######## block 1 ########
[src/rtl/seg_pkg.sv]
`timescale 1ns/1ps
// Shared types and segment encoding for the 7-segment display driver.
//  - SEG_BLANK / SEG_MINUS active-low segment patterns
//  - digit_t: nibble plus blank/minus flags held per display digit
//  - state_e: driver FSM states
package seg_pkg;

   localparam logic [6:0] SEG_BLANK = 7'h7F;
   localparam logic [6:0] SEG_MINUS = 7'h3F;

   typedef enum logic [1:0] {IDLE, CONVERT, COMMIT} state_e;

   typedef struct packed {
      logic       blank;
      logic       minus;
      logic [3:0] nib;
   } digit_t;

   localparam digit_t DIGIT_BLANK = '{blank: 1'b1, minus: 1'b0, nib: 4'h0};
   localparam digit_t DIGIT_MINUS = '{blank: 1'b0, minus: 1'b1, nib: 4'h0};
   localparam digit_t DIGIT_ZERO  = '{blank: 1'b0, minus: 1'b0, nib: 4'h0};

   // Active-low {g..a} pattern for a hex nibble.
   function automatic logic [6:0] hex_to_seg(input logic [3:0] n);
      logic [6:0] s;
      case (n)
         4'h0: s = 7'h40;
         4'h1: s = 7'h79;
         4'h2: s = 7'h24;
         4'h3: s = 7'h30;
         4'h4: s = 7'h19;
         4'h5: s = 7'h12;
         4'h6: s = 7'h02;
         4'h7: s = 7'h78;
         4'h8: s = 7'h00;
         4'h9: s = 7'h10;
         4'hA: s = 7'h08;
         4'hB: s = 7'h03;
         4'hC: s = 7'h46;
         4'hD: s = 7'h21;
         4'hE: s = 7'h06;
         default: s = 7'h0E;
      endcase
      return s;
   endfunction

   function automatic logic [6:0] digit_to_seg(input digit_t d);
      if (d.blank)      return SEG_BLANK;
      else if (d.minus) return SEG_MINUS;
      else              return hex_to_seg(d.nib);
   endfunction

   function automatic digit_t make_digit(input logic [3:0] nib, input logic blank);
      digit_t d;
      d.blank = blank;
      d.minus = 1'b0;
      d.nib   = nib;
      return d;
   endfunction

endpackage

[src/rtl/bin_to_bcd.sv]
`timescale 1ns/1ps
// Sequential 8-bit double-dabble converter, one shift per cycle.
//  clock, reset_n      : clock, async active-low reset
//  start_i, bin_i      : load a new binary value (ignored state is overwritten)
//  done_c              : high in the cycle whose closing edge performs the 8th shift
//  hundreds_o/tens_o/ones_o : BCD result, valid after that edge
module bin_to_bcd (
   input  logic       clock,
   input  logic       reset_n,
   input  logic       start_i,
   input  logic [7:0] bin_i,
   output logic       done_c,
   output logic [3:0] hundreds_o,
   output logic [3:0] tens_o,
   output logic [3:0] ones_o
);

   logic [7:0]  bin_q, bin_d;
   logic [11:0] bcd_q, bcd_d;
   logic [2:0]  cnt_q, cnt_d;
   logic        active_q, active_d;
   logic [11:0] adj;

   // Add-3 correction on each BCD nibble followed by a one-bit left shift.
   always_comb begin
      adj      = bcd_q;
      bin_d    = bin_q;
      bcd_d    = bcd_q;
      cnt_d    = cnt_q;
      active_d = active_q;
      for (int i = 0; i < 3; i++) begin
         if (bcd_q[i*4 +: 4] >= 4'd5) adj[i*4 +: 4] = bcd_q[i*4 +: 4] + 4'd3;
      end
      if (start_i) begin
         bin_d    = bin_i;
         bcd_d    = '0;
         cnt_d    = '0;
         active_d = 1'b1;
      end else if (active_q) begin
         bcd_d = {adj[10:0], bin_q[7]};
         bin_d = {bin_q[6:0], 1'b0};
         cnt_d = cnt_q + 3'd1;
         if (cnt_q == 3'd7) active_d = 1'b0;
      end
   end

   always_ff @(posedge clock or negedge reset_n) begin
      if (!reset_n) begin
         bin_q    <= '0;
         bcd_q    <= '0;
         cnt_q    <= '0;
         active_q <= 1'b0;
      end else begin
         bin_q    <= bin_d;
         bcd_q    <= bcd_d;
         cnt_q    <= cnt_d;
         active_q <= active_d;
      end
   end

   assign done_c     = active_q && (cnt_q == 3'd7);
   assign hundreds_o = bcd_q[11:8];
   assign tens_o     = bcd_q[7:4];
   assign ones_o     = bcd_q[3:0];

endmodule

[src/rtl/seg_display_driver.sv]
`timescale 1ns/1ps
// 4-digit 7-segment driver: converts an 8-bit result to decimal (signed or
// unsigned) or hex and time-multiplexes the digits.
//  clock, reset_n : clock, async active-low reset
//  value, value_valid, signed_mode, hex_mode : load request and its modes
//  busy  : conversion in progress, loads dropped while high
//  shown : value committed to the display
//  seg   : active-low segments {g..a};  an : active-low anodes, an[0] rightmost
module seg_display_driver
   import seg_pkg::*;
#(
   parameter int unsigned REFRESH_DIV = 100000
) (
   input  logic       clock,
   input  logic       reset_n,
   input  logic [7:0] value,
   input  logic       value_valid,
   input  logic       signed_mode,
   input  logic       hex_mode,
   output logic       busy,
   output logic [7:0] shown,
   output logic [6:0] seg,
   output logic [3:0] an
);

   localparam int unsigned        CNT_W   = $clog2(REFRESH_DIV);
   localparam logic [CNT_W-1:0]   CNT_MAX = CNT_W'(REFRESH_DIV - 1);

   state_e           state_q, state_d;
   logic [7:0]       val_q, val_d;
   logic             neg_q, neg_d;
   logic             hex_q, hex_d;
   logic [7:0]       shown_q, shown_d;
   digit_t           dig_q [4];
   digit_t           dig_d [4];
   logic [1:0]       idx_q;
   logic [CNT_W-1:0] cnt_q;
   logic             busy_q;
   logic [3:0]       an_q;
   logic [6:0]       seg_q;

   logic             load_c;
   logic [7:0]       mag_c;
   logic             done_c;
   logic [3:0]       hun_c, ten_c, one_c;

   assign load_c = value_valid && (state_q == IDLE);
   assign mag_c  = (signed_mode && value[7]) ? (~value + 8'd1) : value;

   bin_to_bcd u_bcd (
      .clock      (clock),
      .reset_n    (reset_n),
      .start_i    (load_c && !hex_mode),
      .bin_i      (mag_c),
      .done_c     (done_c),
      .hundreds_o (hun_c),
      .tens_o     (ten_c),
      .ones_o     (one_c)
   );

   // Next-state, capture and commit logic.
   always_comb begin
      state_d = state_q;
      val_d   = val_q;
      neg_d   = neg_q;
      hex_d   = hex_q;
      shown_d = shown_q;
      dig_d   = dig_q;
      case (state_q)
         IDLE: begin
            if (load_c) begin
               val_d   = value;
               neg_d   = signed_mode && value[7];
               hex_d   = hex_mode;
               state_d = hex_mode ? COMMIT : CONVERT;
            end
         end
         CONVERT: begin
            if (done_c) state_d = COMMIT;
         end
         COMMIT: begin
            state_d = IDLE;
            shown_d = val_q;
            if (hex_q) begin
               dig_d[0] = make_digit(val_q[3:0], 1'b0);
               dig_d[1] = make_digit(val_q[7:4], 1'b0);
               dig_d[2] = DIGIT_BLANK;
               dig_d[3] = DIGIT_BLANK;
            end else begin
               // Leading-zero suppression; the sign stays pinned to the leftmost digit.
               dig_d[0] = make_digit(one_c, 1'b0);
               dig_d[1] = make_digit(ten_c, (hun_c == 4'd0) && (ten_c == 4'd0));
               dig_d[2] = make_digit(hun_c, hun_c == 4'd0);
               dig_d[3] = neg_q ? DIGIT_MINUS : DIGIT_BLANK;
            end
         end
         default: state_d = IDLE;
      endcase
   end

   always_ff @(posedge clock or negedge reset_n) begin
      if (!reset_n) begin
         state_q <= IDLE;
         val_q   <= '0;
         neg_q   <= 1'b0;
         hex_q   <= 1'b0;
         shown_q <= '0;
         busy_q  <= 1'b0;
         dig_q[0] <= DIGIT_ZERO;
         for (int i = 1; i < 4; i++) dig_q[i] <= DIGIT_BLANK;
      end else begin
         state_q <= state_d;
         val_q   <= val_d;
         neg_q   <= neg_d;
         hex_q   <= hex_d;
         shown_q <= shown_d;
         busy_q  <= (state_d != IDLE);
         dig_q   <= dig_d;
      end
   end

   // Refresh counter, scan index and registered display outputs.
   always_ff @(posedge clock or negedge reset_n) begin
      if (!reset_n) begin
         cnt_q <= '0;
         idx_q <= '0;
         an_q  <= 4'b1111;
         seg_q <= SEG_BLANK;
      end else begin
         if (cnt_q == CNT_MAX) begin
            cnt_q <= '0;
            idx_q <= idx_q + 2'd1;
         end else begin
            cnt_q <= cnt_q + CNT_W'(1);
         end
         an_q  <= ~(4'b0001 << idx_q);
         seg_q <= digit_to_seg(dig_q[idx_q]);
      end
   end

   assign busy  = busy_q;
   assign shown = shown_q;
   assign an    = an_q;
   assign seg   = seg_q;

endmodule
[config.mk]
export PLATFORM = sky130hd
export DESIGN_NAME = seg_display_driver
export DESIGN_NICKNAME = d
export VERILOG_FILES = /design/src/rtl/seg_pkg.sv /design/src/rtl/bin_to_bcd.sv /design/src/rtl/seg_display_driver.sv
export SDC_FILE = /design/constraint.sdc
export NUM_CORES = 1
export LEC_CHECK = 0
export CAP_MARGIN = 20
export CORE_UTILIZATION = 40
export CTS_CLUSTER_SIZE = 25
export DETAILED_ROUTE_END_ITERATION = 8
export PLACE_DENSITY = 0.57
export SLEW_MARGIN = 20
export SYNTH_ARGS = -nofsm -noshare
export SYNTH_HDL_FRONTEND = slang
export SYNTH_HIERARCHICAL = 1
export SYNTH_SLANG_ARGS = --single-unit
export TNS_END_PERCENT = 30
[constraint.sdc]
create_clock -name clock -period 2.7 [get_ports clock]
set_clock_uncertainty 0.15 [all_clocks]
set_input_delay 0.54 -clock clock [delete_from_list [all_inputs] [get_ports clock]]
set_output_delay 0.54 -clock clock [all_outputs]
set_load 0.05 [all_outputs]
**Block 1: met2 routing**

Scale bar: 20 microns.
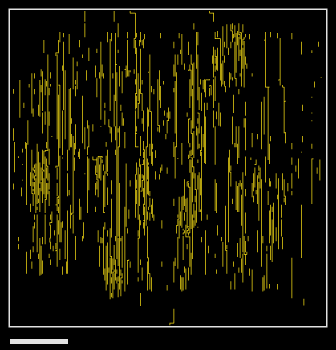
The wires run mostly vertical. The longest straight run is 64.6 microns.

**Block 1: sequential cells colored by netlist name**

Scale bar: 20 microns.
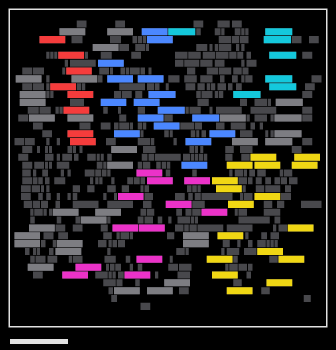
Key: dig_q = blue [sequential cells 16]; val_q = red [sequential cells 8, where north-west]; u_bcd/bcd_q = magenta [sequential cells 12]; seg = cyan [sequential cells 7, where north-east]; cnt_q = yellow [sequential cells 17]
Another 31 sequential cells are not colored.
sequential group power: 2.25 mW
proportion of cell area occupied by registers: 42.20%
Post-Route Utilization: 49.30%
FF/Latch Area: 2295 sq um

**Block 1: signal wires on met3**

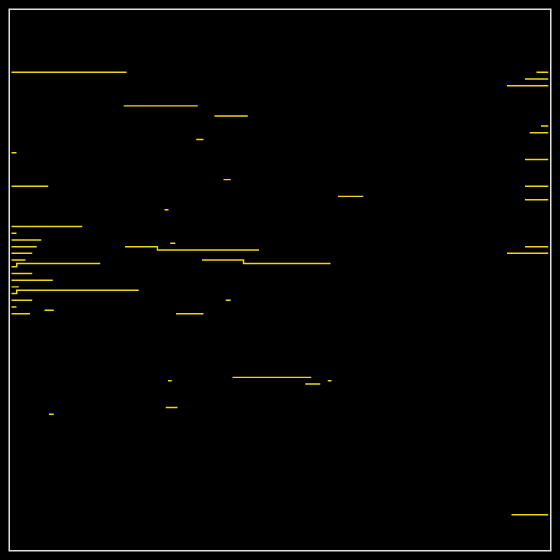
The layer carries 293 microns of wire. The layer holds 3.3% of the routed length. The longest straight run is 24.6 microns. The wires run mostly horizontal. 36 nets have wire on it.
GRT met3 Usage: 3.912%
via count: 3193
Routed WL: 8952 microns

==> impl_metrics.toml <==
# physical design summary
[status]
status = "completed"

[power]
p_comb_share_pct = 37.0
power.total_mw = 5.732

[synth]
synth_flops = 91
syn_nets = 480

[cells_and_area]
clk_share_pct = 6.006
area_growth_syn_to_layout_pct = 17.52
lay_top_cells = "77 x dfrtp_1, 64 x nand2_1, 35 x o21ai_0"

[timing]
fmaxAchievable_mhz = 428.9
finalMaxSlewViolations = 0

[setup_path]
r2r_setup_slack_ns = 0.55
crit_slowest_cell = "clkdlybuf4s50_1"
critPathMaxFanout = 1
critPathCapture = "seg[1]"
crit_cells = 1
r2r_cells = 6

[floorplan]
tap_cells = 140
fp-utilization_pct = 41.95
io_pins = 33
core_sq_um = 11030

[global_route]
antenna_found_initial = 0

[cts]
h-tree-depth = 3

[place]
place_area_sq_um = 5111
dp.cells = 610
[cells in the mapped netlist (6+ instances only)]
library cell,count,area share (%)
clkbuf_1,8,0.65
nand2_1,64,5.2
nand4_1,7,0.95
mux2i_1,22,4.8
dfstp_2,14,8.0
o21ai_0,35,3.8
xnor2_1,12,2.3
mux2_2,14,3.4
nor2_1,28,2.3
a21oi_1,13,1.4
xor2_1,11,2.1
a31oi_1,6,0.81
nand3_1,9,0.97
dfrtp_1,77,42
inv_1,23,1.9
ha_1,21,5.7
[cells by family after synthesis]
kind of cell,Yosys count,synth area share [%]
flops,91,49.59
mux,39,9.032
compound gates,82,11.57
fa+ha+maj,21,5.679
buf+inv,43,4.110
simple gates,147,15.66
xor+xnor,23,4.354
[flip-flops by register name, summed over array words and instances, names as in the netlist]
signal and cells:
u_bcd/bcd_q 12, u_bcd/bin_q 8, an 4, state_q 2, u_bcd/cnt_q 3, hex_q 1
neg_q 1, dig_q 16, cnt_q 17, val_q 8, idx_q 2, u_bcd/active_q 1
shown 8, seg 7, busy 1
[metal layers]
layer	wire (microns)	GRT usage [%]
met3	292	3.912
met4	223	7.524
met1	4304	21.51
met5	0	0
met2	4132	26.95

######## block 2 ########
**Block 2: signal wires on met3**

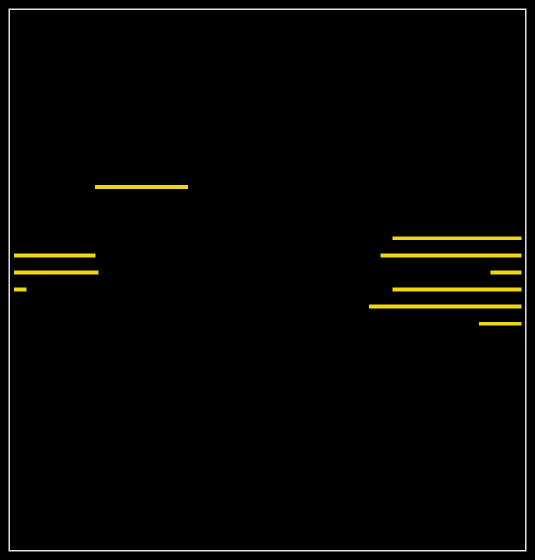
**Block 2: met2 routing**

Scale bar: 10 microns.
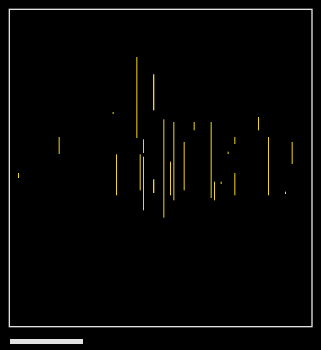
===== src/rtl/half_adder_pkg.sv =====
// Shared defaults and helpers for the half_adder block.
package half_adder_pkg;

  localparam int DEFAULT_WIDTH = 1;
  localparam int DEFAULT_CNT_W = 16;

  // All-ones value of a w-bit counter (w in 1..32), used as the saturation ceiling.
  function automatic logic [31:0] sat_max(input int w);
    if (w >= 32) begin
      return 32'hFFFF_FFFF;
    end
    return (32'd1 << w) - 32'd1;
  endfunction

endpackage


===== src/rtl/half_adder_cell.sv =====
// One combinational half-adder lane: sum = a ^ b, carry = a & b.
module half_adder_cell (
  input  logic a_i,
  input  logic b_i,
  output logic sum_o,
  output logic carry_o
);

  assign sum_o   = a_i ^ b_i;
  assign carry_o = a_i & b_i;

endmodule


===== src/rtl/half_adder.sv =====
// WIDTH independent half-adder lanes with registered outputs (latency 1).
// Optional carry-event counter enabled by macro HALF_ADDER_STATS_EN.
module half_adder
  import half_adder_pkg::*;
#(
  parameter int WIDTH = DEFAULT_WIDTH,
  parameter int CNT_W = DEFAULT_CNT_W
) (
  input  logic             clk,
  input  logic             rst_n,
  input  logic             in_valid,
  input  logic [WIDTH-1:0] a,
  input  logic [WIDTH-1:0] b,
  output logic             out_valid,
  output logic [WIDTH-1:0] sum,
  output logic [WIDTH-1:0] carry,
  output logic             any_carry
`ifdef HALF_ADDER_STATS_EN
  ,
  output logic [CNT_W-1:0] carry_count
`endif
);

  logic [WIDTH-1:0] sum_c;
  logic [WIDTH-1:0] carry_c;

  logic             valid_q, valid_d;
  logic [WIDTH-1:0] sum_q, sum_d;
  logic [WIDTH-1:0] carry_q, carry_d;
  logic             any_q, any_d;

  generate
    for (genvar gi = 0; gi < WIDTH; gi++) begin : g_lane
      half_adder_cell u_cell (
        .a_i     (a[gi]),
        .b_i     (b[gi]),
        .sum_o   (sum_c[gi]),
        .carry_o (carry_c[gi])
      );
    end
  endgenerate

  // Inputs are only looked at when in_valid is high, so X on idle cycles never propagates.
  always_comb begin
    valid_d = in_valid;
    sum_d   = sum_q;
    carry_d = carry_q;
    any_d   = any_q;
    if (in_valid) begin
      sum_d   = sum_c;
      carry_d = carry_c;
      any_d   = |carry_c;
    end
  end

  always_ff @(posedge clk) begin
    if (!rst_n) begin
      valid_q <= 1'b0;
      sum_q   <= '0;
      carry_q <= '0;
      any_q   <= 1'b0;
    end else begin
      valid_q <= valid_d;
      sum_q   <= sum_d;
      carry_q <= carry_d;
      any_q   <= any_d;
    end
  end

  assign out_valid = valid_q;
  assign sum       = sum_q;
  assign carry     = carry_q;
  assign any_carry = any_q;

`ifdef HALF_ADDER_STATS_EN
  localparam logic [CNT_W-1:0] CNT_MAX = CNT_W'(sat_max(CNT_W));

  logic [CNT_W-1:0] cnt_q, cnt_d;

  always_comb begin
    cnt_d = cnt_q;
    if (in_valid && (|carry_c) && (cnt_q != CNT_MAX)) begin
      cnt_d = cnt_q + CNT_W'(1);
    end
  end

  always_ff @(posedge clk) begin
    if (!rst_n) begin
      cnt_q <= '0;
    end else begin
      cnt_q <= cnt_d;
    end
  end

  assign carry_count = cnt_q;
`endif

endmodule


===== config.mk =====
export PLATFORM = sky130hd
export DESIGN_NAME = half_adder
export DESIGN_NICKNAME = d
export VERILOG_FILES = /design/src/rtl/half_adder_pkg.sv /design/src/rtl/half_adder_cell.sv /design/src/rtl/half_adder.sv
export SDC_FILE = /design/constraint.sdc
export NUM_CORES = 1
export LEC_CHECK = 0
export CORE_AREA = 2 2 39 41
export CTS_CLUSTER_DIAMETER = 50
export DETAILED_ROUTE_END_ITERATION = 12
export DIE_AREA = 0 0 41 43
export PLACE_DENSITY = 0.37
export SLEW_MARGIN = 40
export SYNTH_ARGS = -nofsm -noshare
export SYNTH_HDL_FRONTEND = slang
export SYNTH_HIERARCHICAL = 1
export SYNTH_SLANG_ARGS = --single-unit

===== constraint.sdc =====
create_clock -name clk -period 1.78 [get_ports clk]
set_input_delay 0.178 -clock clk [delete_from_list [all_inputs] [get_ports clk]]
set_output_delay 0.178 -clock clk [all_outputs]
set_load 0.02 [all_outputs]

==> impl_metrics.toml <==
# physical design summary
[setup_path]
worstPathRequired_ns = 1.60
path_cells = "clkdlybuf4s50_1"

[run]
log.warning_count = 26

[synth]
synthTopCellsByArea = "dfxtp_1 50%, mux2i_1 17%, ha_1 10%, nor2b_1 10%, and2_2 6.3%"
ys_cells = 10
ys_types = 6
yosys.area.top_type = "dfxtp_1"

[status]
status = "completed"

[cells_and_area]
finish.utilization_pct = 17.27
drive_gt1_share_pct = 19.05

[cts]
root_buffer = "clkbuf_4"
cts.path.max_buffers = 2

[detailed_routing]
dr.pass1.iters = 2
drt_iter0_drc = 4
detail_route.vias_per_cell = 3.000

[timing]
worst_slew_pin_slew_ns = 0.2201
slew_headroom_pct = 85.28

[global_route]
gr-total-overflow = 0

[place]
port_buffers = 8
Notes on 'signal wires on met3' of block 2 above:
The layer carries 68.6 microns of wire. The wires run mostly horizontal. The layer holds 23% of the routed length. 9 nets have wire on it. The longest straight run is 11.8 microns.
Routed WL: 298 microns
GRT met3 Usage: 4.712%
via count: 111

Notes on 'met2 routing' of block 2 above:
23 nets have wire on it. The layer carries 104 microns of wire. The layer holds 35% of the routed length. The wires run mostly vertical.
met2 usage: 5.000%

cell families after synthesis:
family                     count (synthesis)
DFF                                        3
muxes                                      2
buffers and inverters                      1
adders and majority gates                  1
and+or+nand+nor                            3
routing by layer:
layer,global-route usage (%),up-vias
met5,0,-
met4,6.000,0
met3,4.712,2
met2,5.000,9
met1,3.548,45
li1,-,55
sequential cells by signal, summed over array words and instances, names as in the netlist:
name and count:
any_carry 1, out_valid 1, sum 1
layout make-up:
type	count	area [sq um]
clock buffer	4	26.28
fill	154	1145
multi-input combinational	6	52.55
sequential	3	60.06
tap	16	20.02
timing repair buffer	8	80.08
path summary, 6_finish.rpt:
check / start / to / slack, ns / cells past startpoint
max: any_carry / carry / 0.42 / 1
min: sum / sum / 0.52 / 2
max reg2reg: any_carry / any_carry / 1.16 / 2
min reg2reg: sum / sum / 0.52 / 2
report_power, final:
group,switching (mW),internal (mW)
Sequential,0.00168,0.0715
Combinational,0.0133,0.0205
Clock,0.0345,0.0840
cells in the final DEF, fill, tap and decap left out:
cell             instances
mux2i_1                  2
clkbuf_1                 1
nor2b_1                  2
dfxtp_1                  3
and2_2                   1
clkdlybuf4s50_1          8
clkbuf_4                 3
ha_1                     1

######## block 3 ########
**src/rtl/rd_checker_multilane.sv**
```systemverilog
// Multi-lane 8b/10b running-disparity checker: per-lane RD tracking, per-word
// violation flags, and a saturating total violation counter with sticky flag.
module rd_checker_multilane #(
    parameter int   WIDTH   = 10,
    parameter int   NLANES  = 4,
    parameter int   ERRW    = 16,
    parameter logic RD_INIT = 1'b0
) (
    input  logic                     clk,
    input  logic                     reset,
    input  logic                     valid_in,
    input  logic [NLANES-1:0]        start_in,
    input  logic [NLANES*WIDTH-1:0]  data_in,
    input  logic                     clr_cnt,
    output logic                     valid_out,
    output logic [NLANES-1:0]        rd_out,
    output logic [NLANES-1:0]        err_out,
    output logic [ERRW-1:0]          err_cnt,
    output logic                     sticky_err
);

    localparam int CW = $clog2(WIDTH + 1);
    localparam int NW = $clog2(NLANES + 1);
    localparam logic [CW-1:0] HALF    = CW'(WIDTH / 2);
    localparam logic [CW-1:0] HALF_P1 = CW'(WIDTH / 2 + 1);
    localparam logic [CW-1:0] HALF_M1 = CW'(WIDTH / 2 - 1);

    logic [CW-1:0]     w_ones [NLANES];
    logic [NLANES-1:0] w_rd_cur;
    logic [NLANES-1:0] w_rd_next;
    logic [NLANES-1:0] w_viol;
    logic [NW-1:0]     w_nviol;
    logic [ERRW:0]     w_sum;
    logic [ERRW-1:0]   w_cnt_next;

    logic              r_valid;
    logic [NLANES-1:0] r_rd;
    logic [NLANES-1:0] r_err;
    logic [ERRW-1:0]   r_cnt;
    logic              r_sticky;

    always_comb begin
        for (int unsigned i = 0; i < NLANES; i++) begin
            w_ones[i] = '0;
            for (int unsigned j = 0; j < WIDTH; j++) begin
                w_ones[i] = w_ones[i] + CW'(data_in[i*WIDTH + j]);
            end
        end
    end

    // Disparity is classified by ones count against WIDTH/2: +-1 maps to d = +-2.
    always_comb begin
        w_rd_cur  = '0;
        w_rd_next = r_rd;
        w_viol    = '0;
        if (valid_in) begin
            for (int unsigned i = 0; i < NLANES; i++) begin
                w_rd_cur[i] = start_in[i] ? RD_INIT : r_rd[i];
                if (w_ones[i] == HALF) begin
                    w_rd_next[i] = w_rd_cur[i];
                end else if (w_ones[i] == HALF_P1) begin
                    w_rd_next[i] = 1'b1;
                    w_viol[i]    = w_rd_cur[i];
                end else if (w_ones[i] == HALF_M1) begin
                    w_rd_next[i] = 1'b0;
                    w_viol[i]    = ~w_rd_cur[i];
                end else begin
                    w_rd_next[i] = (w_ones[i] > HALF);
                    w_viol[i]    = 1'b1;
                end
            end
        end
    end

    always_comb begin
        w_nviol = '0;
        for (int unsigned i = 0; i < NLANES; i++) begin
            w_nviol = w_nviol + NW'(w_viol[i]);
        end
        w_sum      = {1'b0, r_cnt} + (ERRW + 1)'(w_nviol);
        w_cnt_next = w_sum[ERRW] ? '1 : w_sum[ERRW-1:0];
    end

    always_ff @(posedge clk or posedge reset) begin
        if (reset) begin
            r_valid  <= 1'b0;
            r_rd     <= {NLANES{RD_INIT}};
            r_err    <= '0;
            r_cnt    <= '0;
            r_sticky <= 1'b0;
        end else begin
            r_valid <= valid_in;
            r_rd    <= w_rd_next;
            r_err   <= w_viol;
            if (clr_cnt) begin
                r_cnt    <= '0;
                r_sticky <= 1'b0;
            end else begin
                r_cnt <= w_cnt_next;
                if (|w_viol) r_sticky <= 1'b1;
            end
        end
    end

    assign valid_out  = r_valid;
    assign rd_out     = r_rd;
    assign err_out    = r_err;
    assign err_cnt    = r_cnt;
    assign sticky_err = r_sticky;

endmodule

```
**config.mk**
```make
export PLATFORM = sky130hd
export DESIGN_NAME = rd_checker_multilane
export DESIGN_NICKNAME = d
export VERILOG_FILES = /design/src/rtl/rd_checker_multilane.sv
export SDC_FILE = /design/constraint.sdc
export NUM_CORES = 1
export LEC_CHECK = 0
export CAP_MARGIN = 25
export CORE_ASPECT_RATIO = 2
export CORE_MARGIN = 8
export CORE_UTILIZATION = 36
export CTS_CLUSTER_SIZE = 30
export DETAILED_ROUTE_END_ITERATION = 12
export PLACE_DENSITY = 0.62
export SLEW_MARGIN = 20
export SYNTH_ARGS = -nofsm -noshare
export SYNTH_HDL_FRONTEND = slang
export SYNTH_SLANG_ARGS = --single-unit
```
**constraint.sdc**
```tcl
create_clock -name clk -period 3.9 [get_ports clk]
set_clock_uncertainty 0.05 [all_clocks]
set_input_delay 0.975 -clock clk [delete_from_list [all_inputs] [get_ports clk]]
set_output_delay 0.975 -clock clk [all_outputs]
set_load 0.005 [all_outputs]
```
**Block 3: sequential cells colored by netlist name**

Scale bar: 20 microns.
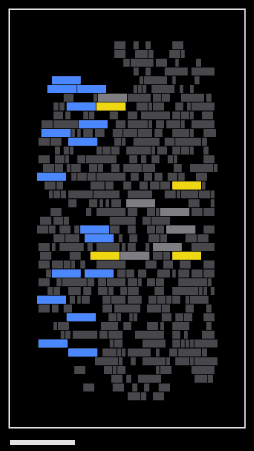
Key: rd_out = yellow [sequential cells 4]; err_cnt = blue [sequential cells 16]
proportion of cell area occupied by registers: 17.19%
FF/Latch Area: 650.6 sq um
Post-Route Utilization: 60.48%

==> impl_metrics.toml <==
# physical design summary
[setup_path]
crit_start = "data_in[23]"
critPathCapture = "err_cnt[9]"

[cells_and_area]
comb_share_pct = 44.10

[timing]
period_needed_ns = 5.766
setup_viol = 20
setup_slack_ns = -1.866

[status]
failed_checks = "negative setup slack"
status = "finished with violations"

[detailed_routing]
drt-met1-wl_microns = 2457

[run]
maxCapViolCount = 0

[synth]
synthArstFlopShare_pct = 100.0
ys_seq_share_pct = 28.20
top_area_share_pct = 28.20

[place]
dp.final_hpwl_microns = 5369

[power]
sw_frac_of_total_pct = 37.87
cells by family (layout without fill, tap and decap cells):
group / Yosys count / in the layout / synth area share (%)
AND/OR/NAND/NOR: 45 / 46 / 13.34
AND-OR/OR-AND: 54 / 54 / 16.32
adder cells (fa/ha/maj): 36 / 36 / 28.31
XOR/XNOR: 7 / 7 / 2.657
multiplexers: 1 / 1 / 0.4339
buffers and inverters: 63 / 189 / 10.74
flip-flops: 26 / 26 / 28.20
metrics by stage:
step	total power, mW	area (sq um)	instances	hold slack [ns]	setup WS [ns]
2_1_floorplan	1.067	2404	232	0.4380	-1.746
3_3_place_gp	1.646	3538	430	0.4591	-2.449
3_5_place_dp	1.668	3538	430	0.4585	-2.531
4_1_cts	2.056	3687	441	0.4738	-2.001
5_1_grt	2.325	3785	445	0.4983	-2.122
6_report	2.142	3785	445	0.4742	-1.866
worst register-to-register path: stages, from the launching register on:
cell and delay [ns]:
dfrtp_1 0.40, nand2b_1 0.10, and4_1 0.21, nor3_2 0.16
inv_1 0.10, fa_1 0.52, inv_2 0.04, fa_2 0.33
inv_2 0.07, fa_2 0.22, nand4_4 0.11, nor4_4 0.17
buf_6 0.17, nand4_4 0.19, a31oi_1 0.23

######## block 4 ########
**Block 4: signal wires on met3**

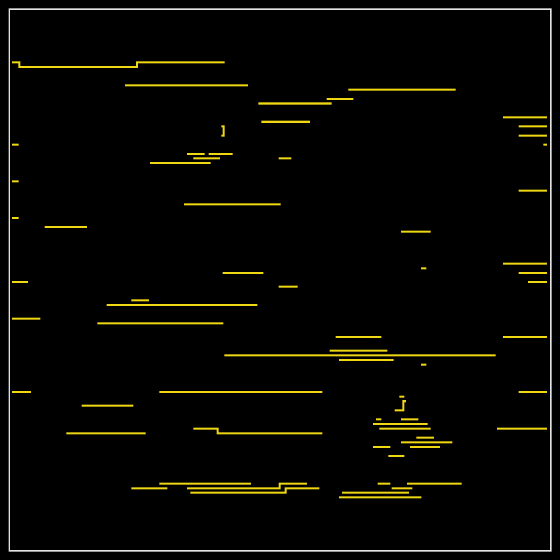
**Block 4: met2 routing**

Scale bar: 20 microns.
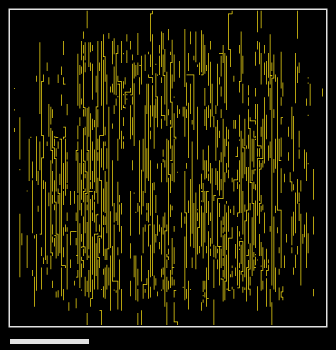
**Block 4: logic cells by family**

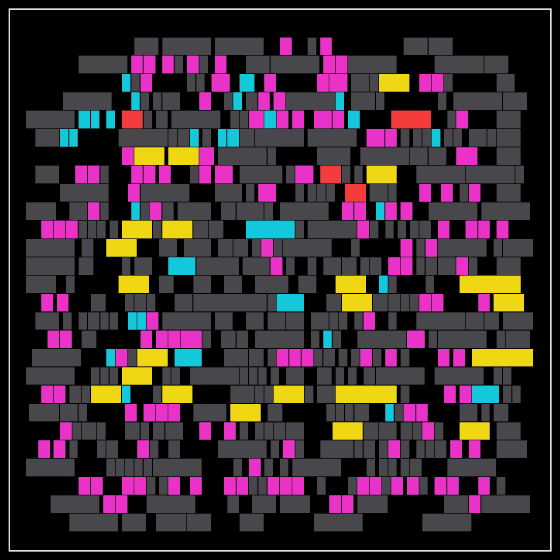
## src/rtl/cn_msg_gen.sv

```systemverilog
// Serial min-sum LDPC check-node update: collects DEG sign-magnitude messages,
// then emits DEG extrinsic check-to-variable messages in edge order.
module cn_msg_gen #(
    parameter int W   = 11,
    parameter int DEG = 5,
    parameter int IW  = 3
) (
    input  logic          clk,
    input  logic          rst,
    input  logic          in_valid,
    output logic          in_ready,
    input  logic [W-1:0]  in_msg,
    output logic          out_valid,
    input  logic          out_ready,
    output logic [W-1:0]  out_msg,
    output logic [IW-1:0] out_idx,
    output logic          busy
);

    localparam int            MW       = W - 1;
    localparam logic [MW-1:0] MAG_MAX  = '1;
    localparam logic [IW-1:0] LAST_IDX = IW'(DEG - 1);

    typedef enum logic {
        COLLECT,
        EMIT
    } state_t;

    state_t          state;
    state_t          state_nxt;
    logic [IW-1:0]   cnt;
    logic [MW-1:0]   min1;
    logic [MW-1:0]   min2;
    logic [IW-1:0]   idx1;
    logic            sprod;
    logic [DEG-1:0]  sgn;

    logic            accept;
    logic            out_hs;
    logic [MW-1:0]   in_mag;
    logic            in_sgn;
    logic [MW-1:0]   min1_upd;
    logic [MW-1:0]   min2_upd;
    logic [IW-1:0]   idx1_upd;
    logic            sprod_upd;
    logic [DEG-1:0]  sgn_upd;
    logic [IW-1:0]   idx_inc;

    // Extrinsic message for edge k: the smallest magnitude among the other edges,
    // and the sign product with this edge's own sign removed.
    function automatic logic [W-1:0] ext_msg(
        input logic [IW-1:0]  k,
        input logic [MW-1:0]  m1,
        input logic [MW-1:0]  m2,
        input logic [IW-1:0]  i1,
        input logic           sp,
        input logic [DEG-1:0] sg
    );
        logic [MW-1:0] mag;
        mag = (k == i1) ? m2 : m1;
        return {sp ^ sg[k], mag};
    endfunction

    always_ff @(posedge clk) begin
        if (rst) begin
            state <= COLLECT;
        end else begin
            state <= state_nxt;
        end
    end

    always_comb begin
        state_nxt = state;
        in_ready  = 1'b0;
        out_valid = 1'b0;
        case (state)
            COLLECT: begin
                in_ready = 1'b1;
                if (in_valid && cnt == LAST_IDX) begin
                    state_nxt = EMIT;
                end
            end
            EMIT: begin
                out_valid = 1'b1;
                if (out_ready && out_idx == LAST_IDX) begin
                    state_nxt = COLLECT;
                end
            end
            default: state_nxt = COLLECT;
        endcase
    end

    assign accept  = in_valid && in_ready;
    assign out_hs  = out_valid && out_ready;
    assign in_mag  = in_msg[MW-1:0];
    assign in_sgn  = in_msg[W-1];
    assign idx_inc = out_idx + 1'b1;

    // Running min1/min2 tracking; strict compares keep the first occurrence in idx1
    always_comb begin
        min1_upd  = min1;
        min2_upd  = min2;
        idx1_upd  = idx1;
        sprod_upd = sprod ^ in_sgn;
        sgn_upd   = sgn;
        sgn_upd[cnt] = in_sgn;
        if (in_mag < min1) begin
            min2_upd = min1;
            min1_upd = in_mag;
            idx1_upd = cnt;
        end else if (in_mag < min2) begin
            min2_upd = in_mag;
        end
    end

    always_ff @(posedge clk) begin
        if (rst) begin
            cnt     <= '0;
            min1    <= MAG_MAX;
            min2    <= MAG_MAX;
            idx1    <= '0;
            sprod   <= 1'b0;
            sgn     <= '0;
            out_msg <= '0;
            out_idx <= '0;
            busy    <= 1'b0;
        end else begin
            if (accept) begin
                sgn   <= sgn_upd;
                sprod <= sprod_upd;
                min1  <= min1_upd;
                min2  <= min2_upd;
                idx1  <= idx1_upd;
                busy  <= 1'b1;
                if (cnt == LAST_IDX) begin
                    // Edge 0 is formed from the just-updated statistics for 1-cycle latency
                    cnt     <= '0;
                    out_idx <= '0;
                    out_msg <= ext_msg('0, min1_upd, min2_upd, idx1_upd, sprod_upd, sgn_upd);
                end else begin
                    cnt <= cnt + 1'b1;
                end
            end
            if (out_hs) begin
                if (out_idx == LAST_IDX) begin
                    min1  <= MAG_MAX;
                    min2  <= MAG_MAX;
                    sprod <= 1'b0;
                    idx1  <= '0;
                    busy  <= 1'b0;
                end else begin
                    out_idx <= idx_inc;
                    out_msg <= ext_msg(idx_inc, min1, min2, idx1, sprod, sgn);
                end
            end
        end
    end

endmodule

```

## config.mk

```make
export PLATFORM = sky130hd
export DESIGN_NAME = cn_msg_gen
export DESIGN_NICKNAME = d
export VERILOG_FILES = /design/src/rtl/cn_msg_gen.sv
export SDC_FILE = /design/constraint.sdc
export NUM_CORES = 1
export LEC_CHECK = 0
export ABC_AREA = 1
export ABC_CLOCK_PERIOD_IN_PS = 2200
export CAP_MARGIN = 20
export CORE_MARGIN = 2
export CORE_UTILIZATION = 54
export CTS_CLUSTER_DIAMETER = 100
export DETAILED_ROUTE_END_ITERATION = 7
export PLACE_DENSITY_LB_ADDON = 0.08
export REMOVE_ABC_BUFFERS = 1
export SLEW_MARGIN = 0
export SYNTH_ARGS = -nofsm -noshare
export SYNTH_HDL_FRONTEND = slang
export SYNTH_SLANG_ARGS = --single-unit
```

## constraint.sdc

```tcl
create_clock -name clk -period 2.2 [get_ports clk]
set_input_delay 0.44 -clock clk [delete_from_list [all_inputs] [get_ports clk]]
set_output_delay 0.44 -clock clk [all_outputs]
set_load 0.01 [all_outputs]
```

==> impl_metrics.toml <==
# physical design summary
[setup_path]
r2r_start = "min1[4]"
startpoint_type = "flip-flop"
worst_r2r_endpoint = "out_msg[1]"

[detailed_routing]
detail_route.vias_per_cell = 5.531
drt-met1-wl_microns = 3940
drt_iter0_drc = 230
maxUsedRoutingLayer = "met4"
dr.pass1.iters = 7

[status]
status = "completed"

[cells_and_area]
nFillCells = 490

[global_route]
antenna_found_initial = 0

[synth]
synthXorXnorAreaFrac_pct = 1.357
aoi_share_pct = 22.24
synthArstFlopShare_pct = 0
ys_types = 33
synth_cells = 466

[timing]
fmaxAchievable_mhz = 488.1
slew_headroom_pct = 69.19

[run]
log.warning_count = 27

[cts]
hold_buffers = 0

[min_path]
whs_path_depth = 2

[power]
power_density_nw_per_um2 = 600.3
About 'signal wires on met3' of block 4:
The layer holds 5.9% of the routed length. The longest straight run is 40.0 microns. The wires run mostly horizontal. The layer carries 497 microns of wire. 53 nets have wire on it.

About 'met2 routing' of block 4:
The wires run mostly vertical. The layer carries 3910 microns of wire. 415 nets have wire on it. The longest straight run is 52.5 microns. The layer holds 46% of the routed length.
Routed WL: 8455 microns
met2 usage: 44.33%
via count: 3241

About 'logic cells by family' of block 4:
Key: aoi and oai cells = magenta [cells 131, most used a21oi_1, where spread over the die]; xor and xnor cells = red [cells 4, most used xor2_1]; nor cells = cyan [cells 30, most used nor2_1]; fa/ha/maj cells = yellow [cells 22, most used ha_1]

## what timing repair did
item	CTS	global route
gates cloned	1	0
pin swaps	3	11
endpoints found under the setup margin	10	21
resized	2	22
endpoints found under the hold margin	0	0
buffers inserted	0	1
## worst max-delay path by stage
stage / start / endpoint / depth (start not counted)
2_1_floorplan: state / out_msg[10] / 9
3_3_place_gp: in_msg[9] / out_msg[5] / 13
3_5_place_dp: in_msg[5] / out_msg[7] / 13
4_1_cts: in_msg[5] / out_msg[1] / 15
5_1_grt: min1[9] / out_msg[5] / 13
6_report: min1[4] / out_msg[1] / 14
## cell type report
type,instances,share of cell area (%)
clock buffers,5,1.773
clock inverters,3,1.096
inverters,55,5.319
multi-input cells,344,50.32
flip-flops and latches,48,24.76
well taps,72,2.321
repair buffers,59,14.41
## sequential cells by signal, indices dropped and copies added (netlist names), 2 cells and up, named ones only
signal   flops
min2        10
idx1         3
out_idx      2
sgn          5
out_msg     11
min1        10
cnt          3
## report_power, final
| group | switching, mW | leakage [nW] | internal, mW |
|---|---|---|---|
| combinational | 0.454 | 1.41 | 0.270 |
| sequential | 0.0383 | 0.394 | 0.923 |
| clock | 0.308 | 0.0541 | 0.337 |

######## block 5 ########
--- config.mk ---
export PLATFORM = sky130hd
export DESIGN_NAME = vga_timing_gen_flat
export DESIGN_NICKNAME = d
export VERILOG_FILES = /design/src/rtl/vga_if.sv /design/src/rtl/vga_timing_gen.sv /design/src/flat_wrapper.sv
export SDC_FILE = /design/constraint.sdc
export NUM_CORES = 1
export LEC_CHECK = 0
export CORE_MARGIN = 2
export CORE_UTILIZATION = 25
export DETAILED_ROUTE_END_ITERATION = 10
export REMOVE_ABC_BUFFERS = 1
export SETUP_SLACK_MARGIN = 0.15
export SLEW_MARGIN = 10
export SYNTH_ARGS = -nofsm -noshare
export SYNTH_HDL_FRONTEND = slang
export SYNTH_SLANG_ARGS = --single-unit
--- constraint.sdc ---
create_clock -name clk60MHz -period 2.5 [get_ports clk60MHz]
set_input_delay 0.625 -clock clk60MHz [delete_from_list [all_inputs] [get_ports clk60MHz]]
set_output_delay 0.625 -clock clk60MHz [all_outputs]
set_load 0.02 [all_outputs]
--- src/rtl/vga_if.sv ---
// Pixel-timing bundle from the timing generator to the draw pipeline.
// The 'out' side drives the timing, and the 'in' side receives it.
interface vga_if;
    logic [10:0] hcount;
    logic [10:0] vcount;
    logic        hsync;
    logic        vsync;
    logic        hblnk;
    logic        vblnk;
    logic [11:0] rgb;

    modport out (
        output hcount, vcount, hsync, vsync, hblnk, vblnk, rgb
    );

    modport in (
        input hcount, vcount, hsync, vsync, hblnk, vblnk, rgb
    );
endinterface

--- src/rtl/vga_timing_gen.sv ---
// Raster timing generator: horizontal/vertical counters with registered sync/blank decode,
// a frame-start pulse and a completed-frame counter. Colour is always black here.
module vga_timing_gen #(
    parameter int unsigned H_ACTIVE = 1024,
    parameter int unsigned H_FP     = 24,
    parameter int unsigned H_SYNC   = 136,
    parameter int unsigned H_BP     = 160,
    parameter int unsigned V_ACTIVE = 768,
    parameter int unsigned V_FP     = 3,
    parameter int unsigned V_SYNC   = 6,
    parameter int unsigned V_BP     = 29
) (
    input  logic        clk60MHz,
    input  logic        rst,
    input  logic        en,
    vga_if.out          out,
    output logic        frame_start,
    output logic [15:0] frame_cnt
);

    localparam int unsigned HTotal = H_ACTIVE + H_FP + H_SYNC + H_BP;
    localparam int unsigned VTotal = V_ACTIVE + V_FP + V_SYNC + V_BP;

    localparam logic [10:0] HLast      = 11'(HTotal - 1);
    localparam logic [10:0] VLast      = 11'(VTotal - 1);
    localparam logic [10:0] HBlnkStart = 11'(H_ACTIVE);
    localparam logic [10:0] HSyncStart = 11'(H_ACTIVE + H_FP);
    localparam logic [10:0] HSyncLast  = 11'(H_ACTIVE + H_FP + H_SYNC - 1);
    localparam logic [10:0] VBlnkStart = 11'(V_ACTIVE);
    localparam logic [10:0] VSyncStart = 11'(V_ACTIVE + V_FP);
    localparam logic [10:0] VSyncLast  = 11'(V_ACTIVE + V_FP + V_SYNC - 1);

    logic [10:0] h_q, h_d;
    logic [10:0] v_q, v_d;
    logic        hsync_q, hsync_d;
    logic        vsync_q, vsync_d;
    logic        hblnk_q, hblnk_d;
    logic        vblnk_q, vblnk_d;
    logic        frame_start_q, frame_start_d;
    logic [15:0] frame_cnt_q, frame_cnt_d;

    always_comb begin
        h_d           = h_q;
        v_d           = v_q;
        hsync_d       = hsync_q;
        vsync_d       = vsync_q;
        hblnk_d       = hblnk_q;
        vblnk_d       = vblnk_q;
        frame_start_d = 1'b0;
        frame_cnt_d   = frame_cnt_q;

        if (en) begin
            if (h_q == HLast) begin
                h_d = '0;
                if (v_q == VLast) begin
                    v_d           = '0;
                    frame_start_d = 1'b1;
                    frame_cnt_d   = frame_cnt_q + 16'd1;
                end else begin
                    v_d = v_q + 11'd1;
                end
            end else begin
                h_d = h_q + 11'd1;
            end

            // Decode from the next counter values so flags line up with hcount/vcount.
            hblnk_d = (h_d >= HBlnkStart);
            hsync_d = (h_d >= HSyncStart) && (h_d <= HSyncLast);
            vblnk_d = (v_d >= VBlnkStart);
            vsync_d = (v_d >= VSyncStart) && (v_d <= VSyncLast);
        end
    end

    always_ff @(posedge clk60MHz) begin
        if (rst) begin
            h_q           <= '0;
            v_q           <= '0;
            hsync_q       <= 1'b0;
            vsync_q       <= 1'b0;
            hblnk_q       <= 1'b0;
            vblnk_q       <= 1'b0;
            frame_start_q <= 1'b0;
            frame_cnt_q   <= '0;
        end else begin
            h_q           <= h_d;
            v_q           <= v_d;
            hsync_q       <= hsync_d;
            vsync_q       <= vsync_d;
            hblnk_q       <= hblnk_d;
            vblnk_q       <= vblnk_d;
            frame_start_q <= frame_start_d;
            frame_cnt_q   <= frame_cnt_d;
        end
    end

    assign out.hcount  = h_q;
    assign out.vcount  = v_q;
    assign out.hsync   = hsync_q;
    assign out.vsync   = vsync_q;
    assign out.hblnk   = hblnk_q;
    assign out.vblnk   = vblnk_q;
    assign out.rgb     = 12'h000;
    assign frame_start = frame_start_q;
    assign frame_cnt   = frame_cnt_q;

endmodule

--- src/flat_wrapper.sv ---
// flat-port wrapper written by rule: the top's interface ports become plain ports
module vga_timing_gen_flat 
#(
    parameter int unsigned H_ACTIVE = 1024,
    parameter int unsigned H_FP     = 24,
    parameter int unsigned H_SYNC   = 136,
    parameter int unsigned H_BP     = 160,
    parameter int unsigned V_ACTIVE = 768,
    parameter int unsigned V_FP     = 3,
    parameter int unsigned V_SYNC   = 6,
    parameter int unsigned V_BP     = 29
)
  (clk60MHz, rst, en, frame_start, frame_cnt, out_hcount, out_vcount, out_hsync, out_vsync, out_hblnk, out_vblnk, out_rgb);
  vga_if out_i ();
  input  logic clk60MHz;
  input  logic rst;
  input  logic en;
  output logic frame_start;
  output logic [15:0] frame_cnt;
  output wire logic [$bits(out_i.hcount)-1:0] out_hcount;
  output wire logic [$bits(out_i.vcount)-1:0] out_vcount;
  output wire logic [$bits(out_i.hsync)-1:0] out_hsync;
  output wire logic [$bits(out_i.vsync)-1:0] out_vsync;
  output wire logic [$bits(out_i.hblnk)-1:0] out_hblnk;
  output wire logic [$bits(out_i.vblnk)-1:0] out_vblnk;
  output wire logic [$bits(out_i.rgb)-1:0] out_rgb;
  assign out_hcount = out_i.hcount;
  assign out_vcount = out_i.vcount;
  assign out_hsync = out_i.hsync;
  assign out_vsync = out_i.vsync;
  assign out_hblnk = out_i.hblnk;
  assign out_vblnk = out_i.vblnk;
  assign out_rgb = out_i.rgb;
  vga_timing_gen #(.H_ACTIVE(H_ACTIVE), .H_FP(H_FP), .H_SYNC(H_SYNC), .H_BP(H_BP), .V_ACTIVE(V_ACTIVE), .V_FP(V_FP), .V_SYNC(V_SYNC), .V_BP(V_BP)) u_core (.clk60MHz(clk60MHz), .rst(rst), .en(en), .out(out_i), .frame_start(frame_start), .frame_cnt(frame_cnt));
endmodule
**Block 5: track usage over the die**

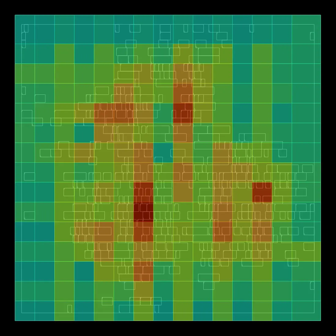
gr busiest metal: met2
met2 usage: 19.56%
GR Util All Layers: 12.22%
drt wl/cell: 13.29 microns

==> impl_metrics.toml <==
# physical design summary
[power]
sequentialPower_uw = 692
p_leak_nw = 1.235
power-top-group = "sequential cells"

[setup_path]
r2r_start = "u_core.out.hcount[5]"
critPathKind = "reg2reg"
crit_start = "u_core.out.hcount[5]"

[status]
status = "completed"

[detailed_routing]
maxUsedRoutingLayer = "met4"
drtAntennaViolNets = 0
drt-met1-wl_microns = 3292

[cells_and_area]
finish.utilization_pct = 33.48
area_growth_syn_to_layout_pct = 30.58
lay_top_count = "clkdlybuf4s50_1"

[floorplan]
core_sq_um = 10280

[synth]
fa_ha_area_share_pct = 2.374
yosysMostFrequentCell = "dfxtp_1"
synthXorXnorAreaFrac_pct = 6.980

[timing]
whs_ns = 0.4757

[run]
maxCapViolCount = 0
## cell type report
| class | instances | area, sq um |
|---|---|---|
| multi-input cells | 267 | 1635 |
| well taps | 136 | 170.2 |
| clock buffers | 5 | 68.82 |
| clock inverters | 3 | 25.02 |
| repair buffers | 73 | 660.6 |
| fillers | 1099 | 6837 |
| inverters | 5 | 18.77 |
| flip-flops and latches | 43 | 862.1 |
## logic make-up (layout without fill, tap and decap cells)
kind of cell / after synthesis / count (layout)
flip-flops: 43 / 43
multiplexers: 2 / 2
AND-OR/OR-AND: 66 / 66
other: 1 / 12
buffers and inverters: 37 / 86
adder cells (fa/ha/maj): 5 / 5
AND/OR/NAND/NOR: 161 / 161
XOR/XNOR: 21 / 21
## critical path, cell delays in order (launching register included)
cell and delay [ns]:
dfxtp_1 0.47, and3_1 0.35, nand4_4 0.23, or4_1 0.58, o21ai_1 0.15, nor2_1 0.09, o32ai_1 0.26
## flip-flops by register name (all words and copies together) (netlist names)
register            flops
u_core.out.vsync        1
u_core.frame_cnt       16
u_core.out.hsync        1
u_core.out.hblnk        1
u_core.out.vblnk        1
u_core.out.vcount      11
u_core.out.hcount      11
u_core.frame_start      1

######## block 6 ########
`src/rtl/tinker_fetch_queue_pkg.sv`:
```
`default_nettype none
// ============================================================================
// Module   : tinker_fetch_pkg
// Brief    : Shared types and constants for the Tinker fetch queue.
// Revision : 1.0
// ============================================================================
package tinker_fetch_pkg;

    localparam int          INSTR_W          = 32;
    localparam int          ADDR_W           = 64;
    localparam logic [63:0] RESET_PC_DEFAULT = 64'h2000;

    typedef enum logic {
        FETCH = 1'b0,
        FAULT = 1'b1
    } fetch_state_t;

    typedef struct packed {
        logic [INSTR_W-1:0] instr;
        logic [ADDR_W-1:0]  pc;
    } fetch_entry_t;

endpackage
`default_nettype wire

```
`src/rtl/tinker_fetch_queue_if.sv`:
```
`default_nettype none
// ============================================================================
// Module   : tinker_fetch_queue_if
// Brief    : Memory, redirect and decoder-side signals of the fetch queue.
// Revision : 1.0
// ============================================================================
interface tinker_fetch_queue_if
    import tinker_fetch_pkg::*;
#(
    parameter int DEPTH = 4
);
    localparam int c_CNT_W = $clog2(DEPTH) + 1;

    logic                 imem_req_valid;
    logic                 imem_req_ready;
    logic [ADDR_W-1:0]    imem_req_addr;
    logic                 imem_rsp_valid;
    logic [INSTR_W-1:0]   imem_rsp_data;
    logic                 redirect_valid;
    logic [ADDR_W-1:0]    redirect_pc;
    logic                 out_valid;
    logic                 out_ready;
    logic [INSTR_W-1:0]   out_instr;
    logic [ADDR_W-1:0]    out_pc;
    logic                 fault;
    logic [c_CNT_W-1:0]   occupancy;

    modport master (
        output imem_req_valid, imem_req_addr,
        input  imem_req_ready, imem_rsp_valid, imem_rsp_data,
        input  redirect_valid, redirect_pc,
        output out_valid, out_instr, out_pc,
        input  out_ready,
        output fault, occupancy
    );

    modport slave (
        input  imem_req_valid, imem_req_addr,
        output imem_req_ready, imem_rsp_valid, imem_rsp_data,
        output redirect_valid, redirect_pc,
        input  out_valid, out_instr, out_pc,
        output out_ready,
        input  fault, occupancy
    );

endinterface
`default_nettype wire

```
`src/rtl/tinker_fetch_queue_fifo.sv`:
```
`default_nettype none
// ============================================================================
// Module   : tinker_instr_fifo
// Brief    : Fetched-instruction FIFO with synchronous flush and count output.
// Revision : 1.0
// ============================================================================
module tinker_instr_fifo
    import tinker_fetch_pkg::*;
#(
    parameter int DEPTH = 4
) (
    input  logic                     clk,
    input  logic                     reset,
    input  logic                     i_flush,
    input  logic                     i_push,
    input  fetch_entry_t             i_push_data,
    input  logic                     i_pop,
    output fetch_entry_t             o_head,
    output logic                     o_valid,
    output logic [$clog2(DEPTH):0]   o_count
);
    localparam int            c_AW    = $clog2(DEPTH);
    localparam int            c_CW    = c_AW + 1;
    localparam logic [c_CW-1:0] c_FULL = c_CW'(DEPTH);

    fetch_entry_t     r_mem [DEPTH];
    logic [c_AW-1:0]  r_wr_ptr;
    logic [c_AW-1:0]  r_rd_ptr;
    logic [c_CW-1:0]  r_count;
    logic             w_do_pop;

    assign w_do_pop = i_pop && (r_count != '0);
    assign o_valid  = (r_count != '0);
    assign o_count  = r_count;
    assign o_head   = o_valid ? r_mem[r_rd_ptr] : '0;

    always_ff @(posedge clk) begin
        if (!reset || i_flush) begin
            r_wr_ptr <= '0;
            r_rd_ptr <= '0;
            r_count  <= '0;
        end else begin
            if (i_push)
                r_wr_ptr <= r_wr_ptr + 1'b1;
            if (w_do_pop)
                r_rd_ptr <= r_rd_ptr + 1'b1;
            r_count <= r_count + c_CW'(i_push) - c_CW'(w_do_pop);
        end
    end

    // Storage needs no reset; the count alone decides what is valid.
    always_ff @(posedge clk) begin
        if (reset && !i_flush && i_push)
            r_mem[r_wr_ptr] <= i_push_data;
    end

    always_ff @(posedge clk) begin
        if (reset && !i_flush && i_push && !w_do_pop)
            assert (r_count != c_FULL) else $error("tinker_instr_fifo overflow");
    end

endmodule
`default_nettype wire

```
`src/rtl/tinker_fetch_queue.sv`:
```
`default_nettype none
// ============================================================================
// Module   : tinker_fetch_queue
// Brief    : Fetch PC, request credit/drop tracking and redirect/fault FSM.
// Revision : 1.0
// ============================================================================
module tinker_fetch_queue
    import tinker_fetch_pkg::*;
#(
    parameter int          DEPTH    = 4,
    parameter logic [63:0] RESET_PC = RESET_PC_DEFAULT
) (
    input  logic                  clk,
    input  logic                  reset,
    tinker_fetch_queue_if.master  bus
);
    localparam int                 c_CNT_W   = $clog2(DEPTH) + 1;
    localparam logic [c_CNT_W-1:0] c_DEPTH   = c_CNT_W'(DEPTH);
    localparam logic [c_CNT_W:0]   c_DEPTH_X = (c_CNT_W + 1)'(DEPTH);

    fetch_state_t        r_state;
    fetch_state_t        w_state_next;
    logic [ADDR_W-3:0]   r_fetch_word;
    logic [ADDR_W-1:0]   r_rsp_pc;
    logic [c_CNT_W-1:0]  r_pend;
    logic [c_CNT_W-1:0]  r_drop;
    logic [c_CNT_W-1:0]  w_pend_next;
    logic [c_CNT_W-1:0]  w_live;
    logic [c_CNT_W-1:0]  w_count;
    logic [c_CNT_W:0]    w_credit;
    logic                w_req_valid;
    logic                w_req_fire;
    logic                w_rsp_fire;
    logic                w_push;
    logic                w_pop;
    logic                w_out_valid;
    fetch_entry_t        w_push_data;
    fetch_entry_t        w_head;

    // Credit counts buffered plus live in-flight words so a live response always has room.
    assign w_live      = r_pend - r_drop;
    assign w_credit    = {1'b0, w_count} + {1'b0, w_live};
    assign w_req_valid = (r_state == FETCH) && (w_credit < c_DEPTH_X) && (r_pend < c_DEPTH);
    assign w_req_fire  = w_req_valid && bus.imem_req_ready;
    assign w_rsp_fire  = bus.imem_rsp_valid;
    assign w_push      = w_rsp_fire && (r_drop == '0) && !bus.redirect_valid;
    assign w_pop       = w_out_valid && bus.out_ready;
    assign w_pend_next = r_pend + c_CNT_W'(w_req_fire) - c_CNT_W'(w_rsp_fire);
    assign w_push_data = '{instr: bus.imem_rsp_data, pc: r_rsp_pc};

    always_ff @(posedge clk) begin
        if (!reset)
            r_state <= FETCH;
        else
            r_state <= w_state_next;
    end

    always_comb begin
        w_state_next = r_state;
        if (bus.redirect_valid)
            w_state_next = (bus.redirect_pc[1:0] == 2'b00) ? FETCH : FAULT;
    end

    always_ff @(posedge clk) begin
        if (!reset) begin
            r_fetch_word <= RESET_PC[ADDR_W-1:2];
            r_rsp_pc     <= RESET_PC;
            r_pend       <= '0;
            r_drop       <= '0;
        end else begin
            r_pend <= w_pend_next;
            if (bus.redirect_valid) begin
                r_drop       <= w_pend_next;
                r_fetch_word <= bus.redirect_pc[ADDR_W-1:2];
                r_rsp_pc     <= bus.redirect_pc;
            end else begin
                if (w_req_fire)
                    r_fetch_word <= r_fetch_word + 1'b1;
                if (w_push)
                    r_rsp_pc <= r_rsp_pc + 64'd4;
                if (w_rsp_fire && (r_drop != '0))
                    r_drop <= r_drop - 1'b1;
            end
        end
    end

    tinker_instr_fifo #(
        .DEPTH (DEPTH)
    ) u_fifo (
        .clk         (clk),
        .reset       (reset),
        .i_flush     (bus.redirect_valid),
        .i_push      (w_push),
        .i_push_data (w_push_data),
        .i_pop       (w_pop),
        .o_head      (w_head),
        .o_valid     (w_out_valid),
        .o_count     (w_count)
    );

    assign bus.imem_req_valid = w_req_valid;
    assign bus.imem_req_addr  = {r_fetch_word, 2'b00};
    assign bus.out_valid      = w_out_valid;
    assign bus.out_instr      = w_head.instr;
    assign bus.out_pc         = w_head.pc;
    assign bus.fault          = (r_state == FAULT);
    assign bus.occupancy      = w_count;

endmodule
`default_nettype wire

```
`src/flat_wrapper.sv`:
```
// flat-port wrapper written by rule: the top's interface ports become plain ports
module tinker_fetch_queue_flat import tinker_fetch_pkg::*;
#(
    parameter int          DEPTH    = 4,
    parameter logic [63:0] RESET_PC = RESET_PC_DEFAULT
)
  (clk, reset, bus_imem_req_valid, bus_imem_req_addr, bus_imem_req_ready, bus_imem_rsp_valid, bus_imem_rsp_data, bus_redirect_valid, bus_redirect_pc, bus_out_valid, bus_out_instr, bus_out_pc, bus_out_ready, bus_fault, bus_occupancy);
  tinker_fetch_queue_if #(.DEPTH(DEPTH)) bus_i ();
  input  logic clk;
  input  logic reset;
  output wire logic [$bits(bus_i.imem_req_valid)-1:0] bus_imem_req_valid;
  output wire logic [$bits(bus_i.imem_req_addr)-1:0] bus_imem_req_addr;
  input wire logic [$bits(bus_i.imem_req_ready)-1:0] bus_imem_req_ready;
  input wire logic [$bits(bus_i.imem_rsp_valid)-1:0] bus_imem_rsp_valid;
  input wire logic [$bits(bus_i.imem_rsp_data)-1:0] bus_imem_rsp_data;
  input wire logic [$bits(bus_i.redirect_valid)-1:0] bus_redirect_valid;
  input wire logic [$bits(bus_i.redirect_pc)-1:0] bus_redirect_pc;
  output wire logic [$bits(bus_i.out_valid)-1:0] bus_out_valid;
  output wire logic [$bits(bus_i.out_instr)-1:0] bus_out_instr;
  output wire logic [$bits(bus_i.out_pc)-1:0] bus_out_pc;
  input wire logic [$bits(bus_i.out_ready)-1:0] bus_out_ready;
  output wire logic [$bits(bus_i.fault)-1:0] bus_fault;
  output wire logic [$bits(bus_i.occupancy)-1:0] bus_occupancy;
  assign bus_imem_req_valid = bus_i.imem_req_valid;
  assign bus_imem_req_addr = bus_i.imem_req_addr;
  assign bus_i.imem_req_ready = bus_imem_req_ready;
  assign bus_i.imem_rsp_valid = bus_imem_rsp_valid;
  assign bus_i.imem_rsp_data = bus_imem_rsp_data;
  assign bus_i.redirect_valid = bus_redirect_valid;
  assign bus_i.redirect_pc = bus_redirect_pc;
  assign bus_out_valid = bus_i.out_valid;
  assign bus_out_instr = bus_i.out_instr;
  assign bus_out_pc = bus_i.out_pc;
  assign bus_i.out_ready = bus_out_ready;
  assign bus_fault = bus_i.fault;
  assign bus_occupancy = bus_i.occupancy;
  tinker_fetch_queue #(.DEPTH(DEPTH), .RESET_PC(RESET_PC)) u_core (.clk(clk), .reset(reset), .bus(bus_i));
endmodule
```
`config.mk`:
```
export PLATFORM = sky130hd
export DESIGN_NAME = tinker_fetch_queue_flat
export DESIGN_NICKNAME = d
export VERILOG_FILES = /design/src/rtl/tinker_fetch_queue_pkg.sv /design/src/rtl/tinker_fetch_queue_if.sv /design/src/rtl/tinker_fetch_queue_fifo.sv /design/src/rtl/tinker_fetch_queue.sv /design/src/flat_wrapper.sv
export SDC_FILE = /design/constraint.sdc
export NUM_CORES = 1
export LEC_CHECK = 0
export ABC_AREA = 1
export CORE_UTILIZATION = 61
export DETAILED_ROUTE_END_ITERATION = 16
export PLACE_DENSITY = 0.88
export SYNTH_ARGS = -nofsm -noshare
export SYNTH_HDL_FRONTEND = slang
export SYNTH_SLANG_ARGS = --single-unit
```
`constraint.sdc`:
```
create_clock -name clk -period 12.3 [get_ports clk]
set_clock_uncertainty 0.05 [all_clocks]
set_input_delay 2.46 -clock clk [delete_from_list [all_inputs] [get_ports clk]]
set_output_delay 2.46 -clock clk [all_outputs]
set_load 0.005 [all_outputs]
```
**Block 6: sequential cells colored by netlist name**

Scale bar: 50 microns.
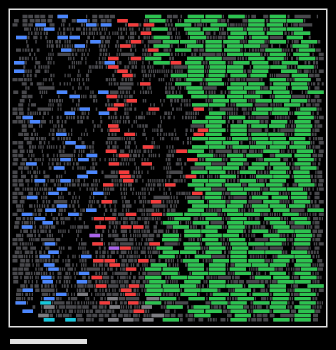
Key: u_core.u_fifo.r_mem = green [sequential cells 384]; u_core.r_fetch_word = blue [sequential cells 62, where a vertical strip on the left]; u_core.u_fifo.r_wr_ptr = purple [sequential cells 2]; u_core.r_rsp_pc = red [sequential cells 64]; u_core.r_drop = cyan [sequential cells 3]
Another 11 sequential cells are not colored.
sequential group power: 2.10 mW
Post-Route Utilization: 73.93%

==> impl_metrics.toml <==
# physical design summary
[power]
p_comb_share_pct = 14.7
sw_frac_of_total_pct = 27.11

[setup_path]
path_delay_family = "buffers and inverters"
crit_slowest_cell = "buf_4"

[cells_and_area]
top_regs = "u_core.u_fifo.r_mem x384, u_core.r_rsp_pc x64, u_core.r_fetch_word x62"
drive_gt1_share_pct = 6.044
comb_area_sq_um = 9251

[synth]
edf_count = 384
yosys.area.top_type = "edfxtp_1"

[timing]
fmaxAchievable_mhz = 147.7

[run]
log.warning_count = 33

[place]
gp_congestion = 0.9792

[cts]
h-tree-depth = 2
hold_buffers = 0

[status]
status = "completed"
**Block 6: signal wires on met3**

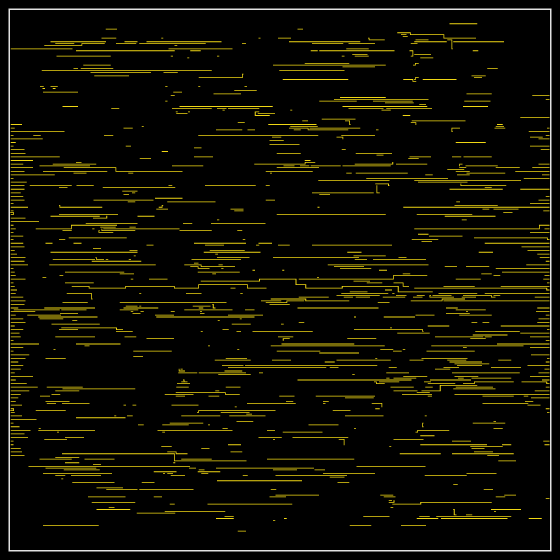
The layer carries 7510 microns of wire. The wires run mostly horizontal. 506 nets have wire on it. The longest straight run is 63.9 microns. The layer holds 9.5% of the routed length.

==> path summary, 6_finish.rpt <==
check	depth (start not counted)	endpoint	slack (ns)	start
setup reg to reg	20	u_core.r_drop[2]	8.30	u_core.r_pend[0]
setup / recovery	7	bus_out_pc[28]	5.53	flip-flop
hold / removal	2	flip-flop	0.42	u_core.u_fifo.r_rd_ptr[1]
hold reg to reg	2	flip-flop	0.42	u_core.u_fifo.r_rd_ptr[1]
==> cell families (layout without fill, tap and decap cells) <==
group,count (synthesis),in the layout,synth area share [%]
adder cells (fa/ha/maj),18,18,0.9944
AND-OR/OR-AND,542,542,11.33
buffers and inverters,337,601,5.333
AND/OR/NAND/NOR,1355,1355,22.87
other,1,2,0.01505
XOR/XNOR,50,50,1.758
flip-flops,526,526,57.69
==> worst min-delay path, cell delays in order (launching register included) <==
cell and delay [ns]:
dfxtp_1 0.30, inv_1 0.05, a21oi_1 0.07
==> power by group through the flow <==
stage          combinational [mW]  clock, mW  sequential [mW]
2_1_floorplan               0.337          0             2.09
3_3_place_gp                0.594          0             2.13
3_5_place_dp                0.617          0             2.13
4_1_cts                     0.626       1.57             2.10
5_1_grt                     0.686       1.64             2.11
6_report                    0.634       1.57             2.10

######## block 7 ########
**Block 7: met2 routing**

Scale bar: 20 microns.
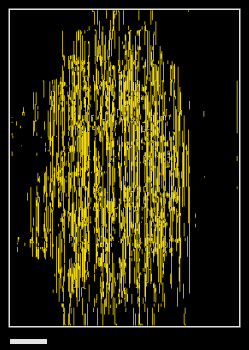
**Block 7: track usage over the die**

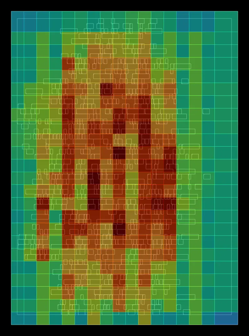
**Block 7: signal wires on met3**

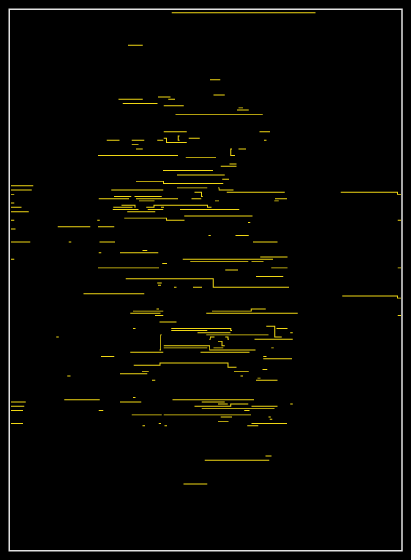
File: config.mk
export PLATFORM = sky130hd
export DESIGN_NAME = cape_sng_et
export DESIGN_NICKNAME = d
export VERILOG_FILES = /design/src/rtl/cape_sng_et.sv
export SDC_FILE = /design/constraint.sdc
export NUM_CORES = 1
export LEC_CHECK = 0
export CAP_MARGIN = 5
export CORE_ASPECT_RATIO = 1.4
export CORE_MARGIN = 3
export CORE_UTILIZATION = 30
export CTS_CLUSTER_SIZE = 12
export DETAILED_ROUTE_END_ITERATION = 12
export GPL_TIMING_DRIVEN = 0
export SLEW_MARGIN = 20
export SYNTH_ARGS = -nofsm -noshare
export SYNTH_HDL_FRONTEND = slang
export SYNTH_SLANG_ARGS = --single-unit
File: constraint.sdc
create_clock -name clk -period 4.56 [get_ports clk]
set_input_delay 0.456 -clock clk [delete_from_list [all_inputs] [get_ports clk]]
set_output_delay 0.456 -clock clk [all_outputs]
set_load 0.05 [all_outputs]
File: src/rtl/cape_sng_et.sv
// Multi-channel stochastic number generator: one shared or interleaved counter
// with runtime precision and optional bypass of trailing-zero counter bits.
module cape_sng_et #(
  parameter int WIDTH      = 8,
  parameter int NUM_INPUTS = 4,
  parameter int PW         = $clog2(WIDTH+1)
) (
  input  logic                        clk,
  input  logic                        rst,
  input  logic                        start,
  input  logic                        en,
  input  logic                        corr_mode,
  input  logic                        et_en,
  input  logic [PW-1:0]               prec,
  input  logic [WIDTH*NUM_INPUTS-1:0] Bxs,
  output logic                        busy,
  output logic                        valid,
  output logic                        last,
  output logic                        done,
  output logic [NUM_INPUTS-1:0]       Xs
);

  localparam int CW = WIDTH*NUM_INPUTS;

  logic                                r_busy;
  logic                                r_done;
  logic                                r_corr;
  logic                                r_et;
  logic [PW-1:0]                       r_prec;
  logic [CW-1:0]                       r_bx;
  logic [CW-1:0]                       r_cnt;

  logic [NUM_INPUTS-1:0][WIDTH-1:0]    w_z;
  logic [NUM_INPUTS-1:0][WIDTH-1:0]    w_v;
  logic [NUM_INPUTS-1:0]               w_x;
  logic [CW-1:0]                       w_bp;
  logic [CW-1:0]                       w_sat;
  logic [CW-1:0]                       w_inc;
  logic                                w_all;

  function automatic logic [PW-1:0] sat_prec(input logic [PW-1:0] p);
    if (p == '0 || int'(p) > WIDTH)
      return PW'(WIDTH);
    else
      return p;
  endfunction

  function automatic logic [WIDTH-1:0] prec_mask(input logic [PW-1:0] p);
    logic [WIDTH-1:0] m;
    for (int j = 0; j < WIDTH; j++)
      m[j] = (j >= (WIDTH - int'(p)));
    return m;
  endfunction

  // Per-channel trailing-zero vectors and the resulting bypass mask
  always_comb begin
    logic v_run;
    w_z  = '0;
    w_bp = '1;
    for (int i = 0; i < NUM_INPUTS; i++) begin
      v_run = 1'b1;
      for (int j = 0; j < WIDTH; j++) begin
        v_run     = v_run & ~r_bx[i*WIDTH+j];
        w_z[i][j] = (j < (WIDTH - int'(r_prec))) || (r_et && v_run);
      end
    end
    for (int j = 0; j < WIDTH; j++) begin
      if (r_corr) begin
        w_bp[j] = 1'b1;
        for (int i = 0; i < NUM_INPUTS; i++)
          w_bp[j] = w_bp[j] & w_z[i][j];
      end else begin
        for (int i = 0; i < NUM_INPUTS; i++)
          w_bp[j*NUM_INPUTS+i] = w_z[i][j];
      end
    end
  end

  // Forcing bypassed bits to 1 lets the carry ripple straight through them
  assign w_sat = r_cnt | w_bp;
  assign w_all = &w_sat;
  assign w_inc = (w_sat + {{(CW-1){1'b0}}, 1'b1}) & ~w_bp;

  always_comb begin
    w_v = '0;
    w_x = '0;
    for (int i = 0; i < NUM_INPUTS; i++) begin
      for (int j = 0; j < WIDTH; j++)
        w_v[i][j] = r_corr ? r_cnt[j] : r_cnt[j*NUM_INPUTS+i];
      w_x[i] = (w_v[i] < r_bx[i*WIDTH +: WIDTH]);
    end
  end

  always_ff @(posedge clk or posedge rst) begin
    if (rst) begin
      r_busy <= 1'b0;
      r_done <= 1'b0;
      r_corr <= 1'b0;
      r_et   <= 1'b0;
      r_prec <= '0;
      r_bx   <= '0;
      r_cnt  <= '0;
    end else begin
      r_done <= r_busy & en & w_all;
      if (!r_busy) begin
        if (start) begin
          r_busy <= 1'b1;
          r_corr <= corr_mode;
          r_et   <= et_en;
          r_prec <= sat_prec(prec);
          r_bx   <= Bxs & {NUM_INPUTS{prec_mask(sat_prec(prec))}};
          r_cnt  <= '0;
        end
      end else if (en) begin
        r_cnt <= w_inc;
        if (w_all)
          r_busy <= 1'b0;
      end
    end
  end

  assign busy  = r_busy;
  assign valid = r_busy & en;
  assign last  = valid & w_all;
  assign done  = r_done;
  assign Xs    = valid ? w_x : '0;

endmodule

==> impl_metrics.toml <==
# physical design summary
[detailed_routing]
drtAntennaViolNets = 0
routedWlPerCell_microns = 21.53

[cells_and_area]
finish.utilization_pct = 37.19
n_antenna_cell = 0
fin_nets = 870

[synth]
edf_count = 0
synthFlopType = "dfrtp_1"

[status]
status = "completed"

[cts]
clkTransAtPathRegs_ns = 0.06

[power]
p_int_mw = 2.355

[setup_path]
r2r_start = "r_bx[9]"
critPathCapture = "last"

[global_route]
grt_first_pass_wirelength_microns = 34960
gr-total-overflow = 0

[timing]
hold_viol = 0
finalMaxSlewViolations = 0
rsz0062_at_grt = "true"
## Picture notes: 'met2 routing' of block 7
The wires run mostly vertical. The layer carries 10800 microns of wire. 736 nets have wire on it. The longest straight run is 73.6 microns. The layer holds 48% of the routed length.
via count: 6087
Routed WL: 22480 microns

## Picture notes: 'track usage over the die' of block 7
gr busiest metal: met2
met1 Use GR: 27.27%
met2 usage: 35.90%

## Picture notes: 'signal wires on met3' of block 7
The longest straight run is 44.9 microns. The layer holds 5.7% of the routed length. The layer carries 1270 microns of wire.
GRT met3 Usage: 2.726%

[power groups by stage]
stage / combinational [mW] / clock [mW] / sequential, mW
3_5_place_dp: 2.87 / 0 / 1.14
2_1_floorplan: 1.99 / 0 / 1.04
5_1_grt: 3.27 / 0.770 / 1.19
6_report: 3.02 / 0.737 / 1.16
4_1_cts: 2.91 / 0.740 / 1.14
3_3_place_gp: 2.83 / 0 / 1.14
[flip-flops by register name (all words and copies together), names as in the netlist]
name	flops
done	1
r_et	1
r_cnt	32
busy	1
r_bx	32
r_prec	4
r_corr	1
[layout by cell type, fill, tap and decap left out, types with 8 or more instances in the layout]
cell type	instances
inv_1	67
nand2_1	83
a31oi_1	12
dfrtp_1	72
nor4_1	13
a21o_1	10
nand2b_1	11
o22ai_1	15
clkbuf_16	9
o211ai_1	18
o21ai_0	78
clkdlybuf4s50_1	44
nand3_1	16
a21oi_1	32
nand4_1	9
clkbuf_1	15
and3_1	8
nor2_1	59
ha_1	31
nor3_1	21
or4_1	8
o21a_1	12
[routing by layer]
layer  vias to the layer above  GRT usage (%)  share of wire, %
li1                       2845              -                 -
met1                      2896          27.27                40
met2                       273          35.90                48
met3                        73          2.726               5.7
met4                         0          14.55               6.6
met5                         -              0                 0

######## block 8 ########
<file path="config.mk">
export PLATFORM = sky130hd
export DESIGN_NAME = seg7_scan_reader
export DESIGN_NICKNAME = d
export VERILOG_FILES = /design/src/rtl/seg7_pkg.sv /design/src/rtl/seg7_glyph_decode.sv /design/src/rtl/seg7_scan_reader.sv
export SDC_FILE = /design/constraint.sdc
export NUM_CORES = 1
export LEC_CHECK = 0
export CORE_UTILIZATION = 35
export DETAILED_ROUTE_END_ITERATION = 7
export GPL_TIMING_DRIVEN = 1
export SLEW_MARGIN = 20
export SYNTH_ARGS = -nofsm -noshare
export SYNTH_HDL_FRONTEND = slang
export SYNTH_SLANG_ARGS = --single-unit
</file>
<file path="constraint.sdc">
create_clock -name clk -period 2.9 [get_ports clk]
set_clock_uncertainty 0.05 [all_clocks]
set_input_delay 0.58 -clock clk [delete_from_list [all_inputs] [get_ports clk]]
set_output_delay 0.58 -clock clk [all_outputs]
set_load 0.01 [all_outputs]
</file>
<file path="src/rtl/seg7_pkg.sv">
// seg7_pkg: shared definitions for the 7-segment display blocks.
// Holds the active-high glyph table (bit order gfedcba), the segment bit
// indices, and the state type used by the scan reader's capture FSM.
// The drivers and the reader both take their glyphs from here so the
// encode and decode tables cannot drift apart.
package seg7_pkg;

  // Segment bit positions within a 7-bit pattern
  localparam int unsigned SEG_A = 0;
  localparam int unsigned SEG_B = 1;
  localparam int unsigned SEG_C = 2;
  localparam int unsigned SEG_D = 3;
  localparam int unsigned SEG_E = 4;
  localparam int unsigned SEG_F = 5;
  localparam int unsigned SEG_G = 6;

  // Hex glyphs, active-high, bits gfedcba
  localparam logic [6:0] GLYPH_0     = 7'h3F;
  localparam logic [6:0] GLYPH_1     = 7'h06;
  localparam logic [6:0] GLYPH_2     = 7'h5B;
  localparam logic [6:0] GLYPH_3     = 7'h4F;
  localparam logic [6:0] GLYPH_4     = 7'h66;
  localparam logic [6:0] GLYPH_5     = 7'h6D;
  localparam logic [6:0] GLYPH_6     = 7'h7D;
  localparam logic [6:0] GLYPH_7     = 7'h07;
  localparam logic [6:0] GLYPH_8     = 7'h7F;
  localparam logic [6:0] GLYPH_9     = 7'h6F;
  localparam logic [6:0] GLYPH_A     = 7'h77;
  localparam logic [6:0] GLYPH_B     = 7'h7C;
  localparam logic [6:0] GLYPH_C     = 7'h39;
  localparam logic [6:0] GLYPH_D     = 7'h5E;
  localparam logic [6:0] GLYPH_E     = 7'h79;
  localparam logic [6:0] GLYPH_F     = 7'h71;
  localparam logic [6:0] GLYPH_BLANK = 7'h00;

  // Capture FSM states of the scan reader
  typedef enum logic [1:0] {
    ST_WAIT    = 2'd0,
    ST_CAPTURE = 2'd1,
    ST_HELD    = 2'd2
  } scan_state_e;

endpackage

</file>
<file path="src/rtl/seg7_glyph_decode.sv">
// seg7_glyph_decode: combinational inverse of the hex-to-7-segment table.
// Ports:
//   seg    in   7  active-high segment pattern, bit0=a .. bit6=g
//   nibble out  4  decoded hex value (0 when the pattern is not a glyph)
//   bad    out  1  pattern is not one of the 16 hex glyphs
module seg7_glyph_decode
  import seg7_pkg::*;
(
  input  logic [6:0] seg,
  output logic [3:0] nibble,
  output logic       bad
);

  // Table lookup; anything outside the 16 glyphs (blank included) is flagged
  always_comb begin
    nibble = 4'h0;
    bad    = 1'b0;
    case (seg)
      GLYPH_0: nibble = 4'h0;
      GLYPH_1: nibble = 4'h1;
      GLYPH_2: nibble = 4'h2;
      GLYPH_3: nibble = 4'h3;
      GLYPH_4: nibble = 4'h4;
      GLYPH_5: nibble = 4'h5;
      GLYPH_6: nibble = 4'h6;
      GLYPH_7: nibble = 4'h7;
      GLYPH_8: nibble = 4'h8;
      GLYPH_9: nibble = 4'h9;
      GLYPH_A: nibble = 4'hA;
      GLYPH_B: nibble = 4'hB;
      GLYPH_C: nibble = 4'hC;
      GLYPH_D: nibble = 4'hD;
      GLYPH_E: nibble = 4'hE;
      GLYPH_F: nibble = 4'hF;
      default: begin
        nibble = 4'h0;
        bad    = 1'b1;
      end
    endcase
  end

endmodule

</file>
<file path="src/rtl/seg7_scan_reader.sv">
// seg7_scan_reader: observes a time-multiplexed 7-segment bus and rebuilds
// the displayed hex digits into a frame delivered over valid/ready.
// Ports:
//   clk, reset  clock and asynchronous active-high reset
//   seg_in      7-bit segment bus (bit0=a .. bit6=g)
//   dig_in      NDIG one-hot digit strobes, all-zero when blanked
//   out_data    captured frame, slot k at [4k+3:4k]
//   out_bad     per-slot "not a hex glyph" flags
//   out_valid   frame available; held with data until out_ready
//   out_ready   consumer accept
//   overflow    one-cycle pulse when a completed frame had to be dropped
//   strobe_err  one-cycle pulse at the start of a multi-hot strobe interval
//
// Timing: the counter is updated on the same edge that loads the input
// register, so cnt_q is the age (in cycles, saturating) of the registered
// sample. The state register is classified from the same next-values, so
// ST_CAPTURE is the cycle in which the registered sample first becomes
// SETTLE cycles old; the slot is written on the edge that ends that cycle.
module seg7_scan_reader
  import seg7_pkg::*;
#(
  parameter int NDIG       = 4,
  parameter int SETTLE     = 3,
  parameter bit ACTIVE_LOW = 1'b0
) (
  input  logic                clk,
  input  logic                reset,
  input  logic [6:0]          seg_in,
  input  logic [NDIG-1:0]     dig_in,
  output logic [4*NDIG-1:0]   out_data,
  output logic [NDIG-1:0]     out_bad,
  output logic                out_valid,
  input  logic                out_ready,
  output logic                overflow,
  output logic                strobe_err
);

  localparam int              IDX_W     = (NDIG > 1) ? $clog2(NDIG) : 1;
  localparam logic [3:0]      SETTLE_C  = 4'(SETTLE);
  localparam logic [NDIG-1:0] FULL_MASK = {NDIG{1'b1}};

  // Strobe classification: 0 = zero-hot, 1 = one-hot, 2 = multi-hot
  function automatic logic [1:0] hot_class(input logic [NDIG-1:0] v);
    logic seen;
    logic multi;
    seen  = 1'b0;
    multi = 1'b0;
    for (int i = 0; i < NDIG; i++) begin
      if (v[i]) begin
        if (seen) begin
          multi = 1'b1;
        end else begin
          seen = 1'b1;
        end
      end else begin
        seen = seen;
      end
    end
    if (multi) begin
      return 2'd2;
    end else if (seen) begin
      return 2'd1;
    end else begin
      return 2'd0;
    end
  endfunction

  // One-hot to binary slot index
  function automatic logic [IDX_W-1:0] onehot_to_idx(input logic [NDIG-1:0] v);
    logic [IDX_W-1:0] idx;
    idx = '0;
    for (int i = 0; i < NDIG; i++) begin
      if (v[i]) begin
        idx = IDX_W'(i);
      end else begin
        idx = idx;
      end
    end
    return idx;
  endfunction

  logic [6:0]        seg_d, seg_q;
  logic [NDIG-1:0]   dig_d, dig_q;
  logic [3:0]        cnt_d, cnt_q;
  logic              changed_s;
  logic              reach_s;
  scan_state_e       state_d, state_q;
  logic              capture_s;
  logic              frame_done_s;
  logic [IDX_W-1:0]  idx_s;
  logic [3:0]        dec_nibble_s;
  logic              dec_bad_s;
  logic [NDIG-1:0]   mask_d, mask_q;
  logic [4*NDIG-1:0] slot_d, slot_q;
  logic [NDIG-1:0]   bad_d, bad_q;
  logic [4*NDIG-1:0] out_data_d, out_data_q;
  logic [NDIG-1:0]   out_bad_d, out_bad_q;
  logic              out_valid_d, out_valid_q;
  logic              overflow_d, overflow_q;
  logic              strobe_err_d, strobe_err_q;

  seg7_glyph_decode u_decode (
    .seg    (seg_q),
    .nibble (dec_nibble_s),
    .bad    (dec_bad_s)
  );

  // Input polarity normalisation and sample-age counter
  always_comb begin
    if (ACTIVE_LOW) begin
      seg_d = ~seg_in;
      dig_d = ~dig_in;
    end else begin
      seg_d = seg_in;
      dig_d = dig_in;
    end
    changed_s = ({seg_d, dig_d} != {seg_q, dig_q});
    if (changed_s) begin
      cnt_d = 4'd1;
    end else if (cnt_q < SETTLE_C) begin
      cnt_d = cnt_q + 4'd1;
    end else begin
      cnt_d = cnt_q;
    end
    // "first reaches": either a fresh sample with SETTLE=1, or a climb onto SETTLE
    reach_s = (cnt_d == SETTLE_C) && (changed_s || (cnt_q != SETTLE_C));
  end

  // FSM next-state: one capture per stable one-hot interval
  always_comb begin
    state_d = ST_WAIT;
    case (state_q)
      ST_WAIT: begin
        if (reach_s && (hot_class(dig_d) == 2'd1)) begin
          state_d = ST_CAPTURE;
        end else begin
          state_d = ST_WAIT;
        end
      end
      ST_CAPTURE, ST_HELD: begin
        if (reach_s && (hot_class(dig_d) == 2'd1)) begin
          state_d = ST_CAPTURE;
        end else if (changed_s) begin
          state_d = ST_WAIT;
        end else begin
          state_d = ST_HELD;
        end
      end
      default: state_d = ST_WAIT;
    endcase
  end

  // FSM outputs: capture strobe and multi-hot entry detect
  always_comb begin
    capture_s    = (state_q == ST_CAPTURE);
    strobe_err_d = (hot_class(dig_d) == 2'd2) && (hot_class(dig_q) != 2'd2);
  end

  // Slot/mask update and output frame handshake
  always_comb begin
    idx_s        = onehot_to_idx(dig_q);
    frame_done_s = (mask_q == FULL_MASK);
    slot_d       = slot_q;
    bad_d        = bad_q;
    out_data_d   = out_data_q;
    out_bad_d    = out_bad_q;
    out_valid_d  = out_valid_q;
    overflow_d   = 1'b0;

    if (frame_done_s) begin
      mask_d = '0;
    end else begin
      mask_d = mask_q;
    end

    // A capture in the completion cycle starts the next frame
    if (capture_s) begin
      for (int k = 0; k < NDIG; k++) begin
        if (IDX_W'(k) == idx_s) begin
          slot_d[4*k +: 4] = dec_nibble_s;
          bad_d[k]         = dec_bad_s;
          mask_d[k]        = 1'b1;
        end else begin
          mask_d[k] = mask_d[k];
        end
      end
    end else begin
      mask_d = mask_d;
    end

    if (frame_done_s) begin
      if (!out_valid_q || out_ready) begin
        out_data_d  = slot_q;
        out_bad_d   = bad_q;
        out_valid_d = 1'b1;
      end else begin
        overflow_d  = 1'b1;
      end
    end else if (out_valid_q && out_ready) begin
      out_valid_d = 1'b0;
    end else begin
      out_valid_d = out_valid_q;
    end
  end

  // State registers
  always_ff @(posedge clk or posedge reset) begin
    if (reset) begin
      seg_q        <= 7'h00;
      dig_q        <= '0;
      cnt_q        <= 4'd0;
      state_q      <= ST_WAIT;
      mask_q       <= '0;
      slot_q       <= '0;
      bad_q        <= '0;
      out_data_q   <= '0;
      out_bad_q    <= '0;
      out_valid_q  <= 1'b0;
      overflow_q   <= 1'b0;
      strobe_err_q <= 1'b0;
    end else begin
      seg_q        <= seg_d;
      dig_q        <= dig_d;
      cnt_q        <= cnt_d;
      state_q      <= state_d;
      mask_q       <= mask_d;
      slot_q       <= slot_d;
      bad_q        <= bad_d;
      out_data_q   <= out_data_d;
      out_bad_q    <= out_bad_d;
      out_valid_q  <= out_valid_d;
      overflow_q   <= overflow_d;
      strobe_err_q <= strobe_err_d;
    end
  end

  assign out_data   = out_data_q;
  assign out_bad    = out_bad_q;
  assign out_valid  = out_valid_q;
  assign overflow   = overflow_q;
  assign strobe_err = strobe_err_q;

endmodule
</file>
**Block 8: sequential cells colored by netlist name**

Scale bar: 20 microns.
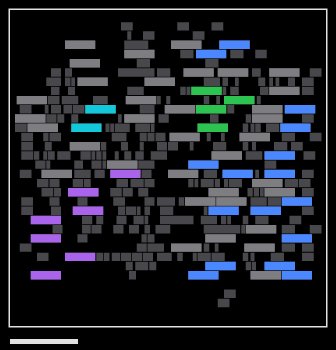
Key: state_q = cyan [sequential cells 2]; seg_q = purple [sequential cells 7]; mask_q = green [sequential cells 4]; out_data = blue [sequential cells 16]

**Block 8: track usage over the die**

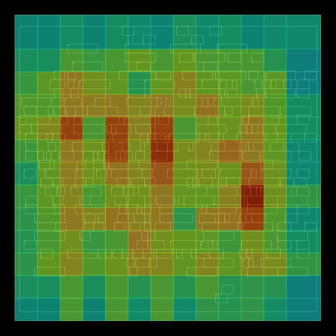
GRT met3 Usage: 5.447%
drt wl/cell: 13.64 microns
met2 usage: 19.24%

==> impl_metrics.toml <==
# physical design summary
[status]
status = "completed"

[min_path]
hold_path_class = "reg2reg"

[setup_path]
cp.arrival_ns = 2.24
critPathKind = "reg2reg"
critPathBufInv = 0

[timing]
slew_headroom_pct = 54.83
fmaxAchievable_mhz = 477.8
setup_viol = 0

[power]
powerClk_uw = 828
p_seq_share_pct = 50.0
p_leak_nw = 1.619

[synth]
yosysWarnings = 0
syn_area_sq_um = 2913
edf_count = 0
mux_share_pct = 8.076
aoi_share_pct = 10.48
synth_cells = 245
yosysMostFrequentCell = "dfrtp_1"

[global_route]
grt_first_pass_wirelength_microns = 8804
grt.total_usage_pct = 13.46

[cts]
clock-sinks = 64

[cells_and_area]
seq_area_sq_um = 1602
finish.utilization_pct = 45.38
comb_cells = 163

[floorplan]
core_sq_um = 7888
**Block 8: logic cells by family**

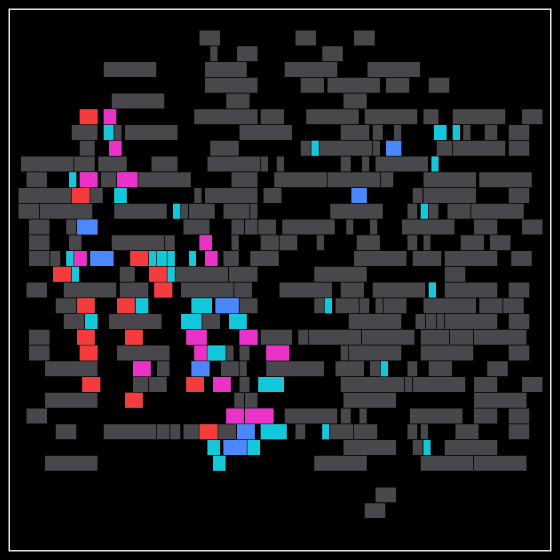
Key: nor cells = cyan [cells 32, most used nor2_1]; and/or cells = magenta [cells 15, most used and2_1]; non-inverting ao/oa cells = blue [cells 8]; xor and xnor cells = red [cells 15, most used xor2_1, where west]
Commonest Layout Cell: dfrtp_1
Comb area share: 34.04%
Post-Layout Cell Count: 389

-- per-stage QoR --
stage / setup slack (ns) / area [sq um] / power (mW) / hold WS, ns
detailed placement: 0.5916 / 3362 / 1.040 / 0.4182
finish: 0.8071 / 3580 / 1.850 / 0.4304
global placement: 0.6512 / 3362 / 1.039 / 0.4120
floorplan: 0.6719 / 2913 / 0.9981 / 0.3959
CTS: 0.7657 / 3580 / 1.875 / 0.4344
global route: 0.6518 / 3580 / 1.923 / 0.4484
-- flip-flops by register name (all words and copies together) (netlist names) --
name / count
state_q: 2
cnt_q: 4
seg_q: 7
out_bad: 4
dig_q: 4
overflow: 1
out_data: 16
mask_q: 4
slot_q: 16
bad_q: 4
strobe_err: 1
out_valid: 1
-- placed cells by master (no fill, tap or decap), types with 6 or more instances in the layout --
cell type        synthesis  layout
mux2_1                  10      10
dfrtp_1                 64      64
clkbuf_8                 0       9
o21ai_1                  8       8
nor2_1                  17      17
a21oi_1                 12      12
nand2_1                 19      19
mux2_2                  10      10
clkdlybuf4s50_1          0      36
nand4_1                  6       6
xor2_1                  12      12

######## block 9 ########
File: src/rtl/button_pkg.sv
// Shared types and helpers for the push-button front end.
package button_pkg;

    typedef enum logic [1:0] {
        IDLE         = 2'd0,
        PRESS_WAIT   = 2'd1,
        HELD         = 2'd2,
        RELEASE_WAIT = 2'd3
    } btn_state_t;

    // Bits needed to represent values 0 .. value-1.
    function automatic int clog2(input int value);
        int r;
        int v;
        r = 0;
        v = value - 1;
        while (v > 0) begin
            r = r + 1;
            v = v >> 1;
        end
        return r;
    endfunction

endpackage

File: src/rtl/button_debouncer.sv
// One button channel: two-flop synchronizer, debounce FSM, press/long-press strobes.
//
//   state        | meaning
//   -------------+-----------------------------------------------------
//   IDLE         | button released and stable
//   PRESS_WAIT   | input high, counting stable samples before accepting
//   HELD         | press accepted, long-press timer running
//   RELEASE_WAIT | input low, counting stable samples before releasing
module button_debouncer
    import button_pkg::*;
#(
    parameter int DEBOUNCE_CYCLES = 500000,
    parameter int LONG_CYCLES     = 50000000
) (
    input  logic clk,
    input  logic reset,
    input  logic button_in,
    output logic pulse,
    output logic held,
    output logic long_pulse
);

    localparam int CW = clog2(DEBOUNCE_CYCLES + 1);
    localparam int LW = clog2(LONG_CYCLES + 1);
    localparam logic [CW-1:0] CNT_MAX  = CW'(DEBOUNCE_CYCLES);
    localparam logic [LW-1:0] LCNT_MAX = LW'(LONG_CYCLES);

    logic       sync1_q, sync1_d;
    logic       sync2_q, sync2_d;
    btn_state_t state_q, state_d;
    logic [CW-1:0] cnt_q, cnt_d;
    logic [LW-1:0] lcnt_q, lcnt_d;
    logic       pulse_q, pulse_d;
    logic       held_q, held_d;
    logic       long_pulse_q, long_pulse_d;
    logic       s;

    assign s = sync2_q;

    always_comb begin
        sync1_d      = button_in;
        sync2_d      = sync1_q;
        state_d      = state_q;
        cnt_d        = cnt_q;
        lcnt_d       = lcnt_q;
        pulse_d      = 1'b0;
        long_pulse_d = 1'b0;
        case (state_q)
            IDLE: begin
                if (s) begin
                    state_d = PRESS_WAIT;
                    cnt_d   = CW'(1);
                end
            end
            PRESS_WAIT: begin
                if (!s) begin
                    state_d = IDLE;
                    cnt_d   = '0;
                end else if (cnt_q == CNT_MAX) begin
                    state_d = HELD;
                    pulse_d = 1'b1;
                    lcnt_d  = '0;
                end else begin
                    cnt_d = cnt_q + CW'(1);
                end
            end
            HELD: begin
                if (!s) begin
                    state_d = RELEASE_WAIT;
                    cnt_d   = CW'(1);
                end else if (lcnt_q != LCNT_MAX) begin
                    // Saturating: the strobe can only fire on the single step into LCNT_MAX.
                    lcnt_d       = lcnt_q + LW'(1);
                    long_pulse_d = (lcnt_q == LCNT_MAX - LW'(1));
                end
            end
            RELEASE_WAIT: begin
                if (s) begin
                    state_d = HELD;
                end else if (cnt_q == CNT_MAX) begin
                    state_d = IDLE;
                    cnt_d   = '0;
                end else begin
                    cnt_d = cnt_q + CW'(1);
                end
            end
            default: begin
                state_d = IDLE;
                cnt_d   = '0;
            end
        endcase
        held_d = (state_d == HELD) || (state_d == RELEASE_WAIT);
    end

    always_ff @(posedge clk or negedge reset) begin
        if (!reset) begin
            sync1_q      <= 1'b0;
            sync2_q      <= 1'b0;
            state_q      <= IDLE;
            cnt_q        <= '0;
            lcnt_q       <= '0;
            pulse_q      <= 1'b0;
            held_q       <= 1'b0;
            long_pulse_q <= 1'b0;
        end else begin
            sync1_q      <= sync1_d;
            sync2_q      <= sync2_d;
            state_q      <= state_d;
            cnt_q        <= cnt_d;
            lcnt_q       <= lcnt_d;
            pulse_q      <= pulse_d;
            held_q       <= held_d;
            long_pulse_q <= long_pulse_d;
        end
    end

    assign pulse      = pulse_q;
    assign held       = held_q;
    assign long_pulse = long_pulse_q;

endmodule

File: src/rtl/button_conditioner.sv
// Array of independent button channels feeding the music player controls.
module button_conditioner
    import button_pkg::*;
#(
    parameter int N_BUTTONS       = 2,
    parameter int DEBOUNCE_CYCLES = 500000,
    parameter int LONG_CYCLES     = 50000000
) (
    input  logic                 clk,
    input  logic                 reset,
    input  logic [N_BUTTONS-1:0] button_in,
    output logic [N_BUTTONS-1:0] pulse,
    output logic [N_BUTTONS-1:0] held,
    output logic [N_BUTTONS-1:0] long_pulse
);

    for (genvar i = 0; i < N_BUTTONS; i++) begin : g_ch
        button_debouncer #(
            .DEBOUNCE_CYCLES(DEBOUNCE_CYCLES),
            .LONG_CYCLES    (LONG_CYCLES)
        ) u_deb (
            .clk       (clk),
            .reset     (reset),
            .button_in (button_in[i]),
            .pulse     (pulse[i]),
            .held      (held[i]),
            .long_pulse(long_pulse[i])
        );
    end

endmodule

File: config.mk
export PLATFORM = sky130hd
export DESIGN_NAME = button_conditioner
export DESIGN_NICKNAME = d
export VERILOG_FILES = /design/src/rtl/button_pkg.sv /design/src/rtl/button_debouncer.sv /design/src/rtl/button_conditioner.sv
export SDC_FILE = /design/constraint.sdc
export NUM_CORES = 1
export LEC_CHECK = 0
export CAP_MARGIN = 10
export CORE_ASPECT_RATIO = 1.4
export CORE_UTILIZATION = 60
export DETAILED_ROUTE_END_ITERATION = 6
export HOLD_SLACK_MARGIN = 0.03
export PLACE_DENSITY = 0.87
export SLEW_MARGIN = 20
export SYNTH_ARGS = -nofsm -noshare
export SYNTH_HDL_FRONTEND = slang
export SYNTH_SLANG_ARGS = --single-unit
export TNS_END_PERCENT = 50
File: constraint.sdc
create_clock -name clk -period 4.05 [get_ports clk]
set_input_delay 1.0125 -clock clk [delete_from_list [all_inputs] [get_ports clk]]
set_output_delay 1.0125 -clock clk [all_outputs]
set_load 0.02 [all_outputs]
**Block 9: signal wires on met3**

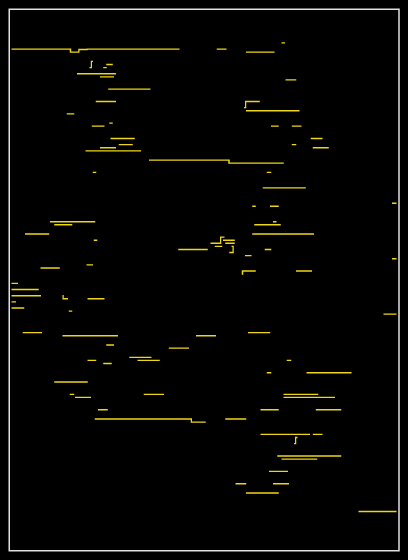
The longest straight run is 21.2 microns. The wires run mostly horizontal.
GRT met3 Usage: 4.297%
via count: 4961
Routed WL: 12880 microns

==> impl_metrics.toml <==
# physical design summary
[global_route]
grtUsageMet1_pct = 31.20
use_met2_pct = 47.05

[min_path]
worstHoldStart = "g_ch[1].u_deb.sync1_q"

[timing]
slew_headroom_pct = 43.75
hold_viol = 0
period_needed_ns = 2.886

[detailed_routing]
dr.pass1.iters = 5

[synth]
syn_area_sq_um = 5879
edf_count = 0

[cells_and_area]
seq_area_sq_um = 2603
comb_cells = 502
buffer_area_share_pct = 1.966

[setup_path]
critPathKind = "reg2reg"
worst_r2r_endpoint = "g_ch[1].u_deb.lcnt_q[19]"

[run]
log.warning_count = 38

[power]
power-top-group = "sequential cells"
power_density_nw_per_um2 = 402.2

[status]
status = "completed"

[cts]
cts_made_buffers = 9
**Block 9: logic cells by family**

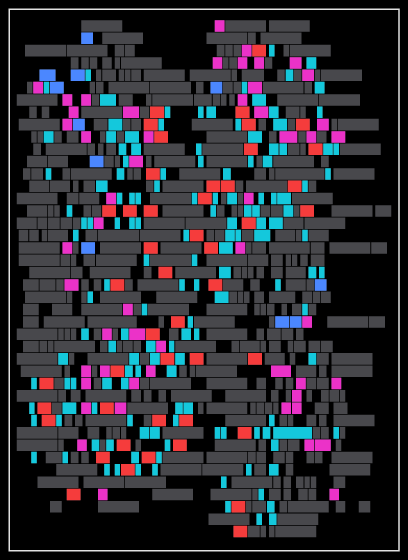
Key: and/or cells = magenta [cells 52, most used and3_1, where spread over the die]; nor cells = cyan [cells 142, most used nor2_1]; non-inverting ao/oa cells = blue [cells 11, most used a21o_1]; xor and xnor cells = red [cells 46, most used xnor2_1]
Commonest Layout Cell: dfrtp_1
Comb area share: 48.27%

## worst max-delay path, cell delays in order (launching register included)
cell      delay, ns
dfrtp_1        0.42
inv_1          0.12
ha_1           0.37
nor4bb_1       0.26
nand4_1        0.12
nor3_1         0.66
buf_4          0.29
nor4b_1        0.09
nand2_1        0.11
mux2_2         0.33
## state kept, by name, indices dropped and copies added (netlist names)
register               count
g_ch.u_deb.s               2
g_ch.u_deb.cnt_q          38
g_ch.u_deb.held            2
g_ch.u_deb.sync1_q         2
g_ch.u_deb.lcnt_q         52
g_ch.u_deb.pulse           2
g_ch.u_deb.state_q         4
g_ch.u_deb.long_pulse      2
## per-stage QoR
stage | hold slack [ns] | std cells | setup WS (ns) | util [%]
after CTS | 0.3500 | 788 | 1.195 | 66.85
after global placement | 0.3348 | 773 | 1.322 | 63.48
final | 0.3492 | 788 | 1.164 | 66.90
after global routing | 0.3628 | 788 | 0.8251 | 66.90
after floorplan | 0.3312 | 655 | 1.623 | -
after detailed placement | 0.3372 | 773 | 1.200 | 63.48

######## block 10 ########
**Block 10: logic cells by family**

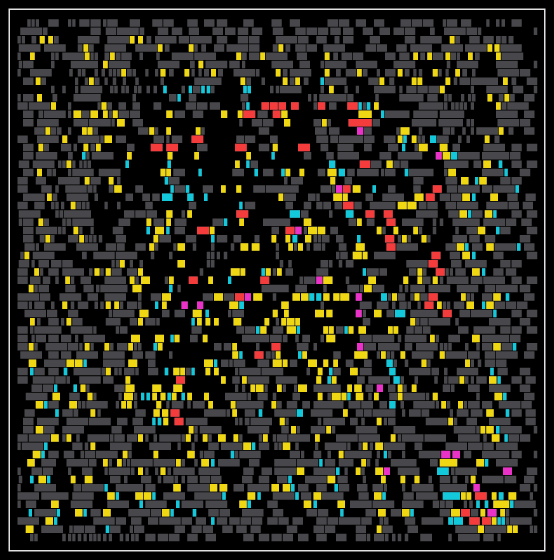
**Block 10: met2 routing**

Scale bar: 50 microns.
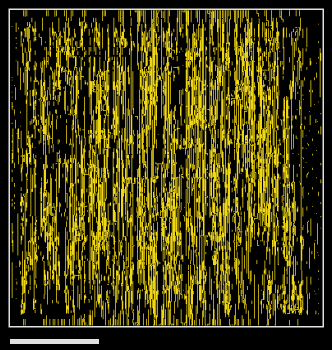
**Block 10: sequential cells colored by netlist name**

Scale bar: 50 microns.
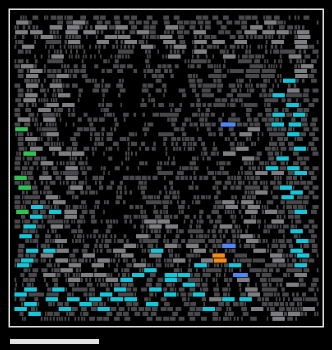
--- src/rtl/mem_pkg.sv ---
// ---------------------------------------------------------------------------
// mem_pkg
// Shared definitions for the load/store sequencer:
//   - access size encodings (byte/half/word/dword)
//   - sequencer state enumeration
//   - natural-alignment check helper
// ---------------------------------------------------------------------------
package mem_pkg;

    localparam logic [1:0] SZ_BYTE  = 2'b00;
    localparam logic [1:0] SZ_HALF  = 2'b01;
    localparam logic [1:0] SZ_WORD  = 2'b10;
    localparam logic [1:0] SZ_DWORD = 2'b11;

    typedef enum logic [2:0] {
        ST_IDLE,
        ST_RD_SETUP,
        ST_RD_STROBE,
        ST_RD_CAPTURE,
        ST_WR_SETUP,
        ST_WR_STROBE,
        ST_RESP
    } state_t;

    // An access is legal only when its byte offset is a multiple of its size.
    function automatic logic is_misaligned(input logic [1:0] size,
                                           input logic [2:0] offset);
        logic bad;
        case (size)
            SZ_BYTE: bad = 1'b0;
            SZ_HALF: bad = (offset[0] != 1'b0);
            SZ_WORD: bad = (offset[1:0] != 2'b00);
            default: bad = (offset != 3'b000);
        endcase
        return bad;
    endfunction

endpackage

--- src/rtl/mem_lane_align.sv ---
// ---------------------------------------------------------------------------
// mem_lane_align
// Purely combinational byte-lane steering for little-endian dword memory.
//   Extract path: pulls the addressed lane out of a dword and zero- or
//                 sign-extends it to DATA_W.
//   Merge path:   replaces the addressed lane of an old dword with the low
//                 bytes of the store data, leaving every other byte intact.
// Ports:
//   offset, size       - byte offset within the dword and access size
//   is_signed          - sign-extend extracted lane (ignored for dword)
//   ext_dword          - dword to extract from
//   ext_result         - extended load result
//   merge_old          - dword currently in memory
//   merge_wdata        - right-justified store data
//   merge_result       - dword to write back
// ---------------------------------------------------------------------------
module mem_lane_align
    import mem_pkg::*;
#(
    parameter int DATA_W = 64
) (
    input  logic [2:0]        offset,
    input  logic [1:0]        size,
    input  logic              is_signed,
    input  logic [DATA_W-1:0] ext_dword,
    output logic [DATA_W-1:0] ext_result,
    input  logic [DATA_W-1:0] merge_old,
    input  logic [DATA_W-1:0] merge_wdata,
    output logic [DATA_W-1:0] merge_result
);

    logic [5:0]        shift_amt;
    logic [DATA_W-1:0] shifted;
    logic [DATA_W-1:0] lane_mask;
    logic [DATA_W-1:0] merge_mask;
    logic              sign_bit;

    // lane_mask is the right-justified mask of the access size; it is shared
    // by both paths, shifted up to the lane position for the merge.
    always_comb begin
        shift_amt    = {offset, 3'b000};
        shifted      = ext_dword >> shift_amt;
        lane_mask    = '1;
        sign_bit     = 1'b0;
        case (size)
            SZ_BYTE: begin
                lane_mask = DATA_W'(8'hFF);
                sign_bit  = shifted[7];
            end
            SZ_HALF: begin
                lane_mask = DATA_W'(16'hFFFF);
                sign_bit  = shifted[15];
            end
            SZ_WORD: begin
                lane_mask = DATA_W'(32'hFFFF_FFFF);
                sign_bit  = shifted[31];
            end
            default: begin
                lane_mask = '1;
                sign_bit  = 1'b0;
            end
        endcase
        ext_result   = (shifted & lane_mask) |
                       ((is_signed && sign_bit) ? ~lane_mask : '0);
        merge_mask   = lane_mask << shift_amt;
        merge_result = (merge_old & ~merge_mask) |
                       ((merge_wdata & lane_mask) << shift_amt);
    end

endmodule

--- src/rtl/mem_access_unit.sv ---
// ---------------------------------------------------------------------------
// mem_access_unit
// Load/store sequencer between the execute stage and Data_Memory. Accepts
// one byte-addressed access per handshake, drives Data_Memory with clean
// single-cycle MemRead/MemWrite pulses framed by a setup cycle and a hold
// cycle, performs read-modify-write for sub-dword stores and returns
// extended load data.
// Ports:
//   clk, reset                     - clock, synchronous active-high reset
//   req_valid/req_ready            - request handshake (ready only in IDLE)
//   req_write, req_size,
//   req_signed, req_addr, req_wdata - request fields
//   mem_address, mem_write_data,
//   mem_read, mem_write            - Data_Memory interface (all registered)
//   mem_read_data                  - Data_Memory read data (valid the cycle
//                                    after a MemRead pulse)
//   resp_valid/resp_ready          - response handshake
//   resp_rdata, resp_err           - load result / misalignment flag
// ---------------------------------------------------------------------------
module mem_access_unit
    import mem_pkg::*;
#(
    parameter int DATA_W  = 64,
    parameter int INDEX_W = 5
) (
    input  logic              clk,
    input  logic              reset,
    input  logic              req_valid,
    output logic              req_ready,
    input  logic              req_write,
    input  logic [1:0]        req_size,
    input  logic              req_signed,
    input  logic [DATA_W-1:0] req_addr,
    input  logic [DATA_W-1:0] req_wdata,
    output logic [DATA_W-1:0] mem_address,
    output logic [DATA_W-1:0] mem_write_data,
    output logic              mem_read,
    output logic              mem_write,
    input  logic [DATA_W-1:0] mem_read_data,
    output logic              resp_valid,
    input  logic              resp_ready,
    output logic [DATA_W-1:0] resp_rdata,
    output logic              resp_err
);

    state_t            state_q, state_d;
    logic              is_write_q, is_write_d;
    logic [1:0]        size_q, size_d;
    logic              is_signed_q, is_signed_d;
    logic [2:0]        offset_q, offset_d;
    logic [DATA_W-1:0] wdata_q, wdata_d;
    logic [DATA_W-1:0] mem_address_q, mem_address_d;
    logic [DATA_W-1:0] mem_write_data_q, mem_write_data_d;
    logic              mem_read_q, mem_read_d;
    logic              mem_write_q, mem_write_d;
    logic              resp_valid_q, resp_valid_d;
    logic [DATA_W-1:0] resp_rdata_q, resp_rdata_d;
    logic              resp_err_q, resp_err_d;
    logic              req_ready_q, req_ready_d;

    logic [DATA_W-1:0] load_value;
    logic [DATA_W-1:0] merged_value;

    // Address bits above the dword index do not select anything in the
    // 32-entry memory.
    logic unused_addr_bits;
    assign unused_addr_bits = ^req_addr[DATA_W-1:INDEX_W+3];

    mem_lane_align #(
        .DATA_W (DATA_W)
    ) u_lane_align (
        .offset       (offset_q),
        .size         (size_q),
        .is_signed    (is_signed_q),
        .ext_dword    (mem_read_data),
        .ext_result   (load_value),
        .merge_old    (mem_read_data),
        .merge_wdata  (wdata_q),
        .merge_result (merged_value)
    );

    // Next-state logic. Every output is registered, so each state computes
    // the output values for the state it is about to enter.
    always_comb begin
        state_d          = state_q;
        is_write_d       = is_write_q;
        size_d           = size_q;
        is_signed_d      = is_signed_q;
        offset_d         = offset_q;
        wdata_d          = wdata_q;
        mem_address_d    = mem_address_q;
        mem_write_data_d = mem_write_data_q;
        mem_read_d       = 1'b0;
        mem_write_d      = 1'b0;
        resp_valid_d     = resp_valid_q;
        resp_rdata_d     = resp_rdata_q;
        resp_err_d       = resp_err_q;
        req_ready_d      = req_ready_q;

        case (state_q)
            ST_IDLE: begin
                if (req_valid && req_ready_q) begin
                    is_write_d       = req_write;
                    size_d           = req_size;
                    is_signed_d      = req_signed;
                    offset_d         = req_addr[2:0];
                    wdata_d          = req_wdata;
                    mem_address_d    = DATA_W'(req_addr[INDEX_W+2:3]);
                    mem_write_data_d = req_wdata;
                    resp_rdata_d     = '0;
                    resp_err_d       = 1'b0;
                    req_ready_d      = 1'b0;
                    if (is_misaligned(req_size, req_addr[2:0])) begin
                        state_d      = ST_RESP;
                        resp_err_d   = 1'b1;
                        resp_valid_d = 1'b1;
                    end else if (req_write && (req_size == SZ_DWORD)) begin
                        state_d = ST_WR_SETUP;
                    end else begin
                        // Loads and sub-dword stores both start by reading.
                        state_d = ST_RD_SETUP;
                    end
                end
            end
            ST_RD_SETUP: begin
                state_d    = ST_RD_STROBE;
                mem_read_d = 1'b1;
            end
            ST_RD_STROBE: begin
                state_d = ST_RD_CAPTURE;
            end
            ST_RD_CAPTURE: begin
                if (is_write_q) begin
                    mem_write_data_d = merged_value;
                    state_d          = ST_WR_SETUP;
                end else begin
                    resp_rdata_d = load_value;
                    resp_valid_d = 1'b1;
                    state_d      = ST_RESP;
                end
            end
            ST_WR_SETUP: begin
                state_d     = ST_WR_STROBE;
                mem_write_d = 1'b1;
            end
            ST_WR_STROBE: begin
                state_d      = ST_RESP;
                resp_valid_d = 1'b1;
            end
            ST_RESP: begin
                if (resp_ready) begin
                    state_d      = ST_IDLE;
                    resp_valid_d = 1'b0;
                    req_ready_d  = 1'b1;
                end
            end
            default: begin
                state_d      = ST_IDLE;
                resp_valid_d = 1'b0;
                req_ready_d  = 1'b1;
            end
        endcase
    end

    // State and output registers. Reset parks the unit in IDLE with every
    // strobe low; a write already pulsed to memory is not undone.
    always_ff @(posedge clk) begin
        if (reset) begin
            state_q          <= ST_IDLE;
            is_write_q       <= 1'b0;
            size_q           <= SZ_BYTE;
            is_signed_q      <= 1'b0;
            offset_q         <= 3'b000;
            wdata_q          <= '0;
            mem_address_q    <= '0;
            mem_write_data_q <= '0;
            mem_read_q       <= 1'b0;
            mem_write_q      <= 1'b0;
            resp_valid_q     <= 1'b0;
            resp_rdata_q     <= '0;
            resp_err_q       <= 1'b0;
            req_ready_q      <= 1'b1;
        end else begin
            state_q          <= state_d;
            is_write_q       <= is_write_d;
            size_q           <= size_d;
            is_signed_q      <= is_signed_d;
            offset_q         <= offset_d;
            wdata_q          <= wdata_d;
            mem_address_q    <= mem_address_d;
            mem_write_data_q <= mem_write_data_d;
            mem_read_q       <= mem_read_d;
            mem_write_q      <= mem_write_d;
            resp_valid_q     <= resp_valid_d;
            resp_rdata_q     <= resp_rdata_d;
            resp_err_q       <= resp_err_d;
            req_ready_q      <= req_ready_d;
        end
    end

    assign req_ready      = req_ready_q;
    assign mem_address    = mem_address_q;
    assign mem_write_data = mem_write_data_q;
    assign mem_read       = mem_read_q;
    assign mem_write      = mem_write_q;
    assign resp_valid     = resp_valid_q;
    assign resp_rdata     = resp_rdata_q;
    assign resp_err       = resp_err_q;

endmodule

--- config.mk ---
export PLATFORM = sky130hd
export DESIGN_NAME = mem_access_unit
export DESIGN_NICKNAME = d
export VERILOG_FILES = /design/src/rtl/mem_pkg.sv /design/src/rtl/mem_lane_align.sv /design/src/rtl/mem_access_unit.sv
export SDC_FILE = /design/constraint.sdc
export NUM_CORES = 1
export LEC_CHECK = 0
export ABC_AREA = 0
export CAP_MARGIN = 15
export CORE_AREA = 2 2 173 175
export DETAILED_ROUTE_END_ITERATION = 8
export DIE_AREA = 0 0 175 177
export HOLD_SLACK_MARGIN = 0.1
export PLACE_DENSITY_LB_ADDON = 0.08
export SYNTH_ARGS = -nofsm -noshare
export SYNTH_HDL_FRONTEND = slang
export SYNTH_HIERARCHICAL = 1
export SYNTH_SLANG_ARGS = --single-unit
export TNS_END_PERCENT = 100
--- constraint.sdc ---
create_clock -name clk -period 2.55 [get_ports clk]
set_input_delay 0.255 -clock clk [delete_from_list [all_inputs] [get_ports clk]]
set_output_delay 0.255 -clock clk [all_outputs]
set_load 0.05 [all_outputs]
==> impl_metrics.toml <==
# physical design summary
[setup_path]
path_delay_family = "AND-OR/OR-AND gates"
r2r_cells = 9
cp.arrival_ns = 2.90

[global_route]
grt_max_degree = 141
grt_pass1_vias = 12492

[power]
sequentialPower_mw = 4.55
power_density_nw_per_um2 = 924.5
power-top-group = "combinational logic"
p_leak_nw = 6.859

[synth]
synthFlopType = "dfxtp_1"
ys_seq_share_pct = 32.69
synthTopCellsByArea = "dfxtp_1 33%, nand2_1 10%, mux2i_1 10%, a21oi_1 7.6%, buf_4 4.3%"

[cts]
cts_made_buffers = 24

[timing]
fmaxAchievable_mhz = 402.4

[detailed_routing]
totalWireLength_microns = 51990
wl_met2_microns = 23540
drt-met1-wl_microns = 22360

[place]
port_buffers = 281

[status]
status = "completed"

[cells_and_area]
drive_gt1_share_pct = 12.47
Notes on 'logic cells by family' of block 10 above:
Key: aoi and oai cells = yellow [cells 410, most used a21oi_1, where spread over the die]; and/or cells = magenta [cells 18]; nor cells = cyan [cells 154, most used nor2_1, where spread over the die]; non-inverting ao/oa cells = red [cells 45, most used a22o_1]
Comb area share: 44.84%
Commonest Layout Cell: nand2_1
Post-Layout Cell Count: 2378

Notes on 'met2 routing' of block 10 above:
The layer holds 45% of the routed length. The layer carries 23.5 mm of wire.

Notes on 'sequential cells colored by netlist name' of block 10 above:
Key: mem_write_data = cyan [sequential cells 64]; mem_address = green [sequential cells 5, where west]; offset_q = blue [sequential cells 3]; size_q = orange [sequential cells 2]
Another 138 sequential cells are not colored.

-- layer usage --
layer | vias to the layer above | GRT usage (%)
met2 | 588 | 51.45
met4 | 0 | 10.10
met5 | - | 0
met3 | 90 | 7.023
li1 | 6422 | -
met1 | 6464 | 43.92
-- layout make-up --
cell class / instances / area [sq um]
fillers: 2804 / 12000
multi-input cells: 1312 / 7734
flip-flops and latches: 212 / 4253
repair buffers: 407 / 3946
clock buffers: 38 / 723.2
well taps: 390 / 488.0
inverters: 15 / 56.30
clock inverters: 4 / 47.55
-- stage by stage --
step                util, %  std cells  setup TNS, ns  hold WS, ns  cell area [sq um]
floorplan                 -       1753              0       0.3543              13200
global placement      56.11       2333       -0.02175       0.4418              16410
detailed placement    56.11       2333              0       0.4494              16410
CTS                   58.76       2375              0       0.1249              17180
global route          58.98       2378              0       0.1613              17250
finish                58.98       2378              0       0.1424              17250
-- placed cells by master (no fill, tap or decap), drive strengths merged, types with 14 or more instances in the layout --
master,count
nand2,363
clkdlybuf4s50,280
dfxtp,212
a21oi,196
nor2,132
mux2i,130
buf,127
nand3,74
a211oi,68
o21ai,62
conb,59
mux2,42
clkbuf,38
a22o,21
a22oi,18
inv,14

######## block 11 ########
### config.mk
export PLATFORM = sky130hd
export DESIGN_NAME = down_counter_ctrl
export DESIGN_NICKNAME = d
export VERILOG_FILES = /design/src/rtl/down_counter_pkg.sv /design/src/rtl/down_counter_core.sv /design/src/rtl/down_counter_ctrl.sv
export SDC_FILE = /design/constraint.sdc
export NUM_CORES = 1
export LEC_CHECK = 0
export CAP_MARGIN = 20
export CORE_MARGIN = 5
export CORE_UTILIZATION = 30
export DETAILED_ROUTE_END_ITERATION = 10
export MAX_ROUTING_LAYER = met4
export SYNTH_ARGS = -nofsm -noshare
export SYNTH_HDL_FRONTEND = slang
export SYNTH_HIERARCHICAL = 1
export SYNTH_SLANG_ARGS = --single-unit
### constraint.sdc
create_clock -name clk -period 3 [get_ports clk]
set_input_delay 0.3 -clock clk [delete_from_list [all_inputs] [get_ports clk]]
set_output_delay 0.3 -clock clk [all_outputs]
set_load 0.01 [all_outputs]
### src/rtl/down_counter_pkg.sv
// Shared types and default sizing for the down-counter controller and its datapath.
package down_counter_pkg;

    typedef enum logic [1:0] {
        ST_IDLE  = 2'b00,
        ST_COUNT = 2'b01,
        ST_PAUSE = 2'b10,
        ST_DONE  = 2'b11
    } state_e;

    localparam int DEFAULT_WIDTH    = 4;
    localparam int DEFAULT_PRESCALE = 4;

endpackage

### src/rtl/down_counter_core.sv
// Down-counter datapath: clear beats load beats decrement, and the value saturates at zero.
module down_counter_core
    import down_counter_pkg::*;
#(
    parameter int WIDTH = DEFAULT_WIDTH
) (
    input  logic             clk,
    input  logic             reset,
    input  logic             load,
    input  logic [WIDTH-1:0] load_val,
    input  logic             dec_en,
    input  logic             clr,
    output logic [WIDTH-1:0] count
);

    localparam logic [WIDTH-1:0] ZERO_C = {WIDTH{1'b0}};
    localparam logic [WIDTH-1:0] ONE_C  = {{(WIDTH-1){1'b0}}, 1'b1};

    logic [WIDTH-1:0] count_r;

    // Counter register with clr > load > dec priority and saturation at zero.
    always_ff @(posedge clk or negedge reset) begin
        if (!reset) begin
            count_r <= ZERO_C;
        end else if (clr) begin
            count_r <= ZERO_C;
        end else if (load) begin
            count_r <= load_val;
        end else if (dec_en && (count_r != ZERO_C)) begin
            count_r <= count_r - ONE_C;
        end else begin
            count_r <= count_r;
        end
    end

    assign count = count_r;

endmodule

### src/rtl/down_counter_ctrl.sv
// Sequencing controller for a down counter: start/pause/resume/abort, tc pulse, auto-reload.
// Define DOWN_COUNTER_CTRL_PRESCALE_EN to gate decrements with a PRESCALE-cycle prescaler.
module down_counter_ctrl
    import down_counter_pkg::*;
#(
    parameter int WIDTH    = DEFAULT_WIDTH,
    parameter int PRESCALE = DEFAULT_PRESCALE
) (
    input  logic             clk,
    input  logic             reset,
    input  logic             start,
    input  logic [WIDTH-1:0] load_val,
    input  logic             auto_reload,
    input  logic             pause,
    input  logic             resume,
    input  logic             abort,
    output logic [WIDTH-1:0] count,
    output logic             tc,
    output logic             busy,
    output logic             done
);

    localparam logic [WIDTH-1:0] ZERO_C = {WIDTH{1'b0}};
    localparam logic [WIDTH-1:0] ONE_C  = {{(WIDTH-1){1'b0}}, 1'b1};

    if (PRESCALE < 2) begin : g_prescale_check
        $error("PRESCALE must be at least 2");
    end

    state_e           state_r;
    logic             tc_r;
    logic             busy_r;
    logic             done_r;
    logic [WIDTH-1:0] reload_val_r;
    logic             reload_mode_r;

    logic [WIDTH-1:0] count_s;
    logic             core_clr_s;
    logic             core_load_s;
    logic             core_dec_s;
    logic [WIDTH-1:0] core_val_s;
    logic             presc_wrap_s;
    logic             step_s;
    logic             count_zero_s;
    logic             count_one_s;
    logic             start_zero_s;

`ifdef DOWN_COUNTER_CTRL_PRESCALE_EN
    localparam int PW = (PRESCALE > 1) ? $clog2(PRESCALE) : 1;

    logic [PW-1:0] presc_r;

    assign presc_wrap_s = (presc_r == PW'(PRESCALE - 1));

    // Prescaler phase: restarts on start/abort, runs only while actively counting, holds in PAUSE.
    always_ff @(posedge clk or negedge reset) begin
        if (!reset) begin
            presc_r <= {PW{1'b0}};
        end else if (abort || start) begin
            presc_r <= {PW{1'b0}};
        end else if ((state_r == ST_COUNT) && !pause) begin
            presc_r <= presc_wrap_s ? {PW{1'b0}} : (presc_r + {{(PW-1){1'b0}}, 1'b1});
        end else begin
            presc_r <= presc_r;
        end
    end
`else
    assign presc_wrap_s = 1'b1;
`endif

    assign count_zero_s = (count_s == ZERO_C);
    assign count_one_s  = (count_s == ONE_C);
    assign start_zero_s = (load_val == ZERO_C);
    // An enabled counting edge; the count=0 hold phase is gated by the prescaler too.
    assign step_s       = (state_r == ST_COUNT) && !pause && presc_wrap_s;

    // Datapath commands derived from the same priority order the FSM uses.
    always_comb begin
        core_clr_s  = 1'b0;
        core_load_s = 1'b0;
        core_dec_s  = 1'b0;
        core_val_s  = load_val;
        if (abort) begin
            core_clr_s = 1'b1;
        end else if (start) begin
            if (start_zero_s) begin
                core_clr_s = 1'b1;
            end else begin
                core_load_s = 1'b1;
            end
        end else if (step_s) begin
            if (count_zero_s) begin
                core_load_s = reload_mode_r;
                core_val_s  = reload_val_r;
            end else begin
                core_dec_s = 1'b1;
            end
        end else begin
            core_dec_s = 1'b0;
        end
    end

    // Controller FSM with registered status outputs and the start-time latches.
    always_ff @(posedge clk or negedge reset) begin
        if (!reset) begin
            state_r       <= ST_IDLE;
            tc_r          <= 1'b0;
            busy_r        <= 1'b0;
            done_r        <= 1'b0;
            reload_val_r  <= ZERO_C;
            reload_mode_r <= 1'b0;
        end else if (abort) begin
            state_r <= ST_IDLE;
            tc_r    <= 1'b0;
            busy_r  <= 1'b0;
            done_r  <= 1'b0;
        end else if (start) begin
            reload_val_r  <= load_val;
            reload_mode_r <= auto_reload;
            if (start_zero_s) begin
                state_r <= ST_DONE;
                tc_r    <= 1'b1;
                busy_r  <= 1'b0;
                done_r  <= 1'b1;
            end else begin
                state_r <= ST_COUNT;
                tc_r    <= 1'b0;
                busy_r  <= 1'b1;
                done_r  <= 1'b0;
            end
        end else begin
            case (state_r)
                ST_COUNT: begin
                    if (pause) begin
                        state_r <= ST_PAUSE;
                        tc_r    <= 1'b0;
                    end else if (step_s) begin
                        if (count_zero_s) begin
                            tc_r <= 1'b0;
                            if (reload_mode_r) begin
                                state_r <= ST_COUNT;
                            end else begin
                                state_r <= ST_DONE;
                                busy_r  <= 1'b0;
                                done_r  <= 1'b1;
                            end
                        end else begin
                            // tc lands on the same edge the count reaches zero.
                            tc_r <= count_one_s;
                        end
                    end else begin
                        tc_r <= 1'b0;
                    end
                end
                ST_PAUSE: begin
                    tc_r <= 1'b0;
                    if (resume && !pause) begin
                        state_r <= ST_COUNT;
                    end else begin
                        state_r <= ST_PAUSE;
                    end
                end
                ST_IDLE: begin
                    tc_r <= 1'b0;
                end
                ST_DONE: begin
                    tc_r <= 1'b0;
                end
                default: begin
                    state_r <= ST_IDLE;
                    tc_r    <= 1'b0;
                    busy_r  <= 1'b0;
                    done_r  <= 1'b0;
                end
            endcase
        end
    end

    down_counter_core #(
        .WIDTH(WIDTH)
    ) u_core (
        .clk      (clk),
        .reset    (reset),
        .load     (core_load_s),
        .load_val (core_val_s),
        .dec_en   (core_dec_s),
        .clr      (core_clr_s),
        .count    (count_s)
    );

    assign count = count_s;
    assign tc    = tc_r;
    assign busy  = busy_r;
    assign done  = done_r;

endmodule

**Block 11: track usage over the die**

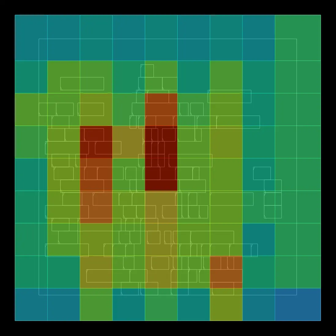
gr busiest metal: met2
GR Util All Layers: 11.31%
GRT met3 Usage: 1.733%
Post-Route Utilization: 38.40%

==> impl_metrics.toml <==
# physical design summary
[cts]
clkTransAtPathRegs_ns = 0.09
hold_buffers = 0
clkLatencyLatePin_ns = 0.29
cts_made_buffers = 3
cts.path.max_buffers = 2

[timing]
finalMaxSlewViolations = 0
period_needed_ns = 2.639
slew_headroom_pct = 57.63

[cells_and_area]
comb_area_sq_um = 500.5
drive_gt1_share_pct = 20.19

[place]
dp.final_hpwl_microns = 1587
port_buffers = 17

[setup_path]
r2r_start = "u_core/count[1]"
critPathBufInv = 1
crit_cells = 5
worstPathRequired_ns = 3.18

[synth]
synthArstFlopShare_pct = 100.0
ys_types = 34
edf_count = 0
synthXorXnorAreaFrac_pct = 0

[run]
log.warning_count = 28

[detailed_routing]
totalWireLength_microns = 2084

[status]
status = "completed"

[power]
p_sw_uw = 141.3

[floorplan]
rows = 20

[global_route]
grt_first_pass_wirelength_microns = 3560
metrics by stage:
stage / cells / setup WS (ns) / area (sq um) / util, % / power, mW
6_report: 137 / 0.3606 / 1144 / 38.40 / 0.4877
5_1_grt: 137 / 0.1940 / 1144 / 38.40 / 0.5187
4_1_cts: 137 / 0.3611 / 1144 / 38.40 / 0.4961
3_5_place_dp: 133 / 0.3942 / 1107 / 37.18 / 0.3479
3_3_place_gp: 133 / 0.4607 / 1107 / 37.18 / 0.3441
2_1_floorplan: 85 / 0.4504 / 904.6 / - / 0.2989
layer usage:
layer	vias to the layer above	GRT usage (%)	routed length (microns)
met5	-	-	0
met4	0	7.124	71
met3	8	1.733	77
met2	17	17.24	1011
met1	349	13.94	924
li1	346	-	-
synth_stat cells (all sizes together), types with 2 or more instances:
cell type  count  area [sq um]
clkbuf         2         7.510
or4            2         22.52
inv            8         30.03
dfrtp         14         350.3
a21o           2         15.01
a31oi          2         12.51
nand3          2         10.01
mux2i          3         30.03
nor4           2         12.51
buf            2         16.26
nor2           5         18.77
nand2b         2         12.51
ha             4         50.05
mux2          10         127.6
a21oi          2         10.01
nor3           7         35.03
nand2          2         7.510

######## block 12 ########
**Block 12: logic cells by family**

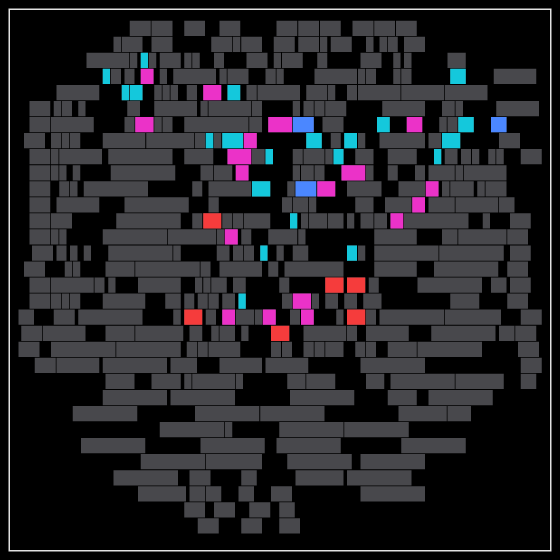
**Block 12: signal wires on met3**

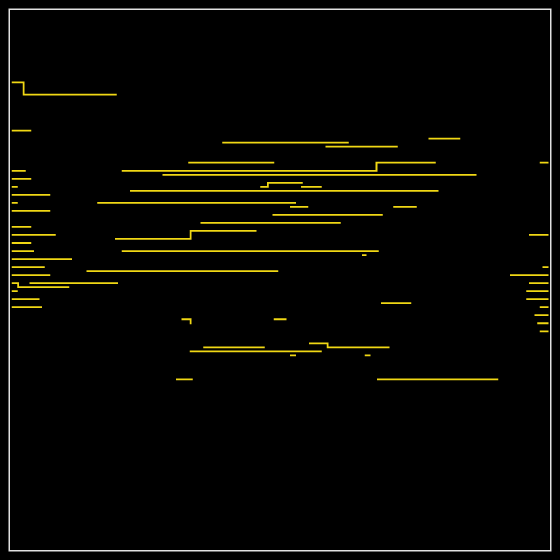
### src/rtl/cpu_pkg.sv
// Shared definitions for the accumulator CPU front end.
//   - opcode encodings (6-bit, top bits of the instruction word)
//   - flag bit positions within the {Z,N,C,O} flag vector
//   - fetch sequencer state encoding
package cpu_pkg;

  localparam logic [5:0] OP_BRZ = 6'd0;
  localparam logic [5:0] OP_BRN = 6'd1;
  localparam logic [5:0] OP_BRC = 6'd2;
  localparam logic [5:0] OP_BRO = 6'd3;
  localparam logic [5:0] OP_LDI = 6'd4;
  localparam logic [5:0] OP_LDA = 6'd5;
  localparam logic [5:0] OP_BRA = 6'd6;
  localparam logic [5:0] OP_JMP = 6'd7;
  localparam logic [5:0] OP_RET = 6'd8;
  localparam logic [5:0] OP_ADD = 6'd9;
  localparam logic [5:0] OP_SUB = 6'd10;
  localparam logic [5:0] OP_ADC = 6'd11;
  localparam logic [5:0] OP_SBC = 6'd12;
  localparam logic [5:0] OP_AND = 6'd13;
  localparam logic [5:0] OP_OR  = 6'd14;
  localparam logic [5:0] OP_XOR = 6'd15;
  localparam logic [5:0] OP_NOT = 6'd16;
  localparam logic [5:0] OP_SHL = 6'd17;
  localparam logic [5:0] OP_SHR = 6'd18;
  localparam logic [5:0] OP_ROL = 6'd19;
  localparam logic [5:0] OP_ROR = 6'd20;
  localparam logic [5:0] OP_STA = 6'd21;
  localparam logic [5:0] OP_CMP = 6'd22;
  localparam logic [5:0] OP_NOP = 6'd23;
  localparam logic [5:0] OP_CLR = 6'd24;
  localparam logic [5:0] OP_INC = 6'd25;
  localparam logic [5:0] OP_DEC = 6'd26;

  localparam int FLAG_Z = 3;
  localparam int FLAG_N = 2;
  localparam int FLAG_C = 1;
  localparam int FLAG_O = 0;

  typedef enum logic [1:0] {
    ST_IDLE  = 2'b00,
    ST_FETCH = 2'b01,
    ST_ISSUE = 2'b10
  } fetch_state_t;

endpackage

### src/rtl/ret_stack.sv
// Return-address LIFO for jmp/ret.
// Ports:
//   clk, rst_n         clock, synchronous active-low reset (empties the stack)
//   i_push, i_data     push i_data (dropped when full)
//   i_pop              discard top entry (ignored when empty)
//   o_full, o_empty    occupancy status
//   o_top              most recently pushed entry (undefined when empty)
module ret_stack #(
  parameter int ADDR_W      = 10,
  parameter int STACK_DEPTH = 4
) (
  input  logic              clk,
  input  logic              rst_n,
  input  logic              i_push,
  input  logic              i_pop,
  input  logic [ADDR_W-1:0] i_data,
  output logic              o_full,
  output logic              o_empty,
  output logic [ADDR_W-1:0] o_top
);

  localparam int PTR_W = (STACK_DEPTH > 1) ? $clog2(STACK_DEPTH) : 1;
  localparam int SP_W  = PTR_W + 1;

  logic [ADDR_W-1:0] r_mem [STACK_DEPTH];
  logic [SP_W-1:0]   r_sp;
  logic [PTR_W-1:0]  w_wr_idx;
  logic [PTR_W-1:0]  w_top_idx;
  logic              w_do_push;
  logic              w_do_pop;

  assign o_full    = (r_sp == SP_W'(STACK_DEPTH));
  assign o_empty   = (r_sp == '0);
  assign w_wr_idx  = r_sp[PTR_W-1:0];
  assign w_top_idx = w_wr_idx - PTR_W'(1);
  assign o_top     = r_mem[w_top_idx];

  // A simultaneous push and pop never comes from the fetch unit; treat it as a no-op.
  assign w_do_push = i_push & ~i_pop & ~o_full;
  assign w_do_pop  = i_pop & ~i_push & ~o_empty;

  always_ff @(posedge clk) begin
    if (!rst_n) begin
      r_sp <= '0;
    end else if (w_do_push) begin
      r_sp <= r_sp + SP_W'(1);
    end else if (w_do_pop) begin
      r_sp <= r_sp - SP_W'(1);
    end
  end

  // Storage needs no reset: entries are only readable below sp.
  always_ff @(posedge clk) begin
    if (w_do_push) begin
      r_mem[w_wr_idx] <= i_data;
    end
  end

endmodule

### src/rtl/instr_fetch_unit.sv
// Instruction fetch sequencer: fetches one word per step over a req/ack
// handshake, issues opcode/operand downstream, and computes the next pc
// (sequential, conditional/unconditional branch, jmp/ret via ret_stack).
// Ports:
//   clk, rst_n                       clock, synchronous active-low reset
//   imem_req, imem_addr              fetch request/address (decoded from state, pc)
//   imem_ack, imem_rdata             memory response, sampled only in FETCH
//   flags                            {Z,N,C,O} from execute, sampled on issue accept
//   op_code, operand, instr_valid    current instruction to control/execute
//   instr_ready                      downstream accepts current instruction
//   pc                               address of current/next fetch
//   stack_err                        sticky return-stack overflow/underflow
//
// state | meaning
// ------+---------------------------------------------------------
// IDLE  | post-reset, moves to FETCH next cycle
// FETCH | imem_req high at pc; load ir on imem_ack
// ISSUE | instr_valid high; on instr_ready update pc, back to FETCH
module instr_fetch_unit
  import cpu_pkg::*;
#(
  parameter int ADDR_W      = 10,
  parameter int INSTR_W     = 16,
  parameter int STACK_DEPTH = 4
) (
  input  logic               clk,
  input  logic               rst_n,
  output logic               imem_req,
  output logic [ADDR_W-1:0]  imem_addr,
  input  logic               imem_ack,
  input  logic [INSTR_W-1:0] imem_rdata,
  input  logic [3:0]         flags,
  output logic [5:0]         op_code,
  output logic [ADDR_W-1:0]  operand,
  output logic               instr_valid,
  input  logic               instr_ready,
  output logic [ADDR_W-1:0]  pc,
  output logic               stack_err
);

  fetch_state_t       r_state;
  fetch_state_t       w_state_nxt;
  logic [ADDR_W-1:0]  r_pc;
  logic [ADDR_W-1:0]  w_pc_nxt;
  logic [ADDR_W-1:0]  w_pc_inc;
  logic [INSTR_W-1:0] r_ir;
  logic               r_stack_err;
  logic               w_ir_load;
  logic               w_pc_load;
  logic               w_push;
  logic               w_pop;
  logic               w_err_set;
  logic               w_stk_full;
  logic               w_stk_empty;
  logic [ADDR_W-1:0]  w_stk_top;
  logic [5:0]         w_opcode;
  logic [ADDR_W-1:0]  w_operand;

  // op_code/operand come straight from ir, which only loads on FETCH->ISSUE.
  assign w_opcode  = r_ir[INSTR_W-1 -: 6];
  assign w_operand = r_ir[ADDR_W-1:0];
  assign w_pc_inc  = r_pc + ADDR_W'(1);

  always_ff @(posedge clk) begin
    if (!rst_n) begin
      r_state     <= ST_IDLE;
      r_pc        <= '0;
      r_ir        <= '0;
      r_stack_err <= 1'b0;
    end else begin
      r_state <= w_state_nxt;
      if (w_ir_load) begin
        r_ir <= imem_rdata;
      end
      if (w_pc_load) begin
        r_pc <= w_pc_nxt;
      end
      if (w_err_set) begin
        r_stack_err <= 1'b1;
      end
    end
  end

  always_comb begin
    w_state_nxt = r_state;
    w_ir_load   = 1'b0;
    w_pc_load   = 1'b0;
    w_pc_nxt    = w_pc_inc;
    w_push      = 1'b0;
    w_pop       = 1'b0;
    w_err_set   = 1'b0;
    case (r_state)
      ST_IDLE: w_state_nxt = ST_FETCH;
      ST_FETCH: begin
        if (imem_ack) begin
          w_ir_load   = 1'b1;
          w_state_nxt = ST_ISSUE;
        end
      end
      ST_ISSUE: begin
        if (instr_ready) begin
          w_pc_load   = 1'b1;
          w_state_nxt = ST_FETCH;
          case (w_opcode)
            OP_BRZ: if (flags[FLAG_Z]) w_pc_nxt = w_operand;
            OP_BRN: if (flags[FLAG_N]) w_pc_nxt = w_operand;
            OP_BRC: if (flags[FLAG_C]) w_pc_nxt = w_operand;
            OP_BRO: if (flags[FLAG_O]) w_pc_nxt = w_operand;
            OP_BRA: w_pc_nxt = w_operand;
            OP_JMP: begin
              // Jump is taken even when the return address cannot be saved.
              w_pc_nxt = w_operand;
              if (w_stk_full) w_err_set = 1'b1;
              else            w_push    = 1'b1;
            end
            OP_RET: begin
              if (w_stk_empty) begin
                w_err_set = 1'b1;
              end else begin
                w_pop    = 1'b1;
                w_pc_nxt = w_stk_top;
              end
            end
            default: ;
          endcase
        end
      end
      default: w_state_nxt = ST_IDLE;
    endcase
  end

  assign imem_req    = (r_state == ST_FETCH);
  assign instr_valid = (r_state == ST_ISSUE);
  assign imem_addr   = r_pc;
  assign pc          = r_pc;
  assign op_code     = w_opcode;
  assign operand     = w_operand;
  assign stack_err   = r_stack_err;

  ret_stack #(
    .ADDR_W     (ADDR_W),
    .STACK_DEPTH(STACK_DEPTH)
  ) u_ret_stack (
    .clk    (clk),
    .rst_n  (rst_n),
    .i_push (w_push),
    .i_pop  (w_pop),
    .i_data (w_pc_inc),
    .o_full (w_stk_full),
    .o_empty(w_stk_empty),
    .o_top  (w_stk_top)
  );

endmodule

### config.mk
export PLATFORM = sky130hd
export DESIGN_NAME = instr_fetch_unit
export DESIGN_NICKNAME = d
export VERILOG_FILES = /design/src/rtl/cpu_pkg.sv /design/src/rtl/ret_stack.sv /design/src/rtl/instr_fetch_unit.sv
export SDC_FILE = /design/constraint.sdc
export NUM_CORES = 1
export LEC_CHECK = 0
export ABC_CLOCK_PERIOD_IN_PS = 6700
export CAP_MARGIN = 15
export CORE_UTILIZATION = 44
export CTS_CLUSTER_SIZE = 40
export DETAILED_ROUTE_END_ITERATION = 6
export GPL_TIMING_DRIVEN = 0
export PLACE_DENSITY = 0.76
export SYNTH_ARGS = -nofsm -noshare
export SYNTH_HDL_FRONTEND = slang
export SYNTH_HIERARCHICAL = 1
export SYNTH_SLANG_ARGS = --single-unit
### constraint.sdc
create_clock -name clk -period 6.7 [get_ports clk]
set_clock_uncertainty 0.05 [all_clocks]
set_input_delay 1.675 -clock clk [delete_from_list [all_inputs] [get_ports clk]]
set_output_delay 1.675 -clock clk [all_outputs]
set_load 0.02 [all_outputs]
==> impl_metrics.toml <==
# physical design summary
[power]
ir_drop_uv = 140.1
p_int_uw = 780.2

[cells_and_area]
comb_cells = 215
drive_gt1_share_pct = 13.22

[timing]
setup_viol = 0
finalMaxSlewViolations = 0
period_used_pct = 68.64
rsz0062_at_grt = "false"

[global_route]
grt.busiest_layer = "met2"

[synth]
synth_flops = 72
synthFlopType = "edfxtp_1"
ys_seq_share_pct = 52.25
ys_area_sq_um = 3525

[status]
status = "completed"

[detailed_routing]
drtAntennaViolNets = 0

[setup_path]
r2r_setup_slack_ns = 3.08

[run]
maxCapViolCount = 0
Notes on 'logic cells by family' of block 12 above:
Key: non-inverting ao/oa cells = blue [cells 3]; nor cells = cyan [cells 21, most used nor2_1]; xor and xnor cells = red [cells 6, most used xnor2_1, where center]; and/or cells = magenta [cells 18, most used and3_1]
Commonest Layout Cell: clkdlybuf4s50_1
Post-Layout Cell Count: 503
Comb area share: 33.03%

Notes on 'signal wires on met3' of block 12 above:
The layer carries 625 microns of wire. The longest straight run is 52.9 microns. The layer holds 7.2% of the routed length. 50 nets have wire on it.

==> metal layers <==
layer | vias up | share of wire [%]
met5 | - | 0
met4 | 0 | 1.6
met3 | 13 | 7.2
met2 | 83 | 48
met1 | 1380 | 43
li1 | 1334 | -
==> worst max-delay path: stages <==
cell and delay (ns):
clkdlybuf4s50_1 0.52, nand2_1 0.21, clkbuf_1 0.33, nor4_1 0.76, nand2b_1 0.21, a21oi_1 0.16
inv_1 0.06, fa_1 0.42, nor4b_1 0.27, a21oi_1 0.08, o32ai_1 0.11
==> power by group through the flow <==
| stage | Clock, mW | Combinational, mW | Sequential (mW) |
|---|---|---|---|
| floorplan | 0 | 0.0465 | 0.492 |
| global placement | 0 | 0.0947 | 0.488 |
| detailed placement | 0 | 0.0956 | 0.488 |
| CTS | 0.433 | 0.0961 | 0.478 |
| global route | 0.449 | 0.104 | 0.480 |
| finish | 0.428 | 0.0960 | 0.478 |
==> final timing paths <==
path,start,endpoint,cells after the start
max,instr_ready,u_ret_stack/r_sp[2],11
min,stack_err,stack_err,1
min reg2reg,stack_err,stack_err,1
max reg2reg,u_ret_stack/r_sp[0],u_ret_stack/r_sp[2],13

######## block 13 ########
**Block 13: sequential cells colored by netlist name**

Scale bar: 20 microns.
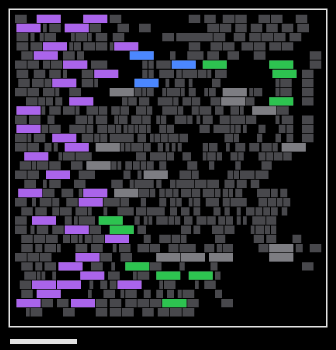
**Block 13: logic cells by family**

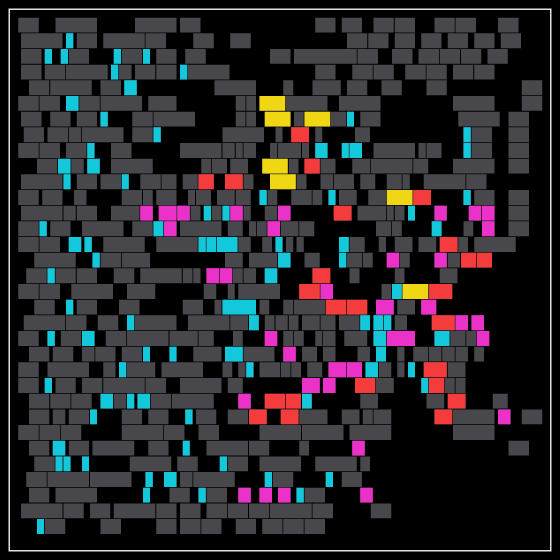
**Block 13: track usage over the die**

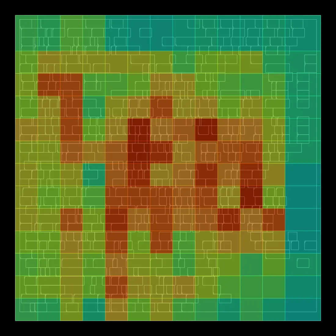
--- src/rtl/ram_march_bist_if.sv ---
`default_nettype none
// ============================================================================
//  Module      : ram_march_bist_if
//  Description : RAM port bundle between the March BIST controller (master)
//                and the single-port synchronous RAM (slave).
//  Revision    : 1.0 - initial release
// ============================================================================
interface ram_march_bist_if #(
    parameter int ADDR_W = 10,
    parameter int DATA_W = 32
);
    logic              mem_we;
    logic [ADDR_W-1:0] mem_addr;
    logic [DATA_W-1:0] mem_din;
    logic [DATA_W-1:0] mem_dout;

    modport master (
        output mem_we,
        output mem_addr,
        output mem_din,
        input  mem_dout
    );

    modport slave (
        input  mem_we,
        input  mem_addr,
        input  mem_din,
        output mem_dout
    );
endinterface
`default_nettype wire

--- src/rtl/ram_march_bist.sv ---
`default_nettype none
// ============================================================================
//  Module      : ram_march_bist
//  Description : March C- built-in self-test controller for a single-port
//                synchronous RAM with one cycle of read latency. Reports
//                pass/fail plus the first failing address and read data.
//                Optional macro RAM_BIST_ERRCNT_EN: adds a saturating 16-bit
//                mismatch counter and runs to completion instead of aborting
//                on the first mismatch.
//  Revision    : 1.0 - initial release
// ============================================================================
module ram_march_bist #(
    parameter int               ADDR_W = 10,
    parameter int               DATA_W = 32,
    parameter logic [DATA_W-1:0] BG    = '0
) (
    input  wire logic              clk,
    input  wire logic              rst,
    input  wire logic              start,
    output logic                   busy,
    output logic                   done,
    output logic                   fail,
    output logic [ADDR_W-1:0]      fail_addr,
    output logic [DATA_W-1:0]      fail_data,
`ifdef RAM_BIST_ERRCNT_EN
    output logic [15:0]            err_cnt,
`endif
    ram_march_bist_if.master       mem
);

    typedef enum logic [2:0] {
        S_IDLE = 3'd0,
        S_WR   = 3'd1,
        S_RD   = 3'd2,
        S_CW   = 3'd3,
        S_CMP  = 3'd4,
        S_DONE = 3'd5
    } state_t;

    // March element indices
    localparam logic [2:0]        c_M0       = 3'd0;
    localparam logic [2:0]        c_M1       = 3'd1;
    localparam logic [2:0]        c_M2       = 3'd2;
    localparam logic [2:0]        c_M3       = 3'd3;
    localparam logic [2:0]        c_M4       = 3'd4;
    localparam logic [2:0]        c_M5       = 3'd5;
    localparam logic [ADDR_W-1:0] c_ADDR_MAX = '1;

    state_t              r_state, w_state_nxt;
    logic [2:0]          r_elem,  w_elem_nxt;
    logic [ADDR_W-1:0]   r_addr,  w_addr_nxt;
    logic                r_fail;
    logic [ADDR_W-1:0]   r_fail_addr;
    logic [DATA_W-1:0]   r_fail_data;

    logic [DATA_W-1:0]   w_exp;
    logic [DATA_W-1:0]   w_wval;
    logic                w_up;
    logic                w_elem_last;
    logic                w_mis;
    logic                w_abort;
    logic                w_accept;

    // Per-element expected read value, write value and address direction
    always_comb begin
        w_exp  = BG;
        w_wval = BG;
        w_up   = 1'b1;
        case (r_elem)
            c_M1:    begin w_exp = BG;  w_wval = ~BG; w_up = 1'b1; end
            c_M2:    begin w_exp = ~BG; w_wval = BG;  w_up = 1'b1; end
            c_M3:    begin w_exp = BG;  w_wval = ~BG; w_up = 1'b0; end
            c_M4:    begin w_exp = ~BG; w_wval = BG;  w_up = 1'b0; end
            c_M5:    begin w_exp = BG;  w_wval = BG;  w_up = 1'b0; end
            default: begin w_exp = BG;  w_wval = BG;  w_up = 1'b1; end
        endcase
    end

    assign w_elem_last = w_up ? (r_addr == c_ADDR_MAX) : (r_addr == '0);
    assign w_mis       = ((r_state == S_CW) || (r_state == S_CMP)) && (mem.mem_dout != w_exp);
    assign w_accept    = (r_state == S_IDLE) && start;

`ifdef RAM_BIST_ERRCNT_EN
    assign w_abort = 1'b0;
`else
    assign w_abort = w_mis;
`endif

    // Next-state, address sequencing and RAM port decode
    always_comb begin
        w_state_nxt  = r_state;
        w_elem_nxt   = r_elem;
        w_addr_nxt   = r_addr;
        mem.mem_we   = 1'b0;
        mem.mem_addr = '0;
        mem.mem_din  = '0;
        busy         = 1'b0;
        done         = 1'b0;
        case (r_state)
            S_IDLE: begin
                if (start) begin
                    w_state_nxt = S_WR;
                    w_elem_nxt  = c_M0;
                    w_addr_nxt  = '0;
                end
            end
            S_WR: begin
                busy         = 1'b1;
                mem.mem_we   = 1'b1;
                mem.mem_addr = r_addr;
                mem.mem_din  = BG;
                if (r_addr == c_ADDR_MAX) begin
                    w_elem_nxt  = c_M1;
                    w_addr_nxt  = '0;
                    w_state_nxt = S_RD;
                end else begin
                    w_addr_nxt  = r_addr + 1'b1;
                end
            end
            S_RD: begin
                busy         = 1'b1;
                mem.mem_addr = r_addr;
                w_state_nxt  = (r_elem == c_M5) ? S_CMP : S_CW;
            end
            S_CW: begin
                busy         = 1'b1;
                mem.mem_addr = r_addr;
                mem.mem_din  = w_wval;
                if (w_abort) begin
                    // Leave the failing cell untouched so it can be inspected
                    w_state_nxt = S_DONE;
                end else begin
                    mem.mem_we  = 1'b1;
                    w_state_nxt = S_RD;
                    if (w_elem_last) begin
                        w_elem_nxt = r_elem + 3'd1;
                        // Only M2 runs upward after a reload; M3..M5 run downward
                        w_addr_nxt = (r_elem == c_M1) ? '0 : c_ADDR_MAX;
                    end else begin
                        w_addr_nxt = w_up ? (r_addr + 1'b1) : (r_addr - 1'b1);
                    end
                end
            end
            S_CMP: begin
                busy         = 1'b1;
                mem.mem_addr = r_addr;
                if (w_abort || (r_addr == '0)) begin
                    w_state_nxt = S_DONE;
                end else begin
                    w_addr_nxt  = r_addr - 1'b1;
                    w_state_nxt = S_RD;
                end
            end
            S_DONE: begin
                done        = 1'b1;
                w_state_nxt = S_IDLE;
            end
            default: begin
                w_state_nxt = S_IDLE;
            end
        endcase
    end

    // Sequencer state, element and address registers
    always_ff @(posedge clk) begin
        if (rst) begin
            r_state <= S_IDLE;
            r_elem  <= c_M0;
            r_addr  <= '0;
        end else begin
            r_state <= w_state_nxt;
            r_elem  <= w_elem_nxt;
            r_addr  <= w_addr_nxt;
        end
    end

    // Sticky first-mismatch capture, cleared when a run is accepted
    always_ff @(posedge clk) begin
        if (rst || w_accept) begin
            r_fail      <= 1'b0;
            r_fail_addr <= '0;
            r_fail_data <= '0;
        end else if (w_mis && !r_fail) begin
            r_fail      <= 1'b1;
            r_fail_addr <= r_addr;
            r_fail_data <= mem.mem_dout;
        end
    end

    assign fail      = r_fail;
    assign fail_addr = r_fail_addr;
    assign fail_data = r_fail_data;

`ifdef RAM_BIST_ERRCNT_EN
    logic [15:0] r_err_cnt;

    // Saturating count of every mismatching compare in the run
    always_ff @(posedge clk) begin
        if (rst || w_accept) begin
            r_err_cnt <= '0;
        end else if (w_mis && (r_err_cnt != 16'hFFFF)) begin
            r_err_cnt <= r_err_cnt + 16'd1;
        end
    end

    assign err_cnt = r_err_cnt;
`endif

endmodule
`default_nettype wire
--- src/flat_wrapper.sv ---
// flat-port wrapper written by rule: the top's interface ports become plain ports
module ram_march_bist_flat 
#(
    parameter int               ADDR_W = 10,
    parameter int               DATA_W = 32,
    parameter logic [DATA_W-1:0] BG    = '0
)
  (clk, rst, start, busy, done, fail, fail_addr, fail_data, mem_mem_we, mem_mem_addr, mem_mem_din, mem_mem_dout);
  ram_march_bist_if #(.ADDR_W(ADDR_W), .DATA_W(DATA_W)) mem_i ();
  input  wire logic clk;
  input  wire logic rst;
  input  wire logic start;
  output logic busy;
  output logic done;
  output logic fail;
  output logic [ADDR_W-1:0] fail_addr;
  output logic [DATA_W-1:0] fail_data;
  output wire logic [$bits(mem_i.mem_we)-1:0] mem_mem_we;
  output wire logic [$bits(mem_i.mem_addr)-1:0] mem_mem_addr;
  output wire logic [$bits(mem_i.mem_din)-1:0] mem_mem_din;
  input wire logic [$bits(mem_i.mem_dout)-1:0] mem_mem_dout;
  assign mem_mem_we = mem_i.mem_we;
  assign mem_mem_addr = mem_i.mem_addr;
  assign mem_mem_din = mem_i.mem_din;
  assign mem_i.mem_dout = mem_mem_dout;
  ram_march_bist #(.ADDR_W(ADDR_W), .DATA_W(DATA_W), .BG(BG)) u_core (.clk(clk), .rst(rst), .start(start), .busy(busy), .done(done), .fail(fail), .fail_addr(fail_addr), .fail_data(fail_data), .mem(mem_i));
endmodule
--- config.mk ---
export PLATFORM = sky130hd
export DESIGN_NAME = ram_march_bist_flat
export DESIGN_NICKNAME = d
export VERILOG_FILES = /design/src/rtl/ram_march_bist_if.sv /design/src/rtl/ram_march_bist.sv /design/src/flat_wrapper.sv
export SDC_FILE = /design/constraint.sdc
export NUM_CORES = 1
export LEC_CHECK = 0
export CAP_MARGIN = 20
export CORE_UTILIZATION = 45
export CTS_BUF_LIST = sky130_fd_sc_hd__clkbuf_4 sky130_fd_sc_hd__clkbuf_8
export CTS_CLUSTER_SIZE = 8
export DETAILED_ROUTE_END_ITERATION = 16
export PLACE_DENSITY = 0.76
export SYNTH_ARGS = -nofsm -noshare
export SYNTH_HDL_FRONTEND = slang
export SYNTH_SLANG_ARGS = --single-unit
--- constraint.sdc ---
create_clock -name clk -period 3.69 [get_ports clk]
set_clock_uncertainty 0.05 [all_clocks]
set_input_delay 0.369 -clock clk [delete_from_list [all_inputs] [get_ports clk]]
set_output_delay 0.369 -clock clk [all_outputs]
set_load 0.01 [all_outputs]
==> impl_metrics.toml <==
# physical design summary
[status]
status = "completed"

[detailed_routing]
wl_met3_microns = 863
wl_met2_microns = 4704
detail_route.vias_per_cell = 5.859
dr.pass1.iters = 4

[cts]
cts_tree = "yes"
clkLatencyLatePin_ns = 0.34
cts_made_buffers = 9

[timing]
setup_viol = 0
period_used_pct = 81.25

[setup_path]
worstPathRequired_ns = 3.27
cp.arrival_ns = 2.58

[synth]
mux_share_pct = 12.75
ys_area_sq_um = 3787
top_area_share_pct = 31.19
yosys.area.top_type = "dfxtp_1"
aoi_share_pct = 19.62

[cells_and_area]
seq_cells = 59
inv_count = 11

[floorplan]
die_h_microns = 93.74
tap_cells = 105
io_pins = 123
fp-utilization_pct = 46.33

[global_route]
grt_use_met3_pct = 8.333
About 'sequential cells colored by netlist name' of block 13:
Key: u_core.fail_addr = green [sequential cells 10]; u_core.fail_data = purple [sequential cells 32, where a vertical strip on the left]; u_core.r_elem = blue [sequential cells 3]
Another 14 sequential cells are not colored.
FF/Latch Area: 1181 sq um
sequential group power: 652 uW
Post-Route Utilization: 61.46%

About 'logic cells by family' of block 13:
Key: non-inverting ao/oa cells = red [cells 24, most used a22o_1]; fa/ha/maj cells = yellow [cells 7, most used ha_1]; and/or cells = magenta [cells 35, most used and2_1]; nor cells = cyan [cells 85, most used nor2_1, where spread over the die]
Comb area share: 43.10%
Post-Layout Cell Count: 638
Commonest Layout Cell: clkdlybuf4s50_1

About 'track usage over the die' of block 13:
gr busiest metal: met2
met1 Use GR: 30.56%

## cells in the final DEF, fill, tap and decap left out, types with 8 or more instances in the layout
cell,instances
clkdlybuf4s50_1,122
mux2i_1,46
nand2_1,10
a21oi_1,19
nand4_1,14
nor4_1,12
or3_1,8
buf_4,11
clkbuf_8,11
and2_1,10
nor3_1,10
dfxtp_1,59
o21ai_0,11
nand3_1,12
nor2_1,55
inv_1,9
## power breakdown
part	total (mW)	internal, mW	switching (mW)
clock network	0.601	0.343	0.257
registers	0.652	0.642	0.00927
logic	0.189	0.0811	0.108
total	1.44	1.07	0.375
## state kept, by name, summed over array words and instances, names as in the netlist
name              flops
u_core.r_addr        10
u_core.fail_addr     10
u_core.r_elem         3
u_core.fail           1
u_core.r_state        3
u_core.fail_data     32
## per-stage QoR
| stage | std cells | utilization (%) | setup slack (ns) |
|---|---|---|---|
| finish | 638 | 61.46 | 0.6917 |
| global route | 638 | 61.46 | 0.4782 |
| CTS | 638 | 61.46 | 0.6892 |
| detailed placement | 623 | 59.00 | 0.6885 |
| global placement | 623 | 59.00 | 0.6958 |
| floorplan | 450 | - | 0.8979 |

######## block 14 ########
$ cat src/rtl/arb_rr4.sv
// Four-way round-robin arbiter with a bounded hold time and a one-cycle turnaround gap between owners.
// Grant appears one cycle after the request is sampled; requesters see no backpressure and simply hold R until granted.
module arb_rr4 #(
  parameter int HOLD_MAX = 8
) (
  input  logic       Clock,
  input  logic       Reset,
  input  logic [3:0] R,
  input  logic       Done,
  output logic       y0,
  output logic       y1,
  output logic       y2,
  output logic       y3,
  output logic [1:0] W,
  output logic       En,
  output logic       Timeout
);

  localparam logic [1:0] S_IDLE = 2'd0;
  localparam logic [1:0] S_BUSY = 2'd1;
  localparam logic [1:0] S_GAP  = 2'd2;

  localparam logic [3:0] CNT_LAST = 4'(HOLD_MAX - 1);

  logic [1:0] state_q, state_d;
  logic [1:0] ptr_q, ptr_d;
  logic [1:0] w_q, w_d;
  logic [3:0] cnt_q, cnt_d;
  logic [3:0] grant_q, grant_d;
  logic       to_q, to_d;

  logic       pick_vld;
  logic [1:0] pick_idx;
  logic       hold_hit;
  logic       release_req;

  // First set request bit scanning upward from the rotating pointer.
  always_comb begin
    pick_vld = 1'b0;
    pick_idx = ptr_q;
    for (int k = 0; k < 4; k++) begin
      if (!pick_vld && R[ptr_q + 2'(k)]) begin
        pick_vld = 1'b1;
        pick_idx = ptr_q + 2'(k);
      end
    end
  end

  assign hold_hit    = (cnt_q == CNT_LAST);
  assign release_req = Done | ~R[w_q];

  always_comb begin
    state_d = state_q;
    ptr_d   = ptr_q;
    w_d     = w_q;
    cnt_d   = cnt_q;
    grant_d = grant_q;
    to_d    = 1'b0;

    case (state_q)
      S_BUSY: begin
        if (release_req || hold_hit) begin
          state_d = S_GAP;
          grant_d = 4'b0000;
          cnt_d   = 4'd0;
          ptr_d   = w_q + 2'd1;
          // A voluntary release on the limit cycle wins over the revoke.
          to_d    = hold_hit & ~release_req;
        end else begin
          cnt_d = cnt_q + 4'd1;
        end
      end
      default: begin
        grant_d = 4'b0000;
        cnt_d   = 4'd0;
        if (pick_vld) begin
          state_d = S_BUSY;
          w_d     = pick_idx;
          grant_d = 4'b0001 << pick_idx;
        end else begin
          state_d = S_IDLE;
        end
      end
    endcase
  end

  always_ff @(posedge Clock) begin
    if (Reset) begin
      state_q <= S_IDLE;
      ptr_q   <= 2'd0;
      w_q     <= 2'd0;
      cnt_q   <= 4'd0;
      grant_q <= 4'b0000;
      to_q    <= 1'b0;
    end else begin
      state_q <= state_d;
      ptr_q   <= ptr_d;
      w_q     <= w_d;
      cnt_q   <= cnt_d;
      grant_q <= grant_d;
      to_q    <= to_d;
    end
  end

  assign {y3, y2, y1, y0} = grant_q;
  assign W                = w_q;
  assign En               = |grant_q;
  assign Timeout          = to_q;

endmodule
$ cat config.mk
export PLATFORM = sky130hd
export DESIGN_NAME = arb_rr4
export DESIGN_NICKNAME = d
export VERILOG_FILES = /design/src/rtl/arb_rr4.sv
export SDC_FILE = /design/constraint.sdc
export NUM_CORES = 1
export LEC_CHECK = 0
export CAP_MARGIN = 40
export CORE_ASPECT_RATIO = 1.1
export CORE_MARGIN = 10
export CORE_UTILIZATION = 49
export DETAILED_ROUTE_END_ITERATION = 7
export HOLD_SLACK_MARGIN = 0.15
export PLACE_DENSITY = 0.83
export SLEW_MARGIN = 30
export SYNTH_ARGS = -nofsm -noshare
export SYNTH_HDL_FRONTEND = slang
export SYNTH_SLANG_ARGS = --single-unit
$ cat constraint.sdc
create_clock -name Clock -period 2.1 [get_ports Clock]
set_input_delay 0.21 -clock Clock [delete_from_list [all_inputs] [get_ports Clock]]
set_output_delay 0.21 -clock Clock [all_outputs]
set_load 0.05 [all_outputs]
**Block 14: track usage over the die**

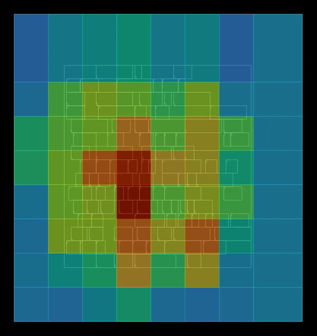
Post-Route Utilization: 65.61%
met2 usage: 16.56%
GRT met3 Usage: 5.285%
gr busiest metal: met2
met1 Use GR: 11.69%

**Block 14: logic cells by family**

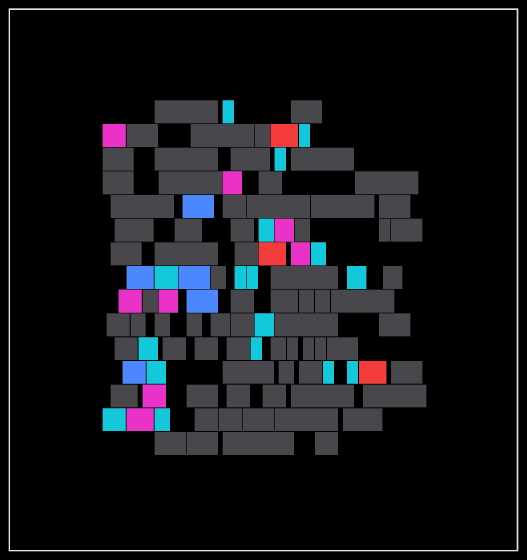
Key: xor and xnor cells = red [cells 3, most used xnor2_1]; and/or cells = magenta [cells 8]; nor cells = cyan [cells 17, most used nor2_1, where center]; non-inverting ao/oa cells = blue [cells 5, most used a32o_1]
Commonest Layout Cell: dfxtp_1
Comb area share: 45.35%
Post-Layout Cell Count: 122

**Block 14: sequential cells colored by netlist name**

Scale bar: 20 microns.
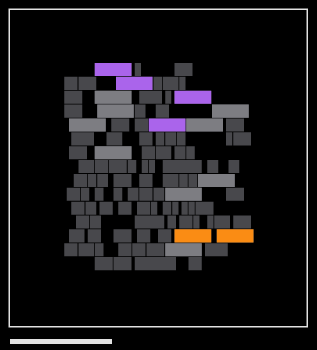
Key: cnt_q = purple [sequential cells 4, where north]; ptr_q = orange [sequential cells 2]
Another 9 sequential cells are not colored.
FF/Latch Area: 300.3 sq um
sequential group power: 323 uW
proportion of cell area occupied by registers: 29.74%

==> cells by family after synthesis <==
group                    synth area share, %
AND/OR/NAND/NOR                        25.16
AND-OR/OR-AND                          24.04
XOR/XNOR                               3.345
adder cells (fa/ha/maj)                1.592
multiplexers                           4.140
flip-flops                             38.22
buffers and inverters                  3.502
==> registers in the layout, indices dropped and copies added, names as in the netlist <==
signal   flops
Timeout      1
W            2
cnt_q        4
grant_q      4
ptr_q        2
state_q      2
==> power breakdown <==
part           switching, mW  internal (mW)
logic                  0.130         0.0959
clock network         0.0940         0.0708
registers             0.0193          0.303
==> final cells by class <==
cell class                      instances  area share (%)
Timing Repair Buffer                   21           19.33
Clock inverter                          1          0.4957
Tap cell                               17           2.107
Sequential cell                        15           29.74
Clock buffer                            3           2.230
Inverter                                2          0.7435
Multi-Input combinational cell         63           45.35
==> stage by stage <==
stage               cells  area (sq um)  utilization, %  power, mW
floorplan              83         785.8               -     0.4778
global placement      118         979.7           63.66     0.5511
detailed placement    118         979.7           63.66     0.5555
CTS                   122          1007           65.45     0.7160
global route          122          1010           65.61     0.7506
finish                122          1010           65.61     0.7135
==> impl_metrics.toml <==
# physical design summary
[synth]
ys_area_sq_um = 785.8
ys_cells = 83
top_area_share_pct = 38.22

[cts]
cts_setup_buffers = 0
clkTransAtPathRegs_ns = 0.09

[global_route]
grt_max_degree = 13
grt_pass1_vias = 644

[power]
power_density_nw_per_um2 = 706.6
p_leak_nw = 0.4011

[floorplan]
fp-utilization_pct = 51.06

[setup_path]
startpoint_type = "flip-flop"
worstPathRequired_ns = 1.89
cp.arrival_ns = 1.58

[detailed_routing]
drc = 0
dr.pass1.iters = 4
totalWireLength_microns = 1772
wl_met3_microns = 189

[cells_and_area]
n_antenna_cell = 0
lay_top_cells = "15 x dfxtp_1, 13 x clkdlybuf4s50_1, 8 x nor2_1"
drive_gt1_share_pct = 15.24

[timing]
setup_viol = 0

[place]
gp_congestion = 0.8564

[status]
status = "completed"

######## block 15 ########
<file path="src/rtl/bg_pkg.sv">
// Shared background-layer definitions: map geometry, attribute word layout and colour key.
// Also used by game_engine and the object renderer.
package bg_pkg;

    localparam int unsigned H_ACTIVE = 640;
    localparam int unsigned V_ACTIVE = 480;
    localparam int unsigned TILE_W   = 16;
    localparam int unsigned MAP_COLS = 40;
    localparam int unsigned MAP_ROWS = 30;
    localparam int unsigned PIX_W    = 12;

    localparam logic [11:0] TRANSP_KEY = 12'hF0F;

    localparam int unsigned COL_LSB = 0;
    localparam int unsigned ROW_LSB = 3;
    localparam int unsigned XFLIP   = 6;
    localparam int unsigned YFLIP   = 7;
    localparam int unsigned EN      = 8;

    typedef struct packed {
        logic       en;
        logic       yflip;
        logic       xflip;
        logic [2:0] row;
        logic [2:0] col;
    } tile_attr_t;

    function automatic tile_attr_t decode_attr(input logic [31:0] word);
        tile_attr_t a;
        a.col   = word[COL_LSB +: 3];
        a.row   = word[ROW_LSB +: 3];
        a.xflip = word[XFLIP];
        a.yflip = word[YFLIP];
        a.en    = word[EN];
        return a;
    endfunction

    function automatic logic is_opaque(input logic en, input logic [11:0] colour);
        return en && (colour != TRANSP_KEY);
    endfunction

endpackage

</file>
<file path="src/rtl/bg_map_addr_gen.sv">
// First pipeline stage: applies fine scroll, wraps the map column and forms the
// registered tile-map RAM address (row*40+col) plus the in-tile pixel offsets.
module bg_map_addr_gen
    import bg_pkg::*;
(
    input  logic        clk_i,
    input  logic        rst_n_i,
    input  logic        video_on_i,
    input  logic [9:0]  x_i,
    input  logic [9:0]  y_i,
    input  logic [3:0]  off_i,
    output logic [15:0] rd_addr_o,
    output logic [3:0]  fx_o,
    output logic [3:0]  fy_o,
    output logic        vid_o
);

    logic [10:0] ex_s;
    logic [6:0]  col_raw_s;
    logic [6:0]  col_s;
    logic [5:0]  row_s;
    logic [15:0] addr_d;
    logic        vid_d;

    logic [15:0] addr_q;
    logic [3:0]  fx_q;
    logic [3:0]  fy_q;
    logic        vid_q;

    // Scrolled column with single-step wrap (ex never exceeds 654, so col_raw <= 40).
    always_comb begin
        ex_s      = {1'b0, x_i} + {7'd0, off_i};
        col_raw_s = ex_s[10:4];
        if (col_raw_s >= 7'(MAP_COLS)) begin
            col_s = col_raw_s - 7'(MAP_COLS);
        end else begin
            col_s = col_raw_s;
        end
        row_s  = y_i[9:4];
        addr_d = ({10'd0, row_s} << 5) + ({10'd0, row_s} << 3) + {9'd0, col_s};
        vid_d  = video_on_i & (y_i < 10'(V_ACTIVE));
    end

    // Stage registers.
    always_ff @(posedge clk_i or negedge rst_n_i) begin
        if (!rst_n_i) begin
            addr_q <= 16'd0;
            fx_q   <= 4'd0;
            fy_q   <= 4'd0;
            vid_q  <= 1'b0;
        end else begin
            addr_q <= addr_d;
            fx_q   <= ex_s[3:0];
            fy_q   <= y_i[3:0];
            vid_q  <= vid_d;
        end
    end

    assign rd_addr_o = addr_q;
    assign fx_o      = fx_q;
    assign fy_o      = fy_q;
    assign vid_o     = vid_q;

endmodule

</file>
<file path="src/rtl/bg_tile_renderer.sv">
// Background tile renderer: map lookup, attribute decode with flips, pattern ROM fetch
// and colour keying, four clocks from x/y sample to RGB output.
module bg_tile_renderer
    import bg_pkg::*;
(
    input  logic        clk,
    input  logic        reset,
    input  logic        video_on,
    input  logic [9:0]  x,
    input  logic [9:0]  y,
    input  logic [3:0]  bg_x_offset,
    output logic [15:0] bg_ram_rd_addr,
    input  logic [31:0] bg_ram_rd_data,
    output logic [13:0] tile_rom_addr,
    input  logic [11:0] tile_rom_data,
    output logic [11:0] bg_rgb,
    output logic        bg_pixel_on,
    output logic        bg_video_on
);

    logic [3:0]  off_d, off_q;
    logic [3:0]  fx1_s, fy1_s;
    logic        vid1_s;

    tile_attr_t  attr_s;
    logic [3:0]  px_s, py_s;
    logic [13:0] rom_addr_d, rom_addr_q;
    logic        en2_d, en2_q, vid2_q;
    logic        en3_q, vid3_q;
    logic [11:0] rgb_d, rgb_q;
    logic        on_d, on_q, vid4_q;
    logic        unused_attr_s;

    assign unused_attr_s = ^bg_ram_rd_data[31:9];

    // Scroll offset only follows the input during blanking so a line never tears.
    always_comb begin
        off_d = off_q;
        if (!video_on) begin
            off_d = bg_x_offset;
        end else begin
            off_d = off_q;
        end
    end

    bg_map_addr_gen u_addr_gen (
        .clk_i      (clk),
        .rst_n_i    (reset),
        .video_on_i (video_on),
        .x_i        (x),
        .y_i        (y),
        .off_i      (off_q),
        .rd_addr_o  (bg_ram_rd_addr),
        .fx_o       (fx1_s),
        .fy_o       (fy1_s),
        .vid_o      (vid1_s)
    );

    // Attribute decode, flip and colour-key selection for the later stages.
    always_comb begin
        attr_s     = decode_attr(bg_ram_rd_data);
        px_s       = fx1_s ^ {4{attr_s.xflip}};
        py_s       = fy1_s ^ {4{attr_s.yflip}};
        rom_addr_d = {attr_s.row, attr_s.col, py_s, px_s};
        en2_d      = vid1_s & attr_s.en;
        rgb_d      = 12'd0;
        on_d       = 1'b0;
        if (is_opaque(en3_q, tile_rom_data)) begin
            rgb_d = tile_rom_data;
            on_d  = 1'b1;
        end else begin
            rgb_d = 12'd0;
            on_d  = 1'b0;
        end
    end

    // Offset latch and stage E2..E4 registers.
    always_ff @(posedge clk or negedge reset) begin
        if (!reset) begin
            off_q      <= 4'd0;
            rom_addr_q <= 14'd0;
            en2_q      <= 1'b0;
            vid2_q     <= 1'b0;
            en3_q      <= 1'b0;
            vid3_q     <= 1'b0;
            rgb_q      <= 12'd0;
            on_q       <= 1'b0;
            vid4_q     <= 1'b0;
        end else begin
            off_q      <= off_d;
            rom_addr_q <= rom_addr_d;
            en2_q      <= en2_d;
            vid2_q     <= vid1_s;
            en3_q      <= en2_q;
            vid3_q     <= vid2_q;
            rgb_q      <= rgb_d;
            on_q       <= on_d;
            vid4_q     <= vid3_q;
        end
    end

    assign tile_rom_addr = rom_addr_q;
    assign bg_rgb        = rgb_q;
    assign bg_pixel_on   = on_q;
    assign bg_video_on   = vid4_q;

endmodule

</file>
<file path="config.mk">
export PLATFORM = sky130hd
export DESIGN_NAME = bg_tile_renderer
export DESIGN_NICKNAME = d
export VERILOG_FILES = /design/src/rtl/bg_pkg.sv /design/src/rtl/bg_map_addr_gen.sv /design/src/rtl/bg_tile_renderer.sv
export SDC_FILE = /design/constraint.sdc
export NUM_CORES = 1
export LEC_CHECK = 0
export CAP_MARGIN = 20
export CORE_UTILIZATION = 38
export CTS_CLUSTER_DIAMETER = 120
export CTS_CLUSTER_SIZE = 28
export DETAILED_ROUTE_END_ITERATION = 10
export PLACE_DENSITY = 0.81
export SYNTH_ARGS = -nofsm -noshare
export SYNTH_HDL_FRONTEND = slang
export SYNTH_SLANG_ARGS = --single-unit
</file>
<file path="constraint.sdc">
create_clock -name clk -period 6.05 [get_ports clk]
set_input_delay 1.21 -clock clk [delete_from_list [all_inputs] [get_ports clk]]
set_output_delay 1.21 -clock clk [all_outputs]
set_load 0.01 [all_outputs]
</file>
**Block 15: logic cells by family**

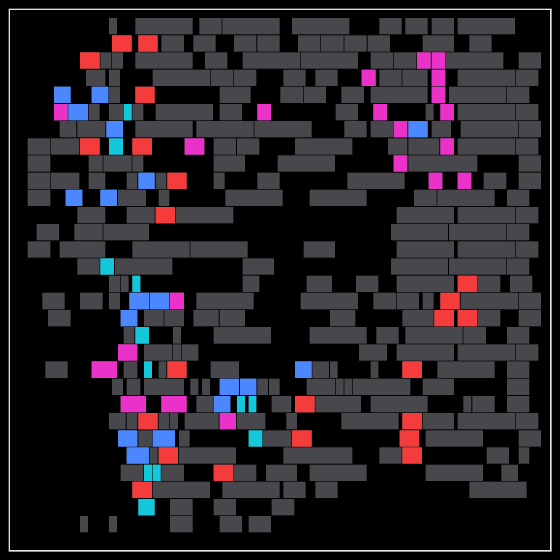
Key: non-inverting ao/oa cells = blue [cells 18, most used a21o_1]; nor cells = cyan [cells 12, most used nor2_1]; xor and xnor cells = red [cells 23, most used xor2_1]; and/or cells = magenta [cells 21, most used and2_1]
Commonest Layout Cell: clkdlybuf4s50_1
Post-Layout Cell Count: 395
Comb area share: 29.96%

==> impl_metrics.toml <==
# physical design summary
[status]
status = "completed"

[synth]
ys_cells = 212
ys_area_sq_um = 2651
edf_count = 0
synth_cells = 212
logic_family = "simple AND/OR/NAND/NOR gates"
synth_flops = 58

[power]
p_int_uw = 813.7
p_seq_share_pct = 41.3
power_density_nw_per_um2 = 283.1

[cts]
hold_buffers = 0
h-tree-depth = 3

[cells_and_area]
n_antenna_cell = 0
buffer_area_share_pct = 23.21
inv_count = 7

[setup_path]
worstSetupEndpointType = "flip-flop"
critPathCapture = "u_addr_gen.rd_addr_o[11]"
r2r_setup_slack_ns = 1.60
crit_start = "x[0]"

[detailed_routing]
drtAntennaViolNets = 0
drc = 0
drt_iter0_drc = 48

[place]
gp_congestion = 0.7776

[floorplan]
dieArea_sq_um = 7315
die_w_microns = 85.53

[min_path]
whs_endpoint = "en3_q"

[global_route]
grt_pass1_vias = 1954
**Block 15: signal wires on met3**

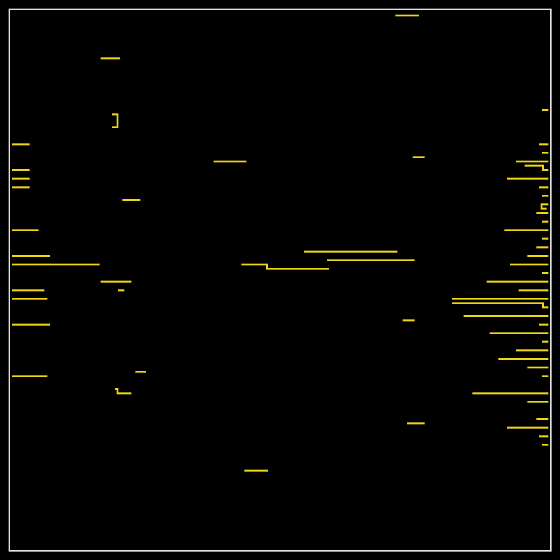
54 nets have wire on it. The layer holds 5.3% of the routed length. The longest straight run is 14.9 microns. The wires run mostly horizontal.
Routed WL: 5403 microns
GRT met3 Usage: 2.887%
via count: 1973

cell usage after synthesis (2+ instances only):
cell type / count
a211oi_1: 3
a21o_1: 8
a21oi_1: 8
a22o_1: 2
a31o_1: 2
a31oi_1: 2
and2_1: 14
buf_4: 3
clkbuf_1: 2
dfrtp_1: 58
fa_1: 3
ha_1: 13
inv_1: 7
mux2_2: 4
nand2_1: 5
nand3_1: 6
nand4_1: 2
nand4b_1: 3
nor2_1: 7
nor2b_1: 2
nor4_1: 2
o21a_1: 2
o21ai_0: 2
o21ai_1: 4
xnor2_1: 8
xor2_1: 15
sequential cells by signal, summed over array words and instances (netlist names):
| register | cells |
|---|---|
| tile_rom_addr | 14 |
| u_addr_gen.rd_addr_o | 13 |
| bg_rgb | 12 |
| off_q | 4 |
| u_addr_gen.fx_o | 4 |
| u_addr_gen.fy_o | 4 |
| bg_pixel_on | 1 |
| bg_video_on | 1 |
| en2_q | 1 |
| en3_q | 1 |
| u_addr_gen.vid_o | 1 |
| vid2_q | 1 |
| vid3_q | 1 |
metal layers:
layer	up-vias	routed length, microns	track usage, %
li1	944	-	-
met1	950	2259	18.48
met2	68	2716	26.62
met3	11	283	2.887
met4	0	143	11.21
met5	-	0	0

######## block 16 ########
**Block 16: logic cells by family**

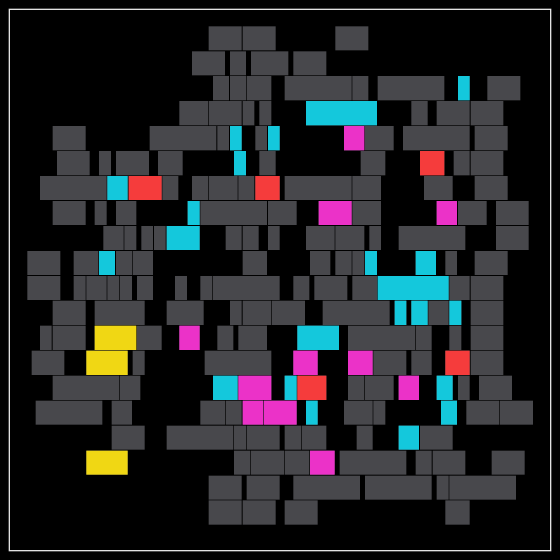
**Block 16: signal wires on met3**

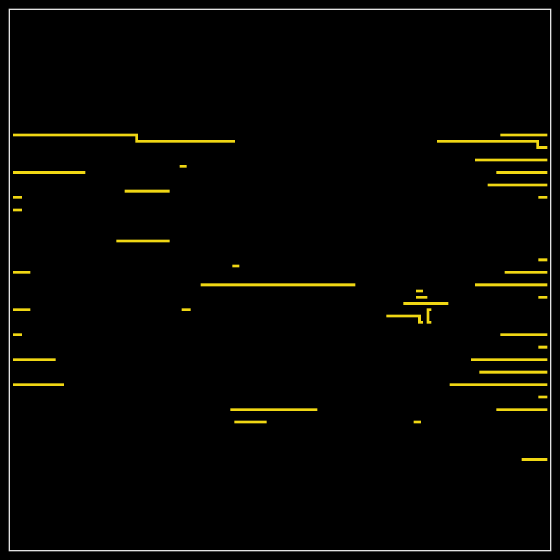
### config.mk
export PLATFORM = sky130hd
export DESIGN_NAME = countdown_timer
export DESIGN_NICKNAME = d
export VERILOG_FILES = /design/src/rtl/countdown_timer_pkg.sv /design/src/rtl/countdown_timer_digit.sv /design/src/rtl/countdown_timer.sv
export SDC_FILE = /design/constraint.sdc
export NUM_CORES = 1
export LEC_CHECK = 0
export CAP_MARGIN = 20
export CORE_MARGIN = 1.5
export CORE_UTILIZATION = 40
export CTS_BUF_LIST = sky130_fd_sc_hd__clkbuf_2 sky130_fd_sc_hd__clkbuf_4 sky130_fd_sc_hd__clkbuf_8
export CTS_CLUSTER_DIAMETER = 50
export DETAILED_ROUTE_END_ITERATION = 8
export GPL_ROUTABILITY_DRIVEN = 0
export GPL_TIMING_DRIVEN = 0
export PLACE_DENSITY = 0.78
export SLEW_MARGIN = 40
export SYNTH_ARGS = -nofsm -noshare
export SYNTH_HDL_FRONTEND = slang
export SYNTH_SLANG_ARGS = --single-unit
### constraint.sdc
create_clock -name clk -period 3.19 [get_ports clk]
set_input_delay 0.4785 -clock clk [delete_from_list [all_inputs] [get_ports clk]]
set_output_delay 0.4785 -clock clk [all_outputs]
set_load 0.01 [all_outputs]
### src/rtl/countdown_timer_pkg.sv
// Shared types and constants for the mm:ss countdown timer.
// COUNTDOWN_BUZZER_EN (see countdown_timer.sv) enables the buzzer.
package countdown_timer_pkg;

    typedef enum logic [1:0] {
        IDLE  = 2'd0,
        RUN   = 2'd1,
        PAUSE = 2'd2,
        DONE  = 2'd3
    } state_t;

    localparam logic [3:0] LIM9 = 4'd9;
    localparam logic [3:0] LIM5 = 4'd5;

    localparam int BUZZ_TICKS = 5;
    localparam int BUZZ_W     = $clog2(BUZZ_TICKS + 1);

    function automatic logic [3:0] clamp(
        input logic [3:0] d,
        input logic [3:0] lim
    );
        return (d > lim) ? lim : d;
    endfunction

endpackage

### src/rtl/countdown_timer_digit.sv
// One BCD digit counting down from limit to 0 with borrow-out.
// Load clamps the preset to limit; borrow wraps the digit to limit.
module bcd_down_digit
    import countdown_timer_pkg::*;
#(
    parameter logic [3:0] limit = LIM9
) (
    input  logic       clk,
    input  logic       cr,
    input  logic       en,
    input  logic       ld,
    input  logic [3:0] d,
    output logic [3:0] q,
    output logic       bo
);

    assign bo = en && (q == 4'd0);

    always_ff @(posedge clk) begin
        if (cr) begin
            q <= 4'd0;
        end else if (ld) begin
            q <= clamp(d, limit);
        end else if (en) begin
            q <= (q == 4'd0) ? limit : q - 4'd1;
        end
    end

endmodule

### src/rtl/countdown_timer.sv
// mm:ss countdown timer, four chained BCD digits plus control FSM.
// Define COUNTDOWN_BUZZER_EN to get a buzzer pulse of BUZZ_TICKS ticks.
module countdown_timer
    import countdown_timer_pkg::*;
(
    input  logic       clk,
    input  logic       cr,
    input  logic       tick,
    input  logic       load,
    input  logic       start,
    input  logic       pause,
    input  logic [3:0] ld_mt,
    input  logic [3:0] ld_mu,
    input  logic [3:0] ld_st,
    input  logic [3:0] ld_su,
    output logic [3:0] mt,
    output logic [3:0] mu,
    output logic [3:0] st,
    output logic [3:0] su,
    output logic       busy,
    output logic       bo,
    output logic       bz
);

    state_t state;

    logic nz;
    logic last;
    logic run_tick;
    logic hit_zero;
    logic ld_ok;
    logic su_bo;
    logic st_bo;
    logic mu_bo;
    logic mt_unused_bo;

    assign nz       = |{mt, mu, st, su};
    assign last     = ({mt, mu, st, su} == 16'h0001);
    assign run_tick = (state == RUN) && tick && nz;
    assign hit_zero = (state == RUN) && tick && last;
    assign ld_ok    = load && ((state == IDLE) || (state == DONE));
    assign busy     = (state == RUN) || (state == PAUSE);

    bcd_down_digit #(.limit(LIM9)) u_su (
        .clk (clk),
        .cr  (cr),
        .en  (run_tick),
        .ld  (ld_ok),
        .d   (ld_su),
        .q   (su),
        .bo  (su_bo)
    );

    bcd_down_digit #(.limit(LIM5)) u_st (
        .clk (clk),
        .cr  (cr),
        .en  (su_bo),
        .ld  (ld_ok),
        .d   (ld_st),
        .q   (st),
        .bo  (st_bo)
    );

    bcd_down_digit #(.limit(LIM9)) u_mu (
        .clk (clk),
        .cr  (cr),
        .en  (st_bo),
        .ld  (ld_ok),
        .d   (ld_mu),
        .q   (mu),
        .bo  (mu_bo)
    );

    // Borrow out of the top digit cannot occur: RUN never ticks at 00:00.
    bcd_down_digit #(.limit(LIM9)) u_mt (
        .clk (clk),
        .cr  (cr),
        .en  (mu_bo),
        .ld  (ld_ok),
        .d   (ld_mt),
        .q   (mt),
        .bo  (mt_unused_bo)
    );

    always_ff @(posedge clk) begin
        if (cr) begin
            state <= IDLE;
            bo    <= 1'b0;
        end else begin
            bo <= 1'b0;
            unique case (state)
                IDLE, DONE: begin
                    if (load) begin
                        state <= IDLE;
                    end else if (start) begin
                        state <= nz ? RUN : IDLE;
                    end
                end
                RUN: begin
                    if (hit_zero) begin
                        state <= DONE;
                        bo    <= 1'b1;
                    end else if (pause) begin
                        state <= PAUSE;
                    end
                end
                PAUSE: begin
                    if (start && !pause) begin
                        state <= RUN;
                    end
                end
                default: state <= IDLE;
            endcase
        end
    end

`ifdef COUNTDOWN_BUZZER_EN
    logic [BUZZ_W-1:0] bcnt;
    logic              bz_q;

    assign bz = bz_q;

    always_ff @(posedge clk) begin
        if (cr) begin
            bz_q <= 1'b0;
            bcnt <= '0;
        end else if (hit_zero) begin
            bz_q <= 1'b1;
            bcnt <= '0;
        end else if (load || start) begin
            bz_q <= 1'b0;
            bcnt <= '0;
        end else if (bz_q && tick) begin
            if (bcnt == BUZZ_W'(BUZZ_TICKS - 1)) begin
                bz_q <= 1'b0;
                bcnt <= '0;
            end else begin
                bcnt <= bcnt + 1'b1;
            end
        end
    end
`else
    assign bz = 1'b0;
`endif

endmodule

==> impl_metrics.toml <==
# physical design summary
[power]
sw_frac_of_total_pct = 44.26
clkPwrFrac_pct = 10.9
powerClk_uw = 128
power_density_nw_per_um2 = 689.1

[synth]
synthXorXnorAreaFrac_pct = 0
simple_gate_area_share_pct = 28.49
common_cells = "19 x dfxtp_1, 11 x nand2_1"
logic_family = "simple AND/OR/NAND/NOR gates"

[setup_path]
path_delay_family = "simple AND/OR/NAND/NOR gates"
critPathMaxStageDelay_ns = 0.58
startpoint_type = "primary input"

[floorplan]
core_sq_um = 3003

[detailed_routing]
maxUsedRoutingLayer = "met4"
vias = 1367
drt-met1-wl_microns = 1518

[global_route]
grt_first_pass_wirelength_microns = 5678
grt_use_met3_pct = 4.615
grt_pass1_vias = 1303

[timing]
setup_viol = 0
fmaxAchievable_mhz = 440.6

[cts]
hold_buffers = 0
clock-sinks = 19

[min_path]
worstHoldStart = "state[1]"

[status]
status = "completed"
About 'logic cells by family' of block 16:
Key: and/or cells = magenta [cells 11]; fa/ha/maj cells = yellow [cells 3, most used ha_1]; nor cells = cyan [cells 22, most used nor2_1]; non-inverting ao/oa cells = red [cells 5, most used o21a_1]
Comb area share: 46.99%
Commonest Layout Cell: clkdlybuf4s50_1
Post-Layout Cell Count: 226

About 'signal wires on met3' of block 16:
38 nets have wire on it. The longest straight run is 16.6 microns. The layer carries 190 microns of wire. The wires run mostly horizontal.

[area by class of cell]
| cell class | instances | area, sq um | share of cell area, % |
|---|---|---|---|
| Multi-Input combinational cell | 115 | 802.0 | 46.99 |
| Clock buffer | 3 | 22.52 | 1.320 |
| Clock inverter | 1 | 5.005 | 0.2933 |
| Sequential cell | 19 | 380.4 | 22.29 |
| Inverter | 10 | 37.54 | 2.199 |
| Timing Repair Buffer | 39 | 390.4 | 22.87 |
| Tap cell | 33 | 41.29 | 2.419 |
| Buffer | 6 | 27.53 | 1.613 |
[registers in the layout (all words and copies together) (netlist names)]
signal  count
u_mt.q      4
u_st.q      4
state       2
bo          1
u_mu.q      4
u_su.q      4
[stage by stage]
stage | utilization, % | hold WS (ns) | worst slack (ns) | cell area, sq um | power, mW
6_report | 56.83 | 0.5145 | 0.9204 | 1707 | 1.176
2_1_floorplan | - | 0.4690 | 1.246 | 1247 | 0.7944
3_3_place_gp | 55.92 | 0.4863 | 0.6682 | 1679 | 1.020
4_1_cts | 56.83 | 0.5234 | 0.9428 | 1707 | 1.176
3_5_place_dp | 55.92 | 0.5057 | 0.6202 | 1679 | 1.046
5_1_grt | 56.83 | 0.5590 | 0.7749 | 1707 | 1.264

######## block 17 ########
**Block 17: signal wires on met3**

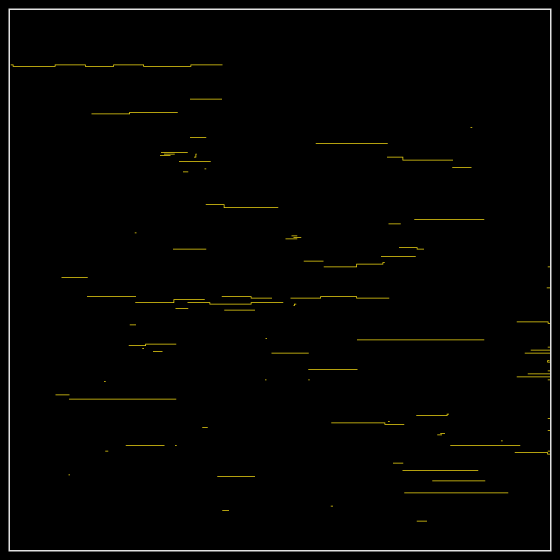
**Block 17: logic cells by family**

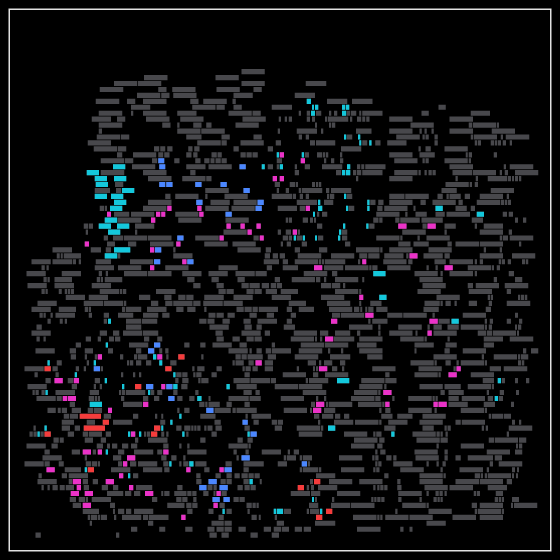
**Block 17: sequential cells colored by netlist name**

Scale bar: 50 microns.
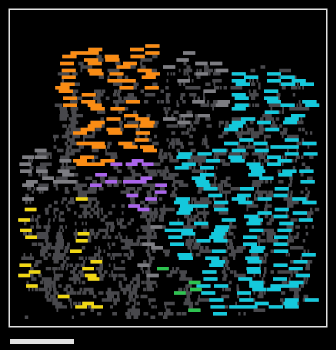
==> config.mk <==
export PLATFORM = sky130hd
export DESIGN_NAME = simmem_linkedlist_bank_rr
export DESIGN_NICKNAME = d
export VERILOG_FILES = /design/src/rtl/simmem_linkedlist_bank_rr.sv
export SDC_FILE = /design/constraint.sdc
export NUM_CORES = 1
export LEC_CHECK = 0
export CAP_MARGIN = 5
export CELL_PAD_IN_SITES_DETAIL_PLACEMENT = 0
export CELL_PAD_IN_SITES_GLOBAL_PLACEMENT = 2
export CORE_MARGIN = 5
export CORE_UTILIZATION = 25
export DETAILED_ROUTE_END_ITERATION = 6
export MAX_ROUTING_LAYER = met4
export PLACE_DENSITY = 0.51
export SLEW_MARGIN = 25
export SYNTH_ARGS = -nofsm -noshare
export SYNTH_HDL_FRONTEND = slang
export SYNTH_SLANG_ARGS = --single-unit
==> constraint.sdc <==
create_clock -name clk_i -period 4.2 [get_ports clk_i]
set_input_delay 0.84 -clock clk_i [delete_from_list [all_inputs] [get_ports clk_i]]
set_output_delay 0.84 -clock clk_i [all_outputs]
set_load 0.005 [all_outputs]
==> src/rtl/simmem_linkedlist_bank_rr.sv <==
// Shared-RAM response bank: one linked-list FIFO per ID plus a bitmap free list,
// drained through a single port by locked round-robin arbitration with a per-ID cap.
module simmem_linkedlist_bank_rr #(
    parameter int StructWidth   = 10,
    parameter int TotalCapacity = 16,
    parameter int IdWidth       = 2,
    parameter int MaxPerId      = 16
) (
    input  logic                                   clk_i,
    input  logic                                   rst_ni,
    input  logic [2**IdWidth-1:0]                  release_en_i,
    input  logic [StructWidth-1:0]                 data_i,
    input  logic                                   in_valid_i,
    output logic                                   in_ready_o,
    output logic [StructWidth-1:0]                 data_o,
    output logic [IdWidth-1:0]                     out_id_o,
    output logic                                   out_valid_o,
    input  logic                                   out_ready_i,
    output logic [$clog2(TotalCapacity+1)-1:0]     free_cnt_o,
    output logic [2**IdWidth-1:0]                  nonempty_o
);

    localparam int NumIds = 2**IdWidth;
    localparam int SlotW  = $clog2(TotalCapacity);
    localparam int CntW   = $clog2(TotalCapacity+1);
    localparam int LenW   = $clog2(MaxPerId+1);

    typedef logic [SlotW-1:0]   slot_t;
    typedef logic [IdWidth-1:0] id_t;
    typedef logic [LenW-1:0]    len_t;

    logic [StructWidth-1:0] data_mem [TotalCapacity];
    slot_t                  next_mem [TotalCapacity];

    logic [TotalCapacity-1:0] free_map_q, free_map_nxt;
    logic [CntW-1:0]          free_cnt_q;
    slot_t                    head_q [NumIds];
    slot_t                    tail_q [NumIds];
    len_t                     len_q  [NumIds];
    slot_t                    head_nxt [NumIds];
    slot_t                    tail_nxt [NumIds];
    len_t                     len_nxt  [NumIds];
    logic                     locked_q;
    id_t                      lock_id_q;
    id_t                      rr_q;

    id_t                      in_id;
    slot_t                    alloc_slot;
    logic                     push;
    logic                     pop;
    logic                     link_tail;
    len_t                     in_len_ap;
    logic [NumIds-1:0]        eligible;
    id_t                      arb_id;
    logic                     arb_found;
    id_t                      gnt_id;
    slot_t                    pop_slot;

    assign in_id      = data_i[IdWidth-1:0];
    assign in_ready_o = (free_cnt_q != '0) && (len_q[in_id] < len_t'(MaxPerId));
    assign push       = in_valid_i && in_ready_o;

    // Lowest-numbered free slot wins, so allocation order is deterministic.
    always_comb begin
        alloc_slot = '0;
        for (int s = TotalCapacity-1; s >= 0; s--) begin
            if (free_map_q[s]) alloc_slot = slot_t'(s);
        end
    end

    always_comb begin
        for (int i = 0; i < NumIds; i++) begin
            eligible[i]   = (len_q[i] != '0) && release_en_i[i];
            nonempty_o[i] = (len_q[i] != '0);
        end
    end

    // Search starts one past the last granted ID; k == NumIds wraps back onto rr_q.
    always_comb begin
        arb_id    = rr_q;
        arb_found = 1'b0;
        for (int k = 1; k <= NumIds; k++) begin
            if (!arb_found && eligible[rr_q + id_t'(k)]) begin
                arb_found = 1'b1;
                arb_id    = rr_q + id_t'(k);
            end
        end
    end

    assign gnt_id      = locked_q ? lock_id_q : arb_id;
    assign out_valid_o = locked_q || arb_found;
    assign pop         = out_valid_o && out_ready_i;
    assign pop_slot    = head_q[gnt_id];
    assign data_o      = data_mem[pop_slot];
    assign out_id_o    = gnt_id;
    assign free_cnt_o  = free_cnt_q;

    always_comb begin
        free_map_nxt = free_map_q;
        if (push) free_map_nxt[alloc_slot] = 1'b0;
        if (pop)  free_map_nxt[pop_slot]   = 1'b1;
    end

    // Pop is applied first so a same-ID push onto a draining single-entry list
    // sees it as empty and takes over the head.
    always_comb begin
        head_nxt  = head_q;
        tail_nxt  = tail_q;
        len_nxt   = len_q;
        link_tail = 1'b0;
        if (pop) begin
            head_nxt[gnt_id] = next_mem[pop_slot];
            len_nxt[gnt_id]  = len_q[gnt_id] - len_t'(1);
        end
        in_len_ap = len_nxt[in_id];
        if (push) begin
            if (in_len_ap == '0) head_nxt[in_id] = alloc_slot;
            else                 link_tail       = 1'b1;
            tail_nxt[in_id] = alloc_slot;
            len_nxt[in_id]  = in_len_ap + len_t'(1);
        end
    end

    always_ff @(posedge clk_i or negedge rst_ni) begin
        if (!rst_ni) begin
            free_map_q <= '1;
            free_cnt_q <= CntW'(TotalCapacity);
            for (int i = 0; i < NumIds; i++) begin
                head_q[i] <= '0;
                tail_q[i] <= '0;
                len_q[i]  <= '0;
            end
            locked_q  <= 1'b0;
            lock_id_q <= '0;
            rr_q      <= id_t'(NumIds-1);
        end else begin
            free_map_q <= free_map_nxt;
            free_cnt_q <= free_cnt_q - CntW'(push) + CntW'(pop);
            head_q     <= head_nxt;
            tail_q     <= tail_nxt;
            len_q      <= len_nxt;
            locked_q   <= out_valid_o && !out_ready_i;
            lock_id_q  <= gnt_id;
            if (pop) rr_q <= gnt_id;
        end
    end

    // Payload storage carries no reset; only list bookkeeping decides validity.
    always_ff @(posedge clk_i) begin
        if (push)      data_mem[alloc_slot]     <= data_i;
        if (link_tail) next_mem[tail_q[in_id]] <= alloc_slot;
    end

    a_out_valid_known: assert property (@(posedge clk_i) disable iff (!rst_ni)
        !$isunknown(out_valid_o));

endmodule

==> impl_metrics.toml <==
# physical design summary
[status]
status = "finished with violations"
failed_checks = "negative setup slack"

[global_route]
gr-total-overflow = 0
grt_pass1_vias = 11040

[cells_and_area]
comb_area_sq_um = 5858
nClkBuffers = 53
comb_cells = 818
largest_reg_flops = 160

[detailed_routing]
routedWlPerCell_microns = 20.54
dr.pass1.iters = 5

[cts]
clkTransAtPathRegs_ns = 0.06
cts.repair.resized = 195

[synth]
ys_cells = 1217
synth_cells = 1217
synth_flops = 302
synth.avg_cell_area_sq_um = 11.55

[floorplan]
core_sq_um = 56060

[min_path]
hold_path_class = "in2async"

[power]
p_leak_nw = 7.575
p_seq_share_pct = 21.8
p_comb_share_pct = 62.5
power-top-group = "combinational logic"
clkPwrFrac_pct = 15.8

[timing]
fin_setup_tns_ns = -52.77
setup_slack_ns = -0.9344
setup_viol = 102
rsz0062_at_grt = "true"

[run]
maxCapViolCount = 0

[setup_path]
r2r_setup_slack_ns = -0.55
Notes on 'signal wires on met3' of block 17 above:
The layer carries 1150 microns of wire. 45 nets have wire on it.
GRT met3 Usage: 2.302%
via count: 10487

Notes on 'logic cells by family' of block 17 above:
Key: xor and xnor cells = red [cells 15, most used xnor2_1]; nor cells = cyan [cells 94, most used nor2_1]; non-inverting ao/oa cells = blue [cells 33, most used a211o_1]; and/or cells = magenta [cells 76, most used and3_1]

Notes on 'sequential cells colored by netlist name' of block 17 above:
Key: free_cnt_o = green [sequential cells 5, where south]; next_mem = orange [sequential cells 64]; head_q = purple [sequential cells 16, where center]; len_q = yellow [sequential cells 20, where south-west]; data_mem = cyan [sequential cells 160]

[per-stage QoR]
stage / cell area [sq um] / setup WS, ns
after floorplan: 14280 / -0.2390
after global placement: 17070 / -1.189
after detailed placement: 17070 / -1.232
after CTS: 19180 / -0.9689
after global routing: 19580 / -1.111
final: 19580 / -0.9344
[kinds of logic after synthesis]
kind of cell,Yosys count
AND-OR/OR-AND,212
multiplexers,66
adder cells (fa/ha/maj),10
buffers and inverters,99
flip-flops,302
AND/OR/NAND/NOR,513
XOR/XNOR,15
[layout by cell type (no fill, tap or decap), drive strengths merged, types with 14 or more instances in the layout]
cell type,Yosys,layout
mux2i,42,42
nand3,75,75
a211o,20,20
o211ai,25,25
o21ai,55,55
nand2b,13,14
mux2,19,19
nor3,38,38
buf,24,268
clkdlybuf4s50,0,26
dfrtp,59,59
a311oi,20,20
nor2,46,46
a21oi,29,29
inv,29,31
clkinv,1,16
clkbuf,45,55
nand2,250,250
edfxtp,224,224
and3,39,39
dfstp,19,19
[critical path, delay by kind of cell, from the launching register on]
kind	cells	cell delay, ns
DFF	1	0.38
and+or+nand+nor	5	0.99
buffers and inverters	6	0.83
AOI/OAI and AO/OA	6	1.52

######## block 18 ########
**Block 18: sequential cells colored by netlist name**

Scale bar: 20 microns.
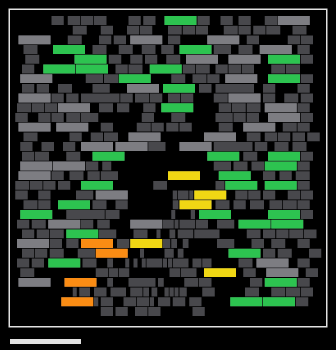
**Block 18: track usage over the die**

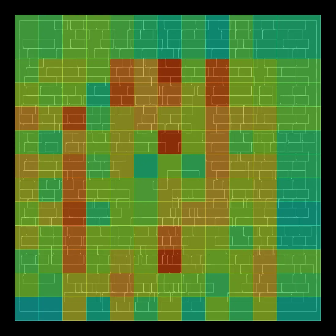
--- config.mk ---
export PLATFORM = sky130hd
export DESIGN_NAME = rob_alloc_flat
export DESIGN_NICKNAME = d
export VERILOG_FILES = /design/src/rtl/rob_alloc_if.sv /design/src/rtl/rob_alloc.sv /design/src/flat_wrapper.sv
export SDC_FILE = /design/constraint.sdc
export NUM_CORES = 1
export LEC_CHECK = 0
export CAP_MARGIN = 20
export CORE_UTILIZATION = 40
export CTS_CLUSTER_DIAMETER = 200
export CTS_CLUSTER_SIZE = 14
export DETAILED_ROUTE_END_ITERATION = 8
export HOLD_SLACK_MARGIN = 0.12
export MAX_ROUTING_LAYER = met4
export PLACE_DENSITY_LB_ADDON = 0.15
export SLEW_MARGIN = 30
export SYNTH_ARGS = -nofsm -noshare
export SYNTH_HDL_FRONTEND = slang
export SYNTH_SLANG_ARGS = --single-unit
--- constraint.sdc ---
create_clock -name clk -period 4.9 [get_ports clk]
set_input_delay 0.98 -clock clk [delete_from_list [all_inputs] [get_ports clk]]
set_output_delay 0.98 -clock clk [all_outputs]
set_load 0.05 [all_outputs]
--- src/rtl/rob_alloc_if.sv ---
// Decode/ROB handshake bundle for rob_alloc: allocation, commit, exception and flush signals.
// stallCycles exists only when ROB_ALLOC_STALL_CNT_EN is defined.
interface rob_alloc_if #(
  parameter int unsigned ROB_IDX_BITS = 4,
  parameter int unsigned ARCH_BITS    = 32
);
  logic                    allocReq;
  logic                    allocReady;
  logic [ROB_IDX_BITS-1:0] allocIdx;
  logic                    commit;
  logic                    except;
  logic [ARCH_BITS-1:0]    excPc;
  logic [ARCH_BITS-1:0]    excAddr;
  logic                    clear;
  logic                    redirect;
  logic [ARCH_BITS-1:0]    redirectPc;
  logic [ARCH_BITS-1:0]    redirectAddr;
  logic [ROB_IDX_BITS:0]   count;
  logic                    empty;
`ifdef ROB_ALLOC_STALL_CNT_EN
  logic [31:0]             stallCycles;
`endif

  modport master (
`ifdef ROB_ALLOC_STALL_CNT_EN
    input  stallCycles,
`endif
    output allocReq, commit, except, excPc, excAddr,
    input  allocReady, allocIdx, clear, redirect, redirectPc, redirectAddr, count, empty
  );

  modport slave (
`ifdef ROB_ALLOC_STALL_CNT_EN
    output stallCycles,
`endif
    input  allocReq, commit, except, excPc, excAddr,
    output allocReady, allocIdx, clear, redirect, redirectPc, redirectAddr, count, empty
  );
endinterface

--- src/rtl/rob_alloc.sv ---
// ROB slot allocator and one-cycle exception flush sequencer.
// Optional saturating stall counter enabled by defining ROB_ALLOC_STALL_CNT_EN.
module rob_alloc #(
  parameter int unsigned ROB_SLOTS    = 16,
  parameter int unsigned ROB_IDX_BITS = 4,
  parameter int unsigned ARCH_BITS    = 32
) (
  input  logic        clk,
  input  logic        rst,
  rob_alloc_if.slave  bus
);
  typedef enum logic {RUN, FLUSH} state_t;

  localparam logic [ROB_IDX_BITS:0]   FULL    = (ROB_IDX_BITS+1)'(ROB_SLOTS);
  localparam logic [ROB_IDX_BITS-1:0] IDX_ONE = ROB_IDX_BITS'(1);
  localparam logic [ROB_IDX_BITS:0]   CNT_ONE = (ROB_IDX_BITS+1)'(1);

  state_t                  state, state_nxt;
  logic [ROB_IDX_BITS-1:0] tail, tail_nxt, head, head_nxt;
  logic [ROB_IDX_BITS:0]   count, count_nxt;
  logic [ARCH_BITS-1:0]    pc_q, pc_nxt, addr_q, addr_nxt;
  logic                    ready, do_alloc, do_commit, clear;

  always_ff @(posedge clk or negedge rst) begin
    if (!rst) begin
      state  <= RUN;
      tail   <= '0;
      head   <= '0;
      count  <= '0;
      pc_q   <= '0;
      addr_q <= '0;
    end else begin
      state  <= state_nxt;
      tail   <= tail_nxt;
      head   <= head_nxt;
      count  <= count_nxt;
      pc_q   <= pc_nxt;
      addr_q <= addr_nxt;
    end
  end

  // Alloc/commit still move the pointers in the exception cycle; FLUSH zeroes them next.
  always_comb begin
    state_nxt = state;
    tail_nxt  = tail;
    head_nxt  = head;
    count_nxt = count;
    pc_nxt    = pc_q;
    addr_nxt  = addr_q;
    ready     = 1'b0;
    clear     = 1'b0;
    do_alloc  = 1'b0;
    do_commit = 1'b0;
    case (state)
      RUN: begin
        ready     = rst && (count != FULL);
        do_alloc  = bus.allocReq && ready;
        do_commit = bus.commit && (count != '0);
        if (do_alloc)  tail_nxt = tail + IDX_ONE;
        if (do_commit) head_nxt = head + IDX_ONE;
        if (do_alloc && !do_commit)      count_nxt = count + CNT_ONE;
        else if (!do_alloc && do_commit) count_nxt = count - CNT_ONE;
        if (bus.except) begin
          pc_nxt    = bus.excPc;
          addr_nxt  = bus.excAddr;
          state_nxt = FLUSH;
        end
      end
      FLUSH: begin
        clear     = 1'b1;
        tail_nxt  = '0;
        head_nxt  = '0;
        count_nxt = '0;
        state_nxt = RUN;
      end
      default: state_nxt = RUN;
    endcase
  end

  assign bus.allocReady   = ready;
  assign bus.allocIdx     = tail;
  assign bus.clear        = clear;
  assign bus.redirect     = clear;
  assign bus.redirectPc   = pc_q;
  assign bus.redirectAddr = addr_q;
  assign bus.count        = count;
  assign bus.empty        = (count == '0);

`ifdef ROB_ALLOC_STALL_CNT_EN
  logic [31:0] stall_q;

  always_ff @(posedge clk or negedge rst) begin
    if (!rst)
      stall_q <= '0;
    else if (state == RUN && bus.allocReq && !ready && stall_q != '1)
      stall_q <= stall_q + 32'd1;
  end

  assign bus.stallCycles = stall_q;
`endif
endmodule

--- src/flat_wrapper.sv ---
// flat-port wrapper written by rule: the top's interface ports become plain ports
module rob_alloc_flat 
#(
  parameter int unsigned ROB_SLOTS    = 16,
  parameter int unsigned ROB_IDX_BITS = 4,
  parameter int unsigned ARCH_BITS    = 32
)
  (clk, rst, bus_allocReq, bus_commit, bus_except, bus_excPc, bus_excAddr, bus_allocReady, bus_allocIdx, bus_clear, bus_redirect, bus_redirectPc, bus_redirectAddr, bus_count, bus_empty);
  rob_alloc_if #(.ROB_IDX_BITS(ROB_IDX_BITS), .ARCH_BITS(ARCH_BITS)) bus_i ();
  input  logic clk;
  input  logic rst;
  input wire logic [$bits(bus_i.allocReq)-1:0] bus_allocReq;
  input wire logic [$bits(bus_i.commit)-1:0] bus_commit;
  input wire logic [$bits(bus_i.except)-1:0] bus_except;
  input wire logic [$bits(bus_i.excPc)-1:0] bus_excPc;
  input wire logic [$bits(bus_i.excAddr)-1:0] bus_excAddr;
  output wire logic [$bits(bus_i.allocReady)-1:0] bus_allocReady;
  output wire logic [$bits(bus_i.allocIdx)-1:0] bus_allocIdx;
  output wire logic [$bits(bus_i.clear)-1:0] bus_clear;
  output wire logic [$bits(bus_i.redirect)-1:0] bus_redirect;
  output wire logic [$bits(bus_i.redirectPc)-1:0] bus_redirectPc;
  output wire logic [$bits(bus_i.redirectAddr)-1:0] bus_redirectAddr;
  output wire logic [$bits(bus_i.count)-1:0] bus_count;
  output wire logic [$bits(bus_i.empty)-1:0] bus_empty;
  assign bus_i.allocReq = bus_allocReq;
  assign bus_i.commit = bus_commit;
  assign bus_i.except = bus_except;
  assign bus_i.excPc = bus_excPc;
  assign bus_i.excAddr = bus_excAddr;
  assign bus_allocReady = bus_i.allocReady;
  assign bus_allocIdx = bus_i.allocIdx;
  assign bus_clear = bus_i.clear;
  assign bus_redirect = bus_i.redirect;
  assign bus_redirectPc = bus_i.redirectPc;
  assign bus_redirectAddr = bus_i.redirectAddr;
  assign bus_count = bus_i.count;
  assign bus_empty = bus_i.empty;
  rob_alloc #(.ROB_SLOTS(ROB_SLOTS), .ROB_IDX_BITS(ROB_IDX_BITS), .ARCH_BITS(ARCH_BITS)) u_core (.clk(clk), .rst(rst), .bus(bus_i));
endmodule
==> impl_metrics.toml <==
# physical design summary
[timing]
setup_viol = 0
setup_slack_ns = 1.633
finClkSkew_ns = 0.007556

[cells_and_area]
seq_cells = 74
lay_top_cells = "144 x clkdlybuf4s50_1, 74 x dfrtp_1, 65 x mux2_2"

[power]
p_comb_uw = 942
ir_drop_uv = 263.2
p_leak_nw = 2.025
p_comb_share_pct = 39.6

[setup_path]
critPathMaxFanout = 6
cp.arrival_ns = 2.29

[cts]
clkLatencyLatePin_ns = 0.34
root_buffer = "clkbuf_8"
cts_made_buffers = 9
cts.repair.resized = 0

[status]
status = "completed"

[place]
post-place-ws_ns = 1.633

[floorplan]
io_pins = 146

[global_route]
grt_pass1_vias = 2116
About 'sequential cells colored by netlist name' of block 18:
Key: u_core.bus.redirectAddr = green [sequential cells 32, where spread over the die]; u_core.bus.count = yellow [sequential cells 5]; u_core.bus.allocIdx = orange [sequential cells 4, where south-west]
Another 33 sequential cells are not colored.
Post-Route Utilization: 66.67%
FF/Latch Area: 1852 sq um

About 'track usage over the die' of block 18:
drt wl/cell: 14.74 microns
gr busiest metal: met2
met2 usage: 26.85%
met1 Use GR: 22.27%

[final timing paths]
path                                                  from                          to  slack, ns  depth (start not counted)
worst max-delay path                   u_core.bus.count[1]                   bus_empty       1.63                          3
worst min-delay path            u_core.bus.redirectAddr[8]  u_core.bus.redirectAddr[8]       0.51                          1
worst max register to register         u_core.bus.count[1]         u_core.bus.count[4]       1.95                         10
worst min register to register  u_core.bus.redirectAddr[8]  u_core.bus.redirectAddr[8]       0.51                          1
max in group asynchronous                              rst   u_core.bus.redirectPc[21]       3.64                          2
min in group asynchronous                              rst  u_core.bus.redirectAddr[4]       0.81                          2
[cells by family (layout without fill, tap and decap cells)]
logic type | count (synthesis) | in the layout | synth area share, %
xor+xnor | 5 | 5 | 1.460
compound gates | 11 | 11 | 2.836
buf+inv | 13 | 166 | 2.002
flops | 74 | 74 | 61.72
mux | 67 | 67 | 25.06
simple gates | 24 | 24 | 3.753
fa+ha+maj | 7 | 7 | 3.169
[per-layer routing]
layer,wire [microns],vias up,GRT usage [%]
met5,0,-,-
met4,102,0,8.944
met3,654,11,6.623
met2,3063,100,26.85
met1,2858,1037,22.27
li1,-,997,-

######## block 19 ########
**Block 19: track usage over the die**

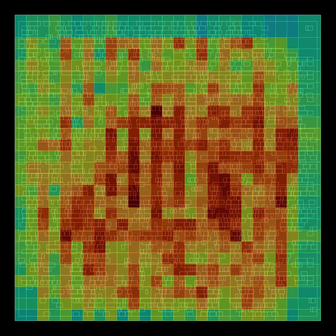
**Block 19: logic cells by family**

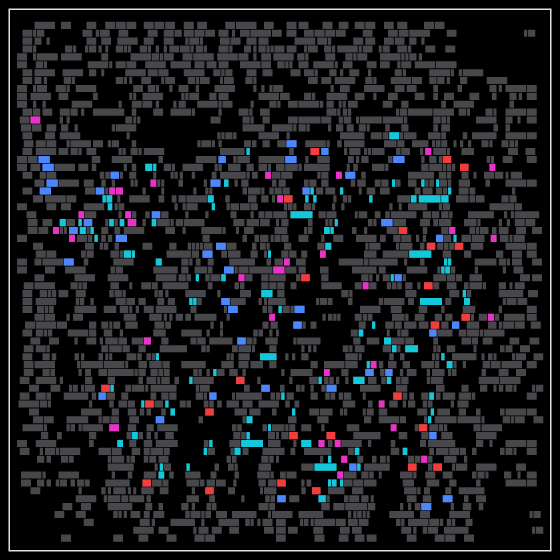
## config.mk

```make
export PLATFORM = sky130hd
export DESIGN_NAME = tluh_device_adapter
export DESIGN_NICKNAME = d
export VERILOG_FILES = /design/src/rtl/tluh_device_adapter.sv
export SDC_FILE = /design/constraint.sdc
export NUM_CORES = 1
export LEC_CHECK = 0
export ABC_CLOCK_PERIOD_IN_PS = 3100
export CAP_MARGIN = 20
export CORE_MARGIN = 2
export CORE_UTILIZATION = 35
export CTS_BUF_LIST = sky130_fd_sc_hd__clkbuf_2
export DETAILED_ROUTE_END_ITERATION = 8
export GPL_TIMING_DRIVEN = 0
export PLACE_DENSITY_LB_ADDON = 0.05
export SYNTH_ARGS = -nofsm -noshare
export SYNTH_HDL_FRONTEND = slang
export SYNTH_SLANG_ARGS = --single-unit
export TNS_END_PERCENT = 5
```

## constraint.sdc

```tcl
create_clock -name clk_i -period 3.1 [get_ports clk_i]
set_input_delay 0.31 -clock clk_i [delete_from_list [all_inputs] [get_ports clk_i]]
set_output_delay 0.31 -clock clk_i [all_outputs]
set_load 0.005 [all_outputs]
```

## src/rtl/tluh_device_adapter.sv

```systemverilog
// tluh_pkg: TL-UH widths, opcode/param encodings and the channel structs.
// tluh_device_adapter: device-side TL-UH responder. Accepts one channel A
// request at a time, drives a req/gnt/rvalid memory port, performs
// Arithmetic/Logical atomics as read-modify-write and returns one
// single-beat channel D response per request.
// Ports:
//   clk_i, rst_ni          clock, synchronous active-low reset
//   tl_d_i / tl_d_o        channel A (+d_ready) in, channel D (+a_ready) out
//   dev_req_o/dev_gnt_i    device request held until granted
//   dev_we_o, dev_addr_o   write enable, word-aligned address
//   dev_wdata_o, dev_be_o  write data, byte enables (all ones for reads)
//   dev_rvalid_i           one completion per granted request
//   dev_rdata_i, dev_err_i read data and error, valid with dev_rvalid_i

package tluh_pkg;
  localparam int unsigned TL_AW  = 32;
  localparam int unsigned TL_DW  = 32;
  localparam int unsigned TL_DBW = TL_DW / 8;
  localparam int unsigned TL_SZW = 2;
  localparam int unsigned TL_AIW = 8;

  typedef enum logic [2:0] {
    PutFullData    = 3'h0,
    PutPartialData = 3'h1,
    ArithmeticData = 3'h2,
    LogicalData    = 3'h3,
    Get            = 3'h4,
    Intent         = 3'h5
  } tl_a_op_e;

  typedef enum logic [2:0] {
    AccessAck     = 3'h0,
    AccessAckData = 3'h1,
    HintAck       = 3'h2
  } tl_d_op_e;

  typedef enum logic [2:0] {
    ArithMin  = 3'h0,
    ArithMax  = 3'h1,
    ArithMinu = 3'h2,
    ArithMaxu = 3'h3,
    ArithAdd  = 3'h4
  } tl_arith_e;

  typedef enum logic [2:0] {
    LogicXor  = 3'h0,
    LogicOr   = 3'h1,
    LogicAnd  = 3'h2,
    LogicSwap = 3'h3
  } tl_logic_e;

  typedef struct packed {
    logic              a_valid;
    logic [2:0]        a_opcode;
    logic [2:0]        a_param;
    logic [TL_SZW-1:0] a_size;
    logic [TL_AIW-1:0] a_source;
    logic [TL_AW-1:0]  a_address;
    logic [TL_DBW-1:0] a_mask;
    logic [TL_DW-1:0]  a_data;
    logic              d_ready;
  } tluh_h2d_t;

  typedef struct packed {
    logic              d_valid;
    logic [2:0]        d_opcode;
    logic [2:0]        d_param;
    logic [TL_SZW-1:0] d_size;
    logic [TL_AIW-1:0] d_source;
    logic [TL_DW-1:0]  d_data;
    logic              d_error;
    logic              a_ready;
  } tluh_d2h_t;
endpackage

module tluh_device_adapter
  import tluh_pkg::*;
#(
  parameter bit          ATOMIC_EN = 1'b1,
  parameter int unsigned ADDR_W    = TL_AW
) (
  input  logic                         clk_i,
  input  logic                         rst_ni,
  input  tluh_pkg::tluh_h2d_t          tl_d_i,
  output tluh_pkg::tluh_d2h_t          tl_d_o,
  output logic                         dev_req_o,
  input  logic                         dev_gnt_i,
  output logic                         dev_we_o,
  output logic [ADDR_W-1:0]            dev_addr_o,
  output logic [tluh_pkg::TL_DW-1:0]   dev_wdata_o,
  output logic [tluh_pkg::TL_DBW-1:0]  dev_be_o,
  input  logic                         dev_rvalid_i,
  input  logic [tluh_pkg::TL_DW-1:0]   dev_rdata_i,
  input  logic                         dev_err_i
);

  localparam int unsigned       ALIGN_W = $clog2(TL_DBW);
  localparam logic [TL_SZW-1:0] SZ_WORD = TL_SZW'(ALIGN_W);

  typedef enum logic [2:0] {
    IDLE,
    RD_REQ,
    RD_WAIT,
    WR_REQ,
    WR_WAIT,
    RESP
  } state_e;

  state_e r_state;
  state_e w_state_nxt;

  logic [2:0]        r_opcode;
  logic [2:0]        r_param;
  logic [TL_SZW-1:0] r_size;
  logic [TL_AIW-1:0] r_source;
  logic [ADDR_W-1:0] r_addr;
  logic [TL_DW-1:0]  r_adata;
  logic [TL_DW-1:0]  r_wdata;
  logic [TL_DBW-1:0] r_be;
  logic              r_rd_err;
  logic [2:0]        r_d_opcode;
  logic [TL_DW-1:0]  r_d_data;
  logic              r_d_error;

  logic             w_accept;
  logic             w_is_get;
  logic             w_is_put;
  logic             w_is_atomic;
  logic             w_is_intent;
  logic             w_mask_full;
  logic             w_param_bad;
  logic             w_dec_err;
  logic [2:0]       w_d_opcode;
  logic             w_r_is_get;
  logic [TL_DW-1:0] w_amo_new;

  // Channel A decode, evaluated on the live request while in IDLE.
  always_comb begin
    w_accept    = tl_d_i.a_valid && (r_state == IDLE);
    w_is_get    = (tl_d_i.a_opcode == Get);
    w_is_put    = (tl_d_i.a_opcode == PutFullData) || (tl_d_i.a_opcode == PutPartialData);
    w_is_atomic = (tl_d_i.a_opcode == ArithmeticData) || (tl_d_i.a_opcode == LogicalData);
    w_is_intent = (tl_d_i.a_opcode == Intent);
    w_mask_full = &tl_d_i.a_mask;
    w_param_bad = ((tl_d_i.a_opcode == ArithmeticData) && (tl_d_i.a_param > 3'(ArithAdd))) ||
                  ((tl_d_i.a_opcode == LogicalData)    && (tl_d_i.a_param > 3'(LogicSwap)));
    w_dec_err   = (tl_d_i.a_size != SZ_WORD)
               || (|tl_d_i.a_address[ALIGN_W-1:0])
               || (w_is_get && !w_mask_full)
               || (w_is_atomic && !w_mask_full)
               || (w_is_atomic && !ATOMIC_EN)
               || w_param_bad
               || !(w_is_get || w_is_put || w_is_atomic || w_is_intent);
    if (w_is_intent) begin
      w_d_opcode = HintAck;
    end else if (w_is_get || w_is_atomic) begin
      w_d_opcode = AccessAckData;
    end else begin
      w_d_opcode = AccessAck;
    end
  end

  assign w_r_is_get = (r_opcode == Get);

  // New memory value for the write phase of an atomic; old value is dev_rdata_i.
  always_comb begin
    w_amo_new = r_adata;
    if (r_opcode == ArithmeticData) begin
      case (r_param)
        ArithMin:  w_amo_new = ($signed(dev_rdata_i) < $signed(r_adata)) ? dev_rdata_i : r_adata;
        ArithMax:  w_amo_new = ($signed(dev_rdata_i) > $signed(r_adata)) ? dev_rdata_i : r_adata;
        ArithMinu: w_amo_new = (dev_rdata_i < r_adata) ? dev_rdata_i : r_adata;
        ArithMaxu: w_amo_new = (dev_rdata_i > r_adata) ? dev_rdata_i : r_adata;
        default:   w_amo_new = dev_rdata_i + r_adata;
      endcase
    end else begin
      case (r_param)
        LogicXor: w_amo_new = dev_rdata_i ^ r_adata;
        LogicOr:  w_amo_new = dev_rdata_i | r_adata;
        LogicAnd: w_amo_new = dev_rdata_i & r_adata;
        default:  w_amo_new = r_adata;
      endcase
    end
  end

  always_ff @(posedge clk_i) begin
    if (!rst_ni) begin
      r_state <= IDLE;
    end else begin
      r_state <= w_state_nxt;
    end
  end

  always_comb begin
    w_state_nxt = r_state;
    case (r_state)
      IDLE: begin
        if (w_accept) begin
          if (w_dec_err || w_is_intent) begin
            w_state_nxt = RESP;
          end else if (w_is_put) begin
            w_state_nxt = WR_REQ;
          end else begin
            w_state_nxt = RD_REQ;
          end
        end
      end
      RD_REQ:  if (dev_gnt_i) w_state_nxt = RD_WAIT;
      WR_REQ:  if (dev_gnt_i) w_state_nxt = WR_WAIT;
      RD_WAIT: begin
        if (dev_rvalid_i) begin
          w_state_nxt = (w_r_is_get || dev_err_i) ? RESP : WR_REQ;
        end
      end
      WR_WAIT: if (dev_rvalid_i) w_state_nxt = RESP;
      RESP:    if (tl_d_i.d_ready) w_state_nxt = IDLE;
      default: w_state_nxt = IDLE;
    endcase
  end

  always_ff @(posedge clk_i) begin
    if (!rst_ni) begin
      r_opcode   <= '0;
      r_param    <= '0;
      r_size     <= '0;
      r_source   <= '0;
      r_addr     <= '0;
      r_adata    <= '0;
      r_wdata    <= '0;
      r_be       <= '0;
      r_rd_err   <= 1'b0;
      r_d_opcode <= '0;
      r_d_data   <= '0;
      r_d_error  <= 1'b0;
    end else begin
      case (r_state)
        IDLE: begin
          if (w_accept) begin
            r_opcode   <= tl_d_i.a_opcode;
            r_param    <= tl_d_i.a_param;
            r_size     <= tl_d_i.a_size;
            r_source   <= tl_d_i.a_source;
            r_addr     <= {tl_d_i.a_address[ADDR_W-1:ALIGN_W], {ALIGN_W{1'b0}}};
            r_adata    <= tl_d_i.a_data;
            r_wdata    <= tl_d_i.a_data;
            r_be       <= w_is_put ? tl_d_i.a_mask : '1;
            r_rd_err   <= 1'b0;
            r_d_opcode <= w_d_opcode;
            r_d_data   <= '0;
            r_d_error  <= w_dec_err;
          end
        end
        RD_WAIT: begin
          if (dev_rvalid_i) begin
            r_rd_err  <= dev_err_i;
            r_d_error <= dev_err_i;
            r_d_data  <= dev_err_i ? '0 : dev_rdata_i;
            if (!w_r_is_get && !dev_err_i) begin
              r_wdata <= w_amo_new;
              r_be    <= '1;
            end
          end
        end
        WR_WAIT: begin
          if (dev_rvalid_i) begin
            r_d_error <= r_rd_err | dev_err_i;
          end
        end
        default: ;
      endcase
    end
  end

  assign dev_req_o   = (r_state == RD_REQ) || (r_state == WR_REQ);
  assign dev_we_o    = (r_state == WR_REQ);
  assign dev_addr_o  = r_addr;
  assign dev_wdata_o = r_wdata;
  assign dev_be_o    = r_be;

  always_comb begin
    tl_d_o          = '0;
    tl_d_o.a_ready  = (r_state == IDLE);
    tl_d_o.d_valid  = (r_state == RESP);
    tl_d_o.d_opcode = r_d_opcode;
    tl_d_o.d_param  = '0;
    tl_d_o.d_size   = r_size;
    tl_d_o.d_source = r_source;
    tl_d_o.d_data   = r_d_data;
    tl_d_o.d_error  = r_d_error;
  end

endmodule
```

==> impl_metrics.toml <==
# physical design summary
[timing]
fmaxAchievable_mhz = 313.2
finalMaxSlewViolations = 0
rsz0062_at_grt = "true"
period_needed_ns = 3.193
setup_slack_ns = -0.09332
worst_slew_pin_slew_ns = 1.128
period_used_pct = 103.0
setup_viol = 14
finClkSkew_ns = 0.04469

[detailed_routing]
vias = 13440
detail_route.vias_per_cell = 5.652

[global_route]
use_met2_pct = 48.15
grt_pass1_vias = 12806
antenna_found_initial = 5

[status]
status = "finished with violations"
failed_checks = "negative setup slack"

[cells_and_area]
area_growth_syn_to_layout_pct = 44.76
dominant-cell-class = "multi-input combinational cells"
nClkBuffers = 18
sh_seq_area_pct = 18.77
clk_share_pct = 1.347

[synth]
ys_cells = 1523
synth_cells = 1523
logic_family = "AND-OR/OR-AND gates"
syn_area_sq_um = 11610
edf_count = 0

[floorplan]
die_h_microns = 186.2

[run]
maxCapViolCount = 0

[setup_path]
path_delay_family = "AND-OR/OR-AND gates"

[cts]
cts_tree = "yes"
About 'track usage over the die' of block 19:
met1 Use GR: 40.84%
drt wl/cell: 23.35 microns
Post-Route Utilization: 51.55%
gr busiest metal: met2
GR Util All Layers: 31.33%

About 'logic cells by family' of block 19:
Key: non-inverting ao/oa cells = blue [cells 44, most used a21o_1]; xor and xnor cells = red [cells 25, most used xnor2_1]; nor cells = cyan [cells 101, most used nor2_1]; and/or cells = magenta [cells 34, most used or3_1]

-- per-layer routing --
metal	share of wire [%]	wire length, microns	up-vias
met5	0.032	18	-
met4	3.9	2186	2
met3	10	5626	144
met1	42	23200	6389
met2	44	24500	693
li1	-	-	6212
-- cells in the mapped netlist, types with 10 or more instances --
library cell  count
or3_1            10
o211ai_1         17
a21boi_0         98
clkbuf_1         86
nand3_1          59
a221oi_1         24
inv_1            83
a211oi_1         19
o22ai_1          31
dfxtp_1         153
nor3_1           18
a22oi_1          15
buf_2            23
a21oi_1          78
o31ai_1          11
nand4_1          10
xnor2_1          15
xor2_1           10
o21ai_0          62
nand2_1         286
ha_1             96
buf_4            12
nor2_1           57
a31oi_1          15
mux2i_1          57
-- repair_timing --
item,CTS,global route
pin swaps,21,40
hold buffers,70,0
endpoints found under the setup margin,69,63
resized,138,101
gates cloned,1,0
buffers inserted,31,39
endpoints found under the hold margin,79,0
-- where the power goes --
part	internal, mW	switching, mW
Combinational	2.60	3.65
Sequential	2.35	0.275
Clock	0.315	0.902
Total	5.27	4.82

######## block 20 ########
**Block 20: track usage over the die**

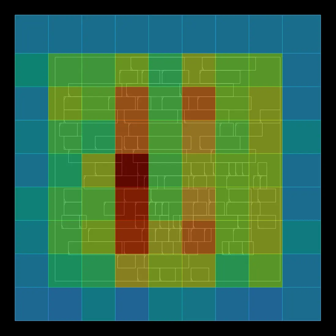
--- src/rtl/serializer_pkg.sv ---
// serializer_pkg: shared sizing helpers and bit-order enum for the stream serializer family
package serializer_pkg;
  typedef enum logic {LSB_FIRST = 1'b0, MSB_FIRST = 1'b1} bit_order_e;
  function automatic int beats(input int data_width, input int lanes);
    return data_width / lanes;
  endfunction
  function automatic int cntr_bits(input int n_beats);
    return (n_beats > 1) ? $clog2(n_beats) : 1;
  endfunction
endpackage

--- src/rtl/serializer_lane_mux.sv ---
// serializer_lane_mux: picks the current LANES-wide beat out of a word by beat index and bit order
module serializer_lane_mux
  import serializer_pkg::*;
#(
  parameter int DATA_WIDTH = 8,
  parameter int LANES = 1,
  parameter int CNTR_BITS = 3,
  parameter bit_order_e ORDER = LSB_FIRST
) (
  input  logic [DATA_WIDTH-1:0] shr_i,
  input  logic [CNTR_BITS-1:0]  cntr_i,
  output logic [LANES-1:0]      data_o
);
  localparam int BEATS = beats(DATA_WIDTH, LANES);
  localparam logic [CNTR_BITS-1:0] LAST = CNTR_BITS'(BEATS - 1);
  logic [CNTR_BITS-1:0] lane;
  // MSB-first walks the lanes from the top of the word downwards
  always_comb begin
    lane = (ORDER == MSB_FIRST) ? LAST - cntr_i : cntr_i;
    data_o = shr_i[lane * LANES +: LANES];
  end
endmodule

--- src/rtl/serializer_stream.sv ---
// serializer_stream: valid/ready word-to-lane serializer with a one-word holding buffer; SERIALIZER_STREAM_PARITY_EN adds o_parity
module serializer_stream #(
  parameter int DATA_WIDTH = 8,
  parameter int LANES = 1,
  parameter bit MSB_FIRST = 1'b0
) (
  input  logic                  i_clk,
  input  logic                  i_rst,
  input  logic                  i_valid,
  output logic                  o_ready,
  input  logic [DATA_WIDTH-1:0] i_data,
  output logic                  o_valid,
  input  logic                  i_ready,
  output logic [LANES-1:0]      o_data,
  output logic                  o_first,
  output logic                  o_last,
  output logic                  o_busy
`ifdef SERIALIZER_STREAM_PARITY_EN
  ,
  output logic                  o_parity
`endif
);
  import serializer_pkg::*;
  localparam int BEATS = beats(DATA_WIDTH, LANES);
  localparam int CW = cntr_bits(BEATS);
  localparam logic [CW-1:0] LAST = CW'(BEATS - 1);
  if (DATA_WIDTH < 2 || DATA_WIDTH % LANES != 0) begin : g_bad_cfg
    $error("serializer_stream: DATA_WIDTH must be >= 2 and a multiple of LANES");
  end
  logic [DATA_WIDTH-1:0] shr_q, shr_d, buf_q, buf_d;
  logic [CW-1:0] cntr_q, cntr_d;
  logic shr_full_q, shr_full_d, buf_full_q, buf_full_d;
  logic in_acc, beat_acc, done, load, to_buf;
  assign in_acc = i_valid & ~buf_full_q;
  assign beat_acc = shr_full_q & i_ready;
  assign done = beat_acc & (cntr_q == LAST);
  // The shifter refills from the buffer first; a new word goes to the buffer only while the shifter stays busy
  always_comb begin
    load = done ? (buf_full_q | in_acc) : (~shr_full_q & in_acc);
    to_buf = shr_full_q & ~done & in_acc;
    shr_d = load ? (buf_full_q ? buf_q : i_data) : shr_q;
    shr_full_d = load | (shr_full_q & ~done);
    cntr_d = (done | load) ? '0 : beat_acc ? cntr_q + CW'(1) : cntr_q;
    buf_d = to_buf ? i_data : buf_q;
    buf_full_d = to_buf | (buf_full_q & ~done);
  end
  // Control flags and beat counter are cleared asynchronously
  always_ff @(posedge i_clk or posedge i_rst) begin
    if (i_rst) begin
      shr_full_q <= 1'b0;
      buf_full_q <= 1'b0;
      cntr_q <= '0;
    end else begin
      shr_full_q <= shr_full_d;
      buf_full_q <= buf_full_d;
      cntr_q <= cntr_d;
    end
  end
  // Word storage carries no reset; the flags say whether it is meaningful
  always_ff @(posedge i_clk) begin
    shr_q <= shr_d;
    buf_q <= buf_d;
  end
`ifdef SERIALIZER_STREAM_PARITY_EN
  logic par_q;
  // Parity is taken once when a word enters the shifter and held for all its beats
  always_ff @(posedge i_clk or posedge i_rst) begin
    if (i_rst) par_q <= 1'b0;
    else if (load) par_q <= ^shr_d;
  end
  assign o_parity = par_q;
`endif
  serializer_lane_mux #(
    .DATA_WIDTH(DATA_WIDTH),
    .LANES(LANES),
    .CNTR_BITS(CW),
    .ORDER(MSB_FIRST ? serializer_pkg::MSB_FIRST : serializer_pkg::LSB_FIRST)
  ) u_mux (
    .shr_i(shr_q),
    .cntr_i(cntr_q),
    .data_o(o_data)
  );
  assign o_valid = shr_full_q;
  assign o_ready = ~buf_full_q;
  assign o_first = shr_full_q & (cntr_q == '0);
  assign o_last = shr_full_q & (cntr_q == LAST);
  assign o_busy = shr_full_q | buf_full_q;
endmodule

--- config.mk ---
export PLATFORM = sky130hd
export DESIGN_NAME = serializer_stream
export DESIGN_NICKNAME = d
export VERILOG_FILES = /design/src/rtl/serializer_pkg.sv /design/src/rtl/serializer_lane_mux.sv /design/src/rtl/serializer_stream.sv
export SDC_FILE = /design/constraint.sdc
export NUM_CORES = 1
export LEC_CHECK = 0
export CAP_MARGIN = 20
export CORE_MARGIN = 8
export CORE_UTILIZATION = 45
export CTS_CLUSTER_DIAMETER = 30
export DETAILED_ROUTE_END_ITERATION = 7
export PLACE_DENSITY = 0.79
export SLEW_MARGIN = 15
export SYNTH_ARGS = -nofsm -noshare
export SYNTH_HDL_FRONTEND = slang
export SYNTH_HIERARCHICAL = 1
export SYNTH_SLANG_ARGS = --single-unit
export TNS_END_PERCENT = 1
--- constraint.sdc ---
create_clock -name i_clk -period 2 [get_ports i_clk]
set_input_delay 0.5 -clock i_clk [delete_from_list [all_inputs] [get_ports i_clk]]
set_output_delay 0.5 -clock i_clk [all_outputs]
set_load 0.02 [all_outputs]
==> impl_metrics.toml <==
# physical design summary
[setup_path]
r2r_setup_slack_ns = 0.15

[cells_and_area]
nClkBuffers = 3
comb_cells = 36
inv_count = 5
buffers = 25
buffer_area_share_pct = 17.53
area_growth_syn_to_layout_pct = 25.81
nFillCells = 182

[floorplan]
tap_cells = 28

[power]
power_density_nw_per_um2 = 907.9
powerClk_uw = 202
p_sw_uw = 329.9

[synth]
synthFlopType = "edfxtp_1"
yosys.area.top_type = "edfxtp_1"
ys_seq_share_pct = 60.65

[global_route]
grtUsageMet1_pct = 11.19

[status]
failed_checks = "negative setup slack"
status = "finished with violations"

[timing]
setup_viol = 2
setup_slack_ns = -0.1609
slew_headroom_pct = 84.82

[cts]
clkLatencyLatePin_ns = 0.30

[detailed_routing]
totalWireLength_microns = 1740
detail_route.vias_per_cell = 4.983
Notes on 'track usage over the die' of block 20 above:
GR Util All Layers: 9.306%
GRT met3 Usage: 2.473%
Post-Route Utilization: 58.47%

## critical path, delay by kind of cell (launching register included)
kind	cells	cell delay, ns
multiplexers	2	0.79
flip-flops	1	0.43
buffers and inverters	1	0.13
## state kept, by name, summed over array words and instances (netlist names)
signal,flops
buf_q,8
o_valid,1
cntr_q,3
buf_full_q,1
shr_q,8
## kinds of logic after synthesis
kind of cell / Yosys count / synth area share (%)
and+or+nand+nor: 14 / 7.770
adders and majority gates: 3 / 3.760
AOI/OAI and AO/OA: 8 / 6.014
buffers and inverters: 7 / 4.135
muxes: 11 / 17.67
DFF: 21 / 60.65
## placed cells by master (no fill, tap or decap), drive strengths merged
cell type	instances
o32ai	1
or2	1
o31ai	1
dlygate4sd2	1
nand4b	1
mux2	9
nand3b	1
nand2	6
nand3	1
clkdlybuf4s50	13
inv	5
clkinv	1
buf	11
and2	1
clkbuf	3
dfrtp	5
mux4	2
a21oi	1
ha	3
edfxtp	16
nor2	2
o21ai	1
a22oi	1
a31oi	1
o211ai	2
nand2b	1
## repair_timing
action | in CTS | in global routing
pin swaps | 0 | 0
setup buffers | 0 | 0
gates resized | 19 | 0
setup endpoints to repair | 5 | 2

######## block 21 ########
--- src/rtl/reset_sequencer.sv ---
// reset_sequencer
// Reset generator: synchronises the release of the raw reset, then releases
// NUM_CHANNELS active-low reset outputs one after another. Software requests
// and an optional watchdog restart the sequence. The cause of the last reset
// is latched, and non-power-on resets are counted.
//
// Ports:
//   CLK          single clock
//   RST_N        raw asynchronous active-low reset
//   sw_rst_req   synchronous software reset request (1-cycle pulse suffices)
//   wdt_kick     synchronous watchdog service strobe
//   rst_n_out    per-channel active-low resets, bit 0 released first
//   all_released high once every channel is released
//   rst_cause    cause of the last reset: 00 RST_N, 01 software, 10 watchdog
//   rst_count    software + watchdog resets since last RST_N, saturating at 255
module reset_sequencer #(
  parameter int unsigned NUM_CHANNELS = 3,
  parameter int unsigned HOLD_CYCLES  = 16,
  parameter int unsigned STAGE_GAP    = 8,
  parameter int unsigned SYNC_STAGES  = 2,
  parameter int unsigned WDT_CYCLES   = 0
) (
  input  logic                    CLK,
  input  logic                    RST_N,
  input  logic                    sw_rst_req,
  input  logic                    wdt_kick,
  output logic [NUM_CHANNELS-1:0] rst_n_out,
  output logic                    all_released,
  output logic [1:0]              rst_cause,
  output logic [7:0]              rst_count
);

  localparam int unsigned CNT_MAX = (HOLD_CYCLES > STAGE_GAP) ? HOLD_CYCLES : STAGE_GAP;
  localparam int unsigned CW      = (CNT_MAX > 1) ? $clog2(CNT_MAX) : 1;
  localparam int unsigned IW      = (NUM_CHANNELS > 1) ? $clog2(NUM_CHANNELS) : 1;

  localparam logic [1:0] CAUSE_SW  = 2'b01;
  localparam logic [1:0] CAUSE_WDT = 2'b10;

  typedef enum logic [1:0] {
    ST_ASSERT  = 2'b00,
    ST_RELEASE = 2'b01,
    ST_RUN     = 2'b10
  } state_t;

  state_t                  state_q, state_d;
  logic [CW-1:0]           cnt_q, cnt_d;
  logic [IW-1:0]           idx_q, idx_d;
  logic [NUM_CHANNELS-1:0] out_q, out_d;
  logic                    all_q, all_d;
  logic [1:0]              cause_q, cause_d;
  logic [7:0]              count_q, count_d;
  logic [SYNC_STAGES-1:0]  sync_q;
  logic                    sync_done;
  logic                    wdt_expire;

  // Release synchroniser: only the deassertion of RST_N is synchronised.
  always_ff @(posedge CLK or negedge RST_N) begin
    if (!RST_N) begin
      sync_q <= '0;
    end else begin
      sync_q <= {sync_q[SYNC_STAGES-2:0], 1'b1};
    end
  end

  assign sync_done = sync_q[SYNC_STAGES-1];

  generate
    if (WDT_CYCLES > 0) begin : g_wdt
      localparam int unsigned WW = (WDT_CYCLES > 1) ? $clog2(WDT_CYCLES) : 1;
      logic [WW-1:0] wdt_q;

      // Held at zero outside RUN, so RUN entry always starts a fresh timeout.
      always_ff @(posedge CLK or negedge RST_N) begin
        if (!RST_N) begin
          wdt_q <= '0;
        end else if ((state_q != ST_RUN) || wdt_kick) begin
          wdt_q <= '0;
        end else begin
          wdt_q <= wdt_q + 1'b1;
        end
      end

      assign wdt_expire = (state_q == ST_RUN) && !wdt_kick &&
                          (wdt_q == WW'(WDT_CYCLES - 1));
    end else begin : g_no_wdt
      assign wdt_expire = wdt_kick & 1'b0;
    end
  endgenerate

  always_ff @(posedge CLK or negedge RST_N) begin
    if (!RST_N) begin
      state_q <= ST_ASSERT;
      cnt_q   <= '0;
      idx_q   <= '0;
      out_q   <= '0;
      all_q   <= 1'b0;
      cause_q <= 2'b00;
      count_q <= '0;
    end else begin
      state_q <= state_d;
      cnt_q   <= cnt_d;
      idx_q   <= idx_d;
      out_q   <= out_d;
      all_q   <= all_d;
      cause_q <= cause_d;
      count_q <= count_d;
    end
  end

  always_comb begin
    state_d = state_q;
    cnt_d   = cnt_q;
    idx_d   = idx_q;
    out_d   = out_q;
    all_d   = all_q;
    cause_d = cause_q;
    count_d = count_q;

    case (state_q)
      ST_ASSERT: begin
        if (sync_done) begin
          if (cnt_q == CW'(HOLD_CYCLES - 1)) begin
            out_d[0] = 1'b1;
            cnt_d    = '0;
            if (NUM_CHANNELS == 1) begin
              all_d   = 1'b1;
              state_d = ST_RUN;
            end else begin
              idx_d   = IW'(1);
              state_d = ST_RELEASE;
            end
          end else begin
            cnt_d = cnt_q + 1'b1;
          end
        end
      end

      ST_RELEASE: begin
        if (cnt_q == CW'(STAGE_GAP - 1)) begin
          cnt_d = '0;
          // OR-in only: released bits never drop until the next reset event.
          out_d = out_q | (NUM_CHANNELS'(1) << idx_q);
          if (idx_q == IW'(NUM_CHANNELS - 1)) begin
            all_d   = 1'b1;
            state_d = ST_RUN;
          end else begin
            idx_d = idx_q + 1'b1;
          end
        end else begin
          cnt_d = cnt_q + 1'b1;
        end
      end

      ST_RUN: begin
      end

      default: begin
        state_d = ST_ASSERT;
      end
    endcase

    // Software request wins over a simultaneous watchdog expiry.
    if (sw_rst_req || wdt_expire) begin
      state_d = ST_ASSERT;
      cnt_d   = '0;
      idx_d   = '0;
      out_d   = '0;
      all_d   = 1'b0;
      cause_d = sw_rst_req ? CAUSE_SW : CAUSE_WDT;
      if (count_q != 8'hFF) begin
        count_d = count_q + 8'd1;
      end
    end
  end

  assign rst_n_out    = out_q;
  assign all_released = all_q;
  assign rst_cause    = cause_q;
  assign rst_count    = count_q;

endmodule

--- config.mk ---
export PLATFORM = sky130hd
export DESIGN_NAME = reset_sequencer
export DESIGN_NICKNAME = d
export VERILOG_FILES = /design/src/rtl/reset_sequencer.sv
export SDC_FILE = /design/constraint.sdc
export NUM_CORES = 1
export LEC_CHECK = 0
export CAP_MARGIN = 20
export CORE_MARGIN = 3
export CORE_UTILIZATION = 40
export DETAILED_ROUTE_END_ITERATION = 16
export SYNTH_ARGS = -nofsm -noshare
export SYNTH_HDL_FRONTEND = slang
export SYNTH_SLANG_ARGS = --single-unit
--- constraint.sdc ---
create_clock -name CLK -period 1.29 [get_ports CLK]
set_clock_uncertainty 0.05 [all_clocks]
set_input_delay 0.258 -clock CLK [delete_from_list [all_inputs] [get_ports CLK]]
set_output_delay 0.258 -clock CLK [all_outputs]
set_load 0.01 [all_outputs]
**Block 21: met2 routing**

Scale bar: 20 microns.
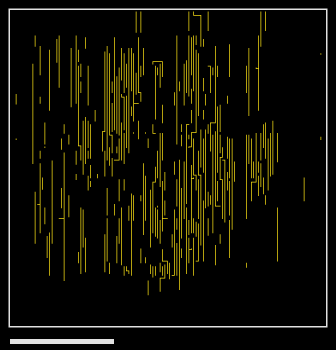
The longest straight run is 24.8 microns. The layer carries 1490 microns of wire. The layer holds 50% of the routed length. 162 nets have wire on it. The wires run mostly vertical.
met2 usage: 30.25%
Routed WL: 2967 microns
via count: 1086

==> impl_metrics.toml <==
# physical design summary
[power]
p_comb_share_pct = 49.6

[synth]
ys_area_sq_um = 1190

[place]
port_buffers = 15

[timing]
finalMaxSlewViolations = 0
period_needed_ns = 1.404
setup_slack_ns = -0.1136
setup_viol = 12

[cts]
clock-sinks = 23
clkLatencyLatePin_ns = 0.33

[cells_and_area]
clk_share_pct = 1.668
lay_top_count = "buf_4"
instances_no_fill = 205
comb_area_sq_um = 673.1

[detailed_routing]
drc = 0
drt-met1-wl_microns = 1309

[global_route]
gr-total-overflow = 0

[status]
failed_checks = "negative setup slack"
status = "finished with violations"

[floorplan]
io_pins = 18

[setup_path]
critPathKind = "reg2reg"
worst_r2r_endpoint = "rst_count[6]"
**Block 21: track usage over the die**

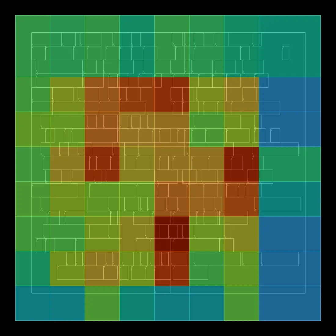
Post-Route Utilization: 64.18%
met1 Use GR: 25.13%
gr busiest metal: met2

-- cell families (layout without fill, tap and decap cells) --
| group | after synthesis | in the layout | share of synthesized area (%) |
|---|---|---|---|
| muxes | 2 | 2 | 1.893 |
| adders and majority gates | 5 | 5 | 5.258 |
| DFF | 23 | 23 | 48.37 |
| AOI/OAI and AO/OA | 23 | 23 | 13.35 |
| other | 2 | 2 | 0.6312 |
| and+or+nand+nor | 45 | 45 | 19.45 |
| xor gates and xnor gates | 7 | 7 | 5.153 |
| buffers and inverters | 12 | 67 | 5.888 |
-- worst max path at each step --
stage                      start           end  cells after the start
CTS                 rst_count[1]  rst_count[6]                      5
detailed placement    sw_rst_req  rst_count[6]                      4
global placement      sw_rst_req  rst_count[5]                      6
global route        rst_count[0]  rst_count[6]                      5
finish              rst_count[1]  rst_count[6]                      5
floorplan           rst_count[0]  rst_count[6]                      4
-- worst max-delay path: stages (launching register included) --
cell and delay, ns:
dfrtp_1 0.42, buf_6 0.13, ha_4 0.16, and3_4 0.15
nand4_1 0.09, mux2_4 0.30
-- sequential cells by signal, summed over array words and instances (netlist names) --
name,cells
state_q,2
sync_q,2
rst_n_out,3
rst_cause,1
idx_q,2
cnt_q,4
all_released,1
rst_count,8

######## block 22 ########
**Block 22: track usage over the die**

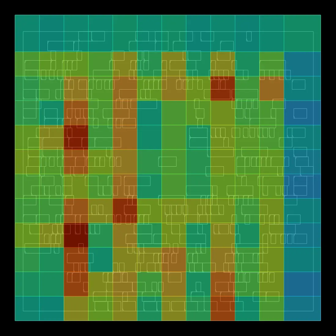
<file path="src/rtl/wishbone_dev_classic_if.sv">
// Wishbone Classic (B4, non-pipelined) bus bundle shared by controller and device.
// Clock and reset travel with the bus so the device sees them as wb.clk_i / wb.rst_i.
interface wishbone_classic #(
  parameter int DATA_WIDTH = 32,
  parameter int ADDR_WIDTH = 32,
  parameter int SEL_WIDTH  = DATA_WIDTH / 8
) (
  input logic clk_i,
  input logic rst_i
);

  logic                  cyc_i;
  logic                  stb_i;
  logic                  we_i;
  logic [ADDR_WIDTH-1:0] adr_i;
  logic [SEL_WIDTH-1:0]  sel_i;
  logic [DATA_WIDTH-1:0] dat_i;
  logic [DATA_WIDTH-1:0] dat_o;
  logic                  ack_o;
  logic                  err_o;

  modport device (
    input  clk_i,
    input  rst_i,
    input  cyc_i,
    input  stb_i,
    input  we_i,
    input  adr_i,
    input  sel_i,
    input  dat_i,
    output dat_o,
    output ack_o,
    output err_o
  );

  modport controller (
    input  clk_i,
    input  rst_i,
    output cyc_i,
    output stb_i,
    output we_i,
    output adr_i,
    output sel_i,
    output dat_i,
    input  dat_o,
    input  ack_o,
    input  err_o
  );

endinterface

</file>
<file path="src/rtl/wishbone_dev_classic.sv">
// Wishbone Classic device adapter: one write/read strobe per bus transfer, registered ack/data.
// Optional checks: define WB_DEV_CLASSIC_ASSERT_EN to compile assertions and covers.
module wishbone_dev_classic #(
  parameter int DATA_WIDTH = 32,
  parameter int ADDR_WIDTH = 32,
  parameter int SEL_WIDTH  = DATA_WIDTH / 8
) (
  wishbone_classic.device         wb,
  input  logic                    ack,
  input  logic [DATA_WIDTH-1:0]   read_data,
  output logic                    request,
  output logic                    read_request,
  output logic [DATA_WIDTH-1:0]   write_data,
  output logic [ADDR_WIDTH-1:0]   address,
  output logic [SEL_WIDTH-1:0]    byte_sel
);

  logic                  ack_reg;
  logic [DATA_WIDTH-1:0] dat_reg;
  logic                  active;
  logic                  accept;

  // Masking with ack_reg closes the transfer the cycle after accept, so a held stb
  // cannot strobe twice for the same bus transfer.
  assign active = wb.cyc_i & wb.stb_i & ~ack_reg & ~wb.rst_i;
  assign accept = active & ack;

  assign request      = accept & wb.we_i;
  assign read_request = accept & ~wb.we_i;

  assign write_data = wb.dat_i;
  assign address    = wb.adr_i;
  assign byte_sel   = wb.sel_i;

  always_ff @(posedge wb.clk_i) begin
    if (wb.rst_i) begin
      ack_reg <= 1'b0;
      dat_reg <= '0;
    end else begin
      ack_reg <= accept;
      if (read_request) begin
        dat_reg <= read_data;
      end
    end
  end

  assign wb.ack_o = ack_reg;
  assign wb.dat_o = dat_reg;
  assign wb.err_o = 1'b0;

`ifdef WB_DEV_CLASSIC_ASSERT_EN
  

  

  // Last accepted write value, used only to qualify the isolated-write cover.
  logic [DATA_WIDTH-1:0] last_write_reg;

  always_ff @(posedge wb.clk_i) begin
    if (wb.rst_i) begin
      last_write_reg <= '0;
    end else if (request) begin
      last_write_reg <= write_data;
    end
  end

  

  

  

  

  
`endif

endmodule

</file>
<file path="src/flat_wrapper.sv">
// flat-port wrapper written by rule: the top's interface ports become plain ports
module wishbone_dev_classic_flat 
#(
  parameter int DATA_WIDTH = 32,
  parameter int ADDR_WIDTH = 32,
  parameter int SEL_WIDTH  = DATA_WIDTH / 8
)
  (ack, read_data, request, read_request, write_data, address, byte_sel, clk_i, rst_i, wb_cyc_i, wb_stb_i, wb_we_i, wb_adr_i, wb_sel_i, wb_dat_i, wb_dat_o, wb_ack_o, wb_err_o);
  wishbone_classic #(.DATA_WIDTH(DATA_WIDTH), .ADDR_WIDTH(ADDR_WIDTH), .SEL_WIDTH(SEL_WIDTH)) wb_i (.clk_i(clk_i), .rst_i(rst_i));
  input  logic ack;
  input  logic [DATA_WIDTH-1:0] read_data;
  output logic request;
  output logic read_request;
  output logic [DATA_WIDTH-1:0] write_data;
  output logic [ADDR_WIDTH-1:0] address;
  output logic [SEL_WIDTH-1:0] byte_sel;
  input wire logic clk_i;
  input wire logic rst_i;
  input wire logic [$bits(wb_i.cyc_i)-1:0] wb_cyc_i;
  input wire logic [$bits(wb_i.stb_i)-1:0] wb_stb_i;
  input wire logic [$bits(wb_i.we_i)-1:0] wb_we_i;
  input wire logic [$bits(wb_i.adr_i)-1:0] wb_adr_i;
  input wire logic [$bits(wb_i.sel_i)-1:0] wb_sel_i;
  input wire logic [$bits(wb_i.dat_i)-1:0] wb_dat_i;
  output wire logic [$bits(wb_i.dat_o)-1:0] wb_dat_o;
  output wire logic [$bits(wb_i.ack_o)-1:0] wb_ack_o;
  output wire logic [$bits(wb_i.err_o)-1:0] wb_err_o;
  assign wb_i.cyc_i = wb_cyc_i;
  assign wb_i.stb_i = wb_stb_i;
  assign wb_i.we_i = wb_we_i;
  assign wb_i.adr_i = wb_adr_i;
  assign wb_i.sel_i = wb_sel_i;
  assign wb_i.dat_i = wb_dat_i;
  assign wb_dat_o = wb_i.dat_o;
  assign wb_ack_o = wb_i.ack_o;
  assign wb_err_o = wb_i.err_o;
  wishbone_dev_classic #(.DATA_WIDTH(DATA_WIDTH), .ADDR_WIDTH(ADDR_WIDTH), .SEL_WIDTH(SEL_WIDTH)) u_core (.wb(wb_i), .ack(ack), .read_data(read_data), .request(request), .read_request(read_request), .write_data(write_data), .address(address), .byte_sel(byte_sel));
endmodule
</file>
<file path="config.mk">
export PLATFORM = sky130hd
export DESIGN_NAME = wishbone_dev_classic_flat
export DESIGN_NICKNAME = d
export VERILOG_FILES = /design/src/rtl/wishbone_dev_classic_if.sv /design/src/rtl/wishbone_dev_classic.sv /design/src/flat_wrapper.sv
export SDC_FILE = /design/constraint.sdc
export NUM_CORES = 1
export LEC_CHECK = 0
export ABC_AREA = 1
export CORE_MARGIN = 2
export CORE_UTILIZATION = 33
export DETAILED_ROUTE_END_ITERATION = 10
export PLACE_DENSITY_LB_ADDON = 0.12
export SLEW_MARGIN = 20
export SYNTH_ARGS = -nofsm -noshare
export SYNTH_HDL_FRONTEND = slang
export SYNTH_SLANG_ARGS = --single-unit
</file>
<file path="constraint.sdc">
create_clock -name clk_i -period 2.7 [get_ports clk_i]
set_input_delay 0.405 -clock clk_i [delete_from_list [all_inputs] [get_ports clk_i]]
set_output_delay 0.405 -clock clk_i [all_outputs]
set_load 0.02 [all_outputs]
</file>
==> impl_metrics.toml <==
# physical design summary
[synth]
logic_family = "buffers and inverters"

[cells_and_area]
area_growth_syn_to_layout_pct = 16.92
instances_no_fill = 433

[min_path]
whs_path_depth = 4

[run]
log.warning_count = 26
maxCapViolCount = 0

[power]
powerClk_uw = 378

[status]
status = "completed"

[cts]
root_buffer = "clkbuf_8"
cts_made_buffers = 5
cts.repair.resized = 0

[detailed_routing]
detail_route.vias_per_cell = 4.206
wl_met2_microns = 2081

[timing]
period_used_pct = 84.19

[setup_path]
worstPathRequired_ns = 2.30
## Picture notes: 'track usage over the die' of block 22
GRT met3 Usage: 5.238%
drt wl/cell: 11.03 microns
met1 Use GR: 16.31%

## cells in the mapped netlist
cell type and count:
inv_1 95, nand4_1 32, dfxtp_1 33, clkinv_1 1
nor2_1 33, conb_1 1, inv_2 5, buf_1 2
buf_2 9, clkbuf_1 4, nand3_2 1, nor2_4 2
buf_4 69, nand2_1 66
## cell type report
type / instances / area (sq um)
tap: 77 / 96.34
fill: 732 / 3847
clock buffer: 7 / 86.33
sequential: 33 / 660.6
inverter: 101 / 379.1
multi-input combinational: 135 / 608.1
timing repair buffer: 80 / 780.7
## flip-flops by register name (all words and copies together) (netlist names)
| register | flops |
|---|---|
| u_core.wb.ack_o | 1 |
| u_core.wb.dat_o | 32 |
## through the flow
| stage | utilization (%) | power (mW) | setup WS [ns] |
|---|---|---|---|
| after floorplan | - | 0.7512 | 1.129 |
| after global placement | 39.09 | 0.7003 | 0.4385 |
| after detailed placement | 39.09 | 0.7010 | 0.4285 |
| after CTS | 40.43 | 1.089 | 0.4127 |
| after global routing | 40.43 | 1.127 | 0.3559 |
| final | 40.43 | 1.066 | 0.4268 |

######## block 23 ########
**Block 23: signal wires on met3**

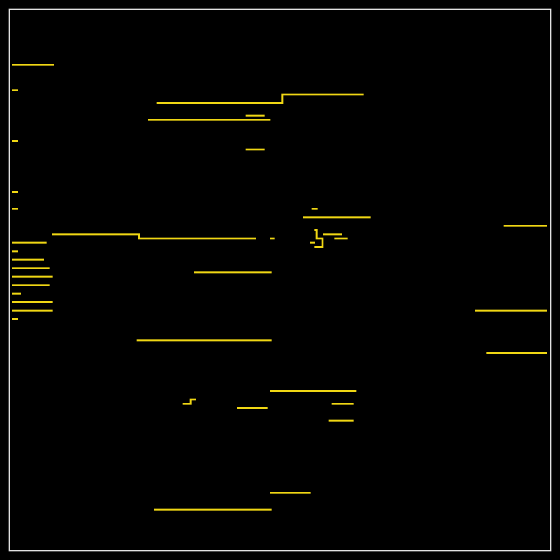
**Block 23: track usage over the die**

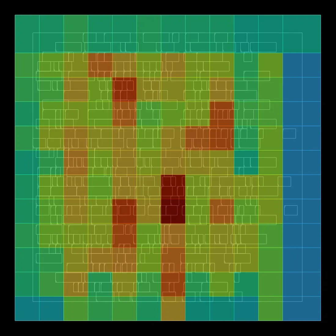
**config.mk**
```make
export PLATFORM = sky130hd
export DESIGN_NAME = uart_rx
export DESIGN_NICKNAME = d
export VERILOG_FILES = /design/src/rtl/uart_pkg.sv /design/src/rtl/uart_sync.sv /design/src/rtl/uart_rx.sv
export SDC_FILE = /design/constraint.sdc
export NUM_CORES = 1
export LEC_CHECK = 0
export CAP_MARGIN = 20
export CORE_MARGIN = 5
export CORE_UTILIZATION = 50
export CTS_BUF_LIST = sky130_fd_sc_hd__clkbuf_8
export DETAILED_ROUTE_END_ITERATION = 8
export PLACE_DENSITY = 0.72
export SETUP_SLACK_MARGIN = 0.5
export SLEW_MARGIN = 20
export SYNTH_ARGS = -nofsm -noshare
export SYNTH_HDL_FRONTEND = slang
export SYNTH_SLANG_ARGS = --single-unit
```
**constraint.sdc**
```tcl
create_clock -name clock -period 6.2 [get_ports clock]
set_clock_uncertainty 0.05 [all_clocks]
set_input_delay 1.55 -clock clock [delete_from_list [all_inputs] [get_ports clock]]
set_output_delay 1.55 -clock clock [all_outputs]
set_load 0.005 [all_outputs]
```
**src/rtl/uart_pkg.sv**
```systemverilog
`default_nettype none
// ============================================================================
//  Module      : uart_pkg
//  Description : Shared types and constants for the UART receive path.
//  Revision    : 1.0 - initial release
// ============================================================================
package uart_pkg;

    localparam int   c_data_bits = 8;
    localparam logic c_line_idle = 1'b1;

    typedef enum logic [2:0] {
        ST_IDLE  = 3'd0,
        ST_START = 3'd1,
        ST_DATA  = 3'd2,
        ST_STOP  = 3'd3,
        ST_BREAK = 3'd4
    } rx_state_e;

endpackage
`default_nettype wire

```
**src/rtl/uart_sync.sv**
```systemverilog
`default_nettype none
// ============================================================================
//  Module      : uart_sync
//  Description : Flop-chain synchroniser for the asynchronous serial line.
//  Revision    : 1.0 - initial release
// ============================================================================
module uart_sync
    import uart_pkg::*;
#(
    parameter int SYNC_STAGES = 2
) (
    input  logic clock,
    input  logic reset,
    input  logic rx,
    output logic rx_s
);

    logic [SYNC_STAGES-1:0] r_sync;

    // Reset to the idle level so a reset never looks like a start bit.
    always_ff @(posedge clock) begin
        if (reset) begin
            r_sync <= {SYNC_STAGES{c_line_idle}};
        end else begin
            r_sync <= {r_sync[SYNC_STAGES-2:0], rx};
        end
    end

    assign rx_s = r_sync[SYNC_STAGES-1];

endmodule
`default_nettype wire

```
**src/rtl/uart_rx.sv**
```systemverilog
`default_nettype none
// ============================================================================
//  Module      : uart_rx
//  Description : 8N1 UART receiver with one-cycle data and framing-error strobes.
//  Revision    : 1.0 - initial release
// ============================================================================
module uart_rx
    import uart_pkg::*;
#(
    parameter int SYNC_STAGES = 2,
    parameter int DIV_WIDTH   = 16
) (
    input  logic                   clock,
    input  logic                   reset,
    input  logic [DIV_WIDTH-1:0]   clock_div,
    input  logic                   rx,
    output logic [c_data_bits-1:0] rx_data,
    output logic                   rx_valid,
    output logic                   rx_error,
    output logic                   rx_busy
);

    localparam int c_idx_w = $clog2(c_data_bits);

    logic                   w_rx_s;
    logic                   w_half_end;
    logic                   w_full_end;

    rx_state_e              r_state;
    logic [DIV_WIDTH-1:0]   r_div;
    logic [DIV_WIDTH:0]     r_cnt;
    logic [c_idx_w-1:0]     r_idx;
    logic [c_data_bits-1:0] r_shift;
    logic [c_data_bits-1:0] r_data;
    logic                   r_valid;
    logic                   r_error;
    logic                   r_busy;

    uart_sync #(
        .SYNC_STAGES (SYNC_STAGES)
    ) u_sync (
        .clock (clock),
        .reset (reset),
        .rx    (rx),
        .rx_s  (w_rx_s)
    );

    // One extra counter bit lets the full period 2*(div+1) fit for any divider.
    assign w_half_end = (r_cnt == {1'b0, r_div});
    assign w_full_end = (r_cnt == {r_div, 1'b1});

    always_ff @(posedge clock) begin
        if (reset) begin
            r_state <= ST_IDLE;
            r_div   <= '0;
            r_cnt   <= '0;
            r_idx   <= '0;
            r_shift <= '0;
            r_data  <= '0;
            r_valid <= 1'b0;
            r_error <= 1'b0;
            r_busy  <= 1'b0;
        end else begin
            r_valid <= 1'b0;
            r_error <= 1'b0;
            case (r_state)
                ST_IDLE: begin
                    if (w_rx_s == 1'b0) begin
                        r_div   <= clock_div;
                        r_cnt   <= '0;
                        r_busy  <= 1'b1;
                        r_state <= ST_START;
                    end
                end
                ST_START: begin
                    if (w_half_end) begin
                        r_cnt <= '0;
                        r_idx <= '0;
                        if (w_rx_s == 1'b0) begin
                            r_state <= ST_DATA;
                        end else begin
                            r_busy  <= 1'b0;
                            r_state <= ST_IDLE;
                        end
                    end else begin
                        r_cnt <= r_cnt + 1'b1;
                    end
                end
                ST_DATA: begin
                    if (w_full_end) begin
                        r_cnt          <= '0;
                        r_shift[r_idx] <= w_rx_s;
                        if (r_idx == c_idx_w'(c_data_bits - 1)) begin
                            r_state <= ST_STOP;
                        end else begin
                            r_idx <= r_idx + 1'b1;
                        end
                    end else begin
                        r_cnt <= r_cnt + 1'b1;
                    end
                end
                ST_STOP: begin
                    // Leaving at mid-stop-bit lets a zero-gap next start be caught.
                    if (w_full_end) begin
                        r_cnt  <= '0;
                        r_busy <= 1'b0;
                        if (w_rx_s == 1'b1) begin
                            r_data  <= r_shift;
                            r_valid <= 1'b1;
                            r_state <= ST_IDLE;
                        end else begin
                            r_error <= 1'b1;
                            r_state <= ST_BREAK;
                        end
                    end else begin
                        r_cnt <= r_cnt + 1'b1;
                    end
                end
                ST_BREAK: begin
                    if (w_rx_s == 1'b1) begin
                        r_state <= ST_IDLE;
                    end
                end
                default: begin
                    r_busy  <= 1'b0;
                    r_state <= ST_IDLE;
                end
            endcase
        end
    end

    assign rx_data  = r_data;
    assign rx_valid = r_valid;
    assign rx_error = r_error;
    assign rx_busy  = r_busy;

endmodule
`default_nettype wire

```
==> impl_metrics.toml <==
# physical design summary
[status]
status = "completed"

[timing]
period_used_pct = 45.10
rsz0062_at_grt = "false"

[setup_path]
path_cells = "clkdlybuf4s50_1"
crit_cells = 1

[cells_and_area]
clk_share_pct = 5.876
buffers = 30
nFillCells = 541
inv_count = 3

[detailed_routing]
drt_iter0_drc = 98

[floorplan]
die_h_microns = 86.65

[min_path]
whs_endpoint = "u_sync.r_sync[1]"

[synth]
simple_gate_area_share_pct = 26.41
top_area_share_pct = 40.89
ys_types = 43

[cts]
root_buffer = "clkbuf_8"

[place]
post-place-ws_ns = 3.289
## Picture notes: 'signal wires on met3' of block 23
30 nets have wire on it. The layer carries 279 microns of wire. The layer holds 4.6% of the routed length. The longest straight run is 21.4 microns. The wires run mostly horizontal.

## Picture notes: 'track usage over the die' of block 23
drt wl/cell: 13.28 microns
Post-Route Utilization: 58.95%
GR Util All Layers: 17.83%

## sequential cells by signal (all words and copies together), names as in the netlist
signal         flops
r_cnt             17
r_div             16
r_idx              3
r_shift            8
r_state            3
rx_busy            1
rx_data            8
rx_error           1
rx_valid           1
u_sync.r_sync      2
## cell usage in the layout, fill, tap and decap left out, types with 2 or more instances in the layout
master and instances:
nand3_1 19, clkbuf_8 10, nor2_1 33, or2_2 5
clkdlybuf4s50_1 28, and3_1 5, dfxtp_1 60, mux2i_1 9
nand3b_1 3, inv_1 3, or2_0 2, nand2b_1 4
clkinv_2 2, clkinvlp_4 2, a31oi_1 5, nor2b_1 3
or3_1 4, nor4_1 7, xnor2_1 15, xor2_1 27
nor3_1 6, nand4_1 4, nand2_1 61, ha_1 3
a21oi_1 31, o21ai_0 10
## metal layers
| layer | up-vias | part of all wire (%) | GRT usage [%] |
|---|---|---|---|
| met2 | 52 | 43 | 26.36 |
| met4 | 0 | 1.6 | 5.949 |
| met1 | 1092 | 51 | 23.94 |
| li1 | 1265 | - | - |
| met5 | - | 0 | 0 |
| met3 | 12 | 4.6 | 6.654 |
## where the power goes
group          internal [mW]  switching [mW]
combinational         0.0858           0.138
clock                  0.195           0.157
sequential             0.403          0.0308

######## block 24 ########
$ cat src/rtl/cpu_types_pkg.sv
// cpu_types_pkg: shared CPU/memory types -- word_t, ramstate_t, arbiter state, block size default
package cpu_types_pkg;
   typedef logic [31:0] word_t;
   typedef enum logic [1:0] {FREE, BUSY, ACCESS, ERROR} ramstate_t;
   typedef enum logic [1:0] {IDLE, GRANT_D, GRANT_I} arb_state_t;
   localparam int BLOCK_WORDS_DEF = 2;
endpackage

$ cat src/rtl/rr_picker.sv
// rr_picker: combinational round-robin pick of the first set request at or after ptr
//  req   in  NCPU  request vector
//  ptr   in  IW    index that gets first look
//  valid out 1     any request set
//  idx   out IW    chosen index
module rr_picker #(
   parameter int NCPU = 2,
   localparam int IW = NCPU > 1 ? $clog2(NCPU) : 1
) (
   input  logic [NCPU-1:0] req,
   input  logic [IW-1:0]   ptr,
   output logic            valid,
   output logic [IW-1:0]   idx
);
   // Walk from farthest to nearest so the nearest hit from ptr is the last write.
   always_comb begin
      valid = |req;
      idx = '0;
      for (int k = NCPU - 1; k >= 0; k--)
         if (req[(int'(ptr) + k) % NCPU]) idx = IW'((int'(ptr) + k) % NCPU);
   end
endmodule

$ cat src/rtl/mem_arbiter.sv
// mem_arbiter: shares one RAM port between per-core icache/dcache, data first, round-robin cores
//  CLK, nRST              clock, async active-low reset
//  iREN/iaddr -> iwait/iload         icache side, per core
//  dREN/dWEN/daddr/dstore -> dwait/dload  dcache side, per core
//  ramREN/ramWEN/ramaddr/ramstore, ramload/ramstate  RAM side
module mem_arbiter
   import cpu_types_pkg::*;
#(
   parameter int NCPU = 2,
   parameter int BLOCK_WORDS = BLOCK_WORDS_DEF
) (
   input  logic                CLK,
   input  logic                nRST,
   input  logic [NCPU-1:0]     iREN,
   input  logic [NCPU*32-1:0]  iaddr,
   output logic [NCPU-1:0]     iwait,
   output logic [NCPU*32-1:0]  iload,
   input  logic [NCPU-1:0]     dREN,
   input  logic [NCPU-1:0]     dWEN,
   input  logic [NCPU*32-1:0]  daddr,
   input  logic [NCPU*32-1:0]  dstore,
   output logic [NCPU-1:0]     dwait,
   output logic [NCPU*32-1:0]  dload,
   output logic                ramREN,
   output logic                ramWEN,
   output logic [31:0]         ramaddr,
   output logic [31:0]         ramstore,
   input  logic [31:0]         ramload,
   input  logic [1:0]          ramstate
);
   localparam int IW = NCPU > 1 ? $clog2(NCPU) : 1;
   localparam int WW = $clog2(BLOCK_WORDS) + 1;

   arb_state_t      state, next;
   logic [IW-1:0]   gsel, gsel_n, rr_ptr, rr_ptr_n;
   logic [WW-1:0]   wcnt, wcnt_n;
   logic [NCPU-1:0] dreq;
   logic            d_valid, i_valid, access, release_g;
   logic [IW-1:0]   d_idx, i_idx;

   assign dreq = dREN | dWEN;
   assign access = ramstate_t'(ramstate) == ACCESS;

   rr_picker #(.NCPU(NCPU)) u_dpick (.req(dreq), .ptr(rr_ptr), .valid(d_valid), .idx(d_idx));
   rr_picker #(.NCPU(NCPU)) u_ipick (.req(iREN), .ptr(rr_ptr), .valid(i_valid), .idx(i_idx));

   always_ff @(posedge CLK, negedge nRST)
      if (!nRST) begin
         state <= IDLE;
         gsel <= '0;
         wcnt <= '0;
         rr_ptr <= '0;
      end else begin
         state <= next;
         gsel <= gsel_n;
         wcnt <= wcnt_n;
         rr_ptr <= rr_ptr_n;
      end

   // Outputs decode from the async-reset state, so reset drops the RAM enables immediately.
   always_comb begin
      next = state;
      gsel_n = gsel;
      wcnt_n = wcnt;
      rr_ptr_n = rr_ptr;
      release_g = 1'b0;
      iwait = '1;
      dwait = '1;
      iload = '0;
      dload = '0;
      ramREN = 1'b0;
      ramWEN = 1'b0;
      ramaddr = '0;
      ramstore = '0;
      case (state)
         IDLE: begin
            next = d_valid ? GRANT_D : i_valid ? GRANT_I : IDLE;
            gsel_n = d_valid ? d_idx : i_valid ? i_idx : gsel;
         end
         GRANT_D: begin
            ramaddr = daddr[32*int'(gsel) +: 32];
            ramstore = dstore[32*int'(gsel) +: 32];
            ramWEN = dWEN[gsel];
            ramREN = dREN[gsel] & ~dWEN[gsel];
            dwait[gsel] = ~access;
            dload[32*int'(gsel) +: 32] = ramload;
            release_g = ~dreq[gsel] | (access && wcnt == WW'(BLOCK_WORDS - 1));
            wcnt_n = access ? wcnt + 1'b1 : wcnt;
         end
         GRANT_I: begin
            ramREN = 1'b1;
            ramaddr = iaddr[32*int'(gsel) +: 32];
            iwait[gsel] = ~access;
            iload[32*int'(gsel) +: 32] = ramload;
            release_g = ~iREN[gsel] | access;
         end
         default: next = IDLE;
      endcase
      if (release_g) begin
         next = IDLE;
         wcnt_n = '0;
         rr_ptr_n = IW'((int'(gsel) + 1) % NCPU);
      end
   end
endmodule
$ cat config.mk
export PLATFORM = sky130hd
export DESIGN_NAME = mem_arbiter
export DESIGN_NICKNAME = d
export VERILOG_FILES = /design/src/rtl/cpu_types_pkg.sv /design/src/rtl/rr_picker.sv /design/src/rtl/mem_arbiter.sv
export SDC_FILE = /design/constraint.sdc
export NUM_CORES = 1
export LEC_CHECK = 0
export ABC_AREA = 1
export CAP_MARGIN = 25
export CORE_AREA = 3 3 169 171
export DETAILED_ROUTE_END_ITERATION = 7
export DIE_AREA = 0 0 172 174
export SYNTH_ARGS = -nofsm -noshare
export SYNTH_HDL_FRONTEND = slang
export SYNTH_SLANG_ARGS = --single-unit
export TNS_END_PERCENT = 10
$ cat constraint.sdc
create_clock -name CLK -period 1.79 [get_ports CLK]
set_clock_uncertainty 0.1 [all_clocks]
set_input_delay 0.358 -clock CLK [delete_from_list [all_inputs] [get_ports CLK]]
set_output_delay 0.358 -clock CLK [all_outputs]
set_load 0.05 [all_outputs]
**Block 24: signal wires on met3**

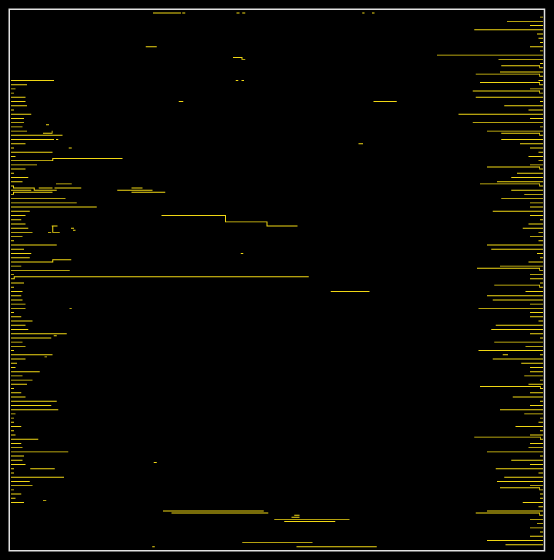
257 nets have wire on it. The layer carries 2120 microns of wire. The longest straight run is 94.8 microns.
via count: 5835
Routed WL: 24280 microns
GRT met3 Usage: 3.775%

**Block 24: met2 routing**

Scale bar: 50 microns.
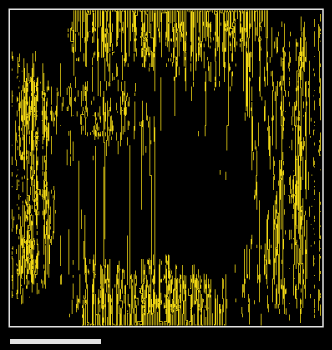
The wires run mostly vertical. 1104 nets have wire on it.

**Block 24: track usage over the die**

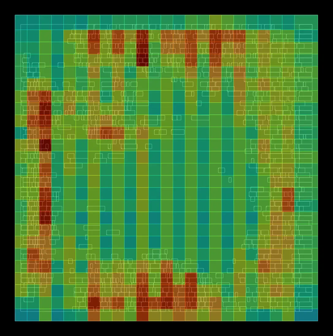
met1 Use GR: 16.90%
met2 usage: 26.92%

==> impl_metrics.toml <==
# physical design summary
[cts]
clkTransAtPathRegs_ns = 0.03
cts.repair.resized = 135

[floorplan]
core_sq_um = 27030
dieArea_sq_um = 29930
fp-utilization_pct = 10.07
rows = 60

[synth]
ys_types = 25
syn_area_sq_um = 2723
synth_cells = 605

[setup_path]
path_cells = "ha_4 > inv_4 > buf_16 > o21ai_1 > a21oi_4 > buf_6"
path_delay_family = "buffers and inverters"
critPathKind = "reg2out"

[status]
status = "finished with violations"
failed_checks = "negative setup slack"

[power]
p_int_mw = 6.880
ir_drop_uv = 832.9
power.total_mw = 15.35
p_comb_mw = 14.7
p_sw_mw = 8.469

[place]
dp.cells = 1404

[cells_and_area]
drive_gt1_share_pct = 53.55
lay_top_count = "clkdlybuf4s50_1"
lay_top_cells = "233 x clkdlybuf4s50_1, 183 x buf_12, 108 x nor2_4"
nFillCells = 2527

[detailed_routing]
drt-met1-wl_microns = 8976
maxUsedRoutingLayer = "met5"

[timing]
setup_viol = 198
setup_slack_ns = -0.4995

[run]
log.warning_count = 31

[global_route]
grt_first_pass_wirelength_microns = 34590
## through the flow
| stage | area (sq um) | setup WS, ns |
|---|---|---|
| global placement | 10740 | -0.3561 |
| detailed placement | 10740 | -0.3411 |
| finish | 11840 | -0.4995 |
| CTS | 11470 | -0.4849 |
| floorplan | 3988 | -0.1826 |
| global route | 11840 | -0.5754 |
## flip-flops by register name, indices dropped and copies added (netlist names)
name and flops:
rr_ptr 1, wcnt 2, gsel 1, state 2
## logic make-up (layout without fill, tap and decap cells)
logic type | count (synthesis) | count (layout) | synth area share [%]
DFF | 6 | 6 | 5.515
other | 0 | 1 | 0
and+or+nand+nor | 391 | 391 | 56.39
xor gates and xnor gates | 1 | 1 | 0.3217
AOI/OAI and AO/OA | 107 | 107 | 19.95
adders and majority gates | 4 | 4 | 1.838
buffers and inverters | 96 | 574 | 15.99
## worst paths after layout
check | slack [ns] | start | endpoint
max in group asynchronous | 1.07 | nRST | gsel
min reg2reg | 0.41 | rr_ptr | rr_ptr
min | 0.28 | nRST | state[0]
max reg2reg | 0.14 | gsel | rr_ptr
min in group CLK | 0.41 | rr_ptr | rr_ptr
max | -0.50 | state[1] | ramaddr[14]


## Gallery

Track usage over the die.
shot_01.png
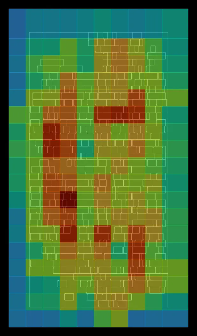
shot_02.png
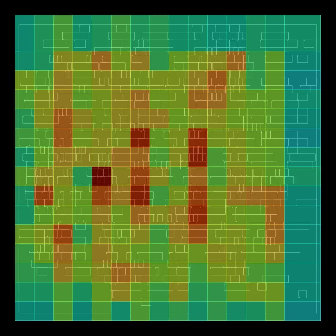
shot_03.png
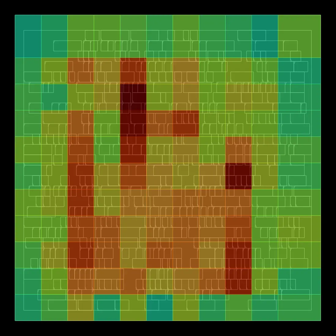
shot_04.png
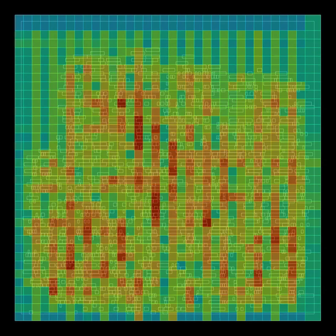
shot_05.png
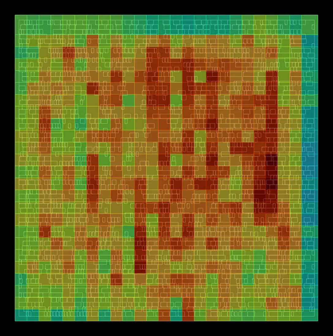
shot_06.png
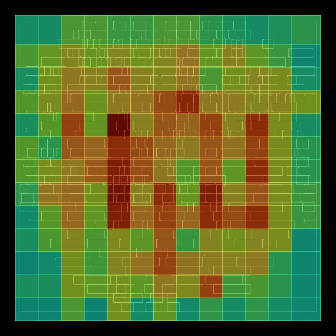
For block 4, see shot_03.png.
For block 17, see shot_04.png.
For block 12, see shot_06.png.
For block 10, see shot_05.png.
For block 1, see shot_02.png.
For block 3, see shot_01.png.


==> gallery <==
Signal wires on met3.
picture 1
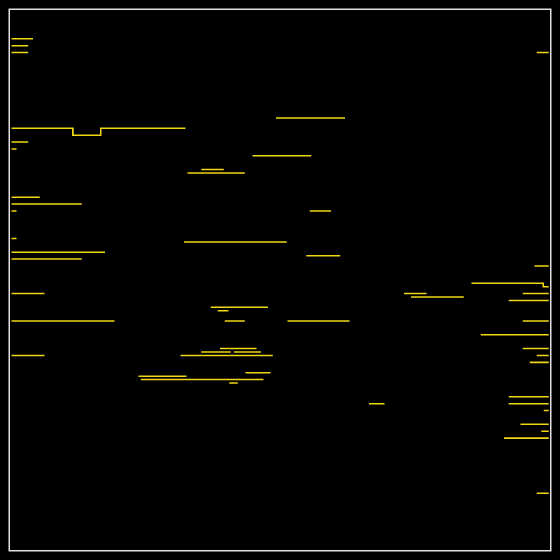
picture 2
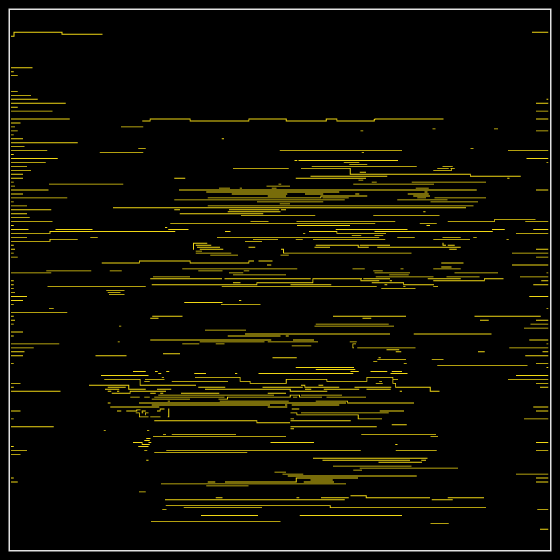
picture 3
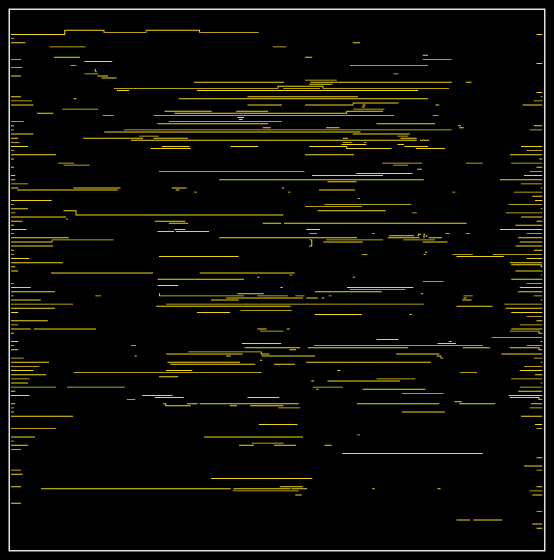
picture 4
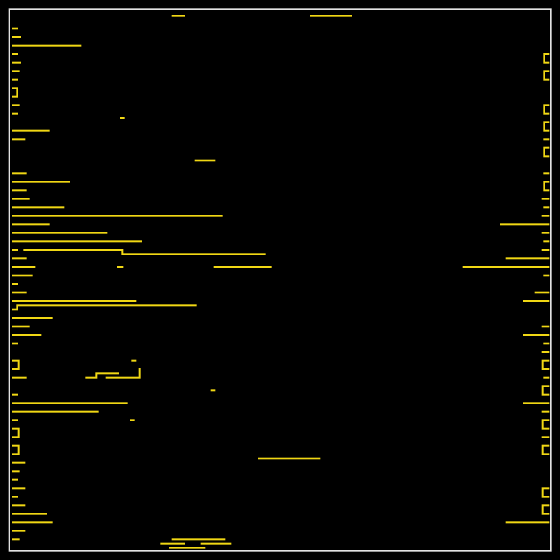
picture 5
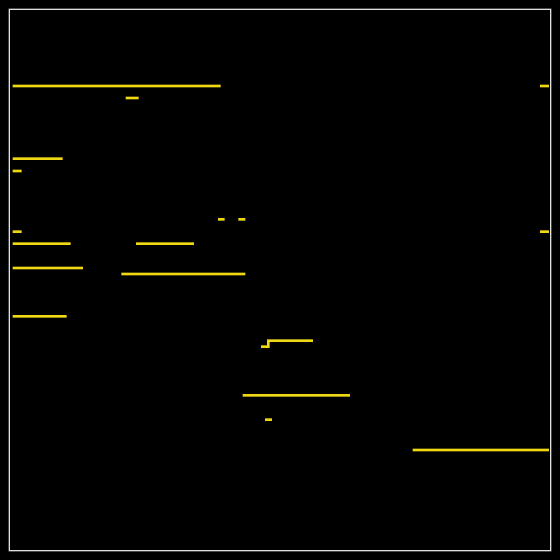
picture 6
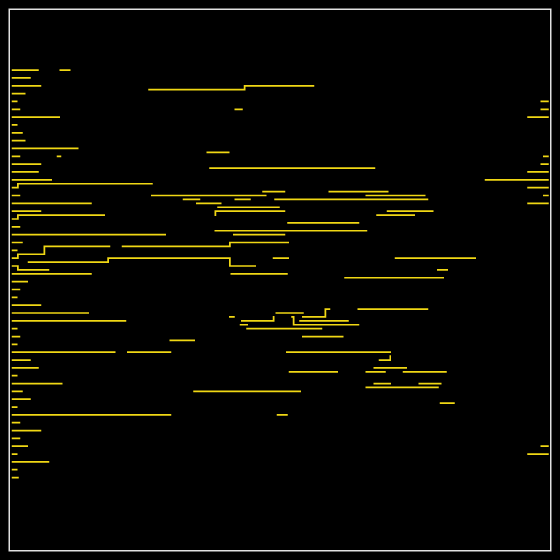
Picture 2 is block 19.
Picture 3 is block 10.
Picture 5 is block 21.
Picture 4 is block 22.
Picture 1 is block 5.
Picture 6 is block 13.

Power figures rest on the tool's default switching activity, not on a simulated workload.
